=== seg7_scan_capture ===
## src/rtl/seg7_scan_capture.sv

```systemverilog
// Recovers per-digit BCD values from a multiplexed common-anode 7-segment bus.
// A digit is captured once its anode/cathode pattern has held steady for SETTLE cycles.
module seg7_scan_capture #(
    parameter int unsigned NUM_DIGITS = 4,
    parameter int unsigned SETTLE     = 4
) (
    input  logic                      clk,
    input  logic                      rst,
    input  logic [NUM_DIGITS-1:0]     anode,
    input  logic [7:0]                cathode,
    output logic [4*NUM_DIGITS-1:0]   digits,
    output logic [NUM_DIGITS-1:0]     dp,
    output logic [NUM_DIGITS-1:0]     blank,
    output logic [NUM_DIGITS-1:0]     err,
    output logic                      frame_valid
);

    localparam int unsigned CNT_W = 4;
    localparam int unsigned VAL_W = 4;
    localparam logic [CNT_W-1:0] SETTLE_MAX = CNT_W'(SETTLE);
    localparam logic [CNT_W-1:0] SETTLE_PRE = CNT_W'(SETTLE - 1);

    logic [NUM_DIGITS-1:0] anode_q;
    logic [7:0]            cathode_q;
    logic [CNT_W-1:0]      stable_cnt;
    logic [NUM_DIGITS-1:0] seen;

    logic                  changed_c;
    logic                  strobe_c;
    logic [NUM_DIGITS-1:0] sel_c;
    logic                  onehot_c;
    logic [NUM_DIGITS-1:0] hit_c;
    logic [NUM_DIGITS-1:0] seen_next_c;
    logic                  complete_c;
    logic [VAL_W-1:0]      dec_val_c;
    logic                  dec_blank_c;
    logic                  dec_err_c;

    // Input sampling and stability counter
    always_ff @(posedge clk or posedge rst) begin
        if (rst) begin
            anode_q    <= '1;
            cathode_q  <= 8'hFF;
            stable_cnt <= '0;
        end else begin
            anode_q   <= anode;
            cathode_q <= cathode;
            if (changed_c) begin
                stable_cnt <= '0;
            end else if (stable_cnt != SETTLE_MAX) begin
                stable_cnt <= stable_cnt + CNT_W'(1);
            end
        end
    end

    // Strobe fires only on the SETTLE-1 -> SETTLE step, so once per stable window
    always_comb begin
        changed_c   = ({anode, cathode} != {anode_q, cathode_q});
        strobe_c    = !changed_c && (stable_cnt == SETTLE_PRE);
        sel_c       = ~anode_q;
        onehot_c    = (sel_c != '0) && ((sel_c & (sel_c - NUM_DIGITS'(1))) == '0);
        hit_c       = (strobe_c && onehot_c) ? sel_c : '0;
        seen_next_c = seen | hit_c;
        complete_c  = (hit_c != '0) && (&seen_next_c);
    end

    // Active-low segment pattern back to a digit value
    always_comb begin
        dec_val_c   = 4'hE;
        dec_blank_c = 1'b0;
        dec_err_c   = 1'b0;
        case (cathode_q[6:0])
            7'h40: dec_val_c = 4'h0;
            7'h79: dec_val_c = 4'h1;
            7'h24: dec_val_c = 4'h2;
            7'h30: dec_val_c = 4'h3;
            7'h19: dec_val_c = 4'h4;
            7'h12: dec_val_c = 4'h5;
            7'h02: dec_val_c = 4'h6;
            7'h78: dec_val_c = 4'h7;
            7'h00: dec_val_c = 4'h8;
            7'h10: dec_val_c = 4'h9;
            7'h7F: begin
                dec_val_c   = 4'hF;
                dec_blank_c = 1'b1;
            end
            default: begin
                dec_val_c = 4'hE;
                dec_err_c = 1'b1;
            end
        endcase
    end

    // Per-digit capture registers and frame tracking
    always_ff @(posedge clk or posedge rst) begin
        if (rst) begin
            digits      <= '0;
            dp          <= '0;
            blank       <= '1;
            err         <= '0;
            seen        <= '0;
            frame_valid <= 1'b0;
        end else begin
            frame_valid <= 1'b0;
            if (hit_c != '0) begin
                if (complete_c) begin
                    seen        <= '0;
                    frame_valid <= 1'b1;
                end else begin
                    seen <= seen_next_c;
                end
            end
            for (int k = 0; k < int'(NUM_DIGITS); k++) begin
                if (hit_c[k]) begin
                    digits[4*k +: 4] <= dec_val_c;
                    dp[k]            <= ~cathode_q[7];
                    blank[k]         <= dec_blank_c;
                    err[k]           <= dec_err_c;
                end
            end
        end
    end

endmodule

```

## config.mk

```make
export PLATFORM = sky130hd
export DESIGN_NAME = seg7_scan_capture
export DESIGN_NICKNAME = d
export VERILOG_FILES = /design/src/rtl/seg7_scan_capture.sv
export SDC_FILE = /design/constraint.sdc
export NUM_CORES = 1
export LEC_CHECK = 0
export CORE_ASPECT_RATIO = 0.7
export CORE_MARGIN = 2
export CORE_UTILIZATION = 25
export DETAILED_ROUTE_END_ITERATION = 10
export GPL_TIMING_DRIVEN = 0
export SYNTH_ARGS = -nofsm -noshare
export SYNTH_HDL_FRONTEND = slang
export SYNTH_SLANG_ARGS = --single-unit
```

## constraint.sdc

```tcl
create_clock -name clk -period 2.2 [get_ports clk]
set_input_delay 0.44 -clock clk [delete_from_list [all_inputs] [get_ports clk]]
set_output_delay 0.44 -clock clk [all_outputs]
set_load 0.05 [all_outputs]
```

=== fetch_prefetch_buffer ===
## config.mk

```make
export PLATFORM = sky130hd
export DESIGN_NAME = fetch_prefetch_buffer
export DESIGN_NICKNAME = d
export VERILOG_FILES = /design/src/rtl/fetch_prefetch_buffer.sv
export SDC_FILE = /design/constraint.sdc
export NUM_CORES = 1
export LEC_CHECK = 0
export CAP_MARGIN = 40
export CORE_UTILIZATION = 40
export CTS_CLUSTER_SIZE = 30
export DETAILED_ROUTE_END_ITERATION = 8
export GPL_TIMING_DRIVEN = 0
export MAX_ROUTING_LAYER = met4
export SYNTH_ARGS = -nofsm -noshare
export SYNTH_HDL_FRONTEND = slang
export SYNTH_SLANG_ARGS = --single-unit
```

## constraint.sdc

```tcl
create_clock -name clk -period 8.45 [get_ports clk]
set_input_delay 1.2675 -clock clk [delete_from_list [all_inputs] [get_ports clk]]
set_output_delay 1.2675 -clock clk [all_outputs]
set_load 0.02 [all_outputs]
```

## src/rtl/fetch_prefetch_buffer.sv

```systemverilog
// Instruction prefetch buffer: sequential req/gnt/rvalid fetches into a DEPTH-entry FIFO feeding decode.
// Latency: rvalid in cycle N -> inst_valid in cycle N+1 (registered FIFO, no bypass).
// Backpressure: stall holds the FIFO head; requests only issue while count+outstanding < DEPTH.
//
// Ports:
//   clk, reset           rising-edge clock; asynchronous active-low reset
//   redirect/_pc         flush the buffer and restart fetch at redirect_pc (word aligned)
//   stall                pipeline not accepting the head instruction this cycle
//   imem_req/addr/gnt    request channel; a request is held until granted (or withdrawn by redirect)
//   imem_rvalid/rdata    in-order response channel
//   inst_valid/inst/pc   FIFO head to the pipeline; inst is a NOP when the buffer is empty
module fetch_prefetch_buffer #(
  parameter int unsigned DEPTH    = 4,
  parameter logic [31:0] RESET_PC = 32'h0
) (
  input  logic        clk,
  input  logic        reset,
  input  logic        redirect,
  input  logic [31:0] redirect_pc,
  input  logic        stall,
  output logic        imem_req,
  output logic [31:0] imem_addr,
  input  logic        imem_gnt,
  input  logic        imem_rvalid,
  input  logic [31:0] imem_rdata,
  output logic        inst_valid,
  output logic [31:0] inst,
  output logic [31:0] inst_pc
);

  localparam int AW = $clog2(DEPTH);
  localparam int CW = AW + 1;
  localparam logic [31:0] NOP = 32'h00000013;

  logic [31:0]   fetch_pc;
  logic [31:0]   out_pc;
  logic [CW-1:0] count;
  logic [CW-1:0] outstanding;
  logic [CW-1:0] drop;
  logic [AW-1:0] wr_ptr;
  logic [AW-1:0] rd_ptr;
  logic [31:0]   mem [DEPTH];

  logic [CW:0] in_use;
  logic        fire;
  logic        rsp;
  logic        push;
  logic        pop;

  // Every in-flight request owns a FIFO slot, so a response can always be pushed.
  // Once raised, this sum only shrinks until a grant, which keeps an ungranted request stable.
  assign in_use   = {1'b0, count} + {1'b0, outstanding};
  assign imem_req = reset && !redirect && (in_use < (CW+1)'(DEPTH));
  assign imem_addr = fetch_pc;
  assign fire     = imem_req && imem_gnt;

  // A response with nothing outstanding is a bus error and is ignored.
  assign rsp  = imem_rvalid && (outstanding != '0);
  // Responses owed to a pre-redirect stream (drop>0), or arriving during a redirect, are discarded.
  assign push = rsp && (drop == '0) && !redirect;
  assign pop  = inst_valid && !stall && !redirect;

  assign inst_valid = (count != '0);
  assign inst       = inst_valid ? mem[rd_ptr] : NOP;
  assign inst_pc    = out_pc;

  always_ff @(posedge clk or negedge reset) begin
    if (!reset) begin
      fetch_pc    <= RESET_PC;
      out_pc      <= RESET_PC;
      count       <= '0;
      outstanding <= '0;
      drop        <= '0;
      wr_ptr      <= '0;
      rd_ptr      <= '0;
    end else begin
      outstanding <= outstanding + CW'(fire) - CW'(rsp);
      if (redirect) begin
        fetch_pc <= redirect_pc;
        out_pc   <= redirect_pc;
        count    <= '0;
        wr_ptr   <= '0;
        rd_ptr   <= '0;
        // Everything still in flight after this cycle belongs to the old stream.
        drop     <= outstanding - CW'(rsp);
      end else begin
        if (fire) fetch_pc <= fetch_pc + 32'd4;
        if (pop) begin
          out_pc <= out_pc + 32'd4;
          rd_ptr <= rd_ptr + AW'(1);
        end
        if (push) wr_ptr <= wr_ptr + AW'(1);
        count <= count + CW'(push) - CW'(pop);
        if (rsp && (drop != '0)) drop <= drop - CW'(1);
      end
    end
  end

  // Storage needs no reset: entries are only read while count says they are valid.
  always_ff @(posedge clk) begin
    if (push) mem[wr_ptr] <= imem_rdata;
  end

  // Bus protocol check: memory must never respond with nothing outstanding.
  rvalid_has_outstanding: assert property (
    @(posedge clk) disable iff (!reset) imem_rvalid |-> (outstanding != '0));

endmodule

```

=== jtag_host_flat ===
==> src/rtl/jtag_host_if.sv <==
// Command/response bus of the JTAG host.
//   i_cmdValid/o_cmdReady : command handshake
//   i_cmdType/i_cmdLen/i_cmdData : command payload (type, bit/cycle count, TDI bits)
//   o_rspValid/o_rspData  : one-cycle completion pulse and captured TDO bits
// slave  : seen by the host (jtag_host)
// master : seen by the command issuer
interface jtag_host_if;
  logic        i_cmdValid;
  logic        o_cmdReady;
  logic [1:0]  i_cmdType;
  logic [5:0]  i_cmdLen;
  logic [31:0] i_cmdData;
  logic        o_rspValid;
  logic [31:0] o_rspData;

  modport slave (
    input  i_cmdValid, i_cmdType, i_cmdLen, i_cmdData,
    output o_cmdReady, o_rspValid, o_rspData
  );

  modport master (
    output i_cmdValid, i_cmdType, i_cmdLen, i_cmdData,
    input  o_cmdReady, o_rspValid, o_rspData
  );
endinterface

==> src/rtl/jtag_host.sv <==
// JTAG host: turns TAP-reset / shift-IR / shift-DR / run-idle commands into
// TCK/TMS/TDI sequences and captures TDO during shift periods.
//   i_clk, i_rstn          : system clock, asynchronous active-low reset
//   bus (jtag_host_if.slave): command handshake and completion response
//   o_jtagTCK/TMS/TDI      : JTAG pins to the target
//   i_jtagTDO              : JTAG data from the target
// CLK_DIV: i_clk cycles per TCK half-period (1..255).
module jtag_host #(
  parameter int unsigned CLK_DIV = 4
) (
  input  logic       i_clk,
  input  logic       i_rstn,
  jtag_host_if.slave bus,
  output logic       o_jtagTCK,
  output logic       o_jtagTMS,
  output logic       o_jtagTDI,
  input  logic       i_jtagTDO
);

  typedef enum logic [1:0] {S_IDLE, S_HEAD, S_SHIFT, S_TAIL} state_t;

  localparam logic [7:0] DIV_LAST = 8'(CLK_DIV - 1);

  state_t      state_q, state_d, next_st;
  logic [5:0]  cnt_q, cnt_d, next_cnt, last_idx, len_in;
  logic [7:0]  div_q, div_d;
  logic        tck_q, tck_d, tms_q, tms_d, tdi_q, tdi_d;
  logic [1:0]  type_q, type_d, drv;
  logic [5:0]  len_q, len_d;
  logic [31:0] data_q, data_d, cap_q, cap_d;
  logic        rsp_valid_q, rsp_valid_d;
  logic [31:0] rsp_data_q, rsp_data_d;

  // Number of HEAD periods; TAP reset and run-idle finish in HEAD.
  function automatic logic [5:0] head_len(input logic [1:0] typ, input logic [5:0] len);
    case (typ)
      2'b00:   return 6'd6;
      2'b01:   return 6'd4;
      2'b10:   return 6'd3;
      default: return len;
    endcase
  endfunction

  // {TMS, TDI} for TCK period cnt of state st.
  function automatic logic [1:0] drive(input state_t st, input logic [5:0] cnt,
                                       input logic [1:0] typ, input logic [5:0] len,
                                       input logic [31:0] data);
    logic tms, tdi;
    tms = 1'b0;
    tdi = 1'b0;
    case (st)
      S_HEAD: begin
        case (typ)
          2'b00:   tms = (cnt < 6'd5);
          2'b01:   tms = (cnt < 6'd2);
          2'b10:   tms = (cnt == 6'd0);
          default: tms = 1'b0;
        endcase
      end
      S_SHIFT: begin
        tms = (cnt == len - 6'd1);
        tdi = data[cnt[4:0]];
      end
      S_TAIL:  tms = (cnt == 6'd0);
      default: ;
    endcase
    return {tms, tdi};
  endfunction

  always_comb begin
    state_d     = state_q;
    cnt_d       = cnt_q;
    div_d       = div_q;
    tck_d       = tck_q;
    tms_d       = tms_q;
    tdi_d       = tdi_q;
    type_d      = type_q;
    len_d       = len_q;
    data_d      = data_q;
    cap_d       = cap_q;
    rsp_valid_d = 1'b0;
    rsp_data_d  = rsp_data_q;
    next_st     = state_q;
    next_cnt    = cnt_q;
    last_idx    = '0;
    drv         = '0;

    if (bus.i_cmdLen == 6'd0)      len_in = 6'd1;
    else if (bus.i_cmdLen > 6'd32) len_in = 6'd32;
    else                           len_in = bus.i_cmdLen;

    if (state_q == S_IDLE) begin
      if (bus.i_cmdValid) begin
        state_d = S_HEAD;
        cnt_d   = '0;
        div_d   = '0;
        tck_d   = 1'b0;
        type_d  = bus.i_cmdType;
        len_d   = len_in;
        data_d  = bus.i_cmdData;
        cap_d   = '0;
        drv     = drive(S_HEAD, 6'd0, bus.i_cmdType, len_in, bus.i_cmdData);
        tms_d   = drv[1];
        tdi_d   = drv[0];
      end
    end else if (div_q != DIV_LAST) begin
      div_d = div_q + 8'd1;
    end else begin
      div_d = '0;
      tck_d = ~tck_q;
      if (!tck_q) begin
        // Rising TCK: sample TDO on this edge.
        if (state_q == S_SHIFT) cap_d[cnt_q[4:0]] = i_jtagTDO;
      end else begin
        // Falling TCK: end of period, set up the next one.
        case (state_q)
          S_HEAD:  last_idx = head_len(type_q, len_q) - 6'd1;
          S_SHIFT: last_idx = len_q - 6'd1;
          default: last_idx = 6'd1;
        endcase
        if (cnt_q != last_idx) begin
          next_cnt = cnt_q + 6'd1;
        end else begin
          next_cnt = '0;
          case (state_q)
            S_HEAD:  next_st = (type_q == 2'b00 || type_q == 2'b11) ? S_IDLE : S_SHIFT;
            S_SHIFT: next_st = S_TAIL;
            default: next_st = S_IDLE;
          endcase
        end
        state_d = next_st;
        cnt_d   = next_cnt;
        if (next_st == S_IDLE) begin
          tms_d       = 1'b0;
          tdi_d       = 1'b0;
          rsp_valid_d = 1'b1;
          rsp_data_d  = (type_q[1] ^ type_q[0]) ? cap_q : '0;
        end else begin
          drv   = drive(next_st, next_cnt, type_q, len_q, data_q);
          tms_d = drv[1];
          tdi_d = drv[0];
        end
      end
    end
  end

  always_ff @(posedge i_clk or negedge i_rstn) begin
    if (!i_rstn) begin
      state_q     <= S_IDLE;
      cnt_q       <= '0;
      div_q       <= '0;
      tck_q       <= 1'b0;
      tms_q       <= 1'b1;
      tdi_q       <= 1'b0;
      type_q      <= '0;
      len_q       <= '0;
      data_q      <= '0;
      cap_q       <= '0;
      rsp_valid_q <= 1'b0;
      rsp_data_q  <= '0;
    end else begin
      state_q     <= state_d;
      cnt_q       <= cnt_d;
      div_q       <= div_d;
      tck_q       <= tck_d;
      tms_q       <= tms_d;
      tdi_q       <= tdi_d;
      type_q      <= type_d;
      len_q       <= len_d;
      data_q      <= data_d;
      cap_q       <= cap_d;
      rsp_valid_q <= rsp_valid_d;
      rsp_data_q  <= rsp_data_d;
    end
  end

  assign bus.o_cmdReady = (state_q == S_IDLE);
  assign bus.o_rspValid = rsp_valid_q;
  assign bus.o_rspData  = rsp_data_q;
  assign o_jtagTCK      = tck_q;
  assign o_jtagTMS      = tms_q;
  assign o_jtagTDI      = tdi_q;

endmodule

==> src/flat_wrapper.sv <==
// flat-port wrapper written by rule: the top's interface ports become plain ports
module jtag_host_flat 
#(
  parameter int unsigned CLK_DIV = 4
)
  (i_clk, i_rstn, o_jtagTCK, o_jtagTMS, o_jtagTDI, i_jtagTDO, bus_i_cmdValid, bus_i_cmdType, bus_i_cmdLen, bus_i_cmdData, bus_o_cmdReady, bus_o_rspValid, bus_o_rspData);
  jtag_host_if bus_i ();
  input  logic i_clk;
  input  logic i_rstn;
  output logic o_jtagTCK;
  output logic o_jtagTMS;
  output logic o_jtagTDI;
  input  logic i_jtagTDO;
  input wire logic [$bits(bus_i.i_cmdValid)-1:0] bus_i_cmdValid;
  input wire logic [$bits(bus_i.i_cmdType)-1:0] bus_i_cmdType;
  input wire logic [$bits(bus_i.i_cmdLen)-1:0] bus_i_cmdLen;
  input wire logic [$bits(bus_i.i_cmdData)-1:0] bus_i_cmdData;
  output wire logic [$bits(bus_i.o_cmdReady)-1:0] bus_o_cmdReady;
  output wire logic [$bits(bus_i.o_rspValid)-1:0] bus_o_rspValid;
  output wire logic [$bits(bus_i.o_rspData)-1:0] bus_o_rspData;
  assign bus_i.i_cmdValid = bus_i_cmdValid;
  assign bus_i.i_cmdType = bus_i_cmdType;
  assign bus_i.i_cmdLen = bus_i_cmdLen;
  assign bus_i.i_cmdData = bus_i_cmdData;
  assign bus_o_cmdReady = bus_i.o_cmdReady;
  assign bus_o_rspValid = bus_i.o_rspValid;
  assign bus_o_rspData = bus_i.o_rspData;
  jtag_host #(.CLK_DIV(CLK_DIV)) u_core (.i_clk(i_clk), .i_rstn(i_rstn), .bus(bus_i), .o_jtagTCK(o_jtagTCK), .o_jtagTMS(o_jtagTMS), .o_jtagTDI(o_jtagTDI), .i_jtagTDO(i_jtagTDO));
endmodule
==> config.mk <==
export PLATFORM = sky130hd
export DESIGN_NAME = jtag_host_flat
export DESIGN_NICKNAME = d
export VERILOG_FILES = /design/src/rtl/jtag_host_if.sv /design/src/rtl/jtag_host.sv /design/src/flat_wrapper.sv
export SDC_FILE = /design/constraint.sdc
export NUM_CORES = 1
export LEC_CHECK = 0
export ABC_CLOCK_PERIOD_IN_PS = 4200
export CAP_MARGIN = 40
export CELL_PAD_IN_SITES_DETAIL_PLACEMENT = 1
export CELL_PAD_IN_SITES_GLOBAL_PLACEMENT = 1
export CORE_MARGIN = 3
export CORE_UTILIZATION = 42
export CTS_CLUSTER_DIAMETER = 50
export DETAILED_ROUTE_END_ITERATION = 12
export PLACE_DENSITY_LB_ADDON = 0.1
export SYNTH_ARGS = -nofsm -noshare
export SYNTH_HDL_FRONTEND = slang
export SYNTH_SLANG_ARGS = --single-unit
==> constraint.sdc <==
create_clock -name i_clk -period 4.2 [get_ports i_clk]
set_input_delay 0.63 -clock i_clk [delete_from_list [all_inputs] [get_ports i_clk]]
set_output_delay 0.63 -clock i_clk [all_outputs]
set_load 0.02 [all_outputs]
### Pin map, seg7_scan_capture

Pins as bars across the die edge, other pins in grey.
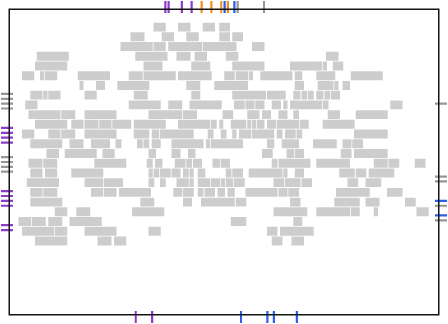
Key: cathode = blue [pins 8, direction input, edge 4 bottom, 2 top, 2 right]; blank = orange [pins 4, direction output, edge top]; digits = purple [pins 16, direction output, edge 10 left, 4 top, 2 bottom]
All pins by edge: 18 left, 12 top, 7 right, 6 bottom.
Port Buffers: 42
die width: 120 µm
Die H: 85.0 µm

==> flow_summary.ini, seg7_scan_capture <==
; yosys + openroad results
[global_routing]
globalRouteOverflowTotal = 0
grt_usage = 0.112

[route]
drtIter0Drc = 75
highest_layer = met4

[layout]
fin_area_mm2 = 0.00322

[synth]
synthAoiAreaFrac = 0.0651
top_cells_by_count = 33 x dfrtp_1, 18 x mux2_2, 16 x dfstp_2
async_reset_ff_frac = 1.00

[power_and_ir_drop]
pg_comb_mw = 0.143
clkPwrFrac = 0.420
comb_power_share = 0.077
total_leakage_power_nw = 1.47

[job]
maxCapViolations = 0

[setup_path]
timing.rr.start = anode_q[3]

[placed_design]
place_inst = 360

[status]
violations = negative setup slack
outcome = finished, violations left

[final_timing]
finalSetupViolCount = 5
setup_ws_ps = -37.8
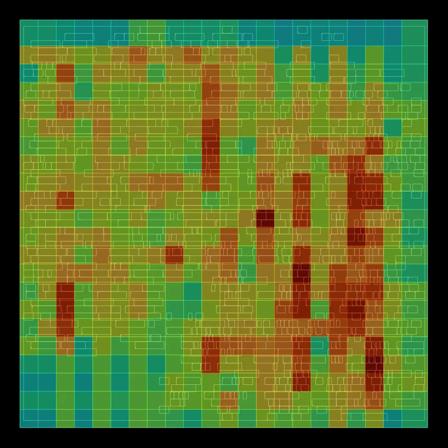
*Track usage over the die, fetch_prefetch_buffer*
GRT met3 Usage: 0.0443
met1 Use GR: 0.270
GR Util met2: 0.341
most used routing layer: met2

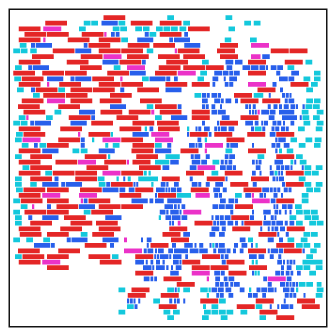
*Placement by cell class, fetch_prefetch_buffer*
Key: other buffers and delay cells = cyan [cells 202, share of their area 16%]; clock drivers and dummy loads = magenta [cells 42, share of their area 5.7%]; flip-flops = red [cells 205, share of their area 49%]; all other logic = blue [cells 436, share of their area 29%]
Core Box Area: 0.0228 mm²
# rows: 55
Core Util, Final: 0.535

==> flow_summary.ini, fetch_prefetch_buffer <==
; yosys + openroad results
[setup_path]
crit_fanout = 64
timing.rr.start = count[1]
slowest_stage = clkdlybuf4s50_1

[status]
outcome = finished clean

[layout]
sh_seq_area = 0.474
seq_cells = 205
n_all_buffers = 202
nFillCells = 1919
final_nets = 956
nonClkBufAreaFrac = 0.158

[synth]
synth_area_mm2 = 0.00933
mux_share = 0.107
netlist.area_leader.share = 0.412

[route]
drtIter0Drc = 332

[power_and_ir_drop]
comb_power_share = 0.315
p_switching_mw = 0.984

[hold_path]
min-delay-start = inst_pc[1]

[global_routing]
grt_usage = 0.211

[placed_design]
placed_area_mm2 = 0.0115
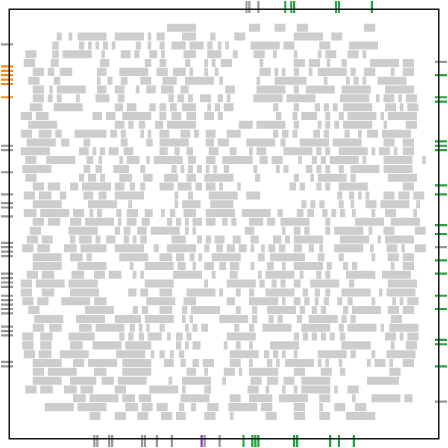
*Pin map, jtag_host_flat*
Pins as bars across the die edge, other pins in grey.
Key: bus_i_cmdLen = orange [pins 6, direction input, edge left]; bus_i_cmdValid = purple [pins 1, direction input, edge bottom]; bus_o_rspData = green [pins 32, direction output, edge 17 right, 9 bottom, 6 top]
All pins by edge: 32 left, 20 bottom, 20 right, 9 top.

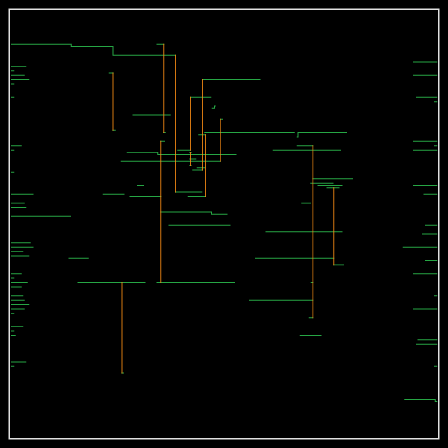
*Signal wires by layer, jtag_host_flat*
Two of the layers only.
Key: met4 = orange [wire length 316 µm]; met3 = green [wire length 698 µm]

==> flow_summary.ini, jtag_host_flat <==
; yosys + openroad results
[status]
outcome = finished clean

[synth]
synth_warnings = 0

[placed_design]
hpwl_mm = 12.7

[final_timing]
hold_violations = 0

[route]
drt_wl_total_mm = 18.4
wl_met3_um = 698

[global_routing]
first_global_vias = 5920
antenna_found_initial = 0

[clock_network]
cts_resized = 0
clk_latency_ps = 420
cts_setup_buffers = 0

[power_and_ir_drop]
clkPwrFrac = 0.258

[setup_path]
worstSetupStartpointType = flip-flop
crit_path_frequent_cell = ha_1

[layout]
drive_gt1_frac = 0.121

=== uart_tx_fifo_flat ===
### Track usage over the die, uart_tx_fifo_flat

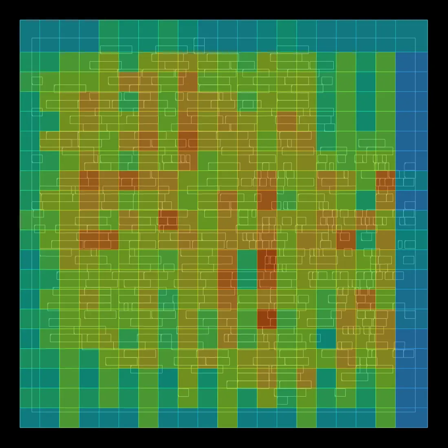

### config.mk
export PLATFORM = sky130hd
export DESIGN_NAME = uart_tx_fifo_flat
export DESIGN_NICKNAME = d
export VERILOG_FILES = /design/src/rtl/uart_tx_fifo_if.sv /design/src/rtl/uart_tx_fifo.sv /design/src/flat_wrapper.sv
export SDC_FILE = /design/constraint.sdc
export NUM_CORES = 1
export LEC_CHECK = 0
export CORE_MARGIN = 4
export CORE_UTILIZATION = 35
export CTS_CLUSTER_DIAMETER = 120
export DETAILED_ROUTE_END_ITERATION = 8
export PLACE_DENSITY = 0.49
export SYNTH_ARGS = -nofsm -noshare
export SYNTH_HDL_FRONTEND = slang
export SYNTH_SLANG_ARGS = --single-unit
### constraint.sdc
create_clock -name clk -period 3.59 [get_ports clk]
set_clock_uncertainty 0.05 [all_clocks]
set_input_delay 0.8975 -clock clk [delete_from_list [all_inputs] [get_ports clk]]
set_output_delay 0.8975 -clock clk [all_outputs]
set_load 0.02 [all_outputs]
### src/rtl/uart_tx_fifo_if.sv
// Host write bus plus transmitter handshake for the UART transmit FIFO.
interface uart_tx_fifo_if #(
  parameter int unsigned ADDR_W = 4
);
  logic              wr_en;
  logic [7:0]        wr_data;
  logic              flush;
  logic              clr_ovf;
  logic              full;
  logic              empty;
  logic [ADDR_W:0]   level;
  logic              overflow;
  logic              idle;
  logic              tx_start;
  logic [7:0]        tx_data;
  logic              tx_busy;

  // Environment side: host plus the downstream transmitter
  modport master (
    output wr_en, wr_data, flush, clr_ovf, tx_busy,
    input  full, empty, level, overflow, idle, tx_start, tx_data
  );

  // FIFO side
  modport slave (
    input  wr_en, wr_data, flush, clr_ovf, tx_busy,
    output full, empty, level, overflow, idle, tx_start, tx_data
  );
endinterface

### src/rtl/uart_tx_fifo.sv
// Transmit byte FIFO feeding a UART transmitter through a tx_start/tx_busy handshake.
module uart_tx_fifo #(
  parameter int unsigned DEPTH  = 16,
  parameter int unsigned ADDR_W = 4
) (
  input  logic          clk,
  input  logic          rst,
  uart_tx_fifo_if.slave bus
);

  localparam int unsigned LVL_W = ADDR_W + 1;

  if ((DEPTH < 2) || (DEPTH != (32'd1 << ADDR_W))) begin : g_bad_depth
    $error("uart_tx_fifo: DEPTH must be a power of two >= 2 equal to 2**ADDR_W");
  end

  typedef enum logic [1:0] {
    S_IDLE   = 2'd0,
    S_LAUNCH = 2'd1,
    S_DONE   = 2'd2
  } state_t;

  state_t             state_q;
  logic [7:0]         mem [DEPTH];
  logic [ADDR_W-1:0]  wr_ptr_q;
  logic [ADDR_W-1:0]  rd_ptr_q;
  logic [LVL_W-1:0]   level_q;
  logic               overflow_q;
  logic               tx_start_q;
  logic [7:0]         tx_data_q;

  logic full_c;
  logic empty_c;
  logic wr_ok_c;
  logic drop_c;
  logic pop_c;

  // Flags come from the registered level, so a same-cycle pop never rescues a write at full
  assign full_c  = (level_q == LVL_W'(DEPTH));
  assign empty_c = (level_q == '0);
  assign wr_ok_c = bus.wr_en && !full_c && !bus.flush;
  assign drop_c  = bus.wr_en &&  full_c && !bus.flush;
  assign pop_c   = (state_q == S_IDLE) && !empty_c && !bus.tx_busy && !bus.flush;

  // Storage array; contents are don't-care until written, so no reset
  always_ff @(posedge clk) begin
    if (wr_ok_c) begin
      mem[wr_ptr_q] <= bus.wr_data;
    end
  end

  // Pointers and fill level; flush drops everything queued by catching rd up to wr
  always_ff @(posedge clk or posedge rst) begin
    if (rst) begin
      wr_ptr_q <= '0;
      rd_ptr_q <= '0;
      level_q  <= '0;
    end else begin
      if (wr_ok_c) begin
        wr_ptr_q <= wr_ptr_q + ADDR_W'(1);
      end
      if (bus.flush) begin
        rd_ptr_q <= wr_ptr_q;
        level_q  <= '0;
      end else begin
        if (pop_c) begin
          rd_ptr_q <= rd_ptr_q + ADDR_W'(1);
        end
        if (wr_ok_c && !pop_c) begin
          level_q <= level_q + LVL_W'(1);
        end else if (pop_c && !wr_ok_c) begin
          level_q <= level_q - LVL_W'(1);
        end
      end
    end
  end

  // Sticky overflow; a drop in the same cycle as a clear keeps it set
  always_ff @(posedge clk or posedge rst) begin
    if (rst) begin
      overflow_q <= 1'b0;
    end else if (drop_c) begin
      overflow_q <= 1'b1;
    end else if (bus.clr_ovf) begin
      overflow_q <= 1'b0;
    end
  end

  // Launch FSM: pop head, hold request until the transmitter goes busy, then wait for it to finish
  always_ff @(posedge clk or posedge rst) begin
    if (rst) begin
      state_q    <= S_IDLE;
      tx_start_q <= 1'b0;
      tx_data_q  <= 8'h00;
    end else begin
      case (state_q)
        S_IDLE: begin
          if (pop_c) begin
            tx_data_q  <= mem[rd_ptr_q];
            tx_start_q <= 1'b1;
            state_q    <= S_LAUNCH;
          end
        end
        S_LAUNCH: begin
          if (bus.tx_busy) begin
            tx_start_q <= 1'b0;
            state_q    <= S_DONE;
          end
        end
        S_DONE: begin
          if (!bus.tx_busy) begin
            state_q <= S_IDLE;
          end
        end
        default: begin
          tx_start_q <= 1'b0;
          state_q    <= S_IDLE;
        end
      endcase
    end
  end

  assign bus.full     = full_c;
  assign bus.empty    = empty_c;
  assign bus.level    = level_q;
  assign bus.overflow = overflow_q;
  assign bus.idle     = empty_c && (state_q == S_IDLE) && !bus.tx_busy;
  assign bus.tx_start = tx_start_q;
  assign bus.tx_data  = tx_data_q;

endmodule

### src/flat_wrapper.sv
// flat-port wrapper written by rule: the top's interface ports become plain ports
module uart_tx_fifo_flat 
#(
  parameter int unsigned DEPTH  = 16,
  parameter int unsigned ADDR_W = 4
)
  (clk, rst, bus_wr_en, bus_wr_data, bus_flush, bus_clr_ovf, bus_tx_busy, bus_full, bus_empty, bus_level, bus_overflow, bus_idle, bus_tx_start, bus_tx_data);
  uart_tx_fifo_if #(.ADDR_W(ADDR_W)) bus_i ();
  input  logic clk;
  input  logic rst;
  input wire logic [$bits(bus_i.wr_en)-1:0] bus_wr_en;
  input wire logic [$bits(bus_i.wr_data)-1:0] bus_wr_data;
  input wire logic [$bits(bus_i.flush)-1:0] bus_flush;
  input wire logic [$bits(bus_i.clr_ovf)-1:0] bus_clr_ovf;
  input wire logic [$bits(bus_i.tx_busy)-1:0] bus_tx_busy;
  output wire logic [$bits(bus_i.full)-1:0] bus_full;
  output wire logic [$bits(bus_i.empty)-1:0] bus_empty;
  output wire logic [$bits(bus_i.level)-1:0] bus_level;
  output wire logic [$bits(bus_i.overflow)-1:0] bus_overflow;
  output wire logic [$bits(bus_i.idle)-1:0] bus_idle;
  output wire logic [$bits(bus_i.tx_start)-1:0] bus_tx_start;
  output wire logic [$bits(bus_i.tx_data)-1:0] bus_tx_data;
  assign bus_i.wr_en = bus_wr_en;
  assign bus_i.wr_data = bus_wr_data;
  assign bus_i.flush = bus_flush;
  assign bus_i.clr_ovf = bus_clr_ovf;
  assign bus_i.tx_busy = bus_tx_busy;
  assign bus_full = bus_i.full;
  assign bus_empty = bus_i.empty;
  assign bus_level = bus_i.level;
  assign bus_overflow = bus_i.overflow;
  assign bus_idle = bus_i.idle;
  assign bus_tx_start = bus_i.tx_start;
  assign bus_tx_data = bus_i.tx_data;
  uart_tx_fifo #(.DEPTH(DEPTH), .ADDR_W(ADDR_W)) u_core (.clk(clk), .rst(rst), .bus(bus_i));
endmodule
=== xadc_avg_filter ===
`src/rtl/xadc_avg_filter.sv`:
```
// Four-channel boxcar filter for tagged XADC samples; each channel keeps its
// own ring of the last 2^LOG2_LEN samples and a running sum of that window.
module xadc_avg_filter #(
  parameter int DATA_W   = 12,
  parameter int LOG2_LEN = 4
) (
  input  logic              clk,
  input  logic              rst,
  input  logic              in_valid,
  input  logic [1:0]        in_ch,
  input  logic [DATA_W-1:0] in_data,
  output logic              out_valid,
  output logic [1:0]        out_ch,
  output logic [DATA_W-1:0] out_data,
  output logic              out_primed
);

  // Handshake: no ready. A sample is accepted on every rising edge where
  // in_valid is high and rst is low; its result appears with out_valid high
  // exactly one edge later. out_valid is never high without a matching sample.

  localparam int LEN   = 1 << LOG2_LEN;
  localparam int SUM_W = DATA_W + LOG2_LEN;
  localparam int N_CH  = 4;

  logic [DATA_W-1:0]   tap_mem [N_CH][LEN];
  logic [LOG2_LEN-1:0] ptr     [N_CH];
  logic [SUM_W-1:0]    sum     [N_CH];
  logic                primed  [N_CH];

  logic [LOG2_LEN-1:0] cur_ptr;
  logic [DATA_W-1:0]   old_sample;
  logic [SUM_W-1:0]    new_sum;
  logic                last_tap;

  // Current-cycle read of the selected channel; a same-channel sample on the
  // next cycle sees the registered update, so back-to-back needs no bypass.
  always_comb begin
    cur_ptr    = ptr[in_ch];
    old_sample = tap_mem[in_ch][cur_ptr];
    new_sum    = sum[in_ch] + SUM_W'(in_data) - SUM_W'(old_sample);
    last_tap   = (cur_ptr == LOG2_LEN'(LEN - 1));
  end

  always_ff @(posedge clk) begin
    if (rst) begin
      for (int c = 0; c < N_CH; c++) begin
        for (int t = 0; t < LEN; t++) begin
          tap_mem[c][t] <= '0;
        end
        ptr[c]    <= '0;
        sum[c]    <= '0;
        primed[c] <= 1'b0;
      end
      out_valid  <= 1'b0;
      out_ch     <= '0;
      out_data   <= '0;
      out_primed <= 1'b0;
    end else begin
      out_valid <= in_valid;
      if (in_valid) begin
        tap_mem[in_ch][cur_ptr] <= in_data;
        sum[in_ch]              <= new_sum;
        ptr[in_ch]              <= cur_ptr + LOG2_LEN'(1);
        primed[in_ch]           <= primed[in_ch] | last_tap;
        out_data                <= new_sum[SUM_W-1:LOG2_LEN];
        out_ch                  <= in_ch;
        out_primed              <= primed[in_ch] | last_tap;
      end
    end
  end

endmodule
```
`config.mk`:
```
export PLATFORM = sky130hd
export DESIGN_NAME = xadc_avg_filter
export DESIGN_NICKNAME = d
export VERILOG_FILES = /design/src/rtl/xadc_avg_filter.sv
export SDC_FILE = /design/constraint.sdc
export NUM_CORES = 1
export LEC_CHECK = 0
export ABC_AREA = 0
export CORE_MARGIN = 2
export CORE_UTILIZATION = 25
export CTS_CLUSTER_SIZE = 30
export DETAILED_ROUTE_END_ITERATION = 6
export PLACE_DENSITY = 0.4
export RECOVER_POWER = 50
export SLEW_MARGIN = 30
export SYNTH_ARGS = -nofsm -noshare
export SYNTH_HDL_FRONTEND = slang
export SYNTH_SLANG_ARGS = --single-unit
```
`constraint.sdc`:
```
create_clock -name clk -period 16 [get_ports clk]
set_input_delay 1.6 -clock clk [delete_from_list [all_inputs] [get_ports clk]]
set_output_delay 1.6 -clock clk [all_outputs]
set_load 0.03 [all_outputs]
```
=== instr_encoder ===
`config.mk`:
```
export PLATFORM = sky130hd
export DESIGN_NAME = instr_encoder
export DESIGN_NICKNAME = d
export VERILOG_FILES = /design/src/rtl/instr_encoder.sv
export SDC_FILE = /design/constraint.sdc
export NUM_CORES = 1
export LEC_CHECK = 0
export ABC_AREA = 1
export CORE_MARGIN = 4
export CORE_UTILIZATION = 45
export DETAILED_ROUTE_END_ITERATION = 8
export HOLD_SLACK_MARGIN = 0.15
export PLACE_DENSITY = 0.76
export SKIP_CTS_REPAIR_TIMING = 1
export SLEW_MARGIN = 20
export SYNTH_ARGS = -nofsm -noshare
export SYNTH_HDL_FRONTEND = slang
export SYNTH_SLANG_ARGS = --single-unit
```
`constraint.sdc`:
```
create_clock -name clk -period 2.3 [get_ports clk]
set_input_delay 0.46 -clock clk [delete_from_list [all_inputs] [get_ports clk]]
set_output_delay 0.46 -clock clk [all_outputs]
set_load 0.005 [all_outputs]
```
`src/rtl/instr_encoder.sv`:
```
// RV32I encoder: maps a decode byte {type, code} plus operand fields to a 32-bit
// instruction word, delivered through a small valid/ready FIFO with error flags.
module instr_encoder #(
    parameter int XLEN  = 32,
    parameter int DEPTH = 2
) (
    input  logic            clk,
    input  logic            rst,
    input  logic            in_valid,
    output logic            in_ready,
    input  logic [7:0]      in_decode,
    input  logic [4:0]      in_rd,
    input  logic [4:0]      in_rs1,
    input  logic [4:0]      in_rs2,
    input  logic [XLEN-1:0] in_imm,
    output logic            out_valid,
    input  logic            out_ready,
    output logic [XLEN-1:0] out_instr,
    output logic            out_illegal,
    output logic            out_misalign,
    output logic [7:0]      err_count
);

    localparam int PTR_W   = (DEPTH > 1) ? $clog2(DEPTH) : 1;
    localparam int CNT_W   = $clog2(DEPTH + 1);
    localparam int ENTRY_W = XLEN + 2;

    localparam logic [6:0] OP_LOAD   = 7'b0000011;
    localparam logic [6:0] OP_FENCE  = 7'b0001111;
    localparam logic [6:0] OP_IMM    = 7'b0010011;
    localparam logic [6:0] OP_AUIPC  = 7'b0010111;
    localparam logic [6:0] OP_STORE  = 7'b0100011;
    localparam logic [6:0] OP_REG    = 7'b0110011;
    localparam logic [6:0] OP_LUI    = 7'b0110111;
    localparam logic [6:0] OP_BRANCH = 7'b1100011;
    localparam logic [6:0] OP_JALR   = 7'b1100111;
    localparam logic [6:0] OP_JAL    = 7'b1101111;
    localparam logic [6:0] OP_SYSTEM = 7'b1110011;
    localparam logic [6:0] F7_ZERO   = 7'h00;
    localparam logic [6:0] F7_ALT    = 7'h20;

    function automatic logic [31:0] r_word(input logic [6:0] f7, input logic [4:0] rs2,
                                           input logic [4:0] rs1, input logic [2:0] f3,
                                           input logic [4:0] rd, input logic [6:0] op);
        return {f7, rs2, rs1, f3, rd, op};
    endfunction

    function automatic logic [31:0] i_word(input logic [11:0] imm12, input logic [4:0] rs1,
                                           input logic [2:0] f3, input logic [4:0] rd,
                                           input logic [6:0] op);
        return {imm12, rs1, f3, rd, op};
    endfunction

    function automatic logic [31:0] s_word(input logic [11:0] imm12, input logic [4:0] rs2,
                                           input logic [4:0] rs1, input logic [2:0] f3);
        return {imm12[11:5], rs2, rs1, f3, imm12[4:0], OP_STORE};
    endfunction

    function automatic logic [31:0] b_word(input logic [12:1] off, input logic [4:0] rs2,
                                           input logic [4:0] rs1, input logic [2:0] f3);
        return {off[12], off[10:5], rs2, rs1, f3, off[4:1], off[11], OP_BRANCH};
    endfunction

    logic [3:0]  dec_type;
    logic [3:0]  dec_code;
    logic [31:0] enc_instr;
    logic        enc_illegal;
    logic        enc_misalign;

    assign dec_type = in_decode[7:4];
    assign dec_code = in_decode[3:0];

    // Unused register fields are tied to zero rather than passed through.
    always_comb begin
        enc_instr    = 32'h0;
        enc_illegal  = 1'b0;
        enc_misalign = 1'b0;
        case (dec_type)
            4'h1: begin
                case (dec_code)
                    4'h0: enc_instr = r_word(F7_ZERO, in_imm[4:0], in_rs1, 3'b001, in_rd, OP_IMM);
                    4'h1: enc_instr = r_word(F7_ZERO, in_imm[4:0], in_rs1, 3'b101, in_rd, OP_IMM);
                    4'h2: enc_instr = r_word(F7_ALT,  in_imm[4:0], in_rs1, 3'b101, in_rd, OP_IMM);
                    4'h3: enc_instr = r_word(F7_ZERO, in_rs2, in_rs1, 3'b000, in_rd, OP_REG);
                    4'h4: enc_instr = r_word(F7_ALT,  in_rs2, in_rs1, 3'b000, in_rd, OP_REG);
                    4'h5: enc_instr = r_word(F7_ZERO, in_rs2, in_rs1, 3'b001, in_rd, OP_REG);
                    4'h6: enc_instr = r_word(F7_ZERO, in_rs2, in_rs1, 3'b010, in_rd, OP_REG);
                    4'h7: enc_instr = r_word(F7_ZERO, in_rs2, in_rs1, 3'b011, in_rd, OP_REG);
                    4'h8: enc_instr = r_word(F7_ZERO, in_rs2, in_rs1, 3'b100, in_rd, OP_REG);
                    4'h9: enc_instr = r_word(F7_ZERO, in_rs2, in_rs1, 3'b101, in_rd, OP_REG);
                    4'hA: enc_instr = r_word(F7_ALT,  in_rs2, in_rs1, 3'b101, in_rd, OP_REG);
                    4'hB: enc_instr = r_word(F7_ZERO, in_rs2, in_rs1, 3'b110, in_rd, OP_REG);
                    4'hC: enc_instr = r_word(F7_ZERO, in_rs2, in_rs1, 3'b111, in_rd, OP_REG);
                    default: enc_illegal = 1'b1;
                endcase
            end
            4'h2: begin
                case (dec_code)
                    4'h0: enc_instr = i_word(in_imm[11:0], in_rs1, 3'b000, in_rd, OP_JALR);
                    4'h1: enc_instr = i_word(in_imm[11:0], in_rs1, 3'b000, in_rd, OP_LOAD);
                    4'h2: enc_instr = i_word(in_imm[11:0], in_rs1, 3'b001, in_rd, OP_LOAD);
                    4'h3: enc_instr = i_word(in_imm[11:0], in_rs1, 3'b010, in_rd, OP_LOAD);
                    4'h4: enc_instr = i_word(in_imm[11:0], in_rs1, 3'b100, in_rd, OP_LOAD);
                    4'h5: enc_instr = i_word(in_imm[11:0], in_rs1, 3'b000, in_rd, OP_IMM);
                    4'h6: enc_instr = i_word(in_imm[11:0], in_rs1, 3'b010, in_rd, OP_IMM);
                    4'h7: enc_instr = i_word(in_imm[11:0], in_rs1, 3'b011, in_rd, OP_IMM);
                    4'h8: enc_instr = i_word(in_imm[11:0], in_rs1, 3'b100, in_rd, OP_IMM);
                    4'h9: enc_instr = i_word(in_imm[11:0], in_rs1, 3'b110, in_rd, OP_IMM);
                    4'hA: enc_instr = i_word(in_imm[11:0], in_rs1, 3'b111, in_rd, OP_IMM);
                    default: enc_illegal = 1'b1;
                endcase
            end
            4'h3: begin
                case (dec_code)
                    4'h0: enc_instr = s_word(in_imm[11:0], in_rs2, in_rs1, 3'b000);
                    4'h1: enc_instr = s_word(in_imm[11:0], in_rs2, in_rs1, 3'b001);
                    4'h2: enc_instr = s_word(in_imm[11:0], in_rs2, in_rs1, 3'b010);
                    default: enc_illegal = 1'b1;
                endcase
            end
            4'h4: begin
                enc_misalign = in_imm[0];
                case (dec_code)
                    4'h0: enc_instr = b_word(in_imm[12:1], in_rs2, in_rs1, 3'b000);
                    4'h1: enc_instr = b_word(in_imm[12:1], in_rs2, in_rs1, 3'b001);
                    4'h2: enc_instr = b_word(in_imm[12:1], in_rs2, in_rs1, 3'b100);
                    4'h3: enc_instr = b_word(in_imm[12:1], in_rs2, in_rs1, 3'b101);
                    4'h4: enc_instr = b_word(in_imm[12:1], in_rs2, in_rs1, 3'b110);
                    4'h5: enc_instr = b_word(in_imm[12:1], in_rs2, in_rs1, 3'b111);
                    default: begin
                        enc_illegal  = 1'b1;
                        enc_misalign = 1'b0;
                    end
                endcase
            end
            4'h5: begin
                case (dec_code)
                    4'h0: enc_instr = {in_imm[31:12], in_rd, OP_LUI};
                    4'h1: enc_instr = {in_imm[31:12], in_rd, OP_AUIPC};
                    default: enc_illegal = 1'b1;
                endcase
            end
            4'h6: begin
                if (dec_code == 4'h0) begin
                    enc_instr    = {in_imm[20], in_imm[10:1], in_imm[11], in_imm[19:12], in_rd, OP_JAL};
                    enc_misalign = in_imm[0];
                end else begin
                    enc_illegal = 1'b1;
                end
            end
            4'h7: begin
                case (dec_code)
                    4'h0: enc_instr = {4'h0, in_imm[7:0], 5'h0, 3'b000, 5'h0, OP_FENCE};
                    4'h1: enc_instr = 32'h0000100F;
                    4'h2: enc_instr = 32'h00000073;
                    4'h3: enc_instr = 32'h00100073;
                    default: enc_illegal = 1'b1;
                endcase
            end
            4'h8: begin
                case (dec_code)
                    4'h0: enc_instr = i_word(in_imm[11:0], in_rs1, 3'b001, in_rd, OP_SYSTEM);
                    4'h1: enc_instr = i_word(in_imm[11:0], in_rs1, 3'b010, in_rd, OP_SYSTEM);
                    4'h2: enc_instr = i_word(in_imm[11:0], in_rs1, 3'b011, in_rd, OP_SYSTEM);
                    4'h3: enc_instr = i_word(in_imm[11:0], in_rs1, 3'b101, in_rd, OP_SYSTEM);
                    4'h4: enc_instr = i_word(in_imm[11:0], in_rs1, 3'b110, in_rd, OP_SYSTEM);
                    default: enc_illegal = 1'b1;
                endcase
            end
            default: enc_illegal = 1'b1;
        endcase
    end

    logic [ENTRY_W-1:0] slot_q [DEPTH];
    logic [ENTRY_W-1:0] head_word;
    logic [PTR_W-1:0]   head_reg;
    logic [PTR_W-1:0]   tail_reg;
    logic [CNT_W-1:0]   count_reg;
    logic [7:0]         err_count_reg;
    logic               push;
    logic               pop;

    assign in_ready  = (count_reg < CNT_W'(DEPTH));
    assign out_valid = (count_reg != '0);
    assign push      = in_valid & in_ready;
    assign pop       = out_valid & out_ready;
    assign head_word = slot_q[head_reg];

    // Outputs read zero while empty so discarded entries never leak out.
    assign out_instr    = out_valid ? head_word[XLEN-1:0] : '0;
    assign out_illegal  = out_valid & head_word[XLEN];
    assign out_misalign = out_valid & head_word[XLEN+1];
    assign err_count    = err_count_reg;

    genvar gi;
    generate
        for (gi = 0; gi < DEPTH; gi++) begin : g_slot
            logic [ENTRY_W-1:0] entry_reg;
            always_ff @(posedge clk) begin
                if (push && (tail_reg == PTR_W'(gi))) begin
                    entry_reg <= {enc_misalign, enc_illegal, enc_instr};
                end
            end
            assign slot_q[gi] = entry_reg;
        end
    endgenerate

    always_ff @(posedge clk) begin
        if (rst) begin
            head_reg      <= '0;
            tail_reg      <= '0;
            count_reg     <= '0;
            err_count_reg <= 8'h00;
        end else begin
            if (push) begin
                tail_reg <= (tail_reg == PTR_W'(DEPTH - 1)) ? '0 : tail_reg + 1'b1;
            end
            if (pop) begin
                head_reg <= (head_reg == PTR_W'(DEPTH - 1)) ? '0 : head_reg + 1'b1;
            end
            case ({push, pop})
                2'b10:   count_reg <= count_reg + 1'b1;
                2'b01:   count_reg <= count_reg - 1'b1;
                default: count_reg <= count_reg;
            endcase
            if (push && enc_illegal && (err_count_reg != 8'hFF)) begin
                err_count_reg <= err_count_reg + 8'd1;
            end
        end
    end

endmodule

```
=== cariomart_uart_cmd_rx ===
[src/rtl/cariomart_pkg.sv]
// Shared constants, state encodings and the tick-divider helper for the
// cariomart UART command receiver.
package cariomart_pkg;

    localparam logic [7:0] SYNC_BYTE  = 8'hA5;
    localparam int         OVERSAMPLE = 16;

    typedef enum logic [1:0] {
        R_IDLE,
        R_START,
        R_DATA,
        R_STOP
    } rx_state_t;

    typedef enum logic [1:0] {
        F_SYNC,
        F_CMD,
        F_ARG,
        F_CHK
    } frm_state_t;

    // Clocks per oversampling tick, truncated; callers rely on the result being >= 2.
    function automatic int calc_div(input int clk_hz, input int baud);
        return clk_hz / (baud * OVERSAMPLE);
    endfunction

endpackage

[src/rtl/cariomart_uart_rx.sv]
// 16x-oversampled 8N1 receiver: rxd synchroniser, free-running tick divider
// and bit-level FSM. byte_strobe and frame_err are single-cycle decodes of
// the stop-bit sample cycle, so the framer reacts in that same cycle.
module cariomart_uart_rx
    import cariomart_pkg::*;
#(
    parameter int CLK_HZ = 40_000_000,
    parameter int BAUD   = 57_600
) (
    input  logic       clk,
    input  logic       rst_n,
    input  logic       rxd,
    output logic [7:0] rx_byte,
    output logic       byte_strobe,
    output logic       frame_err
);

    localparam int DIV   = calc_div(CLK_HZ, BAUD);
    localparam int DIV_W = $clog2(DIV);

    logic             rxd_meta_q, rxd_sync_q, rxd_prev_q;
    logic [DIV_W-1:0] div_cnt_q, div_cnt_d;
    logic             tick;
    rx_state_t        state_q, state_d;
    logic [3:0]       tick_cnt_q, tick_cnt_d;
    logic [2:0]       bit_idx_q, bit_idx_d;
    logic [7:0]       shift_q, shift_d;

    // Two-flop synchroniser plus one delayed copy for falling-edge detection; idles high.
    always_ff @(posedge clk or negedge rst_n) begin
        if (!rst_n) begin
            rxd_meta_q <= 1'b1;
            rxd_sync_q <= 1'b1;
            rxd_prev_q <= 1'b1;
        end else begin
            // NOTE: non-blocking so every flop samples the pre-edge value; blocking here would collapse the chain.
            rxd_meta_q <= rxd;
            rxd_sync_q <= rxd_meta_q;
            rxd_prev_q <= rxd_sync_q;
        end
    end

    // Free-running divider producing a one-cycle tick every DIV clocks.
    always_comb begin
        // NOTE: every combinational output gets a value on all paths, otherwise a latch is inferred.
        tick      = (div_cnt_q == DIV_W'(DIV - 1));
        div_cnt_d = tick ? '0 : div_cnt_q + 1'b1;
    end

    // Bit FSM next-state: mid-bit sampling at 8 ticks into start, then every 16 ticks.
    always_comb begin
        state_d     = state_q;
        tick_cnt_d  = tick_cnt_q;
        bit_idx_d   = bit_idx_q;
        shift_d     = shift_q;
        byte_strobe = 1'b0;
        frame_err   = 1'b0;
        unique case (state_q)
            R_IDLE: begin
                if (!rxd_sync_q && rxd_prev_q) begin
                    state_d    = R_START;
                    tick_cnt_d = '0;
                end
            end
            R_START: begin
                if (tick) begin
                    if (tick_cnt_q == 4'd7) begin
                        tick_cnt_d = '0;
                        bit_idx_d  = '0;
                        // A high line at mid-start is a glitch, not a character.
                        state_d    = rxd_sync_q ? R_IDLE : R_DATA;
                    end else begin
                        tick_cnt_d = tick_cnt_q + 4'd1;
                    end
                end
            end
            R_DATA: begin
                if (tick) begin
                    if (tick_cnt_q == 4'd15) begin
                        tick_cnt_d = '0;
                        shift_d    = {rxd_sync_q, shift_q[7:1]};
                        if (bit_idx_q == 3'd7) begin
                            state_d = R_STOP;
                        end else begin
                            bit_idx_d = bit_idx_q + 3'd1;
                        end
                    end else begin
                        tick_cnt_d = tick_cnt_q + 4'd1;
                    end
                end
            end
            R_STOP: begin
                if (tick) begin
                    if (tick_cnt_q == 4'd15) begin
                        tick_cnt_d  = '0;
                        state_d     = R_IDLE;
                        byte_strobe = rxd_sync_q;
                        frame_err   = !rxd_sync_q;
                    end else begin
                        tick_cnt_d = tick_cnt_q + 4'd1;
                    end
                end
            end
            default: state_d = R_IDLE;
        endcase
    end

    // Divider and bit FSM state registers.
    always_ff @(posedge clk or negedge rst_n) begin
        if (!rst_n) begin
            div_cnt_q  <= '0;
            state_q    <= R_IDLE;
            tick_cnt_q <= '0;
            bit_idx_q  <= '0;
            shift_q    <= '0;
        end else begin
            div_cnt_q  <= div_cnt_d;
            state_q    <= state_d;
            tick_cnt_q <= tick_cnt_d;
            bit_idx_q  <= bit_idx_d;
            shift_q    <= shift_d;
        end
    end

    assign rx_byte = shift_q;

endmodule

[src/rtl/cariomart_uart_cmd_rx.sv]
// Packet framer, checksum check and depth-1 command holding register on top
// of cariomart_uart_rx. Packets are {0xA5, CMD, ARG, CMD^ARG}.
// Optional macro CARIOMART_RX_TIMEOUT_EN: resync the framer after
// TIMEOUT_BITS idle bit periods mid-packet.
module cariomart_uart_cmd_rx
    import cariomart_pkg::*;
#(
    parameter int CLK_HZ       = 40_000_000,
    parameter int BAUD         = 57_600,
    parameter int TIMEOUT_BITS = 40
) (
    input  logic       FAB_CLK,
    input  logic       MSS_RESET_N,
    input  logic       rxd,
    output logic       cmd_valid,
    input  logic       cmd_ready,
    output logic [7:0] cmd_code,
    output logic [7:0] cmd_arg,
    output logic       frame_err,
    output logic       chk_err,
    output logic       overrun
);

    logic [7:0] rx_byte;
    logic       byte_strobe;
    logic       rx_frame_err;
    logic       timeout_hit;
    logic       pkt_done;

    frm_state_t frm_q, frm_d;
    logic [7:0] cmd_lat_q, cmd_lat_d;
    logic [7:0] arg_lat_q, arg_lat_d;
    logic       valid_q, valid_d;
    logic [7:0] code_q, code_d;
    logic [7:0] arg_q, arg_d;
    logic       chk_err_q, chk_err_d;
    logic       overrun_q, overrun_d;
    logic       frame_err_q;

    cariomart_uart_rx #(
        .CLK_HZ (CLK_HZ),
        .BAUD   (BAUD)
    ) u_rx (
        .clk         (FAB_CLK),
        .rst_n       (MSS_RESET_N),
        .rxd         (rxd),
        .rx_byte     (rx_byte),
        .byte_strobe (byte_strobe),
        .frame_err   (rx_frame_err)
    );

`ifdef CARIOMART_RX_TIMEOUT_EN
    localparam int BIT_CLKS  = calc_div(CLK_HZ, BAUD) * OVERSAMPLE;
    localparam int BCLK_W    = $clog2(BIT_CLKS);
    localparam int BITS_W    = $clog2(TIMEOUT_BITS + 1);

    logic [BCLK_W-1:0] bit_clk_q, bit_clk_d;
    logic [BITS_W-1:0] bit_cnt_q, bit_cnt_d;

    // Bit-period counter since the last byte; saturates at the limit so it never wraps.
    always_comb begin
        bit_clk_d = bit_clk_q;
        bit_cnt_d = bit_cnt_q;
        if (byte_strobe) begin
            bit_clk_d = '0;
            bit_cnt_d = '0;
        end else if (bit_cnt_q != BITS_W'(TIMEOUT_BITS)) begin
            if (bit_clk_q == BCLK_W'(BIT_CLKS - 1)) begin
                bit_clk_d = '0;
                bit_cnt_d = bit_cnt_q + 1'b1;
            end else begin
                bit_clk_d = bit_clk_q + 1'b1;
            end
        end
        timeout_hit = (bit_cnt_q == BITS_W'(TIMEOUT_BITS)) && (frm_q != F_SYNC);
    end

    // Idle-timeout counter registers.
    always_ff @(posedge FAB_CLK or negedge MSS_RESET_N) begin
        if (!MSS_RESET_N) begin
            bit_clk_q <= '0;
            bit_cnt_q <= '0;
        end else begin
            bit_clk_q <= bit_clk_d;
            bit_cnt_q <= bit_cnt_d;
        end
    end
`else
    assign timeout_hit = 1'b0;
`endif

    // Framer: walks SYNC/CMD/ARG/CHK on each received byte; a framing error or timeout resyncs.
    always_comb begin
        frm_d     = frm_q;
        cmd_lat_d = cmd_lat_q;
        arg_lat_d = arg_lat_q;
        pkt_done  = 1'b0;
        chk_err_d = 1'b0;
        if (rx_frame_err) begin
            frm_d = F_SYNC;
        end else if (byte_strobe) begin
            unique case (frm_q)
                F_SYNC: if (rx_byte == SYNC_BYTE) frm_d = F_CMD;
                F_CMD: begin
                    cmd_lat_d = rx_byte;
                    frm_d     = F_ARG;
                end
                F_ARG: begin
                    arg_lat_d = rx_byte;
                    frm_d     = F_CHK;
                end
                F_CHK: begin
                    if (rx_byte == (cmd_lat_q ^ arg_lat_q)) pkt_done  = 1'b1;
                    else                                    chk_err_d = 1'b1;
                    frm_d = F_SYNC;
                end
                default: frm_d = F_SYNC;
            endcase
        end else if (timeout_hit) begin
            frm_d = F_SYNC;
        end
    end

    // Holding register: load when empty or being drained this cycle, otherwise flag overrun.
    always_comb begin
        valid_d   = valid_q;
        code_d    = code_q;
        arg_d     = arg_q;
        overrun_d = 1'b0;
        if (pkt_done) begin
            if (!valid_q || cmd_ready) begin
                valid_d = 1'b1;
                code_d  = cmd_lat_q;
                arg_d   = arg_lat_q;
            end else begin
                overrun_d = 1'b1;
            end
        end else if (valid_q && cmd_ready) begin
            valid_d = 1'b0;
        end
    end

    // Framer, holding register and registered error pulses.
    always_ff @(posedge FAB_CLK or negedge MSS_RESET_N) begin
        if (!MSS_RESET_N) begin
            frm_q       <= F_SYNC;
            cmd_lat_q   <= '0;
            arg_lat_q   <= '0;
            valid_q     <= 1'b0;
            // NOTE: the held command is data, but it drives outputs that must read 0 after reset, so it is reset too.
            code_q      <= '0;
            arg_q       <= '0;
            chk_err_q   <= 1'b0;
            overrun_q   <= 1'b0;
            frame_err_q <= 1'b0;
        end else begin
            frm_q       <= frm_d;
            cmd_lat_q   <= cmd_lat_d;
            arg_lat_q   <= arg_lat_d;
            valid_q     <= valid_d;
            code_q      <= code_d;
            arg_q       <= arg_d;
            chk_err_q   <= chk_err_d;
            overrun_q   <= overrun_d;
            frame_err_q <= rx_frame_err;
        end
    end

    assign cmd_valid = valid_q;
    assign cmd_code  = code_q;
    assign cmd_arg   = arg_q;
    assign chk_err   = chk_err_q;
    assign overrun   = overrun_q;
    assign frame_err = frame_err_q;

endmodule

[config.mk]
export PLATFORM = sky130hd
export DESIGN_NAME = cariomart_uart_cmd_rx
export DESIGN_NICKNAME = d
export VERILOG_FILES = /design/src/rtl/cariomart_pkg.sv /design/src/rtl/cariomart_uart_rx.sv /design/src/rtl/cariomart_uart_cmd_rx.sv
export SDC_FILE = /design/constraint.sdc
export NUM_CORES = 1
export LEC_CHECK = 0
export CAP_MARGIN = 10
export CORE_MARGIN = 3
export CORE_UTILIZATION = 58
export DETAILED_ROUTE_END_ITERATION = 10
export GPL_ROUTABILITY_DRIVEN = 0
export PLACE_DENSITY = 0.83
export RECOVER_POWER = 100
export SLEW_MARGIN = 0
export SYNTH_ARGS = -nofsm -noshare
export SYNTH_HDL_FRONTEND = slang
export SYNTH_HIERARCHICAL = 1
export SYNTH_SLANG_ARGS = --single-unit
export TNS_END_PERCENT = 5
[constraint.sdc]
create_clock -name FAB_CLK -period 3.5 [get_ports FAB_CLK]
set_clock_uncertainty 0.1 [all_clocks]
set_input_delay 0.7 -clock FAB_CLK [delete_from_list [all_inputs] [get_ports FAB_CLK]]
set_output_delay 0.7 -clock FAB_CLK [all_outputs]
set_load 0.01 [all_outputs]
### Clock distribution, xadc_avg_filter

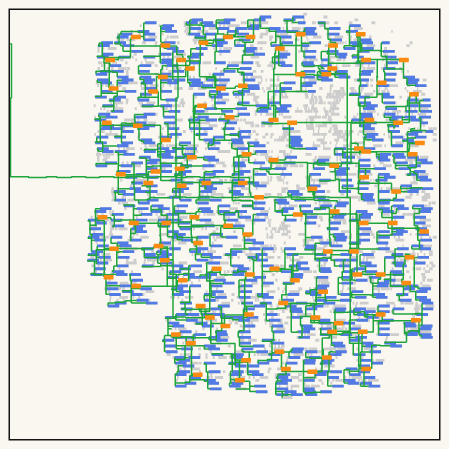
Key: cells driving clock nets = orange [count 102]; clock wires = green [length 12,600 µm]; flip-flops = blue [count 868]
Position of the flops: widely spread.

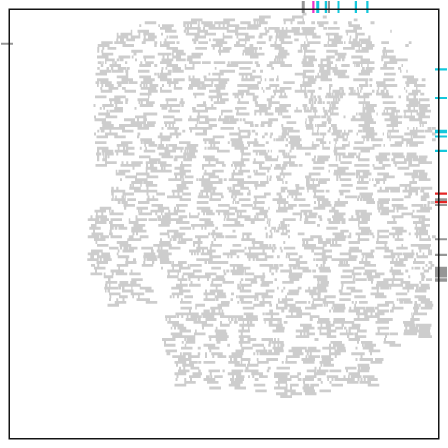
*Pin map, xadc_avg_filter*
Pins as bars across the die edge, other pins in grey.
Key: out_primed = magenta [pins 1, direction output, edge top]; in_ch = red [pins 2, direction input, edge right]; out_data = cyan [pins 12, direction output, edge 6 right, 6 top]
Die H: 408 µm
die width: 408 µm
Port Buffers: 32

==> flow_summary.ini, xadc_avg_filter <==
; yosys + openroad results
[final_timing]
hold_violations = 0
drv_slew = 746
worst-slew-pin-transition_ps = 3330
rsz0062_at_grt = no
clock.fmax_mhz = 104
finalSetupViolCount = 0

[hold_path]
min-delay-start = out_data[0]

[clock_network]
cts-root-buf = clkbuf_16

[global_routing]
gr-usage-met3 = 0.0208
grt_use_met1 = 0.213

[layout]
sh_seq_area = 0.565
logic_gates = 1599
fin_area_mm2 = 0.0458
mostFrequentLayoutCells = 852 x edfxtp_1, 689 x nor3_1, 213 x mux4_2

[status]
outcome = finished, violations left
violations = max-capacitance violations, max-slew violations

[job]
maxCapViolations = 17

[floorplan]
dieArea_mm2 = 0.166
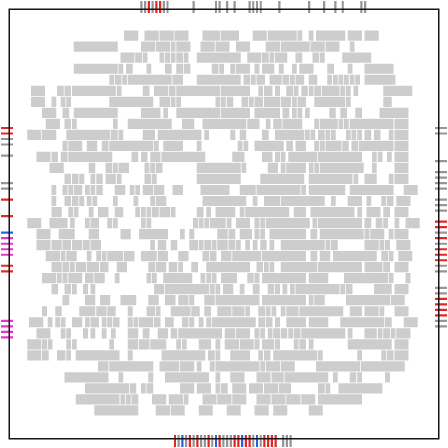
*Pin map, instr_encoder*
Pins as bars across the die edge, other pins in grey.
Key: in_decode = magenta [pins 8, direction input, edge left]; in_imm = red [pins 32, direction input, edge 13 bottom, 10 right, 6 left, 3 top]; in_rd = blue [pins 5, direction input, edge 4 bottom, 1 left]

==> flow_summary.ini, instr_encoder <==
; yosys + openroad results
[final_timing]
finalSetupViolCount = 0
fin_crit_sh = 0.976

[setup_path]
slowest_stage = clkdlybuf4s50_1
critical_path_class = flip-flop to output port
timing.rr.start = count_reg[0]

[global_routing]
antenna_found_initial = 0
first_global_vias = 4308
grt_max_degree = 36
grt_use_met1 = 0.279

[synth]
synthTopCellsByArea = edfxtp_1 46%, nand2_1 16%, a21oi_1 6.7%
synth_area_per_cell_um2 = 8.34

[route]
drt_wl_total_mm = 13.5
wl_met2_mm = 6.61

[power_and_ir_drop]
p_int_mw = 3.02
pg_comb_mw = 1.67
p_sw_frac = 0.322

[floorplan]
dieWidth_um = 106
dieHeight_um = 106
ios = 103
num_rows = 35

[layout]
final-clk-cell-share = 0.0294
fin_area_mm2 = 0.00618
seq_cells = 78

[clock_network]
cts-root-buf = clkbuf_8

[status]
outcome = finished clean
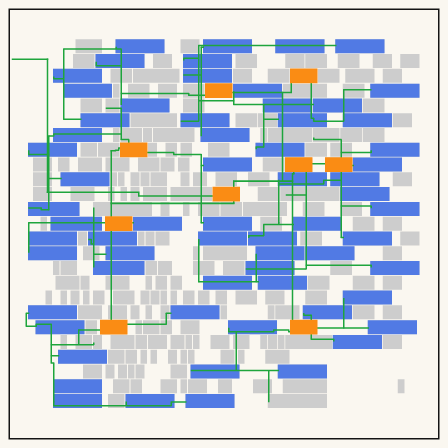
*Clock distribution, cariomart_uart_cmd_rx*
Key: cells driving clock nets = orange [count 9]; flip-flops = blue [count 64]; clock wires = green [length 811 µm]
There are 10 routed clock nets.
Late-Pin Clk Latency: 340 ps
Power Clock: 0.795 mW
Clk pwr share: 0.496

==> flow_summary.ini, cariomart_uart_cmd_rx <==
; yosys + openroad results
[job]
maxCapViolations = 1

[synth]
ys.flop_type = dfrtp_1
synth_warnings = 6
async_reset_ff_frac = 1.00
ys_chip_area_mm2 = 0.00307
synth_adder_area_share = 0.0367

[global_routing]
first_global_vias = 1918

[layout]
comb_area_frac = 0.376
nFillCells = 372

[status]
violations = max-capacitance violations, max-slew violations
outcome = finished, violations left

[setup_path]
worstSetupStartpointType = flip-flop
worst_ep_required_time_ps = 3620
crit_fanout = 16
r2r_slack_ps = 610
critical_path_class = flip-flop to flip-flop

[route]
drc = 0
vias = 1823

[hold_path]
min-delay-start = u_rx/rxd_meta_q

[final_timing]
drv_slew = 34
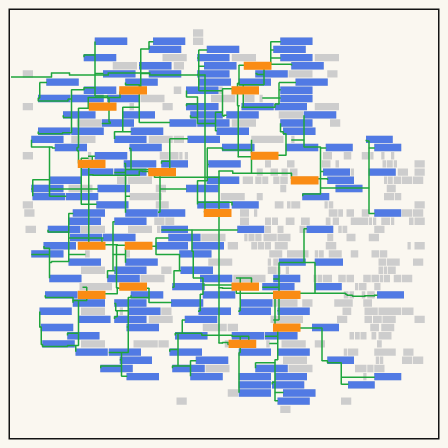
*Clock distribution, uart_tx_fifo_flat*
Key: flip-flops = blue [count 153]; clock wires = green [length 1,770 µm]; cells driving clock nets = orange [count 17]
There are 18 routed clock nets.

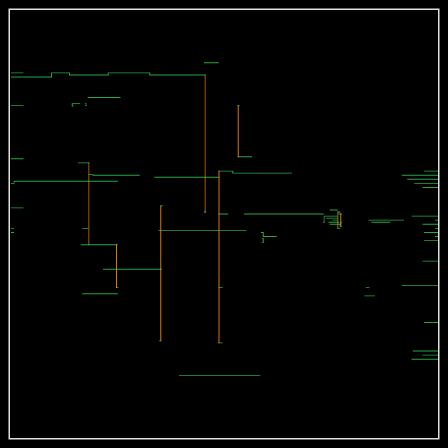
*Signal wires by layer, uart_tx_fifo_flat*
Two of the layers only.
Key: met4 = orange [wire length 216 µm]; met3 = green [wire length 504 µm]
mean routed wirelength per cell: 20.8 µm
total wire length: 13.2 mm
GR Util All Layers: 0.137
via count: 3,237

## Picture notes: 'Track usage over the die' of uart_tx_fifo_flat
met1 Use GR: 0.173
Core Util, Final: 0.434
most used routing layer: met2

==> flow_summary.ini, uart_tx_fifo_flat <==
; yosys + openroad results
[route]
drc = 0

[job]
log.warning_count = 30

[status]
outcome = finished clean

[setup_path]
path_cells = clkdlybuf4s50_1, or3_1, nor3_1, clkdlybuf4s50_1

[clock_network]
clk_latency_ps = 410
clkSinkCount = 153

[final_timing]
fin_crit_sh = 0.946
period_needed_ps = 3400
slew_headroom = 0.371

[layout]
nFillCells = 1527
seq_cells = 153
area_growth_pct = 20.2

[synth]
async_reset_ff_frac = 0.163
synth_adder_area_share = 0.0210
synthAoiAreaFrac = 0.0416

[power_and_ir_drop]
power_leader = registers

=== cronometru_param ===
### Clock distribution, cronometru_param

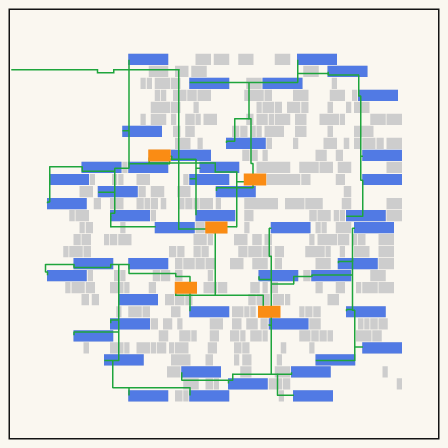

File: config.mk
export PLATFORM = sky130hd
export DESIGN_NAME = cronometru_param
export DESIGN_NICKNAME = d
export VERILOG_FILES = /design/src/rtl/cronometru_pkg.sv /design/src/rtl/cronometru_param_cifra_bcd.sv /design/src/rtl/cronometru_param.sv
export SDC_FILE = /design/constraint.sdc
export NUM_CORES = 1
export LEC_CHECK = 0
export CORE_MARGIN = 8
export CORE_UTILIZATION = 42
export DETAILED_ROUTE_END_ITERATION = 12
export RECOVER_POWER = 25
export SLEW_MARGIN = 25
export SYNTH_ARGS = -nofsm -noshare
export SYNTH_HDL_FRONTEND = slang
export SYNTH_SLANG_ARGS = --single-unit
File: constraint.sdc
create_clock -name clk -period 3.65 [get_ports clk]
set_clock_uncertainty 0.1 [all_clocks]
set_input_delay 0.5475 -clock clk [delete_from_list [all_inputs] [get_ports clk]]
set_output_delay 0.5475 -clock clk [all_outputs]
set_load 0.01 [all_outputs]
File: src/rtl/cronometru_pkg.sv
// Shared definitions for the stopwatch: FSM states, BCD digit width and
// the digit limits used by the cascaded seconds/minutes counters.
package cronometru_pkg;

    typedef enum logic [1:0] {
        OPRIT  = 2'd0,  // stopped, value cleared to 00:00
        NUMARA = 2'd1,  // counting
        PAUZA  = 2'd2   // stopped, value held
    } stare_t;

    localparam int BCD_W        = 4;
    localparam int SEC_ZECI_MAX = 5;
    localparam int UNITATI_MAX  = 9;

endpackage

File: src/rtl/cronometru_param_cifra_bcd.sv
// cifra_bcd: one BCD digit counting 0..MAX. Synchronous clear wins over
// enable; co_o flags that this enabled step wraps MAX back to 0.
module cifra_bcd
    import cronometru_pkg::*;
#(
    parameter int MAX = 9
) (
    input  logic             clk,
    input  logic             reseteaza_n,
    input  logic             en_i,
    input  logic             clr_i,
    output logic [BCD_W-1:0] val_o,
    output logic             co_o
);

    localparam logic [BCD_W-1:0] MAX_V = BCD_W'(MAX);

    logic [BCD_W-1:0] val_q, val_d;

    // Next digit value: clear, wrap at MAX, or step by one.
    always_comb begin
        // NOTE: val_d is assigned a default first so no branch leaves it unassigned (avoids an inferred latch).
        val_d = val_q;
        if (clr_i) begin
            val_d = '0;
        end else if (en_i) begin
            val_d = (val_q == MAX_V) ? '0 : val_q + BCD_W'(1);
        end
    end

    // Digit register.
    always_ff @(posedge clk or negedge reseteaza_n) begin
        if (!reseteaza_n) begin
            val_q <= '0;
        end else begin
            // NOTE: non-blocking so every digit in the chain samples the pre-edge values of its neighbours.
            val_q <= val_d;
        end
    end

    assign val_o = val_q;
    assign co_o  = en_i && (val_q == MAX_V);

endmodule

File: src/rtl/cronometru_param.sv
// cronometru_param: MM:SS stopwatch with a one-second prescaler, cascaded
// BCD digit counters and an OPRIT/NUMARA/PAUZA control FSM.
// Optional lap (freeze-display) feature enabled by defining CRONO_TURA_EN.
module cronometru_param
    import cronometru_pkg::*;
#(
    parameter int DIV_TICK = 100000000,
    parameter int MIN_MAX  = 59
) (
    input  logic             clk,
    input  logic             reseteaza_n,
    input  logic             start,
    input  logic             stop,
    input  logic             sterge,
    input  logic             tura,
    output logic [BCD_W-1:0] BCD0,
    output logic [BCD_W-1:0] BCD1,
    output logic [BCD_W-1:0] BCD2,
    output logic [BCD_W-1:0] BCD3,
    output logic             ruleaza,
    output logic             depasire,
    output logic             tura_activ
);

    localparam int                 PRE_W    = $clog2(DIV_TICK);
    localparam logic [PRE_W-1:0]   PRE_MAX  = PRE_W'(DIV_TICK - 1);
    localparam logic [BCD_W-1:0]   MIN_ZECI = BCD_W'(MIN_MAX / 10);
    localparam logic [BCD_W-1:0]   MIN_UNIT = BCD_W'(MIN_MAX % 10);

    stare_t           stare_q, stare_d;
    logic [PRE_W-1:0] pre_q, pre_d;
    logic             dep_q, dep_d;
    logic             tick, wrap, clr_cifre;
    logic [BCD_W-1:0] c0, c1, c2, c3;
    logic             co0, co1, co2, co3;
    logic [4*BCD_W-1:0] live;

    assign tick = (stare_q == NUMARA) && (pre_q == PRE_MAX);

    // Control FSM next state: stop beats start, sterge beats start outside NUMARA.
    always_comb begin
        stare_d = stare_q;
        case (stare_q)
            OPRIT:   if (start && !stop && !sterge) stare_d = NUMARA;
            NUMARA:  if (stop) stare_d = PAUZA;
            PAUZA: begin
                if (sterge)             stare_d = OPRIT;
                else if (start && !stop) stare_d = NUMARA;
            end
            default: stare_d = OPRIT;
        endcase
    end

    // Prescaler next value: runs only while counting, cleared by sterge.
    always_comb begin
        pre_d = pre_q;
        if (sterge) begin
            pre_d = '0;
        end else if (stare_q == NUMARA) begin
            pre_d = (pre_q == PRE_MAX) ? '0 : pre_q + PRE_W'(1);
        end
    end

    // Wrap from MIN_MAX:59 clears all digits the same way sterge does.
    assign wrap      = co1 && (c3 == MIN_ZECI) && (c2 == MIN_UNIT);
    assign clr_cifre = sterge || wrap;
    assign dep_d     = wrap && !sterge;

    // State, prescaler and wrap-pulse registers.
    always_ff @(posedge clk or negedge reseteaza_n) begin
        if (!reseteaza_n) begin
            stare_q <= OPRIT;
            pre_q   <= '0;
            dep_q   <= 1'b0;
        end else begin
            stare_q <= stare_d;
            pre_q   <= pre_d;
            dep_q   <= dep_d;
        end
    end

    cifra_bcd #(.MAX(UNITATI_MAX)) u_sec_unit (
        .clk(clk), .reseteaza_n(reseteaza_n), .en_i(tick), .clr_i(clr_cifre),
        .val_o(c0), .co_o(co0)
    );
    cifra_bcd #(.MAX(SEC_ZECI_MAX)) u_sec_zeci (
        .clk(clk), .reseteaza_n(reseteaza_n), .en_i(co0), .clr_i(clr_cifre),
        .val_o(c1), .co_o(co1)
    );
    cifra_bcd #(.MAX(UNITATI_MAX)) u_min_unit (
        .clk(clk), .reseteaza_n(reseteaza_n), .en_i(co1), .clr_i(clr_cifre),
        .val_o(c2), .co_o(co2)
    );
    cifra_bcd #(.MAX(UNITATI_MAX)) u_min_zeci (
        .clk(clk), .reseteaza_n(reseteaza_n), .en_i(co2), .clr_i(clr_cifre),
        .val_o(c3), .co_o(co3)
    );

    assign live     = {c3, c2, c1, c0};
    assign ruleaza  = (stare_q == NUMARA);
    assign depasire = dep_q;

`ifdef CRONO_TURA_EN
    logic [4*BCD_W-1:0] tura_q, tura_d;
    logic               activ_q, activ_d;
    logic               unused_co3;

    assign unused_co3 = co3;

    // Lap control: first tura freezes the live value, second releases it.
    always_comb begin
        tura_d  = tura_q;
        activ_d = activ_q;
        if (sterge) begin
            activ_d = 1'b0;
        end else if (tura) begin
            if (activ_q) begin
                activ_d = 1'b0;
            end else if (stare_q != OPRIT) begin
                activ_d = 1'b1;
                tura_d  = live;
            end
        end
    end

    // Lap register and display-freeze flag.
    always_ff @(posedge clk or negedge reseteaza_n) begin
        if (!reseteaza_n) begin
            tura_q  <= '0;
            activ_q <= 1'b0;
        end else begin
            tura_q  <= tura_d;
            activ_q <= activ_d;
        end
    end

    assign {BCD3, BCD2, BCD1, BCD0} = activ_q ? tura_q : live;
    assign tura_activ               = activ_q;
`else
    logic unused_tura;

    assign unused_tura              = tura ^ co3;
    assign {BCD3, BCD2, BCD1, BCD0} = live;
    assign tura_activ               = 1'b0;
`endif

endmodule

=== nibble_serial_adder ===
--- config.mk ---
export PLATFORM = sky130hd
export DESIGN_NAME = nibble_serial_adder
export DESIGN_NICKNAME = d
export VERILOG_FILES = /design/src/rtl/nibble_serial_adder.sv
export SDC_FILE = /design/constraint.sdc
export NUM_CORES = 1
export LEC_CHECK = 0
export CORE_MARGIN = 2
export CORE_UTILIZATION = 54
export CTS_CLUSTER_DIAMETER = 200
export DETAILED_ROUTE_END_ITERATION = 8
export PLACE_DENSITY = 0.81
export SKIP_CTS_REPAIR_TIMING = 1
export SLEW_MARGIN = 40
export SYNTH_ARGS = -nofsm -noshare
export SYNTH_HDL_FRONTEND = slang
export SYNTH_SLANG_ARGS = --single-unit
export TNS_END_PERCENT = 30
--- constraint.sdc ---
create_clock -name clk -period 6.7 [get_ports clk]
set_clock_uncertainty 0.15 [all_clocks]
set_input_delay 1.34 -clock clk [delete_from_list [all_inputs] [get_ports clk]]
set_output_delay 1.34 -clock clk [all_outputs]
set_load 0.1 [all_outputs]
--- src/rtl/nibble_serial_adder.sv ---
// Multi-cycle WIDTH-bit adder that streams one nibble per clock through a single 4-bit ripple adder.
// Optional signed-overflow output is enabled by defining NSA_OVERFLOW_EN.

module fourbit_adder_method1 (
    input  logic [3:0] a,
    input  logic [3:0] b,
    input  logic       cin,
    output logic [3:0] sum,
    output logic       cout,
    output logic       c3
);
    logic [4:0] c;

    always_comb begin
        sum  = '0;
        c    = '0;
        c[0] = cin;
        for (int i = 0; i < 4; i++) begin
            sum[i]   = a[i] ^ b[i] ^ c[i];
            c[i + 1] = (a[i] & b[i]) | (c[i] & (a[i] ^ b[i]));
        end
    end

    assign cout = c[4];
    // Carry into bit 3 is exposed so the top level can derive signed overflow.
    assign c3   = c[3];
endmodule

module nibble_serial_adder #(
    parameter int WIDTH = 16
) (
    input  logic             clk,
    input  logic             rst_n,
    input  logic             in_valid,
    output logic             in_ready,
    input  logic [WIDTH-1:0] a,
    input  logic [WIDTH-1:0] b,
    input  logic             cin,
    output logic             out_valid,
    input  logic             out_ready,
    output logic [WIDTH-1:0] sum,
    output logic             cout
`ifdef NSA_OVERFLOW_EN
    ,
    output logic             ovf
`endif
);
    localparam int N    = WIDTH / 4;
    localparam int IDXW = (N > 1) ? $clog2(N) : 1;
    localparam logic [IDXW-1:0] LAST_IDX = IDXW'(N - 1);

    typedef enum logic [1:0] {
        IDLE,
        RUN,
        DONE
    } state_t;

    state_t           state_q, state_d;
    logic [WIDTH-1:0] a_q, a_d;
    logic [WIDTH-1:0] b_q, b_d;
    logic [WIDTH-1:0] sum_q, sum_d;
    logic             carry_q, carry_d;
    logic [IDXW-1:0]  idx_q, idx_d;
    logic             cout_q, cout_d;
    logic             in_ready_q, in_ready_d;
    logic             out_valid_q, out_valid_d;

    logic [3:0]       nib_a;
    logic [3:0]       nib_b;
    logic [3:0]       nib_sum;
    logic             nib_cout;
`ifdef NSA_OVERFLOW_EN
    logic             nib_c3;
    logic             ovf_q, ovf_d;
`else
    logic             unused_nib_c3;
`endif

    assign nib_a = a_q[{idx_q, 2'b00} +: 4];
    assign nib_b = b_q[{idx_q, 2'b00} +: 4];

    fourbit_adder_method1 u_adder (
        .a    (nib_a),
        .b    (nib_b),
        .cin  (carry_q),
        .sum  (nib_sum),
        .cout (nib_cout),
`ifdef NSA_OVERFLOW_EN
        .c3   (nib_c3)
`else
        .c3   (unused_nib_c3)
`endif
    );

    always_comb begin
        state_d = state_q;
        a_d     = a_q;
        b_d     = b_q;
        sum_d   = sum_q;
        carry_d = carry_q;
        idx_d   = idx_q;
        cout_d  = cout_q;
`ifdef NSA_OVERFLOW_EN
        ovf_d   = ovf_q;
`endif
        case (state_q)
            IDLE: begin
                if (in_valid && in_ready_q) begin
                    a_d     = a;
                    b_d     = b;
                    carry_d = cin;
                    idx_d   = '0;
                    state_d = RUN;
                end
            end
            RUN: begin
                sum_d[{idx_q, 2'b00} +: 4] = nib_sum;
                carry_d = nib_cout;
                if (idx_q == LAST_IDX) begin
                    cout_d  = nib_cout;
`ifdef NSA_OVERFLOW_EN
                    ovf_d   = nib_c3 ^ nib_cout;
`endif
                    state_d = DONE;
                end else begin
                    idx_d = idx_q + 1'b1;
                end
            end
            DONE: begin
                if (out_ready) begin
                    state_d = IDLE;
                end
            end
            default: state_d = IDLE;
        endcase
        // Handshake outputs are registered copies of the next-state decode.
        in_ready_d  = (state_d == IDLE);
        out_valid_d = (state_d == DONE);
    end

    always_ff @(posedge clk) begin
        if (!rst_n) begin
            state_q     <= IDLE;
            a_q         <= '0;
            b_q         <= '0;
            sum_q       <= '0;
            carry_q     <= 1'b0;
            idx_q       <= '0;
            cout_q      <= 1'b0;
            in_ready_q  <= 1'b1;
            out_valid_q <= 1'b0;
`ifdef NSA_OVERFLOW_EN
            ovf_q       <= 1'b0;
`endif
        end else begin
            state_q     <= state_d;
            a_q         <= a_d;
            b_q         <= b_d;
            sum_q       <= sum_d;
            carry_q     <= carry_d;
            idx_q       <= idx_d;
            cout_q      <= cout_d;
            in_ready_q  <= in_ready_d;
            out_valid_q <= out_valid_d;
`ifdef NSA_OVERFLOW_EN
            ovf_q       <= ovf_d;
`endif
        end
    end

    assign in_ready  = in_ready_q;
    assign out_valid = out_valid_q;
    assign sum       = sum_q;
    assign cout      = cout_q;
`ifdef NSA_OVERFLOW_EN
    assign ovf       = ovf_q;
`endif
endmodule

### Track usage over the die, nibble_serial_adder

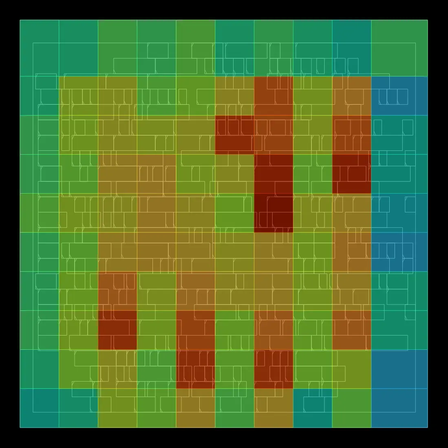
mean routed wirelength per cell: 13.5 µm
GRT met3 Usage: 0.0347
met1 Use GR: 0.263
Core Util, Final: 0.685

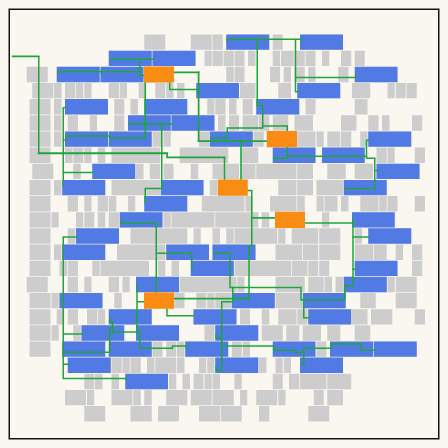
*Clock distribution, nibble_serial_adder*
Key: clock wires = green [length 586 µm]; cells driving clock nets = orange [count 5]; flip-flops = blue [count 56]
There are 6 routed clock nets.
Clk pwr share: 0.276
Power Clock: 0.188 mW
Late-Pin Clk Latency: 300 ps

==> flow_summary.ini, nibble_serial_adder <==
; yosys + openroad results
[status]
outcome = finished clean

[global_routing]
grt_pass1_wl_mm = 8.62
first_global_vias = 1935

[hold_path]
hold_class = flip-flop to flip-flop
min_to = sum[12]

[final_timing]
rsz0062_at_grt = no
setup_ws_ps = 3210
slew_headroom = 0.505

[layout]
fin_area_mm2 = 0.00303
final-clk-cell-share = 0.0310
num_antenna_cells = 0
area_growth_pct = 21.0
sh_seq_area = 0.371

[clock_network]
clkSinkCount = 56
cts_tree = yes
clk_pin_slew_worst_paths_ps = 90
cts-root-buf = clkbuf_8

[synth]
ys_seq_share = 0.448
edf_count = 0
netlist.area_leader.share = 0.448

[route]
vias = 2044
route.layer.met1.wl_mm = 2.25

[power_and_ir_drop]
p_switching_mw = 0.190

[setup_path]
crit_fanout = 16
critical-path-max-stage-delay_ps = 810
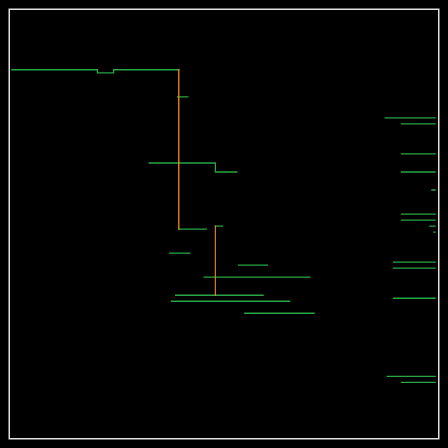
*Signal wires by layer, cronometru_param*
Two of the layers only.
Key: met3 = green [wire length 266 µm]; met4 = orange [wire length 51.7 µm]

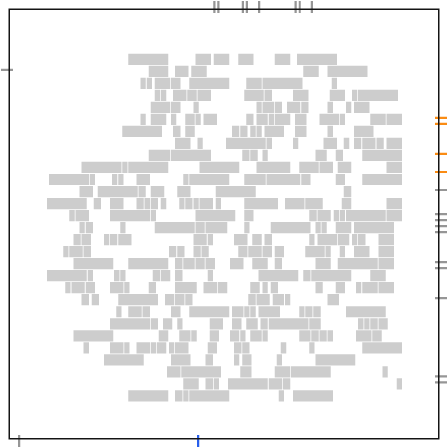
*Pin map, cronometru_param*
Pins as bars across the die edge, other pins in grey.
Key: ruleaza = blue [pins 1, direction output, edge bottom]; BCD2 = orange [pins 4, direction output, edge right]
All pins by edge: 14 right, 8 top, 2 bottom, 1 left.
Die H: 96.8 µm
die width: 96.8 µm

## Picture notes: 'Clock distribution' of cronometru_param
Key: clock wires = green [length 663 µm]; cells driving clock nets = orange [count 5]; flip-flops = blue [count 46]
There are 6 routed clock nets. Position of the flops: widely spread.

==> flow_summary.ini, cronometru_param <==
; yosys + openroad results
[final_timing]
finalSetupViolCount = 0
drv_slew = 47
worst-slew-pin-transition_ps = 2520

[setup_path]
critPathCaptureType = flip-flop
crit_fanout = 16
critical-path-max-stage-delay_ps = 650
worstSetupStartpointType = flip-flop
critPathBufInv = 0

[power_and_ir_drop]
comb_power_share = 0.071
p_total_mw = 0.896
power_leader = registers
powerSeq_mw = 0.526
seq_power_share = 0.588

[global_routing]
grt_pass1_wl_mm = 10.8
antenna_found_initial = 0

[synth]
synth_area_per_cell_um2 = 9.09
async_reset_ff_frac = 1.00
netlist.area_leader.share = 0.420
ys.flop_type = dfrtp_1
synth-seq-cells = 46

[route]
ant_nets = 0

[clock_network]
clkSinkCount = 46
numCtsBuffers = 5
cts-htree-levels = 2

[layout]
logic_gates = 233
final_common_cell = dfrtp_1

[status]
violations = max-capacitance violations, max-slew violations
outcome = finished, violations left

[job]
maxCapViolations = 1

[hold_path]
min-delay-start = pre_q[26]

=== key_buffer_flat ===
### Clock distribution, key_buffer_flat

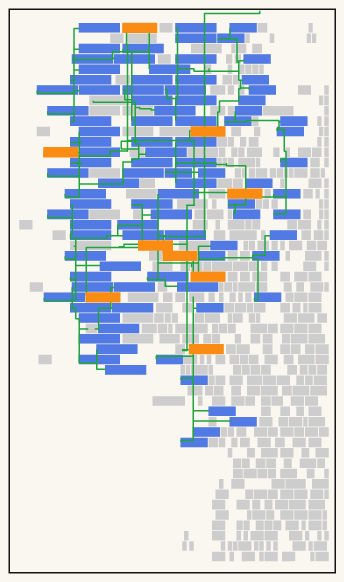

`src/rtl/key_buffer_if.sv`:
```
// key_buffer_if: CPU bus and interrupt signals between a bus master and the key buffer.
interface key_buffer_if;
  logic [63:0] bus_address;
  logic        bus_read_enable;
  logic        bus_write_enable;
  logic [63:0] bus_write_data;
  logic [63:0] bus_read_data;
  logic [3:0]  interrupt_vector;
  logic        interrupt_done;
  modport master (
    output bus_address, bus_read_enable, bus_write_enable, bus_write_data, interrupt_done,
    input  bus_read_data, interrupt_vector
  );
  modport slave (
    input  bus_address, bus_read_enable, bus_write_enable, bus_write_data, interrupt_done,
    output bus_read_data, interrupt_vector
  );
endinterface

```
`src/rtl/key_buffer.sv`:
```
// key_buffer: PS/2 key-code FIFO with memory-mapped DATA/STATUS/CTRL registers and a key interrupt.
module key_buffer #(
  parameter logic [63:0] BASE  = 64'h0000_0000_8000_0010,
  parameter int          DEPTH = 8
) (
  input  logic         clk,
  input  logic         reset,
  input  logic [7:0]   ascii_code,
  input  logic         key_pressed,
  key_buffer_if.slave  bus
);
  localparam int AW = $clog2(DEPTH);
  localparam int CW = AW + 1;
  typedef enum logic [1:0] {IDLE, PEND, ACK} state_t;
  logic [7:0]    mem_q [DEPTH];
  logic [AW-1:0] head_q, head_d, tail_q, tail_d;
  logic [CW-1:0] count_q, count_d;
  logic          ovf_q, ovf_d, ien_q, ien_d, kp_q;
  logic [63:0]   rdata_q, rdata_d;
  state_t        state_q, state_d;
  logic          push, pop, do_push, empty, full, hit_data, hit_stat, hit_ctrl, wr_ctrl;
  logic          unused_wdata;
  assign unused_wdata = ^bus.bus_write_data[63:2];
  always_comb begin
    empty    = count_q == '0;
    full     = count_q == CW'(DEPTH);
    hit_data = bus.bus_address == BASE;
    hit_stat = bus.bus_address == BASE + 64'h8;
    hit_ctrl = bus.bus_address == BASE + 64'h10;
    push     = key_pressed & ~kp_q;
    pop      = bus.bus_read_enable & hit_data & ~empty;
    do_push  = push & (~full | pop);
    wr_ctrl  = bus.bus_write_enable & hit_ctrl;
    head_d   = pop ? head_q + 1'b1 : head_q;
    tail_d   = do_push ? tail_q + 1'b1 : tail_q;
    count_d  = count_q + CW'(do_push) - CW'(pop);
    ovf_d    = (ovf_q & ~(wr_ctrl & bus.bus_write_data[1])) | (push & full & ~pop);
    ien_d    = wr_ctrl ? bus.bus_write_data[0] : ien_q;
    rdata_d  = !bus.bus_read_enable ? rdata_q :
               hit_data ? {56'b0, empty ? 8'h00 : mem_q[head_q]} :
               hit_stat ? {48'b0, 8'(count_q), 5'b0, ovf_q, full, empty} :
               hit_ctrl ? {63'b0, ien_q} : '0;
    // A key landing in the same cycle the FIFO is seen drained re-raises the interrupt directly.
    state_d  = !ien_q ? IDLE :
               state_q == IDLE ? (empty ? IDLE : PEND) :
               state_q == PEND ? (bus.interrupt_done ? ACK : PEND) :
               empty ? (push ? PEND : IDLE) : ACK;
  end
  assign bus.interrupt_vector = state_q == PEND ? 4'd1 : 4'd0;
  assign bus.bus_read_data    = rdata_q;
  always_ff @(posedge clk) begin
    if (reset) begin
      head_q  <= '0;
      tail_q  <= '0;
      count_q <= '0;
      ovf_q   <= 1'b0;
      ien_q   <= 1'b1;
      kp_q    <= 1'b1;
      rdata_q <= '0;
      state_q <= IDLE;
    end else begin
      head_q  <= head_d;
      tail_q  <= tail_d;
      count_q <= count_d;
      ovf_q   <= ovf_d;
      ien_q   <= ien_d;
      kp_q    <= key_pressed;
      rdata_q <= rdata_d;
      state_q <= state_d;
    end
  end
  always_ff @(posedge clk) begin
    if (do_push) mem_q[tail_q] <= ascii_code;
  end
endmodule

```
`src/flat_wrapper.sv`:
```
// flat-port wrapper written by rule: the top's interface ports become plain ports
module key_buffer_flat 
#(
  parameter logic [63:0] BASE  = 64'h0000_0000_8000_0010,
  parameter int          DEPTH = 8
)
  (clk, reset, ascii_code, key_pressed, bus_bus_address, bus_bus_read_enable, bus_bus_write_enable, bus_bus_write_data, bus_interrupt_done, bus_bus_read_data, bus_interrupt_vector);
  key_buffer_if bus_i ();
  input  logic clk;
  input  logic reset;
  input  logic [7:0] ascii_code;
  input  logic key_pressed;
  input wire logic [$bits(bus_i.bus_address)-1:0] bus_bus_address;
  input wire logic [$bits(bus_i.bus_read_enable)-1:0] bus_bus_read_enable;
  input wire logic [$bits(bus_i.bus_write_enable)-1:0] bus_bus_write_enable;
  input wire logic [$bits(bus_i.bus_write_data)-1:0] bus_bus_write_data;
  input wire logic [$bits(bus_i.interrupt_done)-1:0] bus_interrupt_done;
  output wire logic [$bits(bus_i.bus_read_data)-1:0] bus_bus_read_data;
  output wire logic [$bits(bus_i.interrupt_vector)-1:0] bus_interrupt_vector;
  assign bus_i.bus_address = bus_bus_address;
  assign bus_i.bus_read_enable = bus_bus_read_enable;
  assign bus_i.bus_write_enable = bus_bus_write_enable;
  assign bus_i.bus_write_data = bus_bus_write_data;
  assign bus_i.interrupt_done = bus_interrupt_done;
  assign bus_bus_read_data = bus_i.bus_read_data;
  assign bus_interrupt_vector = bus_i.interrupt_vector;
  key_buffer #(.BASE(BASE), .DEPTH(DEPTH)) u_core (.clk(clk), .reset(reset), .ascii_code(ascii_code), .key_pressed(key_pressed), .bus(bus_i));
endmodule
```
`config.mk`:
```
export PLATFORM = sky130hd
export DESIGN_NAME = key_buffer_flat
export DESIGN_NICKNAME = d
export VERILOG_FILES = /design/src/rtl/key_buffer_if.sv /design/src/rtl/key_buffer.sv /design/src/flat_wrapper.sv
export SDC_FILE = /design/constraint.sdc
export NUM_CORES = 1
export LEC_CHECK = 0
export CORE_ASPECT_RATIO = 1.75
export CORE_MARGIN = 1
export CORE_UTILIZATION = 38
export DETAILED_ROUTE_END_ITERATION = 8
export MAX_ROUTING_LAYER = met4
export PLACE_DENSITY = 0.78
export SYNTH_ARGS = -nofsm -noshare
export SYNTH_HDL_FRONTEND = slang
export SYNTH_SLANG_ARGS = --single-unit
```
`constraint.sdc`:
```
create_clock -name clk -period 2.8 [get_ports clk]
set_input_delay 0.28 -clock clk [delete_from_list [all_inputs] [get_ports clk]]
set_output_delay 0.28 -clock clk [all_outputs]
set_load 0.1 [all_outputs]
```
=== pwm_duty_meter ===
[config.mk]
export PLATFORM = sky130hd
export DESIGN_NAME = pwm_duty_meter
export DESIGN_NICKNAME = d
export VERILOG_FILES = /design/src/rtl/pwm_duty_meter.sv
export SDC_FILE = /design/constraint.sdc
export NUM_CORES = 1
export LEC_CHECK = 0
export ABC_AREA = 1
export ABC_CLOCK_PERIOD_IN_PS = 2400
export CAP_MARGIN = 20
export CORE_MARGIN = 8
export CORE_UTILIZATION = 43
export DETAILED_ROUTE_END_ITERATION = 8
export SYNTH_ARGS = -nofsm -noshare
export SYNTH_HDL_FRONTEND = slang
export SYNTH_SLANG_ARGS = --single-unit
[constraint.sdc]
create_clock -name clk_100m -period 2.4 [get_ports clk_100m]
set_input_delay 0.72 -clock clk_100m [delete_from_list [all_inputs] [get_ports clk_100m]]
set_output_delay 0.72 -clock clk_100m [all_outputs]
set_load 0.05 [all_outputs]
[src/rtl/pwm_duty_meter.sv]
// pwm_duty_meter: recovers the duty cycle of an asynchronous PWM stream.
// Measures the carrier period and the high time between consecutive rising
// edges and turns each pair into an 8-bit sample floor(256*high/period)
// with an 8-step restoring divider. If no rising edge is seen for TIMEOUT
// clocks, it reports a stuck-high or stuck-low level instead.
//
// state   | meaning
// --------+-----------------------------------------------------------
// ST_IDLE | waiting for an armed rise; watches for the timeout
// ST_DIV  | 8 restoring-divide iterations, one quotient bit per clock
// ST_DONE | sample published this cycle (valid_o high), back to idle
module pwm_duty_meter #(
    parameter int unsigned CNT_W   = 16,
    parameter int unsigned TIMEOUT = 65535
) (
    input  logic             clk_100m,
    input  logic             rst_n,
    input  logic             pwm_i,
    output logic [7:0]       duty_o,
    output logic [CNT_W-1:0] period_o,
    output logic             valid_o,
    output logic             stuck_o
);

    localparam logic [CNT_W-1:0] TMO     = CNT_W'(TIMEOUT);
    localparam logic [CNT_W-1:0] CNT_ONE = CNT_W'(1);

    typedef enum logic [1:0] {
        ST_IDLE = 2'd0,
        ST_DIV  = 2'd1,
        ST_DONE = 2'd2
    } state_t;

    state_t state_q, state_d;

    // Synchroniser and edge detect
    logic sync1_q;
    logic pwm_s_q;
    logic pwm_d_q;
    logic rise;

    // Measurement counters
    logic [CNT_W-1:0] per_cnt_q, per_cnt_d;
    logic [CNT_W-1:0] hi_cnt_q,  hi_cnt_d;

    // Control flags
    logic armed_q,    armed_d;
    logic tmo_done_q, tmo_done_d;
    logic tmo_hit;

    // Divider datapath; the remainder is one bit wider than the divisor so
    // the doubled remainder never overflows before the compare.
    logic [CNT_W:0]   rem_q, rem_d;
    logic [CNT_W:0]   rem_shl;
    logic [CNT_W:0]   rem_sub;
    logic             take;
    logic [CNT_W-1:0] div_q, div_d;
    logic [7:0]       quo_q, quo_d;
    logic [2:0]       iter_q, iter_d;

    // Published results
    logic [7:0]       duty_q,   duty_d;
    logic [CNT_W-1:0] period_q, period_d;
    logic             valid_q,  valid_d;
    logic             stuck_q,  stuck_d;

    // Two-flop synchroniser plus one delayed copy for rising-edge detection
    always_ff @(posedge clk_100m or negedge rst_n) begin
        if (!rst_n) begin
            sync1_q <= 1'b0;
            pwm_s_q <= 1'b0;
            pwm_d_q <= 1'b0;
        end else begin
            sync1_q <= pwm_i;
            pwm_s_q <= sync1_q;
            pwm_d_q <= pwm_s_q;
        end
    end

    assign rise = pwm_s_q & ~pwm_d_q;

    // Period / high-time counters; a rise restarts both at 1 so the rise
    // cycle belongs to the new interval. Both saturate at TIMEOUT.
    always_comb begin
        per_cnt_d = per_cnt_q;
        hi_cnt_d  = hi_cnt_q;
        if (rise) begin
            per_cnt_d = CNT_ONE;
            hi_cnt_d  = CNT_ONE;
        end else begin
            if (per_cnt_q != TMO) begin
                per_cnt_d = per_cnt_q + CNT_ONE;
            end
            if (pwm_s_q && (hi_cnt_q != TMO)) begin
                hi_cnt_d = hi_cnt_q + CNT_ONE;
            end
        end
    end

    // Timeout fires once per stall, only while the divider is idle
    assign tmo_hit = (state_q == ST_IDLE) && (per_cnt_q == TMO) && !tmo_done_q;

    // One restoring-divide step: double the remainder, subtract if it fits
    assign rem_shl = rem_q << 1;
    assign rem_sub = rem_shl - {1'b0, div_q};
    assign take    = (rem_shl >= {1'b0, div_q});

    // FSM next-state, divider and result-register updates
    always_comb begin
        state_d    = state_q;
        armed_d    = armed_q;
        tmo_done_d = tmo_done_q;
        rem_d      = rem_q;
        div_d      = div_q;
        quo_d      = quo_q;
        iter_d     = iter_q;
        duty_d     = duty_q;
        period_d   = period_q;
        stuck_d    = stuck_q;
        valid_d    = 1'b0;

        if (tmo_hit) begin
            armed_d    = 1'b0;
            tmo_done_d = 1'b1;
            duty_d     = pwm_s_q ? 8'hFF : 8'h00;
            period_d   = '0;
            stuck_d    = 1'b1;
            valid_d    = 1'b1;
        end

        // A rise always re-arms and re-enables the timeout, even when it
        // coincides with the timeout itself; that rise yields no sample.
        if (rise) begin
            armed_d    = 1'b1;
            tmo_done_d = 1'b0;
        end

        case (state_q)
            ST_IDLE: begin
                if (rise && armed_q && !tmo_hit) begin
                    state_d = ST_DIV;
                    rem_d   = {1'b0, hi_cnt_q};
                    div_d   = per_cnt_q;
                    quo_d   = 8'h00;
                    iter_d  = 3'd0;
                end
            end
            ST_DIV: begin
                rem_d  = take ? rem_sub : rem_shl;
                quo_d  = {quo_q[6:0], take};
                iter_d = iter_q + 3'd1;
                if (iter_q == 3'd7) begin
                    // Results land with the move to DONE so valid_o and the
                    // new values appear in the same cycle.
                    state_d  = ST_DONE;
                    duty_d   = {quo_q[6:0], take};
                    period_d = div_q;
                    stuck_d  = 1'b0;
                    valid_d  = 1'b1;
                end
            end
            ST_DONE: begin
                state_d = ST_IDLE;
            end
            default: begin
                state_d = ST_IDLE;
            end
        endcase
    end

    // State, counters, divider and result registers
    always_ff @(posedge clk_100m or negedge rst_n) begin
        if (!rst_n) begin
            state_q    <= ST_IDLE;
            per_cnt_q  <= '0;
            hi_cnt_q   <= '0;
            armed_q    <= 1'b0;
            tmo_done_q <= 1'b0;
            rem_q      <= '0;
            div_q      <= '0;
            quo_q      <= 8'h00;
            iter_q     <= 3'd0;
            duty_q     <= 8'h00;
            period_q   <= '0;
            valid_q    <= 1'b0;
            stuck_q    <= 1'b0;
        end else begin
            state_q    <= state_d;
            per_cnt_q  <= per_cnt_d;
            hi_cnt_q   <= hi_cnt_d;
            armed_q    <= armed_d;
            tmo_done_q <= tmo_done_d;
            rem_q      <= rem_d;
            div_q      <= div_d;
            quo_q      <= quo_d;
            iter_q     <= iter_d;
            duty_q     <= duty_d;
            period_q   <= period_d;
            valid_q    <= valid_d;
            stuck_q    <= stuck_d;
        end
    end

    assign duty_o   = duty_q;
    assign period_o = period_q;
    assign valid_o  = valid_q;
    assign stuck_o  = stuck_q;

endmodule

### Signal wires by layer, pwm_duty_meter

Two of the layers only.
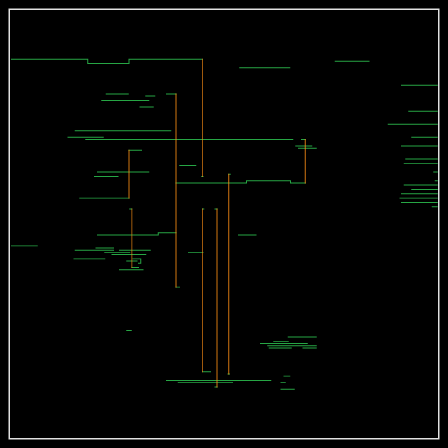
Key: met3 = green [wire length 694 µm]; met4 = orange [wire length 314 µm]
via count: 5,232
mean routed wirelength per cell: 15.7 µm

==> flow_summary.ini, pwm_duty_meter <==
; yosys + openroad results
[job]
log.warning_count = 27

[global_routing]
antenna_found_initial = 0
grt_max_degree = 61

[synth]
yosysUniqueCellTypes = 41
ys_chip_area_mm2 = 0.00599
xor_share = 0.0161
netlist.area_leader.share = 0.447
synthTopCellsByArea = dfrtp_1 45%, nand2_1 13%, inv_1 7.1%
synth_warnings = 0

[clock_network]
clk_latency_ps = 350
ctsHoldBuffers = 0
clk_pin_slew_worst_paths_ps = 80

[route]
route.layer.met1.wl_mm = 7.88

[final_timing]
period_needed_ps = 2280
holdWs_ps = 232
hold_violations = 0

[status]
outcome = finished clean

[layout]
final_common_cell = nand2_1
drive_gt1_frac = 0.0683
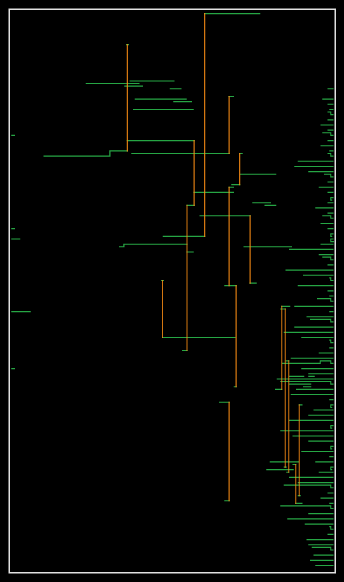
*Signal wires by layer, key_buffer_flat*
Two of the layers only.
Key: met3 = green [wire length 790 µm]; met4 = orange [wire length 402 µm]
via count: 3,451
GR Util All Layers: 0.194

## Picture notes: 'Clock distribution' of key_buffer_flat
Key: cells driving clock nets = orange [count 9]; flip-flops = blue [count 94]; clock wires = green [length 1,040 µm]
There are 10 routed clock nets.

==> flow_summary.ini, key_buffer_flat <==
; yosys + openroad results
[setup_path]
r2r-end = u_core.count_q[2]
worstSetupEndpoint = u_core.count_q[3]
crit_path_start = bus_bus_address[24]

[final_timing]
fin_crit_sh = 0.999
setup_ws_ps = 3.93

[layout]
nFillCells = 950
fin_area_mm2 = 0.00622
final_common_cell = clkdlybuf4s50_1
largest_register_ffs = 64
drive_gt1_frac = 0.263
final-clk-cell-share = 0.0519
mostFrequentLayoutCells = 76 x clkdlybuf4s50_1, 65 x buf_4, 64 x edfxtp_1

[clock_network]
numCtsBuffers = 9
clk_latency_ps = 340
cts_setup_buffers = 0

[floorplan]
taps = 135
dieArea_mm2 = 0.0126

[synth]
yosysUniqueCellTypes = 47
synthMostInstantiatedCell = edfxtp_1
mux_share = 0.102

[status]
outcome = finished clean

[power_and_ir_drop]
seq_power_share = 0.436
clkPwrFrac = 0.380
peakVddDrop_mv = 0.435

[global_routing]
gr-usage-met3 = 0.0452

[job]
log.warning_count = 90

=== audio_out_streamer ===
### Clock distribution, audio_out_streamer

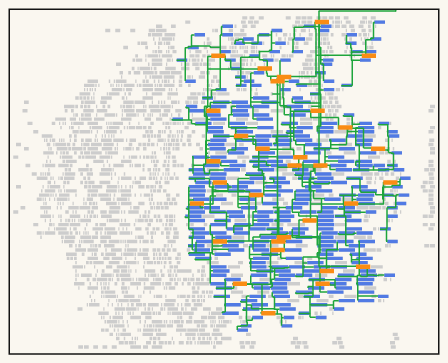

## config.mk

```make
export PLATFORM = sky130hd
export DESIGN_NAME = audio_out_streamer
export DESIGN_NICKNAME = d
export VERILOG_FILES = /design/src/rtl/audio_pkg.sv /design/src/rtl/sample_fifo.sv /design/src/rtl/audio_out_streamer.sv
export SDC_FILE = /design/constraint.sdc
export NUM_CORES = 1
export LEC_CHECK = 0
export ABC_CLOCK_PERIOD_IN_PS = 6600
export CAP_MARGIN = 0
export CORE_ASPECT_RATIO = 0.8
export CORE_MARGIN = 1.5
export CORE_UTILIZATION = 37
export DETAILED_ROUTE_END_ITERATION = 6
export GPL_TIMING_DRIVEN = 1
export REMOVE_ABC_BUFFERS = 1
export SYNTH_ARGS = -nofsm -noshare
export SYNTH_HDL_FRONTEND = slang
export SYNTH_SLANG_ARGS = --single-unit
```

## constraint.sdc

```tcl
create_clock -name CLOCK_50 -period 6.6 [get_ports CLOCK_50]
set_input_delay 1.32 -clock CLOCK_50 [delete_from_list [all_inputs] [get_ports CLOCK_50]]
set_output_delay 1.32 -clock CLOCK_50 [all_outputs]
set_load 0.03 [all_outputs]
```

## src/rtl/audio_pkg.sv

```systemverilog
`default_nettype none
// ============================================================================
// audio_pkg: widths, gain limit, output FSM encoding and gain multiply helper
// Revision: 1.0
// ============================================================================
package audio_pkg;

    localparam int SAMPLE_W = 32;
    localparam int GAIN_W   = 8;
    localparam logic [GAIN_W-1:0] GAIN_MAX = 8'd255;

    typedef enum logic [1:0] {
        ST_IDLE  = 2'd0,
        ST_WRITE = 2'd1,
        ST_HOLD  = 2'd2
    } out_state_t;

    // Signed sample times unsigned gain, floor-divided by 256; always fits SAMPLE_W.
    function automatic logic signed [SAMPLE_W-1:0] apply_gain(
        input logic signed [SAMPLE_W-1:0] s,
        input logic        [GAIN_W-1:0]   g
    );
        logic signed [SAMPLE_W+GAIN_W-1:0] a;
        logic signed [SAMPLE_W+GAIN_W-1:0] b;
        logic signed [SAMPLE_W+GAIN_W-1:0] p;
        a = {{GAIN_W{s[SAMPLE_W-1]}}, s};
        b = {{SAMPLE_W{1'b0}}, g};
        p = a * b;
        return SAMPLE_W'(p >>> GAIN_W);
    endfunction

endpackage
`default_nettype wire

```

## src/rtl/sample_fifo.sv

```systemverilog
`default_nettype none
// ============================================================================
// sample_fifo: synchronous FIFO with combinational head, full/empty and count
// Revision: 1.0
// ============================================================================
module sample_fifo #(
    parameter int WIDTH = 32,
    parameter int DEPTH = 8
) (
    input  logic                     clk,
    input  logic                     rst_n,
    input  logic                     i_push,
    input  logic                     i_pop,
    input  logic [WIDTH-1:0]         i_din,
    output logic [WIDTH-1:0]         o_dout,
    output logic                     o_full,
    output logic                     o_empty,
    output logic [$clog2(DEPTH):0]   o_count
);

    localparam int ADDR_W = $clog2(DEPTH);

    logic [WIDTH-1:0]  r_mem [DEPTH];
    logic [ADDR_W-1:0] r_wr_ptr;
    logic [ADDR_W-1:0] r_rd_ptr;
    logic [ADDR_W:0]   r_count;
    logic              w_do_push;
    logic              w_do_pop;

    assign o_full    = (r_count == (ADDR_W+1)'(DEPTH));
    assign o_empty   = (r_count == '0);
    assign w_do_pop  = i_pop && !o_empty;
    // A push into a full FIFO is accepted when the head leaves on the same edge.
    assign w_do_push = i_push && (!o_full || w_do_pop);
    assign o_dout    = r_mem[r_rd_ptr];
    assign o_count   = r_count;

    always_ff @(posedge clk) begin
        if (w_do_push) begin
            r_mem[r_wr_ptr] <= i_din;
        end
    end

    always_ff @(posedge clk) begin
        if (!rst_n) begin
            r_wr_ptr <= '0;
            r_rd_ptr <= '0;
            r_count  <= '0;
        end else begin
            if (w_do_push) begin
                r_wr_ptr <= r_wr_ptr + 1'b1;
            end
            if (w_do_pop) begin
                r_rd_ptr <= r_rd_ptr + 1'b1;
            end
            if (w_do_push && !w_do_pop) begin
                r_count <= r_count + 1'b1;
            end else if (w_do_pop && !w_do_push) begin
                r_count <= r_count - 1'b1;
            end
        end
    end

endmodule
`default_nettype wire

```

## src/rtl/audio_out_streamer.sv

```systemverilog
`default_nettype none
// ============================================================================
// audio_out_streamer: gain-ramped sample capture, FIFO buffering, codec writes
// Revision: 1.0
// ============================================================================
module audio_out_streamer
    import audio_pkg::*;
#(
    parameter int SAMPLE_DIV = 1042,
    parameter int FIFO_DEPTH = 8,
    parameter int DROP_W     = 16
) (
    input  logic                CLOCK_50,
    input  logic                resetn,
    input  logic [31:0]         sound,
    input  logic                mute,
    input  logic                clear_overflow,
    input  logic                audio_out_allowed,
    output logic                write_audio_out,
    output logic [31:0]         left_channel_audio_out,
    output logic [31:0]         right_channel_audio_out,
    output logic                muted,
    output logic                overflow,
    output logic [DROP_W-1:0]   drop_count
);

    localparam int CNT_W      = $clog2(SAMPLE_DIV);
    localparam int FIFO_CNT_W = $clog2(FIFO_DEPTH) + 1;

    logic [CNT_W-1:0]      r_tick_cnt;
    logic [GAIN_W-1:0]     r_gain;
    out_state_t            r_state;
    logic                  r_write;
    logic [SAMPLE_W-1:0]   r_chan;
    logic                  r_overflow;
    logic [DROP_W-1:0]     r_drop_count;

    logic                  w_tick;
    logic                  w_pop;
    logic                  w_drop;
    logic                  w_fifo_full;
    logic                  w_fifo_empty;
    logic [SAMPLE_W-1:0]   w_sample;
    logic [SAMPLE_W-1:0]   w_fifo_head;
    logic [FIFO_CNT_W-1:0] w_unused_fifo_count;

    assign w_tick   = (r_tick_cnt == CNT_W'(SAMPLE_DIV - 1));
    assign w_sample = apply_gain(sound, r_gain);
    assign w_pop    = (r_state == ST_IDLE) && !w_fifo_empty && audio_out_allowed;
    assign w_drop   = w_tick && w_fifo_full && !w_pop;

    sample_fifo #(
        .WIDTH (SAMPLE_W),
        .DEPTH (FIFO_DEPTH)
    ) u_fifo (
        .clk     (CLOCK_50),
        .rst_n   (resetn),
        .i_push  (w_tick),
        .i_pop   (w_pop),
        .i_din   (w_sample),
        .o_dout  (w_fifo_head),
        .o_full  (w_fifo_full),
        .o_empty (w_fifo_empty),
        .o_count (w_unused_fifo_count)
    );

    // The sample above uses the pre-update gain, so the ramp lags by one tick.
    always_ff @(posedge CLOCK_50) begin
        if (!resetn) begin
            r_tick_cnt <= '0;
            r_gain     <= '0;
        end else if (w_tick) begin
            r_tick_cnt <= '0;
            if (!mute && r_gain != GAIN_MAX) begin
                r_gain <= r_gain + 1'b1;
            end else if (mute && r_gain != '0) begin
                r_gain <= r_gain - 1'b1;
            end
        end else begin
            r_tick_cnt <= r_tick_cnt + 1'b1;
        end
    end

    always_ff @(posedge CLOCK_50) begin
        if (!resetn) begin
            r_overflow   <= 1'b0;
            r_drop_count <= '0;
        end else begin
            if (w_drop) begin
                r_overflow <= 1'b1;
            end else if (clear_overflow) begin
                r_overflow <= 1'b0;
            end
            if (w_drop && r_drop_count != '1) begin
                r_drop_count <= r_drop_count + 1'b1;
            end
        end
    end

    // HOLD gives the codec one cycle to update allowed before it is sampled again.
    always_ff @(posedge CLOCK_50) begin
        if (!resetn) begin
            r_state <= ST_IDLE;
            r_write <= 1'b0;
            r_chan  <= '0;
        end else begin
            r_write <= 1'b0;
            case (r_state)
                ST_IDLE: begin
                    if (w_pop) begin
                        r_state <= ST_WRITE;
                        r_write <= 1'b1;
                        r_chan  <= w_fifo_head;
                    end
                end
                ST_WRITE: r_state <= ST_HOLD;
                ST_HOLD:  r_state <= ST_IDLE;
                default:  r_state <= ST_IDLE;
            endcase
        end
    end

    assign write_audio_out         = r_write;
    assign left_channel_audio_out  = r_chan;
    assign right_channel_audio_out = r_chan;
    assign muted                   = (r_gain == '0);
    assign overflow                = r_overflow;
    assign drop_count              = r_drop_count;

endmodule
`default_nettype wire

```

=== button_repeat ===
--- config.mk ---
export PLATFORM = sky130hd
export DESIGN_NAME = button_repeat
export DESIGN_NICKNAME = d
export VERILOG_FILES = /design/src/rtl/button_repeat.sv
export SDC_FILE = /design/constraint.sdc
export NUM_CORES = 1
export LEC_CHECK = 0
export ABC_AREA = 1
export CAP_MARGIN = 20
export CORE_ASPECT_RATIO = 2
export CORE_MARGIN = 4
export CORE_UTILIZATION = 40
export CTS_CLUSTER_DIAMETER = 120
export DETAILED_ROUTE_END_ITERATION = 7
export GPL_ROUTABILITY_DRIVEN = 0
export SYNTH_ARGS = -nofsm -noshare
export SYNTH_HDL_FRONTEND = slang
export SYNTH_SLANG_ARGS = --single-unit
export TNS_END_PERCENT = 5
--- constraint.sdc ---
create_clock -name sysclk -period 2.6 [get_ports sysclk]
set_clock_uncertainty 0.05 [all_clocks]
set_input_delay 0.52 -clock sysclk [delete_from_list [all_inputs] [get_ports sysclk]]
set_output_delay 0.52 -clock sysclk [all_outputs]
set_load 0.02 [all_outputs]
--- src/rtl/button_repeat.sv ---
// Hold-to-repeat step generator: one strobe on press, then repeat strobes while a single
// button stays held. Conflicting or pre-held presses are locked out until both buttons are low.
module button_repeat #(
    parameter int unsigned INITIAL_DELAY = 50_000_000,
    parameter int unsigned REPEAT_PERIOD = 10_000_000,
    parameter int unsigned CNT_W         = 27
) (
    input  logic sysclk,
    input  logic reset,
    input  logic Plus_deb,
    input  logic Minus_deb,
    output logic Plus_step,
    output logic Minus_step,
    output logic Holding
);

    typedef enum logic [1:0] {
        StWaitRel,
        StIdle,
        StDelay,
        StRepeat
    } state_t;

    localparam logic [CNT_W-1:0] DelayLast  = CNT_W'(INITIAL_DELAY - 1);
    localparam logic [CNT_W-1:0] RepeatLast = CNT_W'(REPEAT_PERIOD - 1);

    state_t           state;
    logic             dir;
    logic [CNT_W-1:0] cnt;

    logic held;
    logic other;
    logic at_last;

    always_comb begin
        held    = dir ? Plus_deb : Minus_deb;
        other   = dir ? Minus_deb : Plus_deb;
        at_last = (state == StDelay) ? (cnt == DelayLast) : (cnt == RepeatLast);
    end

    always_ff @(posedge sysclk or posedge reset) begin
        if (reset) begin
            state      <= StWaitRel;
            dir        <= 1'b0;
            cnt        <= '0;
            Plus_step  <= 1'b0;
            Minus_step <= 1'b0;
            Holding    <= 1'b0;
        end else begin
            Plus_step  <= 1'b0;
            Minus_step <= 1'b0;
            case (state)
                StWaitRel: begin
                    if (!Plus_deb && !Minus_deb) begin
                        state <= StIdle;
                    end
                end
                StIdle: begin
                    if (Plus_deb != Minus_deb) begin
                        dir        <= Plus_deb;
                        Plus_step  <= Plus_deb;
                        Minus_step <= Minus_deb;
                        cnt        <= '0;
                        Holding    <= 1'b1;
                        state      <= StDelay;
                    end else if (Plus_deb) begin
                        state <= StWaitRel;
                    end
                end
                StDelay, StRepeat: begin
                    // Conflict outranks release, which outranks terminal count.
                    if (other) begin
                        Holding <= 1'b0;
                        state   <= StWaitRel;
                    end else if (!held) begin
                        Holding <= 1'b0;
                        state   <= StIdle;
                    end else if (at_last) begin
                        Plus_step  <= dir;
                        Minus_step <= ~dir;
                        cnt        <= '0;
                        state      <= StRepeat;
                    end else begin
                        cnt <= cnt + CNT_W'(1);
                    end
                end
                default: begin
                    Holding <= 1'b0;
                    state   <= StWaitRel;
                end
            endcase
        end
    end

endmodule

=== game_step_ctrl ===
$ cat src/rtl/game_step_ctrl.sv
// game_step_ctrl
// Memory-mapped game sequencer. It turns decoded button events into a paced
// game-step schedule. It owns the run/pause/over state machine, the heading,
// the speed level and the step period. It emits one step pulse per game tick
// and raises its own interrupt.
//
// Parameters
//   BASE_PERIOD  step period in clocks after restart
//   PERIOD_STEP  period decrement per accepted speed-up
//   MIN_PERIOD   period floor (>= 2)
//
// Ports
//   clk, rst                     system clock, async active-high reset
//   wr_addr/wr_en/wr_data/wr_strb register write port (full-word writes only)
//   rd_addr/rd_en/rd_data        combinational register read port
//   turn_left, turn_right        single-cycle turn requests
//   speedup_req, restart_req     single-cycle speed-up / game-reset requests
//   error_in                     single-cycle game-over event
//   step_pulse                   one-cycle pulse per game step
//   heading                      0 up, 1 right, 2 down, 3 left
//   game_state                   0 IDLE, 1 RUN, 2 PAUSE, 3 OVER
//   irq                          |(IER & IFR)
//
// Register map (wr_addr[3:2] / rd_addr[3:2])
//   0x00 CMD    W1 pulses: [0] START [1] PAUSE [2] RESUME [3] RESTART, reads 0
//   0x04 STATUS [1:0] state [3:2] heading [7:4] level [31:16] step_cnt
//   0x08 IER    [1:0]
//   0x0C IFR    W1C, [0] STEP [1] OVER
//
// state | meaning
// ------+-------------------------------------------------------------
// IDLE  | waiting for START; counters at their restart values
// RUN   | cnt counts down; a tick fires when cnt reaches 0
// PAUSE | cnt held; turns and speed-ups still accepted
// OVER  | game ended by error_in; only RESTART leaves this state

module game_step_ctrl #(
    parameter int BASE_PERIOD = 10000000,
    parameter int PERIOD_STEP = 1000000,
    parameter int MIN_PERIOD  = 2000000
) (
    input  logic        clk,
    input  logic        rst,
    input  logic [3:0]  wr_addr,
    input  logic        wr_en,
    input  logic [31:0] wr_data,
    input  logic [3:0]  wr_strb,
    input  logic [3:0]  rd_addr,
    input  logic        rd_en,
    output logic [31:0] rd_data,
    input  logic        turn_left,
    input  logic        turn_right,
    input  logic        speedup_req,
    input  logic        restart_req,
    input  logic        error_in,
    output logic        step_pulse,
    output logic [1:0]  heading,
    output logic [1:0]  game_state,
    output logic        irq
);

    typedef enum logic [1:0] {
        ST_IDLE  = 2'd0,
        ST_RUN   = 2'd1,
        ST_PAUSE = 2'd2,
        ST_OVER  = 2'd3
    } state_t;

    localparam logic [23:0] BASE_P = 24'(BASE_PERIOD);
    localparam logic [23:0] STEP_P = 24'(PERIOD_STEP);
    localparam logic [23:0] MIN_P  = 24'(MIN_PERIOD);

    state_t      state_q;
    state_t      state_d;
    logic [23:0] cnt_q;
    logic [23:0] period_q;
    logic [23:0] period_dec;
    logic [3:0]  level_q;
    logic [15:0] step_cnt_q;
    logic [1:0]  heading_q;
    logic [1:0]  heading_turned;
    logic        pend_valid_q;
    logic        pend_right_q;
    logic        step_pulse_q;
    logic [1:0]  ier_q;
    logic [1:0]  ifr_q;
    logic [1:0]  ifr_clr;

    logic        wr_ok;
    logic        cmd_wr;
    logic        ier_wr;
    logic        ifr_wr;
    logic        cmd_start;
    logic        cmd_pause;
    logic        cmd_resume;
    logic        restart;
    logic        active;
    logic        err_ok;
    logic        start_go;
    logic        tick;
    logic        turn_ok;
    logic        speed_ok;

    logic        unused_bits;
    assign unused_bits = ^{wr_addr[1:0], rd_addr[1:0], wr_data[31:4]};

    // ---------------------------------------------------------------
    // Write decode
    // ---------------------------------------------------------------
    assign wr_ok      = wr_en && (wr_strb == 4'b1111);
    assign cmd_wr     = wr_ok && (wr_addr[3:2] == 2'd0);
    assign ier_wr     = wr_ok && (wr_addr[3:2] == 2'd2);
    assign ifr_wr     = wr_ok && (wr_addr[3:2] == 2'd3);

    assign cmd_start  = cmd_wr && wr_data[0];
    assign cmd_pause  = cmd_wr && wr_data[1];
    assign cmd_resume = cmd_wr && wr_data[2];
    assign restart    = (cmd_wr && wr_data[3]) || restart_req;

    // ---------------------------------------------------------------
    // Event qualification; RESTART > error_in > CMD
    // ---------------------------------------------------------------
    assign active   = (state_q == ST_RUN) || (state_q == ST_PAUSE);
    assign err_ok   = error_in && active && !restart;
    assign start_go = (state_q == ST_IDLE) && cmd_start && !restart;
    assign tick     = (state_q == ST_RUN) && (cnt_q == 24'd0) && !restart && !error_in;
    assign turn_ok  = active && (turn_left ^ turn_right) && !restart;
    assign speed_ok = active && speedup_req && !restart;

    // Period is never below MIN_P, so the subtraction cannot underflow.
    always_comb begin
        period_dec = MIN_P;
        if ((period_q - MIN_P) > STEP_P) begin
            period_dec = period_q - STEP_P;
        end
    end

    always_comb begin
        heading_turned = heading_q;
        if (pend_valid_q) begin
            heading_turned = pend_right_q ? 2'(heading_q + 2'd1) : 2'(heading_q - 2'd1);
        end
    end

    // ---------------------------------------------------------------
    // FSM
    // ---------------------------------------------------------------
    always_ff @(posedge clk or posedge rst) begin
        if (rst) begin
            state_q <= ST_IDLE;
        end else begin
            state_q <= state_d;
        end
    end

    always_comb begin
        state_d = state_q;
        if (restart) begin
            state_d = ST_IDLE;
        end else if (err_ok) begin
            state_d = ST_OVER;
        end else begin
            case (state_q)
                ST_IDLE:  if (cmd_start)  state_d = ST_RUN;
                ST_RUN:   if (cmd_pause)  state_d = ST_PAUSE;
                ST_PAUSE: if (cmd_resume) state_d = ST_RUN;
                default:  state_d = state_q;
            endcase
        end
    end

    // ---------------------------------------------------------------
    // Game datapath: timer, heading, level, period, step counter
    // ---------------------------------------------------------------
    always_ff @(posedge clk or posedge rst) begin
        if (rst) begin
            cnt_q        <= '0;
            period_q     <= BASE_P;
            level_q      <= '0;
            step_cnt_q   <= '0;
            heading_q    <= '0;
            pend_valid_q <= 1'b0;
            pend_right_q <= 1'b0;
            step_pulse_q <= 1'b0;
        end else begin
            step_pulse_q <= tick;
            if (restart) begin
                cnt_q        <= '0;
                period_q     <= BASE_P;
                level_q      <= '0;
                step_cnt_q   <= '0;
                heading_q    <= '0;
                pend_valid_q <= 1'b0;
                pend_right_q <= 1'b0;
            end else begin
                // The reload uses the period as it stood before any
                // speed-up in this same cycle.
                if (start_go || tick) begin
                    cnt_q <= period_q - 24'd1;
                end else if ((state_q == ST_RUN) && !err_ok) begin
                    cnt_q <= cnt_q - 24'd1;
                end

                if (tick) begin
                    step_cnt_q <= step_cnt_q + 16'd1;
                    heading_q  <= heading_turned;
                end

                // On a tick the slot is consumed and refilled by any
                // request arriving in that same cycle.
                if (tick || !pend_valid_q) begin
                    pend_valid_q <= turn_ok;
                    pend_right_q <= turn_right;
                end

                if (speed_ok) begin
                    period_q <= period_dec;
                    if ((period_dec != period_q) && (level_q != 4'hF)) begin
                        level_q <= level_q + 4'd1;
                    end
                end
            end
        end
    end

    // ---------------------------------------------------------------
    // Interrupt registers; a set wins over a W1C clear
    // ---------------------------------------------------------------
    assign ifr_clr = ifr_wr ? wr_data[1:0] : 2'b00;

    always_ff @(posedge clk or posedge rst) begin
        if (rst) begin
            ier_q <= '0;
            ifr_q <= '0;
        end else begin
            if (ier_wr) begin
                ier_q <= wr_data[1:0];
            end
            ifr_q <= (ifr_q & ~ifr_clr) | {err_ok, tick};
        end
    end

    // ---------------------------------------------------------------
    // Read mux and outputs
    // ---------------------------------------------------------------
    always_comb begin
        rd_data = '0;
        if (rd_en) begin
            case (rd_addr[3:2])
                2'd1:    rd_data = {step_cnt_q, 8'h00, level_q, heading_q, state_q};
                2'd2:    rd_data = {30'd0, ier_q};
                2'd3:    rd_data = {30'd0, ifr_q};
                default: rd_data = '0;
            endcase
        end
    end

    assign step_pulse = step_pulse_q;
    assign heading    = heading_q;
    assign game_state = state_q;
    assign irq        = |(ier_q & ifr_q);

endmodule

$ cat config.mk
export PLATFORM = sky130hd
export DESIGN_NAME = game_step_ctrl
export DESIGN_NICKNAME = d
export VERILOG_FILES = /design/src/rtl/game_step_ctrl.sv
export SDC_FILE = /design/constraint.sdc
export NUM_CORES = 1
export LEC_CHECK = 0
export ABC_AREA = 0
export CAP_MARGIN = 20
export CORE_MARGIN = 1
export CORE_UTILIZATION = 51
export CTS_BUF_LIST = sky130_fd_sc_hd__clkbuf_8
export CTS_CLUSTER_SIZE = 40
export DETAILED_ROUTE_END_ITERATION = 8
export MAX_ROUTING_LAYER = met4
export PLACE_DENSITY = 0.73
export SYNTH_ARGS = -nofsm -noshare
export SYNTH_HDL_FRONTEND = slang
export SYNTH_SLANG_ARGS = --single-unit
$ cat constraint.sdc
create_clock -name clk -period 12.4 [get_ports clk]
set_clock_uncertainty 0.15 [all_clocks]
set_input_delay 1.24 -clock clk [delete_from_list [all_inputs] [get_ports clk]]
set_output_delay 1.24 -clock clk [all_outputs]
set_load 0.02 [all_outputs]
=== systolic_pe ===
===== src/rtl/pe_pkg.sv =====
// Shared constants and helpers for the systolic processing element.
package pe_pkg;

   // Accumulation state encoding
   localparam logic ST_IDLE = 1'b0;
   localparam logic ST_ACC  = 1'b1;

   // Largest value representable in a w-bit accumulator (w <= 64), as a 64-bit pattern
   function automatic logic [63:0] sat_max(input int w, input bit sgn);
      if (sgn)
         return (64'd1 << (w - 1)) - 64'd1;
      else if (w >= 64)
         return '1;
      else
         return (64'd1 << w) - 64'd1;
   endfunction

   // Smallest value representable in a w-bit accumulator; callers truncate to w bits
   function automatic logic [63:0] sat_min(input int w, input bit sgn);
      if (sgn)
         return ~((64'd1 << (w - 1)) - 64'd1);
      else
         return '0;
   endfunction

endpackage


===== src/rtl/pe_sat_add.sv =====
// ACC_W-bit adder with optional clamping and an overflow indication.
module pe_sat_add
   import pe_pkg::*;
#(
   parameter int ACC_W    = 32,
   parameter int SIGNED   = 0,
   parameter int SATURATE = 1
) (
   input  logic [ACC_W-1:0] a,
   input  logic [ACC_W-1:0] b,
   output logic [ACC_W-1:0] sum,
   output logic             ovf
);

   localparam logic [ACC_W-1:0] MAX_V = ACC_W'(sat_max(ACC_W, SIGNED != 0));
   localparam logic [ACC_W-1:0] MIN_V = ACC_W'(sat_min(ACC_W, SIGNED != 0));

   logic [ACC_W:0] raw;

   // Add, detect carry-out or sign overflow, then clamp or wrap
   always_comb begin
      raw = {1'b0, a} + {1'b0, b};
      if (SIGNED != 0)
         ovf = (a[ACC_W-1] == b[ACC_W-1]) && (raw[ACC_W-1] != a[ACC_W-1]);
      else
         ovf = raw[ACC_W];
      sum = raw[ACC_W-1:0];
      if (ovf && (SATURATE != 0)) begin
         if ((SIGNED != 0) && a[ACC_W-1])
            sum = MIN_V;
         else
            sum = MAX_V;
      end
   end

endmodule


===== src/rtl/systolic_pe.sv =====
// Systolic-array processing element: operand pass-through, zero-gated
// multiply and a flushing accumulator that emits one dot product per last term.
//
//   state   | meaning
//   --------+---------------------------------------------
//   ST_IDLE | accumulator is 0, no term of a sum received
//   ST_ACC  | at least one term of the current sum received
module systolic_pe
   import pe_pkg::*;
#(
   parameter int DATA_W   = 8,
   parameter int ACC_W    = 32,
   parameter int SIGNED   = 0,
   parameter int SATURATE = 1
) (
   input  logic              clk,
   input  logic              rst_n,
   input  logic              en,
   input  logic [DATA_W-1:0] a_in,
   input  logic [DATA_W-1:0] b_in,
   input  logic              a_vld_in,
   input  logic              b_vld_in,
   input  logic              last_in,
   output logic [DATA_W-1:0] a_out,
   output logic [DATA_W-1:0] b_out,
   output logic              a_vld_out,
   output logic              b_vld_out,
   output logic              last_out,
   output logic [ACC_W-1:0]  c_out,
   output logic              c_vld,
   output logic              ovf
);

   localparam int PW = 2 * DATA_W;

   logic [DATA_W-1:0] a_r, b_r;
   logic              av_r, bv_r, last_r;
   logic [PW-1:0]     a_ext, b_ext, prod_full, prod_r;
   logic              pv_r, nz_r, last2_r, gate;
   logic [ACC_W-1:0]  prod_ext, addend, base, acc_r, sum;
   logic              add_ovf, sticky_r, state_r;
   logic [ACC_W-1:0]  c_out_r;
   logic              c_vld_r, ovf_r;

   assign a_out     = a_r;
   assign b_out     = b_r;
   assign a_vld_out = av_r;
   assign b_vld_out = bv_r;
   assign last_out  = last_r;
   assign c_out     = c_out_r;
   assign c_vld     = c_vld_r;
   assign ovf       = ovf_r;

   // Stage 1: capture operands and qualifiers for the neighbours
   always_ff @(posedge clk) begin
      if (!rst_n) begin
         a_r    <= '0;
         b_r    <= '0;
         av_r   <= 1'b0;
         bv_r   <= 1'b0;
         last_r <= 1'b0;
      end else if (en) begin
         a_r    <= a_in;
         b_r    <= b_in;
         av_r   <= a_vld_in;
         bv_r   <= b_vld_in;
         last_r <= last_in;
      end
   end

   // Full-precision product; both operands widened so one multiplier serves both modes
   always_comb begin
      if (SIGNED != 0) begin
         a_ext = {{DATA_W{a_r[DATA_W-1]}}, a_r};
         b_ext = {{DATA_W{b_r[DATA_W-1]}}, b_r};
      end else begin
         a_ext = {{DATA_W{1'b0}}, a_r};
         b_ext = {{DATA_W{1'b0}}, b_r};
      end
      prod_full = a_ext * b_ext;
      gate      = av_r && bv_r && (a_r != '0) && (b_r != '0);
   end

   // Stage 2: product register only loads for a valid non-zero term
   always_ff @(posedge clk) begin
      if (!rst_n) begin
         prod_r  <= '0;
         pv_r    <= 1'b0;
         nz_r    <= 1'b0;
         last2_r <= 1'b0;
      end else if (en) begin
         pv_r    <= av_r & bv_r;
         nz_r    <= gate;
         last2_r <= last_r;
         if (gate)
            prod_r <= prod_full;
      end
   end

   generate
      if (ACC_W > PW) begin : g_ext
         assign prod_ext = {{(ACC_W - PW){(SIGNED != 0) ? prod_r[PW-1] : 1'b0}}, prod_r};
      end else begin : g_noext
         assign prod_ext = prod_r;
      end
   endgenerate

   assign addend = nz_r ? prod_ext : '0;
   assign base   = (state_r == ST_ACC) ? acc_r : '0;

   pe_sat_add #(
      .ACC_W    (ACC_W),
      .SIGNED   (SIGNED),
      .SATURATE (SATURATE)
   ) u_add (
      .a   (base),
      .b   (addend),
      .sum (sum),
      .ovf (add_ovf)
   );

   // Stage 3: accumulate, or flush and emit the result when the last flag arrives
   always_ff @(posedge clk) begin
      if (!rst_n) begin
         acc_r    <= '0;
         sticky_r <= 1'b0;
         state_r  <= ST_IDLE;
         c_out_r  <= '0;
         c_vld_r  <= 1'b0;
         ovf_r    <= 1'b0;
      end else if (en) begin
         c_vld_r <= 1'b0;
         if (last2_r) begin
            c_out_r  <= sum;
            c_vld_r  <= 1'b1;
            ovf_r    <= sticky_r | add_ovf;
            acc_r    <= '0;
            sticky_r <= 1'b0;
            state_r  <= ST_IDLE;
         end else if (pv_r) begin
            acc_r    <= sum;
            sticky_r <= sticky_r | add_ovf;
            state_r  <= ST_ACC;
         end
      end else begin
         c_vld_r <= 1'b0;
      end
   end

endmodule


===== config.mk =====
export PLATFORM = sky130hd
export DESIGN_NAME = systolic_pe
export DESIGN_NICKNAME = d
export VERILOG_FILES = /design/src/rtl/pe_pkg.sv /design/src/rtl/pe_sat_add.sv /design/src/rtl/systolic_pe.sv
export SDC_FILE = /design/constraint.sdc
export NUM_CORES = 1
export LEC_CHECK = 0
export CORE_MARGIN = 2
export CORE_UTILIZATION = 35
export CTS_BUF_LIST = sky130_fd_sc_hd__clkbuf_8
export CTS_CLUSTER_DIAMETER = 40
export DETAILED_ROUTE_END_ITERATION = 7
export PLACE_DENSITY = 0.57
export SLEW_MARGIN = 20
export SYNTH_ARGS = -nofsm -noshare
export SYNTH_HDL_FRONTEND = slang
export SYNTH_SLANG_ARGS = --single-unit

===== constraint.sdc =====
create_clock -name clk -period 6.92 [get_ports clk]
set_input_delay 1.038 -clock clk [delete_from_list [all_inputs] [get_ports clk]]
set_output_delay 1.038 -clock clk [all_outputs]
set_load 0.01 [all_outputs]

### Clock distribution, button_repeat

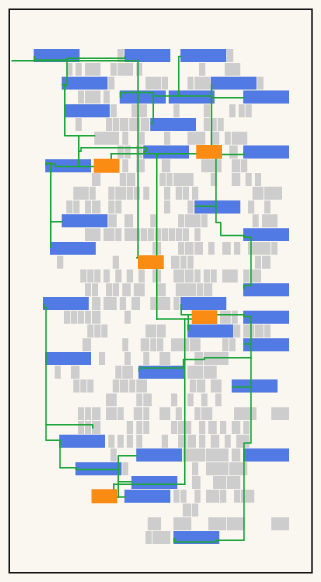
Key: cells driving clock nets = orange [count 5]; clock wires = green [length 561 µm]; flip-flops = blue [count 33]
Position of the flops: widely spread. There are 6 routed clock nets.

==> flow_summary.ini, button_repeat <==
; yosys + openroad results
[status]
outcome = finished clean

[layout]
regMostFlops = cnt
drive_gt1_frac = 0.102
area_growth_pct = 11.4
finish.utilization = 0.460

[power_and_ir_drop]
comb_power_share = 0.291
pg_comb_mw = 0.435

[route]
wire_per_inst_um = 13.8
ant_nets = 0

[synth]
mux_share = 0
synthMostInstantiatedCell = nand2_1

[placed_design]
pre_cts_slack_ps = 80.2
placed_area_mm2 = 0.00226

[hold_path]
hold_class = flip-flop to flip-flop

[global_routing]
grt_use_met1 = 0.180
gr-usage-met3 = 0.0315
grt_max_degree = 34

[setup_path]
path_cells = clkdlybuf4s50_1, inv_1, ha_1, inv_1, o21ai_2, nand2_2, inv_2, nand2_4, clkinv_4, nor2_1
r2r-end = cnt[13]
arrival_ps = 2340
critPathTopFamily = buffers and inverters
critical-path-max-stage-delay_ps = 480
worst_ep_required_time_ps = 2740

[floorplan]
dieWidth_um = 59.5
num_rows = 37

[clock_network]
clkSinkCount = 33

[final_timing]
clock.fmax_mhz = 453
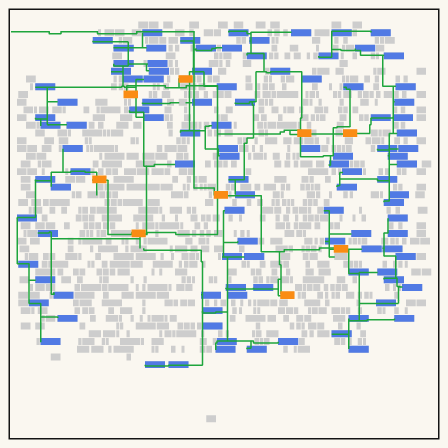
*Clock distribution, systolic_pe*
Key: cells driving clock nets = orange [count 9]; flip-flops = blue [count 106]; clock wires = green [length 1,690 µm]
Position of the flops: widely spread. There are 10 routed clock nets.
Late-Pin Clk Latency: 420 ps
Power Clock: 0.406 mW
clock skew: 20.2 ps
Clk pwr share: 0.341

==> flow_summary.ini, systolic_pe <==
; yosys + openroad results
[final_timing]
clock.fmax_mhz = 221
hold_violations = 0

[route]
avgViaCountPerCell = 5.15
wl_met3_um = 864

[clock_network]
ctsHoldBuffers = 0

[global_routing]
gr-usage-met3 = 0.0364
grt_use_met1 = 0.258
grt_usage = 0.178
first_global_vias = 6077

[floorplan]
dieWidth_um = 151

[layout]
n_all_buffers = 83
flop_area_mm2 = 0.00212

[job]
maxCapViolations = 0

[synth]
synth_area_per_cell_um2 = 8.20
synth-seq-cells = 106
synth_area_mm2 = 0.00754
synth_nets = 1031

[hold_path]
min-delay-start = prod_r[10]

[power_and_ir_drop]
p_switching_mw = 0.348
seq_power_share = 0.541

[setup_path]
critical_path_class = flip-flop to flip-flop
slowest_stage = dfxtp_1

[status]
outcome = finished clean
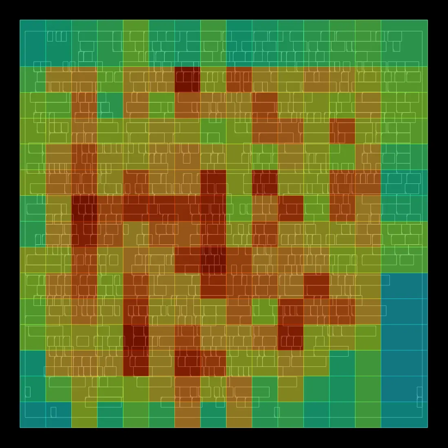
*Track usage over the die, game_step_ctrl*
met1 Use GR: 0.373
GR Util met2: 0.438

==> flow_summary.ini, game_step_ctrl <==
; yosys + openroad results
[status]
outcome = finished clean

[layout]
inverters = 22
stdcell_count = 890

[final_timing]
holdWs_ps = 381
hold_violations = 0

[synth]
simple_gate_area_frac = 0.284
yosysUniqueCellTypes = 63

[hold_path]
min-delay-start = ier_q[1]
min_to = ier_q[1]

[route]
highest_layer = met4
drtIter0Drc = 470
drt_wl_total_mm = 15.2

[setup_path]
crit_path_start = wr_addr[3]
timing.rr.start = cnt_q[7]
cp.depth = 15
r2r_slack_ps = 7150

[clock_network]
clkSinkCount = 79

[power_and_ir_drop]
total_leakage_power_nw = 2.85
power_density_mw_per_mm2 = 177

[global_routing]
antenna_found_initial = 0
gr-usage-met3 = 0.0490

[floorplan]
dieWidth_um = 109
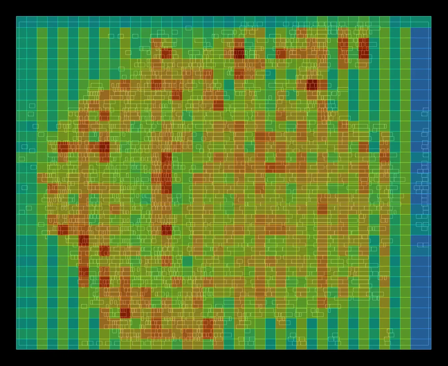
*Track usage over the die, audio_out_streamer*
GRT met3 Usage: 0.0137
GR Util All Layers: 0.154

## Picture notes: 'Clock distribution' of audio_out_streamer
Key: flip-flops = blue [count 337]; clock wires = green [length 3,810 µm]; cells driving clock nets = orange [count 31]
There are 32 routed clock nets.

==> flow_summary.ini, audio_out_streamer <==
; yosys + openroad results
[status]
outcome = finished clean

[layout]
final_common_cell = inv_1
drive_gt1_frac = 0.122
inverters = 280
largestClassByArea = combinational gates

[hold_path]
min-delay-start = r_state[1]

[placed_design]
hpwl_mm = 33.1
pre_cts_slack_ps = -123
place_congestion = 0.814

[floorplan]
initCoreUtil = 0.377
ios = 120

[global_routing]
grt_pass1_wl_mm = 76.0

[power_and_ir_drop]
power_density_mw_per_mm2 = 217
comb_power_share = 0.226

[setup_path]
critPathTopFamily = adder cells
crit_path_frequent_cell = fa_1
critPathBufInv = 4
r2r-end = u_fifo.r_mem[3][21]
timing.rr.start = r_gain[4]

[synth]
edf_count = 256
synth_warnings = 0
ys_seq_share = 0.422
synth_area_per_cell_um2 = 12.0

[route]
highest_layer = met4
wl_met3_mm = 1.40

[clock_network]
clk_pin_slew_worst_paths_ps = 60

[final_timing]
fin_worst_skew_ps = 9.11
fin_crit_sh = 0.927

=== execute_hazard_ctrl_flat ===
### Track usage over the die, execute_hazard_ctrl_flat

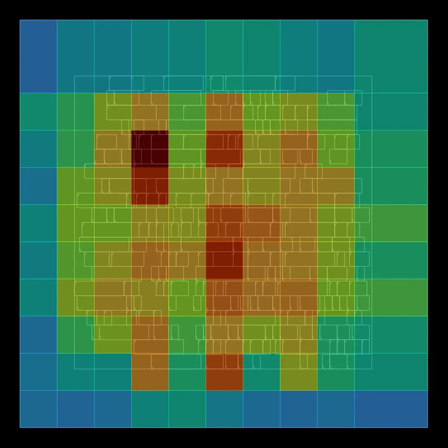

--- config.mk ---
export PLATFORM = sky130hd
export DESIGN_NAME = execute_hazard_ctrl_flat
export DESIGN_NICKNAME = d
export VERILOG_FILES = /design/src/rtl/execute_hazard_ctrl_pkg.sv /design/src/rtl/execute_hazard_ctrl_if.sv /design/src/rtl/execute_hazard_ctrl_match.sv /design/src/rtl/execute_hazard_ctrl.sv /design/src/flat_wrapper.sv
export SDC_FILE = /design/constraint.sdc
export NUM_CORES = 1
export LEC_CHECK = 0
export CAP_MARGIN = 0
export CORE_MARGIN = 10
export CORE_UTILIZATION = 55
export CTS_CLUSTER_DIAMETER = 200
export CTS_CLUSTER_SIZE = 30
export DETAILED_ROUTE_END_ITERATION = 8
export DONT_BUFFER_PORTS = 1
export PLACE_DENSITY = 0.73
export SYNTH_ARGS = -nofsm -noshare
export SYNTH_HDL_FRONTEND = slang
export SYNTH_HIERARCHICAL = 1
export SYNTH_SLANG_ARGS = --single-unit
--- constraint.sdc ---
create_clock -name clk -period 2.1 [get_ports clk]
set_clock_uncertainty 0.1 [all_clocks]
set_input_delay 0.315 -clock clk [delete_from_list [all_inputs] [get_ports clk]]
set_output_delay 0.315 -clock clk [all_outputs]
set_load 0.05 [all_outputs]
--- src/rtl/execute_hazard_ctrl_pkg.sv ---
// Shared types for the execute-stage hazard controller: forward selects, FSM
// states and the per-stage shadow tag carried alongside the pipeline.
package execute_hazard_ctrl_pkg;

  localparam int TAG_AW = 8;
  localparam logic [TAG_AW-1:0] REG_ZERO = '0;

  typedef enum logic [1:0] {
    FWD_RF    = 2'b00,
    FWD_EXMEM = 2'b01,
    FWD_MEMWB = 2'b10
  } fwd_sel_e;

  typedef enum logic [1:0] {
    IDLE       = 2'd0,
    LOAD_STALL = 2'd1,
    VBUSY      = 2'd2
  } hctl_state_e;

  typedef struct packed {
    logic              valid;
    logic [TAG_AW-1:0] rd;
    logic              we;
    logic              vec;
    logic              load;
  } stage_tag_t;

  // Youngest producer wins: EX result beats the older MEM result.
  function automatic fwd_sel_e fwd_pick(input logic hit_ex, input logic hit_mem);
    if (hit_ex)  return FWD_EXMEM;
    if (hit_mem) return FWD_MEMWB;
    return FWD_RF;
  endfunction

endpackage

--- src/rtl/execute_hazard_ctrl_if.sv ---
// Decode-to-hazard-unit bundle: ID instruction info and flush in, pipe control
// and forward selects out.
interface execute_hazard_ctrl_if #(
  parameter int REG_AW = 4
) ();
  logic              id_valid;
  logic [REG_AW-1:0] id_rs1;
  logic [REG_AW-1:0] id_rs2;
  logic              id_use1;
  logic              id_use2;
  logic [REG_AW-1:0] id_rd;
  logic              id_we;
  logic              id_vec;
  logic              id_load;
  logic              id_multi;
  logic              flush;
  logic              stall;
  logic              bubble;
  logic              ex_hold;
  logic [1:0]        fwd_a;
  logic [1:0]        fwd_b;
  logic [1:0]        fwdv_a;
  logic [1:0]        fwdv_b;

  modport master (
    output id_valid, id_rs1, id_rs2, id_use1, id_use2, id_rd, id_we, id_vec,
           id_load, id_multi, flush,
    input  stall, bubble, ex_hold, fwd_a, fwd_b, fwdv_a, fwdv_b
  );

  modport slave (
    input  id_valid, id_rs1, id_rs2, id_use1, id_use2, id_rd, id_we, id_vec,
           id_load, id_multi, flush,
    output stall, bubble, ex_hold, fwd_a, fwd_b, fwdv_a, fwdv_b
  );
endinterface

--- src/rtl/execute_hazard_ctrl_match.sv ---
// Compares one ID source operand against one stage tag; scalar r0 never matches,
// vector addresses compare on the low VREG_AW bits only.
module execute_hazard_ctrl_match
  import execute_hazard_ctrl_pkg::*;
#(
  parameter int VREG_AW = 3
) (
  input  logic              tag_valid,
  input  logic              tag_we,
  input  logic              tag_vec,
  input  logic [TAG_AW-1:0] tag_rd,
  input  logic [TAG_AW-1:0] src,
  input  logic              src_use,
  input  logic              src_vec,
  output logic              hit
);
  logic addr_eq;

  always_comb begin
    addr_eq = 1'b0;
    if (src_vec) addr_eq = (tag_rd[VREG_AW-1:0] == src[VREG_AW-1:0]);
    else         addr_eq = (tag_rd == src) && (tag_rd != REG_ZERO);
  end

  assign hit = tag_valid & tag_we & (tag_vec == src_vec) & src_use & addr_eq;
endmodule

--- src/rtl/execute_hazard_ctrl.sv ---
// Execute-stage hazard controller: registered operand-forward selects, load-use
// stall and multi-cycle vector-op hold of the ID/EX register.
//
// state      | meaning
// IDLE       | normal issue; load-use and multi-op entry evaluated
// LOAD_STALL | bubble sent behind a load last cycle; stalled instr re-issues
// VBUSY      | multi-cycle vector op owns EX; ID/EX held, front end stalled
module execute_hazard_ctrl
  import execute_hazard_ctrl_pkg::*;
#(
  parameter int REG_AW     = 4,
  parameter int VREG_AW    = 3,
  parameter int VOP_CYCLES = 4
) (
  input logic                  clk,
  input logic                  rst,
  execute_hazard_ctrl_if.slave hif
);
  localparam int CW = $clog2(VOP_CYCLES + 1);
  localparam logic [CW-1:0] CNT_LOAD = CW'(VOP_CYCLES - 1);
  localparam logic [CW-1:0] CNT_ONE  = CW'(1);

  hctl_state_e       state, state_nxt;
  logic [CW-1:0]     cnt, cnt_nxt;
  logic              kill_pend, kill_pend_nxt;
  stage_tag_t        ex_tag, mem_tag, id_tag;
  logic [TAG_AW-1:0] rs1, rs2, rd;
  logic              id_live, load_use, issue;
  logic              stall, bubble, ex_hold;
  logic              hit_ex1, hit_ex2, hit_mem1, hit_mem2;
  fwd_sel_e          fwd_a_q, fwd_b_q, fwdv_a_q, fwdv_b_q;
  logic              unused_mem_load;

  assign rs1 = {{(TAG_AW-REG_AW){1'b0}}, hif.id_rs1};
  assign rs2 = {{(TAG_AW-REG_AW){1'b0}}, hif.id_rs2};
  assign rd  = {{(TAG_AW-REG_AW){1'b0}}, hif.id_rd};

  assign id_tag = '{valid: 1'b1, rd: rd, we: hif.id_we, vec: hif.id_vec, load: hif.id_load};
  assign unused_mem_load = mem_tag.load;

  // A flushed ID instruction, or one killed while EX was busy, must never issue.
  assign id_live = hif.id_valid & ~hif.flush & ~kill_pend;

  execute_hazard_ctrl_match #(.VREG_AW(VREG_AW)) u_match_ex1 (
    .tag_valid(ex_tag.valid), .tag_we(ex_tag.we), .tag_vec(ex_tag.vec), .tag_rd(ex_tag.rd),
    .src(rs1), .src_use(hif.id_use1), .src_vec(hif.id_vec), .hit(hit_ex1)
  );
  execute_hazard_ctrl_match #(.VREG_AW(VREG_AW)) u_match_ex2 (
    .tag_valid(ex_tag.valid), .tag_we(ex_tag.we), .tag_vec(ex_tag.vec), .tag_rd(ex_tag.rd),
    .src(rs2), .src_use(hif.id_use2), .src_vec(hif.id_vec), .hit(hit_ex2)
  );
  execute_hazard_ctrl_match #(.VREG_AW(VREG_AW)) u_match_mem1 (
    .tag_valid(mem_tag.valid), .tag_we(mem_tag.we), .tag_vec(mem_tag.vec), .tag_rd(mem_tag.rd),
    .src(rs1), .src_use(hif.id_use1), .src_vec(hif.id_vec), .hit(hit_mem1)
  );
  execute_hazard_ctrl_match #(.VREG_AW(VREG_AW)) u_match_mem2 (
    .tag_valid(mem_tag.valid), .tag_we(mem_tag.we), .tag_vec(mem_tag.vec), .tag_rd(mem_tag.rd),
    .src(rs2), .src_use(hif.id_use2), .src_vec(hif.id_vec), .hit(hit_mem2)
  );

  assign load_use = id_live & ex_tag.load & (hit_ex1 | hit_ex2);

  always_comb begin
    state_nxt     = state;
    cnt_nxt       = cnt;
    kill_pend_nxt = kill_pend;
    stall         = 1'b0;
    bubble        = 1'b0;
    ex_hold       = 1'b0;
    case (state)
      VBUSY: begin
        stall   = 1'b1;
        ex_hold = 1'b1;
        cnt_nxt = cnt - CNT_ONE;
        // The held op is older than the branch; remember the kill for later.
        if (hif.flush) kill_pend_nxt = 1'b1;
        if (cnt == CNT_ONE) state_nxt = IDLE;
      end
      default: begin
        kill_pend_nxt = 1'b0;
        state_nxt     = IDLE;
        if (hif.flush || kill_pend) begin
          bubble = 1'b1;
        end else if (load_use) begin
          stall     = 1'b1;
          bubble    = 1'b1;
          state_nxt = LOAD_STALL;
        end else if (id_live && hif.id_multi) begin
          state_nxt = VBUSY;
          cnt_nxt   = CNT_LOAD;
        end
      end
    endcase
  end

  assign issue = ~ex_hold & ~bubble & id_live;

  always_ff @(posedge clk or posedge rst) begin
    if (rst) begin
      state     <= IDLE;
      cnt       <= '0;
      kill_pend <= 1'b0;
      ex_tag    <= '0;
      mem_tag   <= '0;
      fwd_a_q   <= FWD_RF;
      fwd_b_q   <= FWD_RF;
      fwdv_a_q  <= FWD_RF;
      fwdv_b_q  <= FWD_RF;
    end else begin
      state     <= state_nxt;
      cnt       <= cnt_nxt;
      kill_pend <= kill_pend_nxt;
      if (ex_hold) begin
        mem_tag <= '0;
      end else begin
        mem_tag  <= ex_tag;
        ex_tag   <= issue ? id_tag : '0;
        fwd_a_q  <= (issue && !hif.id_vec) ? fwd_pick(hit_ex1, hit_mem1) : FWD_RF;
        fwd_b_q  <= (issue && !hif.id_vec) ? fwd_pick(hit_ex2, hit_mem2) : FWD_RF;
        fwdv_a_q <= (issue &&  hif.id_vec) ? fwd_pick(hit_ex1, hit_mem1) : FWD_RF;
        fwdv_b_q <= (issue &&  hif.id_vec) ? fwd_pick(hit_ex2, hit_mem2) : FWD_RF;
      end
    end
  end

  assign hif.stall   = stall;
  assign hif.bubble  = bubble;
  assign hif.ex_hold = ex_hold;
  assign hif.fwd_a   = fwd_a_q;
  assign hif.fwd_b   = fwd_b_q;
  assign hif.fwdv_a  = fwdv_a_q;
  assign hif.fwdv_b  = fwdv_b_q;
endmodule

--- src/flat_wrapper.sv ---
// flat-port wrapper written by rule: the top's interface ports become plain ports
module execute_hazard_ctrl_flat import execute_hazard_ctrl_pkg::*;
#(
  parameter int REG_AW     = 4,
  parameter int VREG_AW    = 3,
  parameter int VOP_CYCLES = 4
)
  (clk, rst, hif_id_valid, hif_id_rs1, hif_id_rs2, hif_id_use1, hif_id_use2, hif_id_rd, hif_id_we, hif_id_vec, hif_id_load, hif_id_multi, hif_flush, hif_stall, hif_bubble, hif_ex_hold, hif_fwd_a, hif_fwd_b, hif_fwdv_a, hif_fwdv_b);
  execute_hazard_ctrl_if #(.REG_AW(REG_AW)) hif_i ();
  input logic clk;
  input logic rst;
  input wire logic [$bits(hif_i.id_valid)-1:0] hif_id_valid;
  input wire logic [$bits(hif_i.id_rs1)-1:0] hif_id_rs1;
  input wire logic [$bits(hif_i.id_rs2)-1:0] hif_id_rs2;
  input wire logic [$bits(hif_i.id_use1)-1:0] hif_id_use1;
  input wire logic [$bits(hif_i.id_use2)-1:0] hif_id_use2;
  input wire logic [$bits(hif_i.id_rd)-1:0] hif_id_rd;
  input wire logic [$bits(hif_i.id_we)-1:0] hif_id_we;
  input wire logic [$bits(hif_i.id_vec)-1:0] hif_id_vec;
  input wire logic [$bits(hif_i.id_load)-1:0] hif_id_load;
  input wire logic [$bits(hif_i.id_multi)-1:0] hif_id_multi;
  input wire logic [$bits(hif_i.flush)-1:0] hif_flush;
  output wire logic [$bits(hif_i.stall)-1:0] hif_stall;
  output wire logic [$bits(hif_i.bubble)-1:0] hif_bubble;
  output wire logic [$bits(hif_i.ex_hold)-1:0] hif_ex_hold;
  output wire logic [$bits(hif_i.fwd_a)-1:0] hif_fwd_a;
  output wire logic [$bits(hif_i.fwd_b)-1:0] hif_fwd_b;
  output wire logic [$bits(hif_i.fwdv_a)-1:0] hif_fwdv_a;
  output wire logic [$bits(hif_i.fwdv_b)-1:0] hif_fwdv_b;
  assign hif_i.id_valid = hif_id_valid;
  assign hif_i.id_rs1 = hif_id_rs1;
  assign hif_i.id_rs2 = hif_id_rs2;
  assign hif_i.id_use1 = hif_id_use1;
  assign hif_i.id_use2 = hif_id_use2;
  assign hif_i.id_rd = hif_id_rd;
  assign hif_i.id_we = hif_id_we;
  assign hif_i.id_vec = hif_id_vec;
  assign hif_i.id_load = hif_id_load;
  assign hif_i.id_multi = hif_id_multi;
  assign hif_i.flush = hif_flush;
  assign hif_stall = hif_i.stall;
  assign hif_bubble = hif_i.bubble;
  assign hif_ex_hold = hif_i.ex_hold;
  assign hif_fwd_a = hif_i.fwd_a;
  assign hif_fwd_b = hif_i.fwd_b;
  assign hif_fwdv_a = hif_i.fwdv_a;
  assign hif_fwdv_b = hif_i.fwdv_b;
  execute_hazard_ctrl #(.REG_AW(REG_AW), .VREG_AW(VREG_AW), .VOP_CYCLES(VOP_CYCLES)) u_core (.clk(clk), .rst(rst), .hif(hif_i));
endmodule
=== alu_op_sequencer_flat ===
`src/rtl/alu_op_sequencer_pkg.sv`:
```
// Shared definitions for the ALU command sequencer: command codes, FSM encoding and
// default widths.
package alu_defs;

  localparam int unsigned DefaultWidth = 32;
  localparam int unsigned DefaultTagW  = 4;
  localparam int unsigned CntWidth     = 2;

  typedef enum logic [2:0] {
    CmdAdd  = 3'd0,
    CmdSub  = 3'd1,
    CmdXor  = 3'd2,
    CmdSlt  = 3'd3,
    CmdAnd  = 3'd4,
    CmdNand = 3'd5,
    CmdNor  = 3'd6,
    CmdOr   = 3'd7
  } alu_cmd_e;

  typedef enum logic [1:0] {
    StIdle = 2'd0,
    StExec = 2'd1,
    StResp = 2'd2
  } seq_state_e;

  function automatic logic [15:0] sat_inc16(input logic [15:0] v);
    return (v == 16'hFFFF) ? v : v + 16'd1;
  endfunction

endpackage

```
`src/rtl/alu_op_sequencer_if.sv`:
```
// Request and response channels between an operation driver (master) and the
// sequencer (slave).
interface alu_op_sequencer_if
  import alu_defs::*;
#(
  parameter int unsigned WIDTH = DefaultWidth,
  parameter int unsigned TAG_W = DefaultTagW
);

  logic             req_valid;
  logic             req_ready;
  logic [2:0]       req_cmd;
  logic [WIDTH-1:0] req_a;
  logic [WIDTH-1:0] req_b;
  logic [TAG_W-1:0] req_tag;

  logic             rsp_valid;
  logic             rsp_ready;
  logic [WIDTH-1:0] rsp_result;
  logic             rsp_carryout;
  logic             rsp_zero;
  logic             rsp_overflow;
  logic [TAG_W-1:0] rsp_tag;

  modport master (
    output req_valid, req_cmd, req_a, req_b, req_tag, rsp_ready,
    input  req_ready, rsp_valid, rsp_result, rsp_carryout, rsp_zero, rsp_overflow, rsp_tag
  );

  modport slave (
    input  req_valid, req_cmd, req_a, req_b, req_tag, rsp_ready,
    output req_ready, rsp_valid, rsp_result, rsp_carryout, rsp_zero, rsp_overflow, rsp_tag
  );

endinterface

```
`src/rtl/alu_op_sequencer.sv`:
```
// Serialises ALU operations: holds operands on the ALU inputs, waits ALU_LATENCY cycles,
// captures result and flags and returns them with the request tag.
module alu_op_sequencer
  import alu_defs::*;
#(
  parameter int unsigned WIDTH       = DefaultWidth,
  parameter int unsigned ALU_LATENCY = 0,
  parameter int unsigned TAG_W       = DefaultTagW
) (
  input  logic              clk,
  input  logic              rst_n,
  alu_op_sequencer_if.slave bus,
  output logic [WIDTH-1:0]  alu_operand_a,
  output logic [WIDTH-1:0]  alu_operand_b,
  output logic [2:0]        alu_command,
  input  logic [WIDTH-1:0]  alu_result,
  input  logic              alu_carryout,
  input  logic              alu_zero,
  input  logic              alu_overflow,
  output logic              busy,
  output logic [15:0]       op_count
);

  localparam logic [CntWidth-1:0] LatInit = CntWidth'(ALU_LATENCY);

  seq_state_e          state_q, state_d;
  logic [CntWidth-1:0] cnt_q, cnt_d;
  logic [WIDTH-1:0]    op_a_q, op_a_d;
  logic [WIDTH-1:0]    op_b_q, op_b_d;
  logic [2:0]          cmd_q, cmd_d;
  logic [TAG_W-1:0]    tag_q, tag_d;
  logic [WIDTH-1:0]    res_q, res_d;
  logic                carry_q, carry_d;
  logic                zero_q, zero_d;
  logic                ovf_q, ovf_d;
  logic [TAG_W-1:0]    rtag_q, rtag_d;
  logic                rsp_valid_q, rsp_valid_d;
  logic                busy_q, busy_d;
  logic [15:0]         op_count_q, op_count_d;
  logic                req_ready;
  logic                accept;

  always_comb begin
    state_d    = state_q;
    cnt_d      = cnt_q;
    op_a_d     = op_a_q;
    op_b_d     = op_b_q;
    cmd_d      = cmd_q;
    tag_d      = tag_q;
    res_d      = res_q;
    carry_d    = carry_q;
    zero_d     = zero_q;
    ovf_d      = ovf_q;
    rtag_d     = rtag_q;
    op_count_d = op_count_q;
    req_ready  = 1'b0;

    unique case (state_q)
      StIdle: begin
        req_ready = 1'b1;
      end
      StExec: begin
        if (cnt_q == '0) begin
          res_d   = alu_result;
          carry_d = alu_carryout;
          zero_d  = alu_zero;
          ovf_d   = alu_overflow;
          rtag_d  = tag_q;
          state_d = StResp;
        end else begin
          cnt_d = cnt_q - 1'b1;
        end
      end
      StResp: begin
        // Ready follows the consumer so a new op can start on the completing edge.
        req_ready = bus.rsp_ready;
        if (bus.rsp_ready) begin
          op_count_d = sat_inc16(op_count_q);
          state_d    = StIdle;
        end
      end
      default: begin
        state_d = StIdle;
      end
    endcase

    accept = req_ready && bus.req_valid;
    if (accept) begin
      op_a_d  = bus.req_a;
      op_b_d  = bus.req_b;
      cmd_d   = bus.req_cmd;
      tag_d   = bus.req_tag;
      cnt_d   = LatInit;
      state_d = StExec;
    end

    rsp_valid_d = (state_d == StResp);
    busy_d      = (state_d != StIdle);
  end

  always_ff @(posedge clk or negedge rst_n) begin
    if (!rst_n) begin
      state_q     <= StIdle;
      cnt_q       <= '0;
      op_a_q      <= '0;
      op_b_q      <= '0;
      cmd_q       <= '0;
      tag_q       <= '0;
      res_q       <= '0;
      carry_q     <= 1'b0;
      zero_q      <= 1'b0;
      ovf_q       <= 1'b0;
      rtag_q      <= '0;
      rsp_valid_q <= 1'b0;
      busy_q      <= 1'b0;
      op_count_q  <= '0;
    end else begin
      state_q     <= state_d;
      cnt_q       <= cnt_d;
      op_a_q      <= op_a_d;
      op_b_q      <= op_b_d;
      cmd_q       <= cmd_d;
      tag_q       <= tag_d;
      res_q       <= res_d;
      carry_q     <= carry_d;
      zero_q      <= zero_d;
      ovf_q       <= ovf_d;
      rtag_q      <= rtag_d;
      rsp_valid_q <= rsp_valid_d;
      busy_q      <= busy_d;
      op_count_q  <= op_count_d;
    end
  end

  assign bus.req_ready    = req_ready;
  assign bus.rsp_valid    = rsp_valid_q;
  assign bus.rsp_result   = res_q;
  assign bus.rsp_carryout = carry_q;
  assign bus.rsp_zero     = zero_q;
  assign bus.rsp_overflow = ovf_q;
  assign bus.rsp_tag      = rtag_q;

  assign alu_operand_a = op_a_q;
  assign alu_operand_b = op_b_q;
  assign alu_command   = cmd_q;
  assign busy          = busy_q;
  assign op_count      = op_count_q;

endmodule

```
`src/flat_wrapper.sv`:
```
// flat-port wrapper written by rule: the top's interface ports become plain ports
module alu_op_sequencer_flat import alu_defs::*;
#(
  parameter int unsigned WIDTH       = DefaultWidth,
  parameter int unsigned ALU_LATENCY = 0,
  parameter int unsigned TAG_W       = DefaultTagW
)
  (clk, rst_n, alu_operand_a, alu_operand_b, alu_command, alu_result, alu_carryout, alu_zero, alu_overflow, busy, op_count, bus_req_valid, bus_req_cmd, bus_req_a, bus_req_b, bus_req_tag, bus_rsp_ready, bus_req_ready, bus_rsp_valid, bus_rsp_result, bus_rsp_carryout, bus_rsp_zero, bus_rsp_overflow, bus_rsp_tag);
  alu_op_sequencer_if #(.WIDTH(WIDTH), .TAG_W(TAG_W)) bus_i ();
  input  logic clk;
  input  logic rst_n;
  output logic [WIDTH-1:0] alu_operand_a;
  output logic [WIDTH-1:0] alu_operand_b;
  output logic [2:0] alu_command;
  input  logic [WIDTH-1:0] alu_result;
  input  logic alu_carryout;
  input  logic alu_zero;
  input  logic alu_overflow;
  output logic busy;
  output logic [15:0] op_count;
  input wire logic [$bits(bus_i.req_valid)-1:0] bus_req_valid;
  input wire logic [$bits(bus_i.req_cmd)-1:0] bus_req_cmd;
  input wire logic [$bits(bus_i.req_a)-1:0] bus_req_a;
  input wire logic [$bits(bus_i.req_b)-1:0] bus_req_b;
  input wire logic [$bits(bus_i.req_tag)-1:0] bus_req_tag;
  input wire logic [$bits(bus_i.rsp_ready)-1:0] bus_rsp_ready;
  output wire logic [$bits(bus_i.req_ready)-1:0] bus_req_ready;
  output wire logic [$bits(bus_i.rsp_valid)-1:0] bus_rsp_valid;
  output wire logic [$bits(bus_i.rsp_result)-1:0] bus_rsp_result;
  output wire logic [$bits(bus_i.rsp_carryout)-1:0] bus_rsp_carryout;
  output wire logic [$bits(bus_i.rsp_zero)-1:0] bus_rsp_zero;
  output wire logic [$bits(bus_i.rsp_overflow)-1:0] bus_rsp_overflow;
  output wire logic [$bits(bus_i.rsp_tag)-1:0] bus_rsp_tag;
  assign bus_i.req_valid = bus_req_valid;
  assign bus_i.req_cmd = bus_req_cmd;
  assign bus_i.req_a = bus_req_a;
  assign bus_i.req_b = bus_req_b;
  assign bus_i.req_tag = bus_req_tag;
  assign bus_i.rsp_ready = bus_rsp_ready;
  assign bus_req_ready = bus_i.req_ready;
  assign bus_rsp_valid = bus_i.rsp_valid;
  assign bus_rsp_result = bus_i.rsp_result;
  assign bus_rsp_carryout = bus_i.rsp_carryout;
  assign bus_rsp_zero = bus_i.rsp_zero;
  assign bus_rsp_overflow = bus_i.rsp_overflow;
  assign bus_rsp_tag = bus_i.rsp_tag;
  alu_op_sequencer #(.WIDTH(WIDTH), .ALU_LATENCY(ALU_LATENCY), .TAG_W(TAG_W)) u_core (.clk(clk), .rst_n(rst_n), .bus(bus_i), .alu_operand_a(alu_operand_a), .alu_operand_b(alu_operand_b), .alu_command(alu_command), .alu_result(alu_result), .alu_carryout(alu_carryout), .alu_zero(alu_zero), .alu_overflow(alu_overflow), .busy(busy), .op_count(op_count));
endmodule
```
`config.mk`:
```
export PLATFORM = sky130hd
export DESIGN_NAME = alu_op_sequencer_flat
export DESIGN_NICKNAME = d
export VERILOG_FILES = /design/src/rtl/alu_op_sequencer_pkg.sv /design/src/rtl/alu_op_sequencer_if.sv /design/src/rtl/alu_op_sequencer.sv /design/src/flat_wrapper.sv
export SDC_FILE = /design/constraint.sdc
export NUM_CORES = 1
export LEC_CHECK = 0
export ABC_AREA = 1
export ABC_CLOCK_PERIOD_IN_PS = 4900
export CAP_MARGIN = 20
export CORE_MARGIN = 2
export CORE_UTILIZATION = 30
export DETAILED_ROUTE_END_ITERATION = 10
export REMOVE_ABC_BUFFERS = 1
export SYNTH_ARGS = -nofsm -noshare
export SYNTH_HDL_FRONTEND = slang
export SYNTH_SLANG_ARGS = --single-unit
```
`constraint.sdc`:
```
create_clock -name clk -period 4.9 [get_ports clk]
set_clock_uncertainty 0.1 [all_clocks]
set_input_delay 1.47 -clock clk [delete_from_list [all_inputs] [get_ports clk]]
set_output_delay 1.47 -clock clk [all_outputs]
set_load 0.005 [all_outputs]
```

==> gallery <==
Signal wires by layer.
Two of the layers only.
image #1
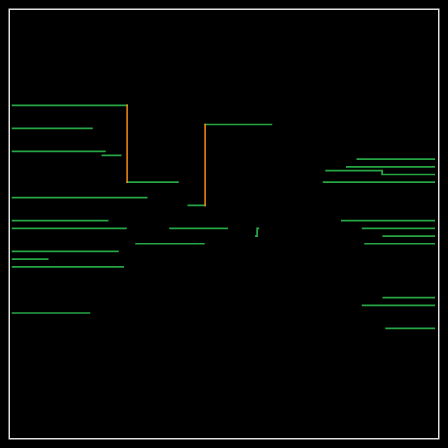
image #2
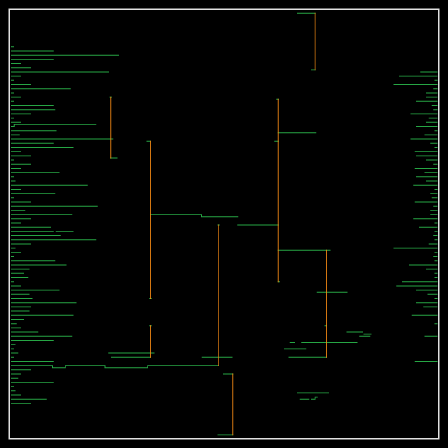
Image #1 comes from execute_hazard_ctrl_flat.
Image #2 comes from alu_op_sequencer_flat.
- most wire: image #2

Key to image #2:
Key: met3 = green [wire length 1,300 µm]; met4 = orange [wire length 258 µm]

### Pin map, execute_hazard_ctrl_flat

Pins as bars across the die edge, other pins in grey.
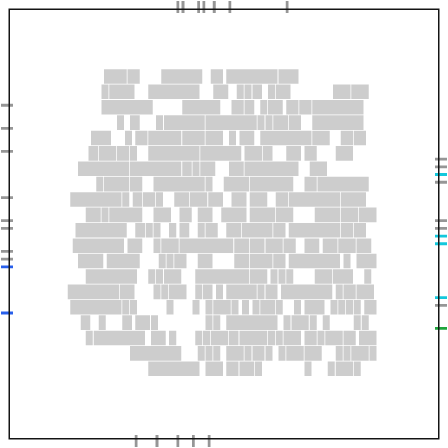
Key: hif_fwdv_b = blue [pins 2, direction output, edge left]; hif_id_rs2 = cyan [pins 4, direction input, edge right]; hif_id_vec = green [pins 1, direction input, edge right]
die width: 75.7 µm
Die H: 75.7 µm
Port Buffers: 0

## Picture notes: 'Track usage over the die' of execute_hazard_ctrl_flat
GR Util All Layers: 0.163
most used routing layer: met2

==> flow_summary.ini, execute_hazard_ctrl_flat <==
; yosys + openroad results
[floorplan]
fp.coreArea_mm2 = 0.00300

[global_routing]
grt_use_met1 = 0.181

[setup_path]
critPathCaptureType = output port
worstSetupStartpointType = flip-flop
crit_path_start = u_core/ex_tag[6]

[final_timing]
finalSetupViolCount = 23
setup_ws_ps = -672
hold_violations = 0
period_needed_ps = 2770

[route]
avgViaCountPerCell = 5.25
vias = 1438
drt_wl_total_mm = 4.29

[power_and_ir_drop]
p_switching_mw = 0.830
p_int_mw = 1.18

[hold_path]
min-delay-start = hif_id_rd[3]

[layout]
mi_logic_area_mm2 = 0.00118
comb_area_frac = 0.533
reg.largest.list = u_core/ex_tag x8, u_core/mem_tag x7, u_core/cnt x3

[placed_design]
hpwl_mm = 3.14

[clock_network]
cts_tree = yes
cts_setup_buffers = 3
cts_resized = 11

[status]
violations = negative setup slack
outcome = finished, violations left

[synth]
top_cells_by_count = 29 x dfrtp_1, 28 x xor2_1, 26 x nand2_1
ys.flop_type = dfrtp_1
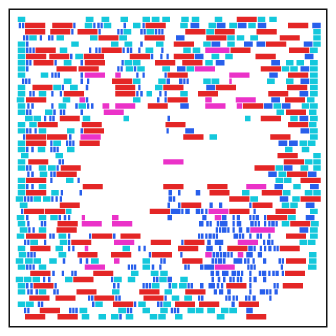
*Placement by cell class, alu_op_sequencer_flat*
Key: all other logic = blue [cells 410, share of their area 24%]; other buffers and delay cells = cyan [cells 239, share of their area 29%]; clock drivers and dummy loads = magenta [cells 32, share of their area 7.0%]; flip-flops = red [cells 132, share of their area 40%]

==> flow_summary.ini, alu_op_sequencer_flat <==
; yosys + openroad results
[floorplan]
num_rows = 49

[hold_path]
hold_class = flip-flop to flip-flop

[status]
outcome = finished clean

[synth]
top_area_cell = dfrtp_1
synthAoiAreaFrac = 0.00666

[layout]
clkbuf_count = 18
mi_logic_area_mm2 = 0.00189
area_growth_pct = 56.5
fin_area_mm2 = 0.00853

[placed_design]
pre_cts_slack_ps = 505

[setup_path]
r2r_slack_ps = 2780
critPathTopFamily = buffers and inverters
cp.depth = 4

[global_routing]
globalRouteMet2Util = 0.234

[route]
first_pass_iters = 4

=== tx_stream_arbiter ===
===== config.mk =====
export PLATFORM = sky130hd
export DESIGN_NAME = tx_stream_arbiter
export DESIGN_NICKNAME = d
export VERILOG_FILES = /design/src/rtl/tx_stream_arbiter.sv
export SDC_FILE = /design/constraint.sdc
export NUM_CORES = 1
export LEC_CHECK = 0
export ABC_AREA = 1
export CAP_MARGIN = 30
export CORE_ASPECT_RATIO = 1.1
export CORE_MARGIN = 5
export CORE_UTILIZATION = 49
export DETAILED_ROUTE_END_ITERATION = 8
export PLACE_DENSITY = 0.89
export SLEW_MARGIN = 20
export SYNTH_ARGS = -nofsm -noshare
export SYNTH_HDL_FRONTEND = slang
export SYNTH_SLANG_ARGS = --single-unit

===== constraint.sdc =====
create_clock -name aclk -period 2.15 [get_ports aclk]
set_input_delay 0.645 -clock aclk [delete_from_list [all_inputs] [get_ports aclk]]
set_output_delay 0.645 -clock aclk [all_outputs]
set_load 0.02 [all_outputs]

===== src/rtl/tx_stream_arbiter.sv =====
// Packet-granular arbiter for the shared 8-bit AXI-Stream transmit path to the MAC.
// Port 0 (ARP) has absolute priority. Ports 1 (TCP) and 2 (UDP) alternate round-robin.
// A grant is held from the first beat to tlast. IFG_CYCLES idle cycles follow each packet.
//
// Ports:
//   aclk, aresetn        clock, asynchronous active-low reset
//   s_tdata_in[3]        source data (0 = ARP, 1 = TCP, 2 = UDP)
//   s_tvalid_in[2:0]     source valid
//   s_tlast_in[2:0]      source end of packet
//   s_tready_out[2:0]    ready back to each source
//   axis_t*_out          stream to the MAC; axis_tready_in is the MAC ready
//   grant_out[2:0]       registered one-hot grant
//   busy_out             high while transferring or in the inter-frame gap
//   pkt_cnt_out[3]       completed packets per port, wraps modulo 2^CNT_W
module tx_stream_arbiter #(
  parameter int unsigned IFG_CYCLES = 12,
  parameter int unsigned CNT_W      = 16
) (
  input  logic             aclk,
  input  logic             aresetn,
  input  logic [7:0]       s_tdata_in [3],
  input  logic [2:0]       s_tvalid_in,
  input  logic [2:0]       s_tlast_in,
  output logic [2:0]       s_tready_out,
  output logic [7:0]       axis_tdata_out,
  output logic             axis_tvalid_out,
  output logic             axis_tlast_out,
  input  logic             axis_tready_in,
  output logic [2:0]       grant_out,
  output logic             busy_out,
  output logic [CNT_W-1:0] pkt_cnt_out [3]
);

  typedef enum logic [1:0] {StIdle, StXfer, StGap} state_e;

  localparam int unsigned GapW = (IFG_CYCLES > 1) ? $clog2(IFG_CYCLES) : 1;
  // Gap counter counts down from IFG_CYCLES-1 to 0, giving IFG_CYCLES cycles in StGap.
  localparam logic [GapW-1:0] GapLoad = (IFG_CYCLES > 0) ? GapW'(IFG_CYCLES - 1) : '0;

  state_e           state_q, state_d;
  logic [2:0]       grant_q, grant_d;
  // rr_q = 0 prefers port 1, rr_q = 1 prefers port 2.
  logic             rr_q, rr_d;
  logic [GapW-1:0]  gap_q, gap_d;
  logic [CNT_W-1:0] cnt_q [3];
  logic [CNT_W-1:0] cnt_d [3];
  logic             pkt_done;

  // Combinational pass-through of the granted source while transferring.
  always_comb begin
    axis_tdata_out  = '0;
    axis_tvalid_out = 1'b0;
    axis_tlast_out  = 1'b0;
    s_tready_out    = '0;
    if (state_q == StXfer) begin
      unique case (grant_q)
        3'b001: begin
          axis_tdata_out  = s_tdata_in[0];
          axis_tvalid_out = s_tvalid_in[0];
          axis_tlast_out  = s_tlast_in[0];
          s_tready_out[0] = axis_tready_in;
        end
        3'b010: begin
          axis_tdata_out  = s_tdata_in[1];
          axis_tvalid_out = s_tvalid_in[1];
          axis_tlast_out  = s_tlast_in[1];
          s_tready_out[1] = axis_tready_in;
        end
        3'b100: begin
          axis_tdata_out  = s_tdata_in[2];
          axis_tvalid_out = s_tvalid_in[2];
          axis_tlast_out  = s_tlast_in[2];
          s_tready_out[2] = axis_tready_in;
        end
        default: ;
      endcase
    end
  end

  assign pkt_done = axis_tvalid_out & axis_tready_in & axis_tlast_out;

  always_comb begin
    state_d = state_q;
    grant_d = grant_q;
    rr_d    = rr_q;
    gap_d   = gap_q;
    cnt_d   = cnt_q;
    unique case (state_q)
      StIdle: begin
        if (|s_tvalid_in) begin
          state_d = StXfer;
          if (s_tvalid_in[0]) begin
            grant_d = 3'b001;
          end else if (s_tvalid_in[1] && (!rr_q || !s_tvalid_in[2])) begin
            grant_d = 3'b010;
          end else begin
            grant_d = 3'b100;
          end
        end
      end
      StXfer: begin
        if (pkt_done) begin
          grant_d = '0;
          gap_d   = GapLoad;
          state_d = (IFG_CYCLES > 0) ? StGap : StIdle;
          if (grant_q[1]) begin
            rr_d = 1'b1;
          end else if (grant_q[2]) begin
            rr_d = 1'b0;
          end
          for (int i = 0; i < 3; i++) begin
            if (grant_q[i]) begin
              cnt_d[i] = cnt_q[i] + CNT_W'(1);
            end
          end
        end
      end
      StGap: begin
        if (gap_q == '0) begin
          state_d = StIdle;
        end else begin
          gap_d = gap_q - GapW'(1);
        end
      end
      default: state_d = StIdle;
    endcase
  end

  always_ff @(posedge aclk or negedge aresetn) begin
    if (!aresetn) begin
      state_q <= StIdle;
      grant_q <= '0;
      rr_q    <= 1'b0;
      gap_q   <= '0;
      cnt_q   <= '{default: '0};
    end else begin
      state_q <= state_d;
      grant_q <= grant_d;
      rr_q    <= rr_d;
      gap_q   <= gap_d;
      cnt_q   <= cnt_d;
    end
  end

  assign grant_out   = grant_q;
  assign busy_out    = (state_q != StIdle);
  assign pkt_cnt_out = cnt_q;

endmodule


=== seq_mul_div_flat ===
**config.mk**
```make
export PLATFORM = sky130hd
export DESIGN_NAME = seq_mul_div_flat
export DESIGN_NICKNAME = d
export VERILOG_FILES = /design/src/rtl/seq_mul_div_pkg.sv /design/src/rtl/seq_mul_div_if.sv /design/src/rtl/seq_mul_div_neg_cond.sv /design/src/rtl/seq_mul_div.sv /design/src/flat_wrapper.sv
export SDC_FILE = /design/constraint.sdc
export NUM_CORES = 1
export LEC_CHECK = 0
export CAP_MARGIN = 30
export CORE_ASPECT_RATIO = 1.75
export CORE_MARGIN = 1
export CORE_UTILIZATION = 50
export CTS_CLUSTER_DIAMETER = 50
export DETAILED_ROUTE_END_ITERATION = 7
export PLACE_DENSITY = 0.82
export SYNTH_ARGS = -nofsm -noshare
export SYNTH_HDL_FRONTEND = slang
export SYNTH_HIERARCHICAL = 1
export SYNTH_SLANG_ARGS = --single-unit
```
**constraint.sdc**
```tcl
create_clock -name Clk -period 3.75 [get_ports Clk]
set_clock_uncertainty 0.2 [all_clocks]
set_input_delay 1.125 -clock Clk [delete_from_list [all_inputs] [get_ports Clk]]
set_output_delay 1.125 -clock Clk [all_outputs]
set_load 0.005 [all_outputs]
```
**src/rtl/seq_mul_div_pkg.sv**
```systemverilog
// Shared definitions for the iterative multiply/divide unit: op codes, FSM
// states and the default widths that match the register file.
package mdu_pkg;

    localparam int unsigned MDU_WIDTH = 32;
    localparam int unsigned MDU_AW    = 5;

    typedef enum logic [1:0] {
        OP_MULU = 2'b00,
        OP_MUL  = 2'b01,
        OP_DIVU = 2'b10,
        OP_DIV  = 2'b11
    } op_e;

    typedef enum logic [1:0] {
        IDLE = 2'b00,
        CALC = 2'b01,
        DONE = 2'b10
    } state_e;

endpackage

```
**src/rtl/seq_mul_div_if.sv**
```systemverilog
// Request/result bundle between the register-file read side and the
// multiply/divide unit, including the one-cycle register-file write port.
interface seq_mul_div_if
    import mdu_pkg::*;
#(
    parameter int unsigned WIDTH = MDU_WIDTH,
    parameter int unsigned AW    = MDU_AW
);

    logic             start;
    logic [1:0]       op;
    logic [WIDTH-1:0] a;
    logic [WIDTH-1:0] b;
    logic [AW-1:0]    dest;
    logic             busy;
    logic             done;
    logic             We;
    logic [AW-1:0]    Wr;
    logic [WIDTH-1:0] D;
    logic [WIDTH-1:0] hi;
    logic [WIDTH-1:0] lo;

    modport master (
        output start, op, a, b, dest,
        input  busy, done, We, Wr, D, hi, lo
    );

    modport slave (
        input  start, op, a, b, dest,
        output busy, done, We, Wr, D, hi, lo
    );

endinterface

```
**src/rtl/seq_mul_div_neg_cond.sv**
```systemverilog
// Conditional two's-complement negate, used for operand magnitudes and
// for sign-correcting results.
module neg_cond #(
    parameter int unsigned N = 32
) (
    input  logic [N-1:0] x,
    input  logic         neg,
    output logic [N-1:0] y
);

    assign y = neg ? ((~x) + N'(1)) : x;

endmodule

```
**src/rtl/seq_mul_div.sv**
```systemverilog
// Iterative multiply/divide unit: one shift-add or restoring-subtract step
// per clock over WIDTH cycles, lower result written back via We/Wr/D.
module seq_mul_div
    import mdu_pkg::*;
#(
    parameter int unsigned WIDTH = MDU_WIDTH,
    parameter int unsigned AW    = MDU_AW
) (
    input  logic          Clk,
    input  logic          Clrn,
    seq_mul_div_if.slave  bus
);

    localparam int unsigned CW = $clog2(WIDTH) + 1;
    localparam int unsigned W2 = 2 * WIDTH;

    state_e           state_q, state_d;
    logic [CW-1:0]    cnt_q, cnt_d;
    logic [W2-1:0]    acc_q, acc_d;
    logic [WIDTH-1:0] opnd_q, opnd_d;
    op_e              op_q, op_d;
    logic [AW-1:0]    dest_q, dest_d;
    logic             sgn_x_q, sgn_x_d;
    logic             sgn_a_q, sgn_a_d;
    logic             bzero_q, bzero_d;
    logic             busy_q, busy_d;
    logic             done_q, done_d;
    logic [WIDTH-1:0] hi_q, hi_d;
    logic [WIDTH-1:0] lo_q, lo_d;

    logic             signed_op, sa, sb;
    logic [WIDTH-1:0] abs_a, abs_b;
    logic             is_mul_in;
    logic             is_div;

    assign signed_op = bus.op[0];
    assign sa        = signed_op & bus.a[WIDTH-1];
    assign sb        = signed_op & bus.b[WIDTH-1];
    assign is_mul_in = ~bus.op[1];
    assign is_div    = (op_q == OP_DIVU) || (op_q == OP_DIV);

    neg_cond #(.N(WIDTH)) u_abs_a (.x(bus.a), .neg(sa), .y(abs_a));
    neg_cond #(.N(WIDTH)) u_abs_b (.x(bus.b), .neg(sb), .y(abs_b));

    // Multiply step: conditional add into the upper half, then shift right.
    logic [WIDTH-1:0] addend;
    logic [WIDTH:0]   mul_sum;
    logic [W2-1:0]    mul_next;

    assign addend   = acc_q[0] ? opnd_q : '0;
    assign mul_sum  = {1'b0, acc_q[W2-1:WIDTH]} + {1'b0, addend};
    assign mul_next = {mul_sum, acc_q[WIDTH-1:1]};

    // Divide step: shift left, trial-subtract the divisor, keep if non-negative.
    logic [WIDTH:0]   div_up, div_diff;
    logic             div_ge;
    logic [WIDTH-1:0] div_rem;
    logic [W2-1:0]    div_next;

    assign div_up   = acc_q[W2-1:WIDTH-1];
    assign div_diff = div_up - {1'b0, opnd_q};
    assign div_ge   = (div_up >= {1'b0, opnd_q});
    assign div_rem  = div_ge ? div_diff[WIDTH-1:0] : div_up[WIDTH-1:0];
    assign div_next = {div_rem, acc_q[WIDTH-2:0], div_ge};

    // Low half of the 2W negate equals a W-bit negate of the quotient.
    logic [W2-1:0]    fix_all;
    logic [WIDTH-1:0] fix_rem;
    logic [WIDTH-1:0] res_hi, res_lo;

    neg_cond #(.N(W2))    u_fix_all (.x(acc_q), .neg(sgn_x_q), .y(fix_all));
    neg_cond #(.N(WIDTH)) u_fix_rem (.x(acc_q[W2-1:WIDTH]), .neg(sgn_a_q & is_div), .y(fix_rem));

    assign res_lo = (is_div && bzero_q) ? '1 : fix_all[WIDTH-1:0];
    assign res_hi = is_div ? fix_rem : fix_all[W2-1:WIDTH];

    always_comb begin
        state_d = state_q;
        cnt_d   = cnt_q;
        acc_d   = acc_q;
        opnd_d  = opnd_q;
        op_d    = op_q;
        dest_d  = dest_q;
        sgn_x_d = sgn_x_q;
        sgn_a_d = sgn_a_q;
        bzero_d = bzero_q;
        hi_d    = hi_q;
        lo_d    = lo_q;

        case (state_q)
            IDLE, DONE: begin
                if (state_q == DONE) begin
                    hi_d    = res_hi;
                    lo_d    = res_lo;
                    state_d = IDLE;
                end
                if (bus.start) begin
                    op_d    = op_e'(bus.op);
                    dest_d  = bus.dest;
                    sgn_x_d = sa ^ sb;
                    sgn_a_d = sa;
                    bzero_d = (bus.b == '0);
                    opnd_d  = is_mul_in ? abs_a : abs_b;
                    acc_d   = {{WIDTH{1'b0}}, (is_mul_in ? abs_b : abs_a)};
                    cnt_d   = '0;
                    state_d = CALC;
                end
            end
            CALC: begin
                acc_d = is_div ? div_next : mul_next;
                cnt_d = cnt_q + CW'(1);
                if (cnt_q == CW'(WIDTH - 1)) begin
                    state_d = DONE;
                end
            end
            default: state_d = IDLE;
        endcase

        busy_d = (state_d != IDLE);
        done_d = (state_d == DONE);
    end

    always_ff @(posedge Clk or negedge Clrn) begin
        if (!Clrn) begin
            state_q <= IDLE;
            cnt_q   <= '0;
            acc_q   <= '0;
            opnd_q  <= '0;
            op_q    <= OP_MULU;
            dest_q  <= '0;
            sgn_x_q <= 1'b0;
            sgn_a_q <= 1'b0;
            bzero_q <= 1'b0;
            busy_q  <= 1'b0;
            done_q  <= 1'b0;
            hi_q    <= '0;
            lo_q    <= '0;
        end else begin
            state_q <= state_d;
            cnt_q   <= cnt_d;
            acc_q   <= acc_d;
            opnd_q  <= opnd_d;
            op_q    <= op_d;
            dest_q  <= dest_d;
            sgn_x_q <= sgn_x_d;
            sgn_a_q <= sgn_a_d;
            bzero_q <= bzero_d;
            busy_q  <= busy_d;
            done_q  <= done_d;
            hi_q    <= hi_d;
            lo_q    <= lo_d;
        end
    end

    assign bus.busy = busy_q;
    assign bus.done = done_q;
    assign bus.We   = done_q & (dest_q != '0);
    assign bus.Wr   = dest_q;
    assign bus.D    = res_lo;
    assign bus.hi   = hi_q;
    assign bus.lo   = lo_q;

endmodule

```
**src/flat_wrapper.sv**
```systemverilog
// flat-port wrapper written by rule: the top's interface ports become plain ports
module seq_mul_div_flat import mdu_pkg::*;
#(
    parameter int unsigned WIDTH = MDU_WIDTH,
    parameter int unsigned AW    = MDU_AW
)
  (Clk, Clrn, bus_start, bus_op, bus_a, bus_b, bus_dest, bus_busy, bus_done, bus_We, bus_Wr, bus_D, bus_hi, bus_lo);
  seq_mul_div_if #(.WIDTH(WIDTH), .AW(AW)) bus_i ();
  input  logic Clk;
  input  logic Clrn;
  input wire logic [$bits(bus_i.start)-1:0] bus_start;
  input wire logic [$bits(bus_i.op)-1:0] bus_op;
  input wire logic [$bits(bus_i.a)-1:0] bus_a;
  input wire logic [$bits(bus_i.b)-1:0] bus_b;
  input wire logic [$bits(bus_i.dest)-1:0] bus_dest;
  output wire logic [$bits(bus_i.busy)-1:0] bus_busy;
  output wire logic [$bits(bus_i.done)-1:0] bus_done;
  output wire logic [$bits(bus_i.We)-1:0] bus_We;
  output wire logic [$bits(bus_i.Wr)-1:0] bus_Wr;
  output wire logic [$bits(bus_i.D)-1:0] bus_D;
  output wire logic [$bits(bus_i.hi)-1:0] bus_hi;
  output wire logic [$bits(bus_i.lo)-1:0] bus_lo;
  assign bus_i.start = bus_start;
  assign bus_i.op = bus_op;
  assign bus_i.a = bus_a;
  assign bus_i.b = bus_b;
  assign bus_i.dest = bus_dest;
  assign bus_busy = bus_i.busy;
  assign bus_done = bus_i.done;
  assign bus_We = bus_i.We;
  assign bus_Wr = bus_i.Wr;
  assign bus_D = bus_i.D;
  assign bus_hi = bus_i.hi;
  assign bus_lo = bus_i.lo;
  seq_mul_div #(.WIDTH(WIDTH), .AW(AW)) u_core (.Clk(Clk), .Clrn(Clrn), .bus(bus_i));
endmodule
```
=== mult_arbiter_flat ===
`src/rtl/mult_arbiter_if.sv`:
```
// Bundle of the request/grant bus and the shared-multiplier hookup for
// mult_arbiter. The arbiter sits on the slave side. The requesters and the
// external multiplier sit on the master side.
interface mult_arbiter_if #(
  parameter int N_REQ = 4
);
  logic [N_REQ-1:0]    req;
  logic [16*N_REQ-1:0] a_in;
  logic [16*N_REQ-1:0] b_in;
  logic [N_REQ-1:0]    gnt;
  logic [N_REQ-1:0]    done;
  logic [15:0]         result;
  logic                ovf;
  logic                busy;
  logic [7:0]          ovf_cnt;
  logic [15:0]         mul_a;
  logic [15:0]         mul_b;
  logic                mul_en;
  logic [15:0]         mul_out;
  logic                mul_ovf;

  modport slave (
    input  req, a_in, b_in, mul_out, mul_ovf,
    output gnt, done, result, ovf, busy, ovf_cnt, mul_a, mul_b, mul_en
  );

  modport master (
    output req, a_in, b_in, mul_out, mul_ovf,
    input  gnt, done, result, ovf, busy, ovf_cnt, mul_a, mul_b, mul_en
  );
endinterface

```
`src/rtl/mult_arbiter.sv`:
```
// Round-robin arbiter that gives N_REQ requesters access to one shared
// multiplier. The winner's operands are latched, and the block waits MUL_LAT
// settle cycles. It then captures the product (optionally saturated on
// overflow) and pulses done back to the winner.
module mult_arbiter #(
  parameter int N_REQ   = 4,
  parameter int MUL_LAT = 1,
  parameter int SAT_EN  = 0
) (
  input  logic           clk,
  input  logic           rst_n,
  mult_arbiter_if.slave  bus
);

  localparam int PTR_W = (N_REQ > 1) ? $clog2(N_REQ) : 1;
  localparam logic [2:0] CNT_LOAD = 3'(MUL_LAT - 1);
  localparam logic [N_REQ-1:0] ONE_LSB = {{(N_REQ-1){1'b0}}, 1'b1};

  typedef enum logic [1:0] {
    ST_IDLE = 2'd0,
    ST_BUSY = 2'd1,
    ST_DONE = 2'd2
  } state_t;

  state_t            state_r;
  logic [PTR_W-1:0]  rr_ptr_r;
  logic [PTR_W-1:0]  gnt_idx_r;
  logic [2:0]        cnt_r;
  logic [N_REQ-1:0]  gnt_r;
  logic [N_REQ-1:0]  done_r;
  logic [15:0]       result_r;
  logic              ovf_r;
  logic              busy_r;
  logic [7:0]        ovf_cnt_r;
  logic [15:0]       mul_a_r;
  logic [15:0]       mul_b_r;
  logic              mul_en_r;

  logic              pick_found_s;
  logic [PTR_W-1:0]  pick_idx_s;

  // Index (base + step) modulo N_REQ; both arguments are below N_REQ.
  function automatic logic [PTR_W-1:0] wrap_idx(input logic [PTR_W-1:0] base,
                                                 input int step);
    int sum_v;
    sum_v = int'(base) + step;
    sum_v = (sum_v >= N_REQ) ? (sum_v - N_REQ) : sum_v;
    return sum_v[PTR_W-1:0];
  endfunction

  // Clamp an overflowed product to the largest magnitude with the sign
  // implied by the operand sign bits. The scale field passes through.
  function automatic logic [15:0] sat_fix(input logic [15:0] prod,
                                          input logic       ovf_in,
                                          input logic       sign_a,
                                          input logic       sign_b);
    logic [15:0] res_v;
    if ((SAT_EN != 0) && ovf_in) begin
      res_v = {prod[15:13], (sign_a == sign_b) ? 13'h0FFF : 13'h1000};
    end else begin
      res_v = prod;
    end
    return res_v;
  endfunction

  // Round-robin pick: first active request at or above rr_ptr, wrapping.
  always_comb begin
    pick_found_s = 1'b0;
    pick_idx_s   = '0;
    for (int k = 0; k < N_REQ; k++) begin
      if (!pick_found_s && bus.req[wrap_idx(rr_ptr_r, k)]) begin
        pick_found_s = 1'b1;
        pick_idx_s   = wrap_idx(rr_ptr_r, k);
      end else begin
        pick_found_s = pick_found_s;
      end
    end
  end

  // Control FSM with every output registered alongside the state.
  always_ff @(posedge clk or negedge rst_n) begin
    if (!rst_n) begin
      state_r   <= ST_IDLE;
      rr_ptr_r  <= '0;
      gnt_idx_r <= '0;
      cnt_r     <= 3'd0;
      gnt_r     <= '0;
      done_r    <= '0;
      result_r  <= 16'h0000;
      ovf_r     <= 1'b0;
      busy_r    <= 1'b0;
      ovf_cnt_r <= 8'd0;
      mul_a_r   <= 16'h0000;
      mul_b_r   <= 16'h0000;
      mul_en_r  <= 1'b0;
    end else begin
      case (state_r)
        ST_IDLE: begin
          if (pick_found_s) begin
            state_r   <= ST_BUSY;
            gnt_idx_r <= pick_idx_s;
            gnt_r     <= ONE_LSB << pick_idx_s;
            mul_a_r   <= bus.a_in[{pick_idx_s, 4'b0000} +: 16];
            mul_b_r   <= bus.b_in[{pick_idx_s, 4'b0000} +: 16];
            cnt_r     <= CNT_LOAD;
            busy_r    <= 1'b1;
            mul_en_r  <= 1'b1;
          end else begin
            state_r   <= ST_IDLE;
          end
        end
        ST_BUSY: begin
          if (cnt_r == 3'd0) begin
            state_r  <= ST_DONE;
            result_r <= sat_fix(bus.mul_out, bus.mul_ovf, mul_a_r[12], mul_b_r[12]);
            ovf_r    <= bus.mul_ovf;
            done_r   <= gnt_r;
            mul_en_r <= 1'b0;
            if (bus.mul_ovf && (ovf_cnt_r != 8'hFF)) begin
              ovf_cnt_r <= ovf_cnt_r + 8'd1;
            end else begin
              ovf_cnt_r <= ovf_cnt_r;
            end
          end else begin
            cnt_r <= cnt_r - 3'd1;
          end
        end
        ST_DONE: begin
          state_r  <= ST_IDLE;
          done_r   <= '0;
          gnt_r    <= '0;
          busy_r   <= 1'b0;
          rr_ptr_r <= wrap_idx(gnt_idx_r, 1);
        end
        default: begin
          state_r  <= ST_IDLE;
          done_r   <= '0;
          gnt_r    <= '0;
          busy_r   <= 1'b0;
          mul_en_r <= 1'b0;
          cnt_r    <= 3'd0;
        end
      endcase
    end
  end

  assign bus.gnt     = gnt_r;
  assign bus.done    = done_r;
  assign bus.result  = result_r;
  assign bus.ovf     = ovf_r;
  assign bus.busy    = busy_r;
  assign bus.ovf_cnt = ovf_cnt_r;
  assign bus.mul_a   = mul_a_r;
  assign bus.mul_b   = mul_b_r;
  assign bus.mul_en  = mul_en_r;

endmodule

```
`src/flat_wrapper.sv`:
```
// flat-port wrapper written by rule: the top's interface ports become plain ports
module mult_arbiter_flat 
#(
  parameter int N_REQ   = 4,
  parameter int MUL_LAT = 1,
  parameter int SAT_EN  = 0
)
  (clk, rst_n, bus_req, bus_a_in, bus_b_in, bus_mul_out, bus_mul_ovf, bus_gnt, bus_done, bus_result, bus_ovf, bus_busy, bus_ovf_cnt, bus_mul_a, bus_mul_b, bus_mul_en);
  mult_arbiter_if #(.N_REQ(N_REQ)) bus_i ();
  input  logic clk;
  input  logic rst_n;
  input wire logic [$bits(bus_i.req)-1:0] bus_req;
  input wire logic [$bits(bus_i.a_in)-1:0] bus_a_in;
  input wire logic [$bits(bus_i.b_in)-1:0] bus_b_in;
  input wire logic [$bits(bus_i.mul_out)-1:0] bus_mul_out;
  input wire logic [$bits(bus_i.mul_ovf)-1:0] bus_mul_ovf;
  output wire logic [$bits(bus_i.gnt)-1:0] bus_gnt;
  output wire logic [$bits(bus_i.done)-1:0] bus_done;
  output wire logic [$bits(bus_i.result)-1:0] bus_result;
  output wire logic [$bits(bus_i.ovf)-1:0] bus_ovf;
  output wire logic [$bits(bus_i.busy)-1:0] bus_busy;
  output wire logic [$bits(bus_i.ovf_cnt)-1:0] bus_ovf_cnt;
  output wire logic [$bits(bus_i.mul_a)-1:0] bus_mul_a;
  output wire logic [$bits(bus_i.mul_b)-1:0] bus_mul_b;
  output wire logic [$bits(bus_i.mul_en)-1:0] bus_mul_en;
  assign bus_i.req = bus_req;
  assign bus_i.a_in = bus_a_in;
  assign bus_i.b_in = bus_b_in;
  assign bus_i.mul_out = bus_mul_out;
  assign bus_i.mul_ovf = bus_mul_ovf;
  assign bus_gnt = bus_i.gnt;
  assign bus_done = bus_i.done;
  assign bus_result = bus_i.result;
  assign bus_ovf = bus_i.ovf;
  assign bus_busy = bus_i.busy;
  assign bus_ovf_cnt = bus_i.ovf_cnt;
  assign bus_mul_a = bus_i.mul_a;
  assign bus_mul_b = bus_i.mul_b;
  assign bus_mul_en = bus_i.mul_en;
  mult_arbiter #(.N_REQ(N_REQ), .MUL_LAT(MUL_LAT), .SAT_EN(SAT_EN)) u_core (.clk(clk), .rst_n(rst_n), .bus(bus_i));
endmodule
```
`config.mk`:
```
export PLATFORM = sky130hd
export DESIGN_NAME = mult_arbiter_flat
export DESIGN_NICKNAME = d
export VERILOG_FILES = /design/src/rtl/mult_arbiter_if.sv /design/src/rtl/mult_arbiter.sv /design/src/flat_wrapper.sv
export SDC_FILE = /design/constraint.sdc
export NUM_CORES = 1
export LEC_CHECK = 0
export CAP_MARGIN = 20
export CELL_PAD_IN_SITES_DETAIL_PLACEMENT = 0
export CELL_PAD_IN_SITES_GLOBAL_PLACEMENT = 1
export CORE_ASPECT_RATIO = 1.2
export CORE_UTILIZATION = 38
export CTS_CLUSTER_DIAMETER = 30
export DETAILED_ROUTE_END_ITERATION = 8
export DONT_BUFFER_PORTS = 1
export GPL_TIMING_DRIVEN = 0
export PLACE_DENSITY = 0.68
export SLEW_MARGIN = 30
export SYNTH_ARGS = -nofsm -noshare
export SYNTH_HDL_FRONTEND = slang
export SYNTH_SLANG_ARGS = --single-unit
```
`constraint.sdc`:
```
create_clock -name clk -period 1.8 [get_ports clk]
set_input_delay 0.18 -clock clk [delete_from_list [all_inputs] [get_ports clk]]
set_output_delay 0.18 -clock clk [all_outputs]
set_load 0.05 [all_outputs]
```
=== down_counter ===
==> config.mk <==
export PLATFORM = sky130hd
export DESIGN_NAME = down_counter
export DESIGN_NICKNAME = d
export VERILOG_FILES = /design/src/rtl/down_counter_pkg.sv /design/src/rtl/down_counter.sv
export SDC_FILE = /design/constraint.sdc
export NUM_CORES = 1
export LEC_CHECK = 0
export ABC_CLOCK_PERIOD_IN_PS = 2000
export CORE_MARGIN = 3
export CORE_UTILIZATION = 42
export DETAILED_ROUTE_END_ITERATION = 10
export MAX_ROUTING_LAYER = met4
export PLACE_DENSITY = 0.86
export SLEW_MARGIN = 0
export SYNTH_ARGS = -nofsm -noshare
export SYNTH_HDL_FRONTEND = slang
export SYNTH_SLANG_ARGS = --single-unit
export TNS_END_PERCENT = 1
==> constraint.sdc <==
create_clock -name clk -period 2 [get_ports clk]
set_clock_uncertainty 0.15 [all_clocks]
set_input_delay 0.6 -clock clk [delete_from_list [all_inputs] [get_ports clk]]
set_output_delay 0.6 -clock clk [all_outputs]
set_load 0.02 [all_outputs]
==> src/rtl/down_counter_pkg.sv <==
// ============================================================================
//  Module   : down_counter_pkg
//  Brief    : Shared state encoding and default width for down_counter.
//  Revision : 1.0 - initial release
// ============================================================================
`default_nettype none

package down_counter_pkg;

    localparam int unsigned c_DEFAULT_BITS = 8;

    typedef enum logic [0:0] {
        IDLE = 1'b0,
        RUN  = 1'b1
    } state_e;

endpackage : down_counter_pkg

`default_nettype wire

==> src/rtl/down_counter.sv <==
// ============================================================================
//  Module   : down_counter
//  Brief    : Loadable down-counting timer with expiry pulse; optional periodic
//             auto-reload enabled by defining DOWN_COUNTER_AUTO_RELOAD_EN.
//  Revision : 1.0 - initial release
// ============================================================================
`default_nettype none

module down_counter
    import down_counter_pkg::*;
#(
    parameter int BITS = c_DEFAULT_BITS
) (
    input  logic            clk,
    input  logic            rst,
    input  logic            ld,
    input  logic [BITS-1:0] din,
    input  logic            cnt,
    input  logic            clr,
    output logic [BITS-1:0] val,
    output logic            tc,
    output logic            busy,
    output logic            done
);

    localparam logic [BITS-1:0] c_ZERO = '0;
    localparam logic [BITS-1:0] c_ONE  = {{(BITS-1){1'b0}}, 1'b1};

    state_e          state_q, state_d;
    logic [BITS-1:0] val_q, val_d;
    logic            done_q, done_d;
    logic            w_expire;

`ifdef DOWN_COUNTER_AUTO_RELOAD_EN
    logic [BITS-1:0] reload_q, reload_d;
`endif

    // Unregistered so a neighbouring stage can use it as a same-cycle carry.
    assign w_expire = (state_q == RUN) && cnt && (val_q == c_ONE);
    assign tc       = w_expire;
    assign val      = val_q;
    assign busy     = (state_q == RUN);
    assign done     = done_q;

    always_comb begin
        state_d  = state_q;
        val_d    = val_q;
        done_d   = 1'b0;
`ifdef DOWN_COUNTER_AUTO_RELOAD_EN
        reload_d = reload_q;
`endif
        if (clr) begin
            state_d = IDLE;
            val_d   = c_ZERO;
        end else if (ld) begin
            val_d   = din;
            state_d = (din != c_ZERO) ? RUN : IDLE;
`ifdef DOWN_COUNTER_AUTO_RELOAD_EN
            reload_d = din;
`endif
        end else if (w_expire) begin
            done_d = 1'b1;
`ifdef DOWN_COUNTER_AUTO_RELOAD_EN
            val_d  = reload_q;
`else
            val_d   = c_ZERO;
            state_d = IDLE;
`endif
        end else if ((state_q == RUN) && cnt) begin
            val_d = val_q - c_ONE;
        end
    end

    always_ff @(posedge clk) begin
        if (rst) begin
            state_q  <= IDLE;
            val_q    <= c_ZERO;
            done_q   <= 1'b0;
`ifdef DOWN_COUNTER_AUTO_RELOAD_EN
            reload_q <= c_ZERO;
`endif
        end else begin
            state_q  <= state_d;
            val_q    <= val_d;
            done_q   <= done_d;
`ifdef DOWN_COUNTER_AUTO_RELOAD_EN
            reload_q <= reload_d;
`endif
        end
    end

endmodule : down_counter

`default_nettype wire

### Clock distribution, seq_mul_div_flat

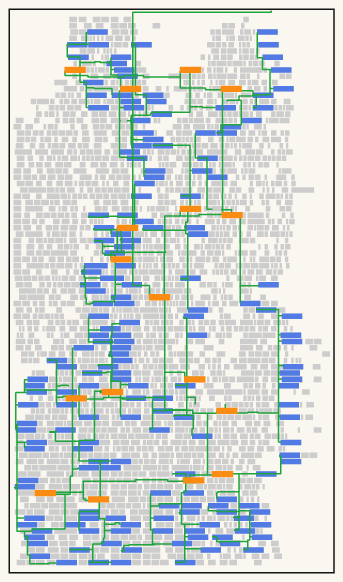
Key: flip-flops = blue [count 179]; cells driving clock nets = orange [count 17]; clock wires = green [length 2,500 µm]
There are 18 routed clock nets. Position of the flops: widely spread.
Late-Pin Clk Latency: 470 ps
Clk pwr share: 0.092

==> flow_summary.ini, seq_mul_div_flat <==
; yosys + openroad results
[synth]
synth-seq-cells = 179
synth_nets = 2057
synth_stat.cells = 1912
edf_count = 0

[setup_path]
slowest_stage = or4_4
crit_path_start = u_core/acc_q[3]

[final_timing]
setup_ws_ps = -517
finalSetupViolCount = 31

[layout]
clkbuf_count = 19

[status]
violations = design-rule violations, negative setup slack
outcome = finished, violations left

[clock_network]
cts_setup_buffers = 14

[route]
route.layer.met1.wl_mm = 21.1
wl_met2_mm = 32.1
drc = 8

[floorplan]
num_rows = 87
ios = 178

[global_routing]
grt_max_degree = 97
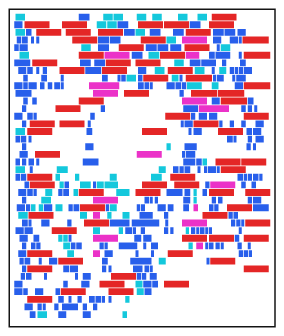
*Placement by cell class, mult_arbiter_flat*
Key: flip-flops = red [cells 76, share of their area 41%]; other buffers and delay cells = cyan [cells 66, share of their area 12%]; clock drivers and dummy loads = magenta [cells 16, share of their area 6.9%]; all other logic = blue [cells 287, share of their area 41%]

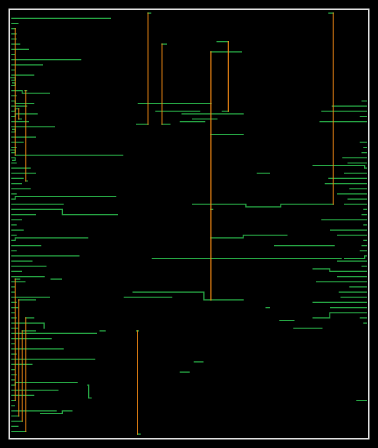
*Signal wires by layer, mult_arbiter_flat*
Two of the layers only.
Key: met3 = green [wire length 1,090 µm]; met4 = orange [wire length 388 µm]

==> flow_summary.ini, mult_arbiter_flat <==
; yosys + openroad results
[status]
outcome = finished, violations left
violations = negative hold slack

[layout]
nonClkBufAreaFrac = 0.111
fin_area_mm2 = 0.00486
nFillCells = 937
largestClassByArea = sequential cells

[global_routing]
busiest_layer = met2
grt_max_degree = 77

[final_timing]
holdWs_ps = -460
hold_violations = 76

[synth]
synth_area_mm2 = 0.00388

[setup_path]
critPathTopFamily = AND-OR/OR-AND gates
worstSetupStartpointType = flip-flop
critical-path-max-stage-delay_ps = 350
critical_path_class = flip-flop to flip-flop
crit_path_start = u_core.rr_ptr_r[0]

[clock_network]
clkSinkCount = 76
cts_setup_buffers = 2
cts-root-buf = clkbuf_16

[power_and_ir_drop]
p_sw_frac = 0.522
p_int_mw = 5.34
power_density_mw_per_mm2 = 2300
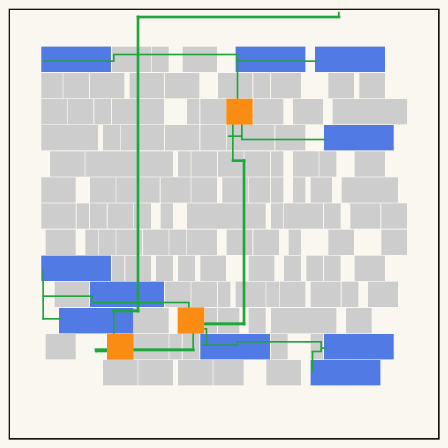
*Clock distribution, down_counter*
Key: flip-flops = blue [count 10]; cells driving clock nets = orange [count 3]; clock wires = green [length 195 µm]
There are 4 routed clock nets.
Clk pwr share: 0.326
Power Clock: 0.190 mW
Late-Pin Clk Latency: 280 ps

==> flow_summary.ini, down_counter <==
; yosys + openroad results
[status]
outcome = finished, violations left
violations = negative setup slack

[route]
vias = 860
wl_met2_mm = 1.28
avgViaCountPerCell = 6.06

[clock_network]
cts_setup_buffers = 1

[floorplan]
fp.coreArea_mm2 = 0.00135

[synth]
synth_warnings = 0
simple_gate_area_frac = 0.256
edf_count = 0

[final_timing]
setup_ws_ps = -140
setup_tns_ps = -140
finalSetupViolCount = 1

[setup_path]
crit_path_start = val[1]

[layout]
final_nets = 143
largestClassByArea = combinational gates

[global_routing]
grt_pass1_wl_mm = 3.80
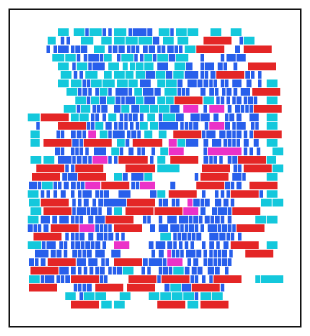
*Placement by cell class, tx_stream_arbiter*
Key: flip-flops = red [cells 58, share of their area 28%]; clock drivers and dummy loads = magenta [cells 16, share of their area 3.9%]; other buffers and delay cells = cyan [cells 135, share of their area 25%]; all other logic = blue [cells 458, share of their area 44%]

==> flow_summary.ini, tx_stream_arbiter <==
; yosys + openroad results
[layout]
comb_area_frac = 0.385
logic_gates = 402
final_nets = 699

[setup_path]
r2r_slack_ps = 90
crit_fanout = 5
worstSetupEndpoint = axis_tdata_out[5]
critical-path-max-stage-delay_ps = 450
critPathTopFamily = buffers and inverters
cp.depth = 9
r2r-end = grant_out[0]

[route]
wl_met2_mm = 5.87
first_pass_iters = 5
wire_per_inst_um = 14.9

[synth]
synthMostInstantiatedCell = nand2_1
ys.flop_type = dfrtp_1

[power_and_ir_drop]
peakVddDrop_mv = 0.367
p_int_mw = 1.74

[floorplan]
dieWidth_um = 92.7
initCoreUtil = 0.498
ios = 98

[status]
violations = negative setup slack
outcome = finished, violations left

[final_timing]
finalSetupViolCount = 11
setup_ws_ps = -124

[clock_network]
cts_tree = yes
numCtsBuffers = 9

[placed_design]
pre_cts_slack_ps = -589

[global_routing]
first_global_vias = 3912
busiest_layer = met2


==> gallery <==
Clock distribution.
panel A
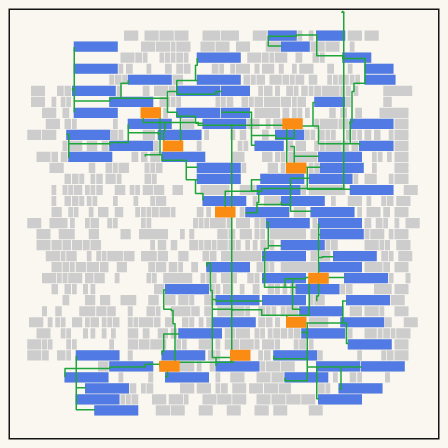
panel B
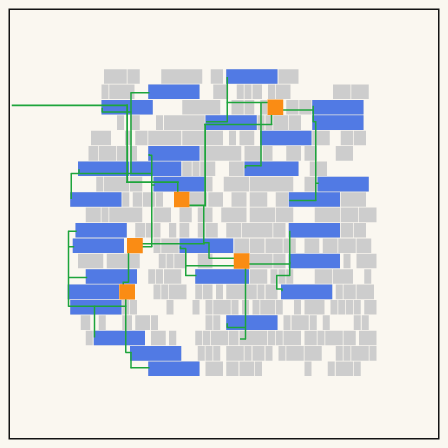
panel C
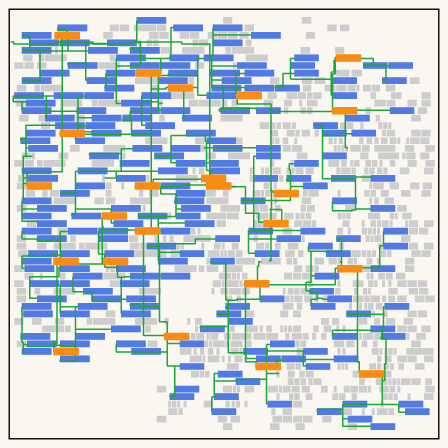
panel D
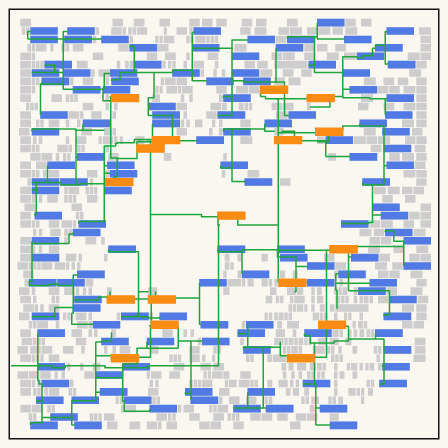
panel E
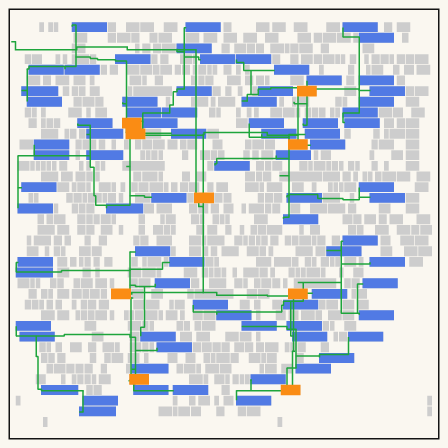
panel F
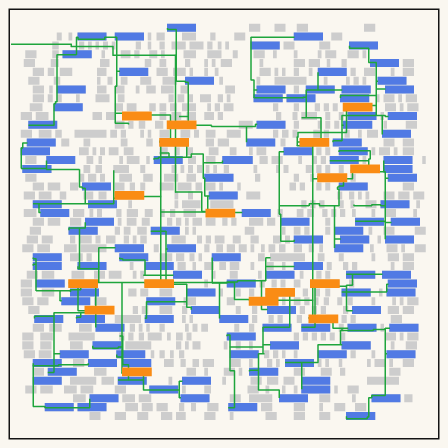
- most sequential cells: panel C
panel A: instr_encoder
panel B: execute_hazard_ctrl_flat
panel F: jtag_host_flat
panel C: fetch_prefetch_buffer
panel D: alu_op_sequencer_flat
panel E: game_step_ctrl


## Gallery

Signal wires by layer.
Two of the layers only.
picture 1
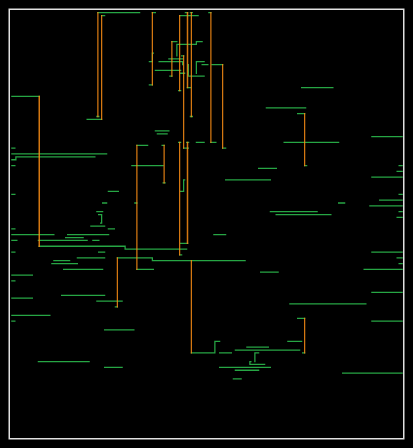
picture 2
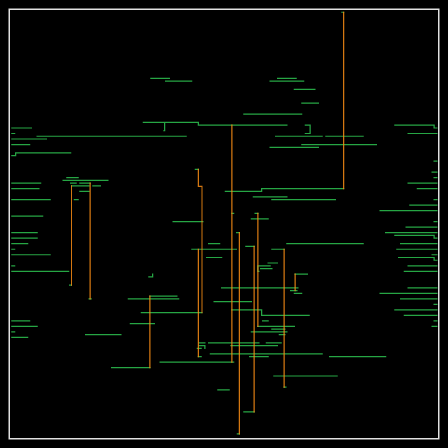
picture 3
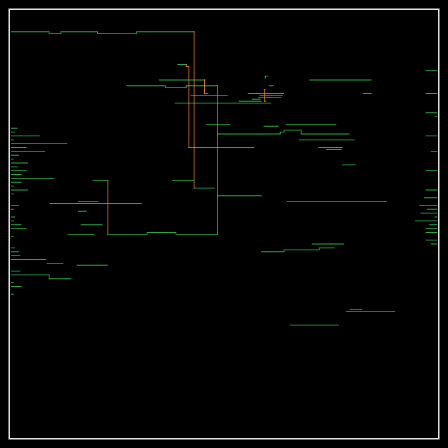
picture 4
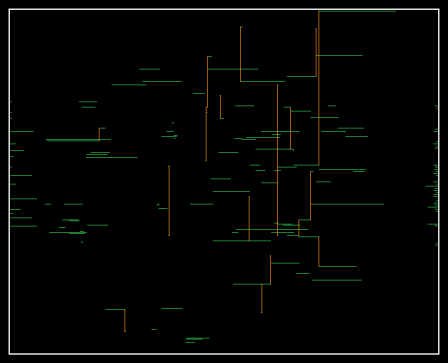
picture 5
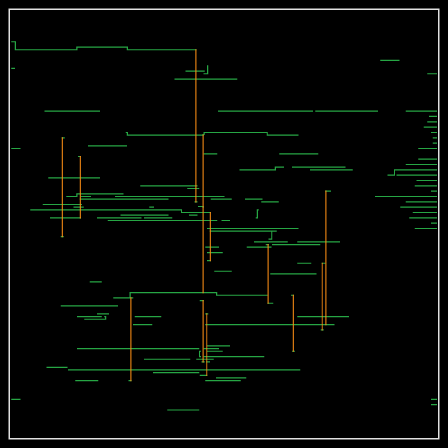
picture 6
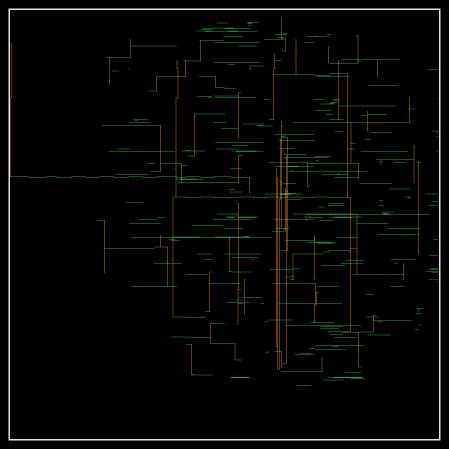
- xadc_avg_filter = picture 6
- instr_encoder = picture 2
- audio_out_streamer = picture 4
- tx_stream_arbiter = picture 1
- systolic_pe = picture 3
- game_step_ctrl = picture 5
- most wire: picture 6
- least wire: picture 1

Power and IR drop assume default switching activity.
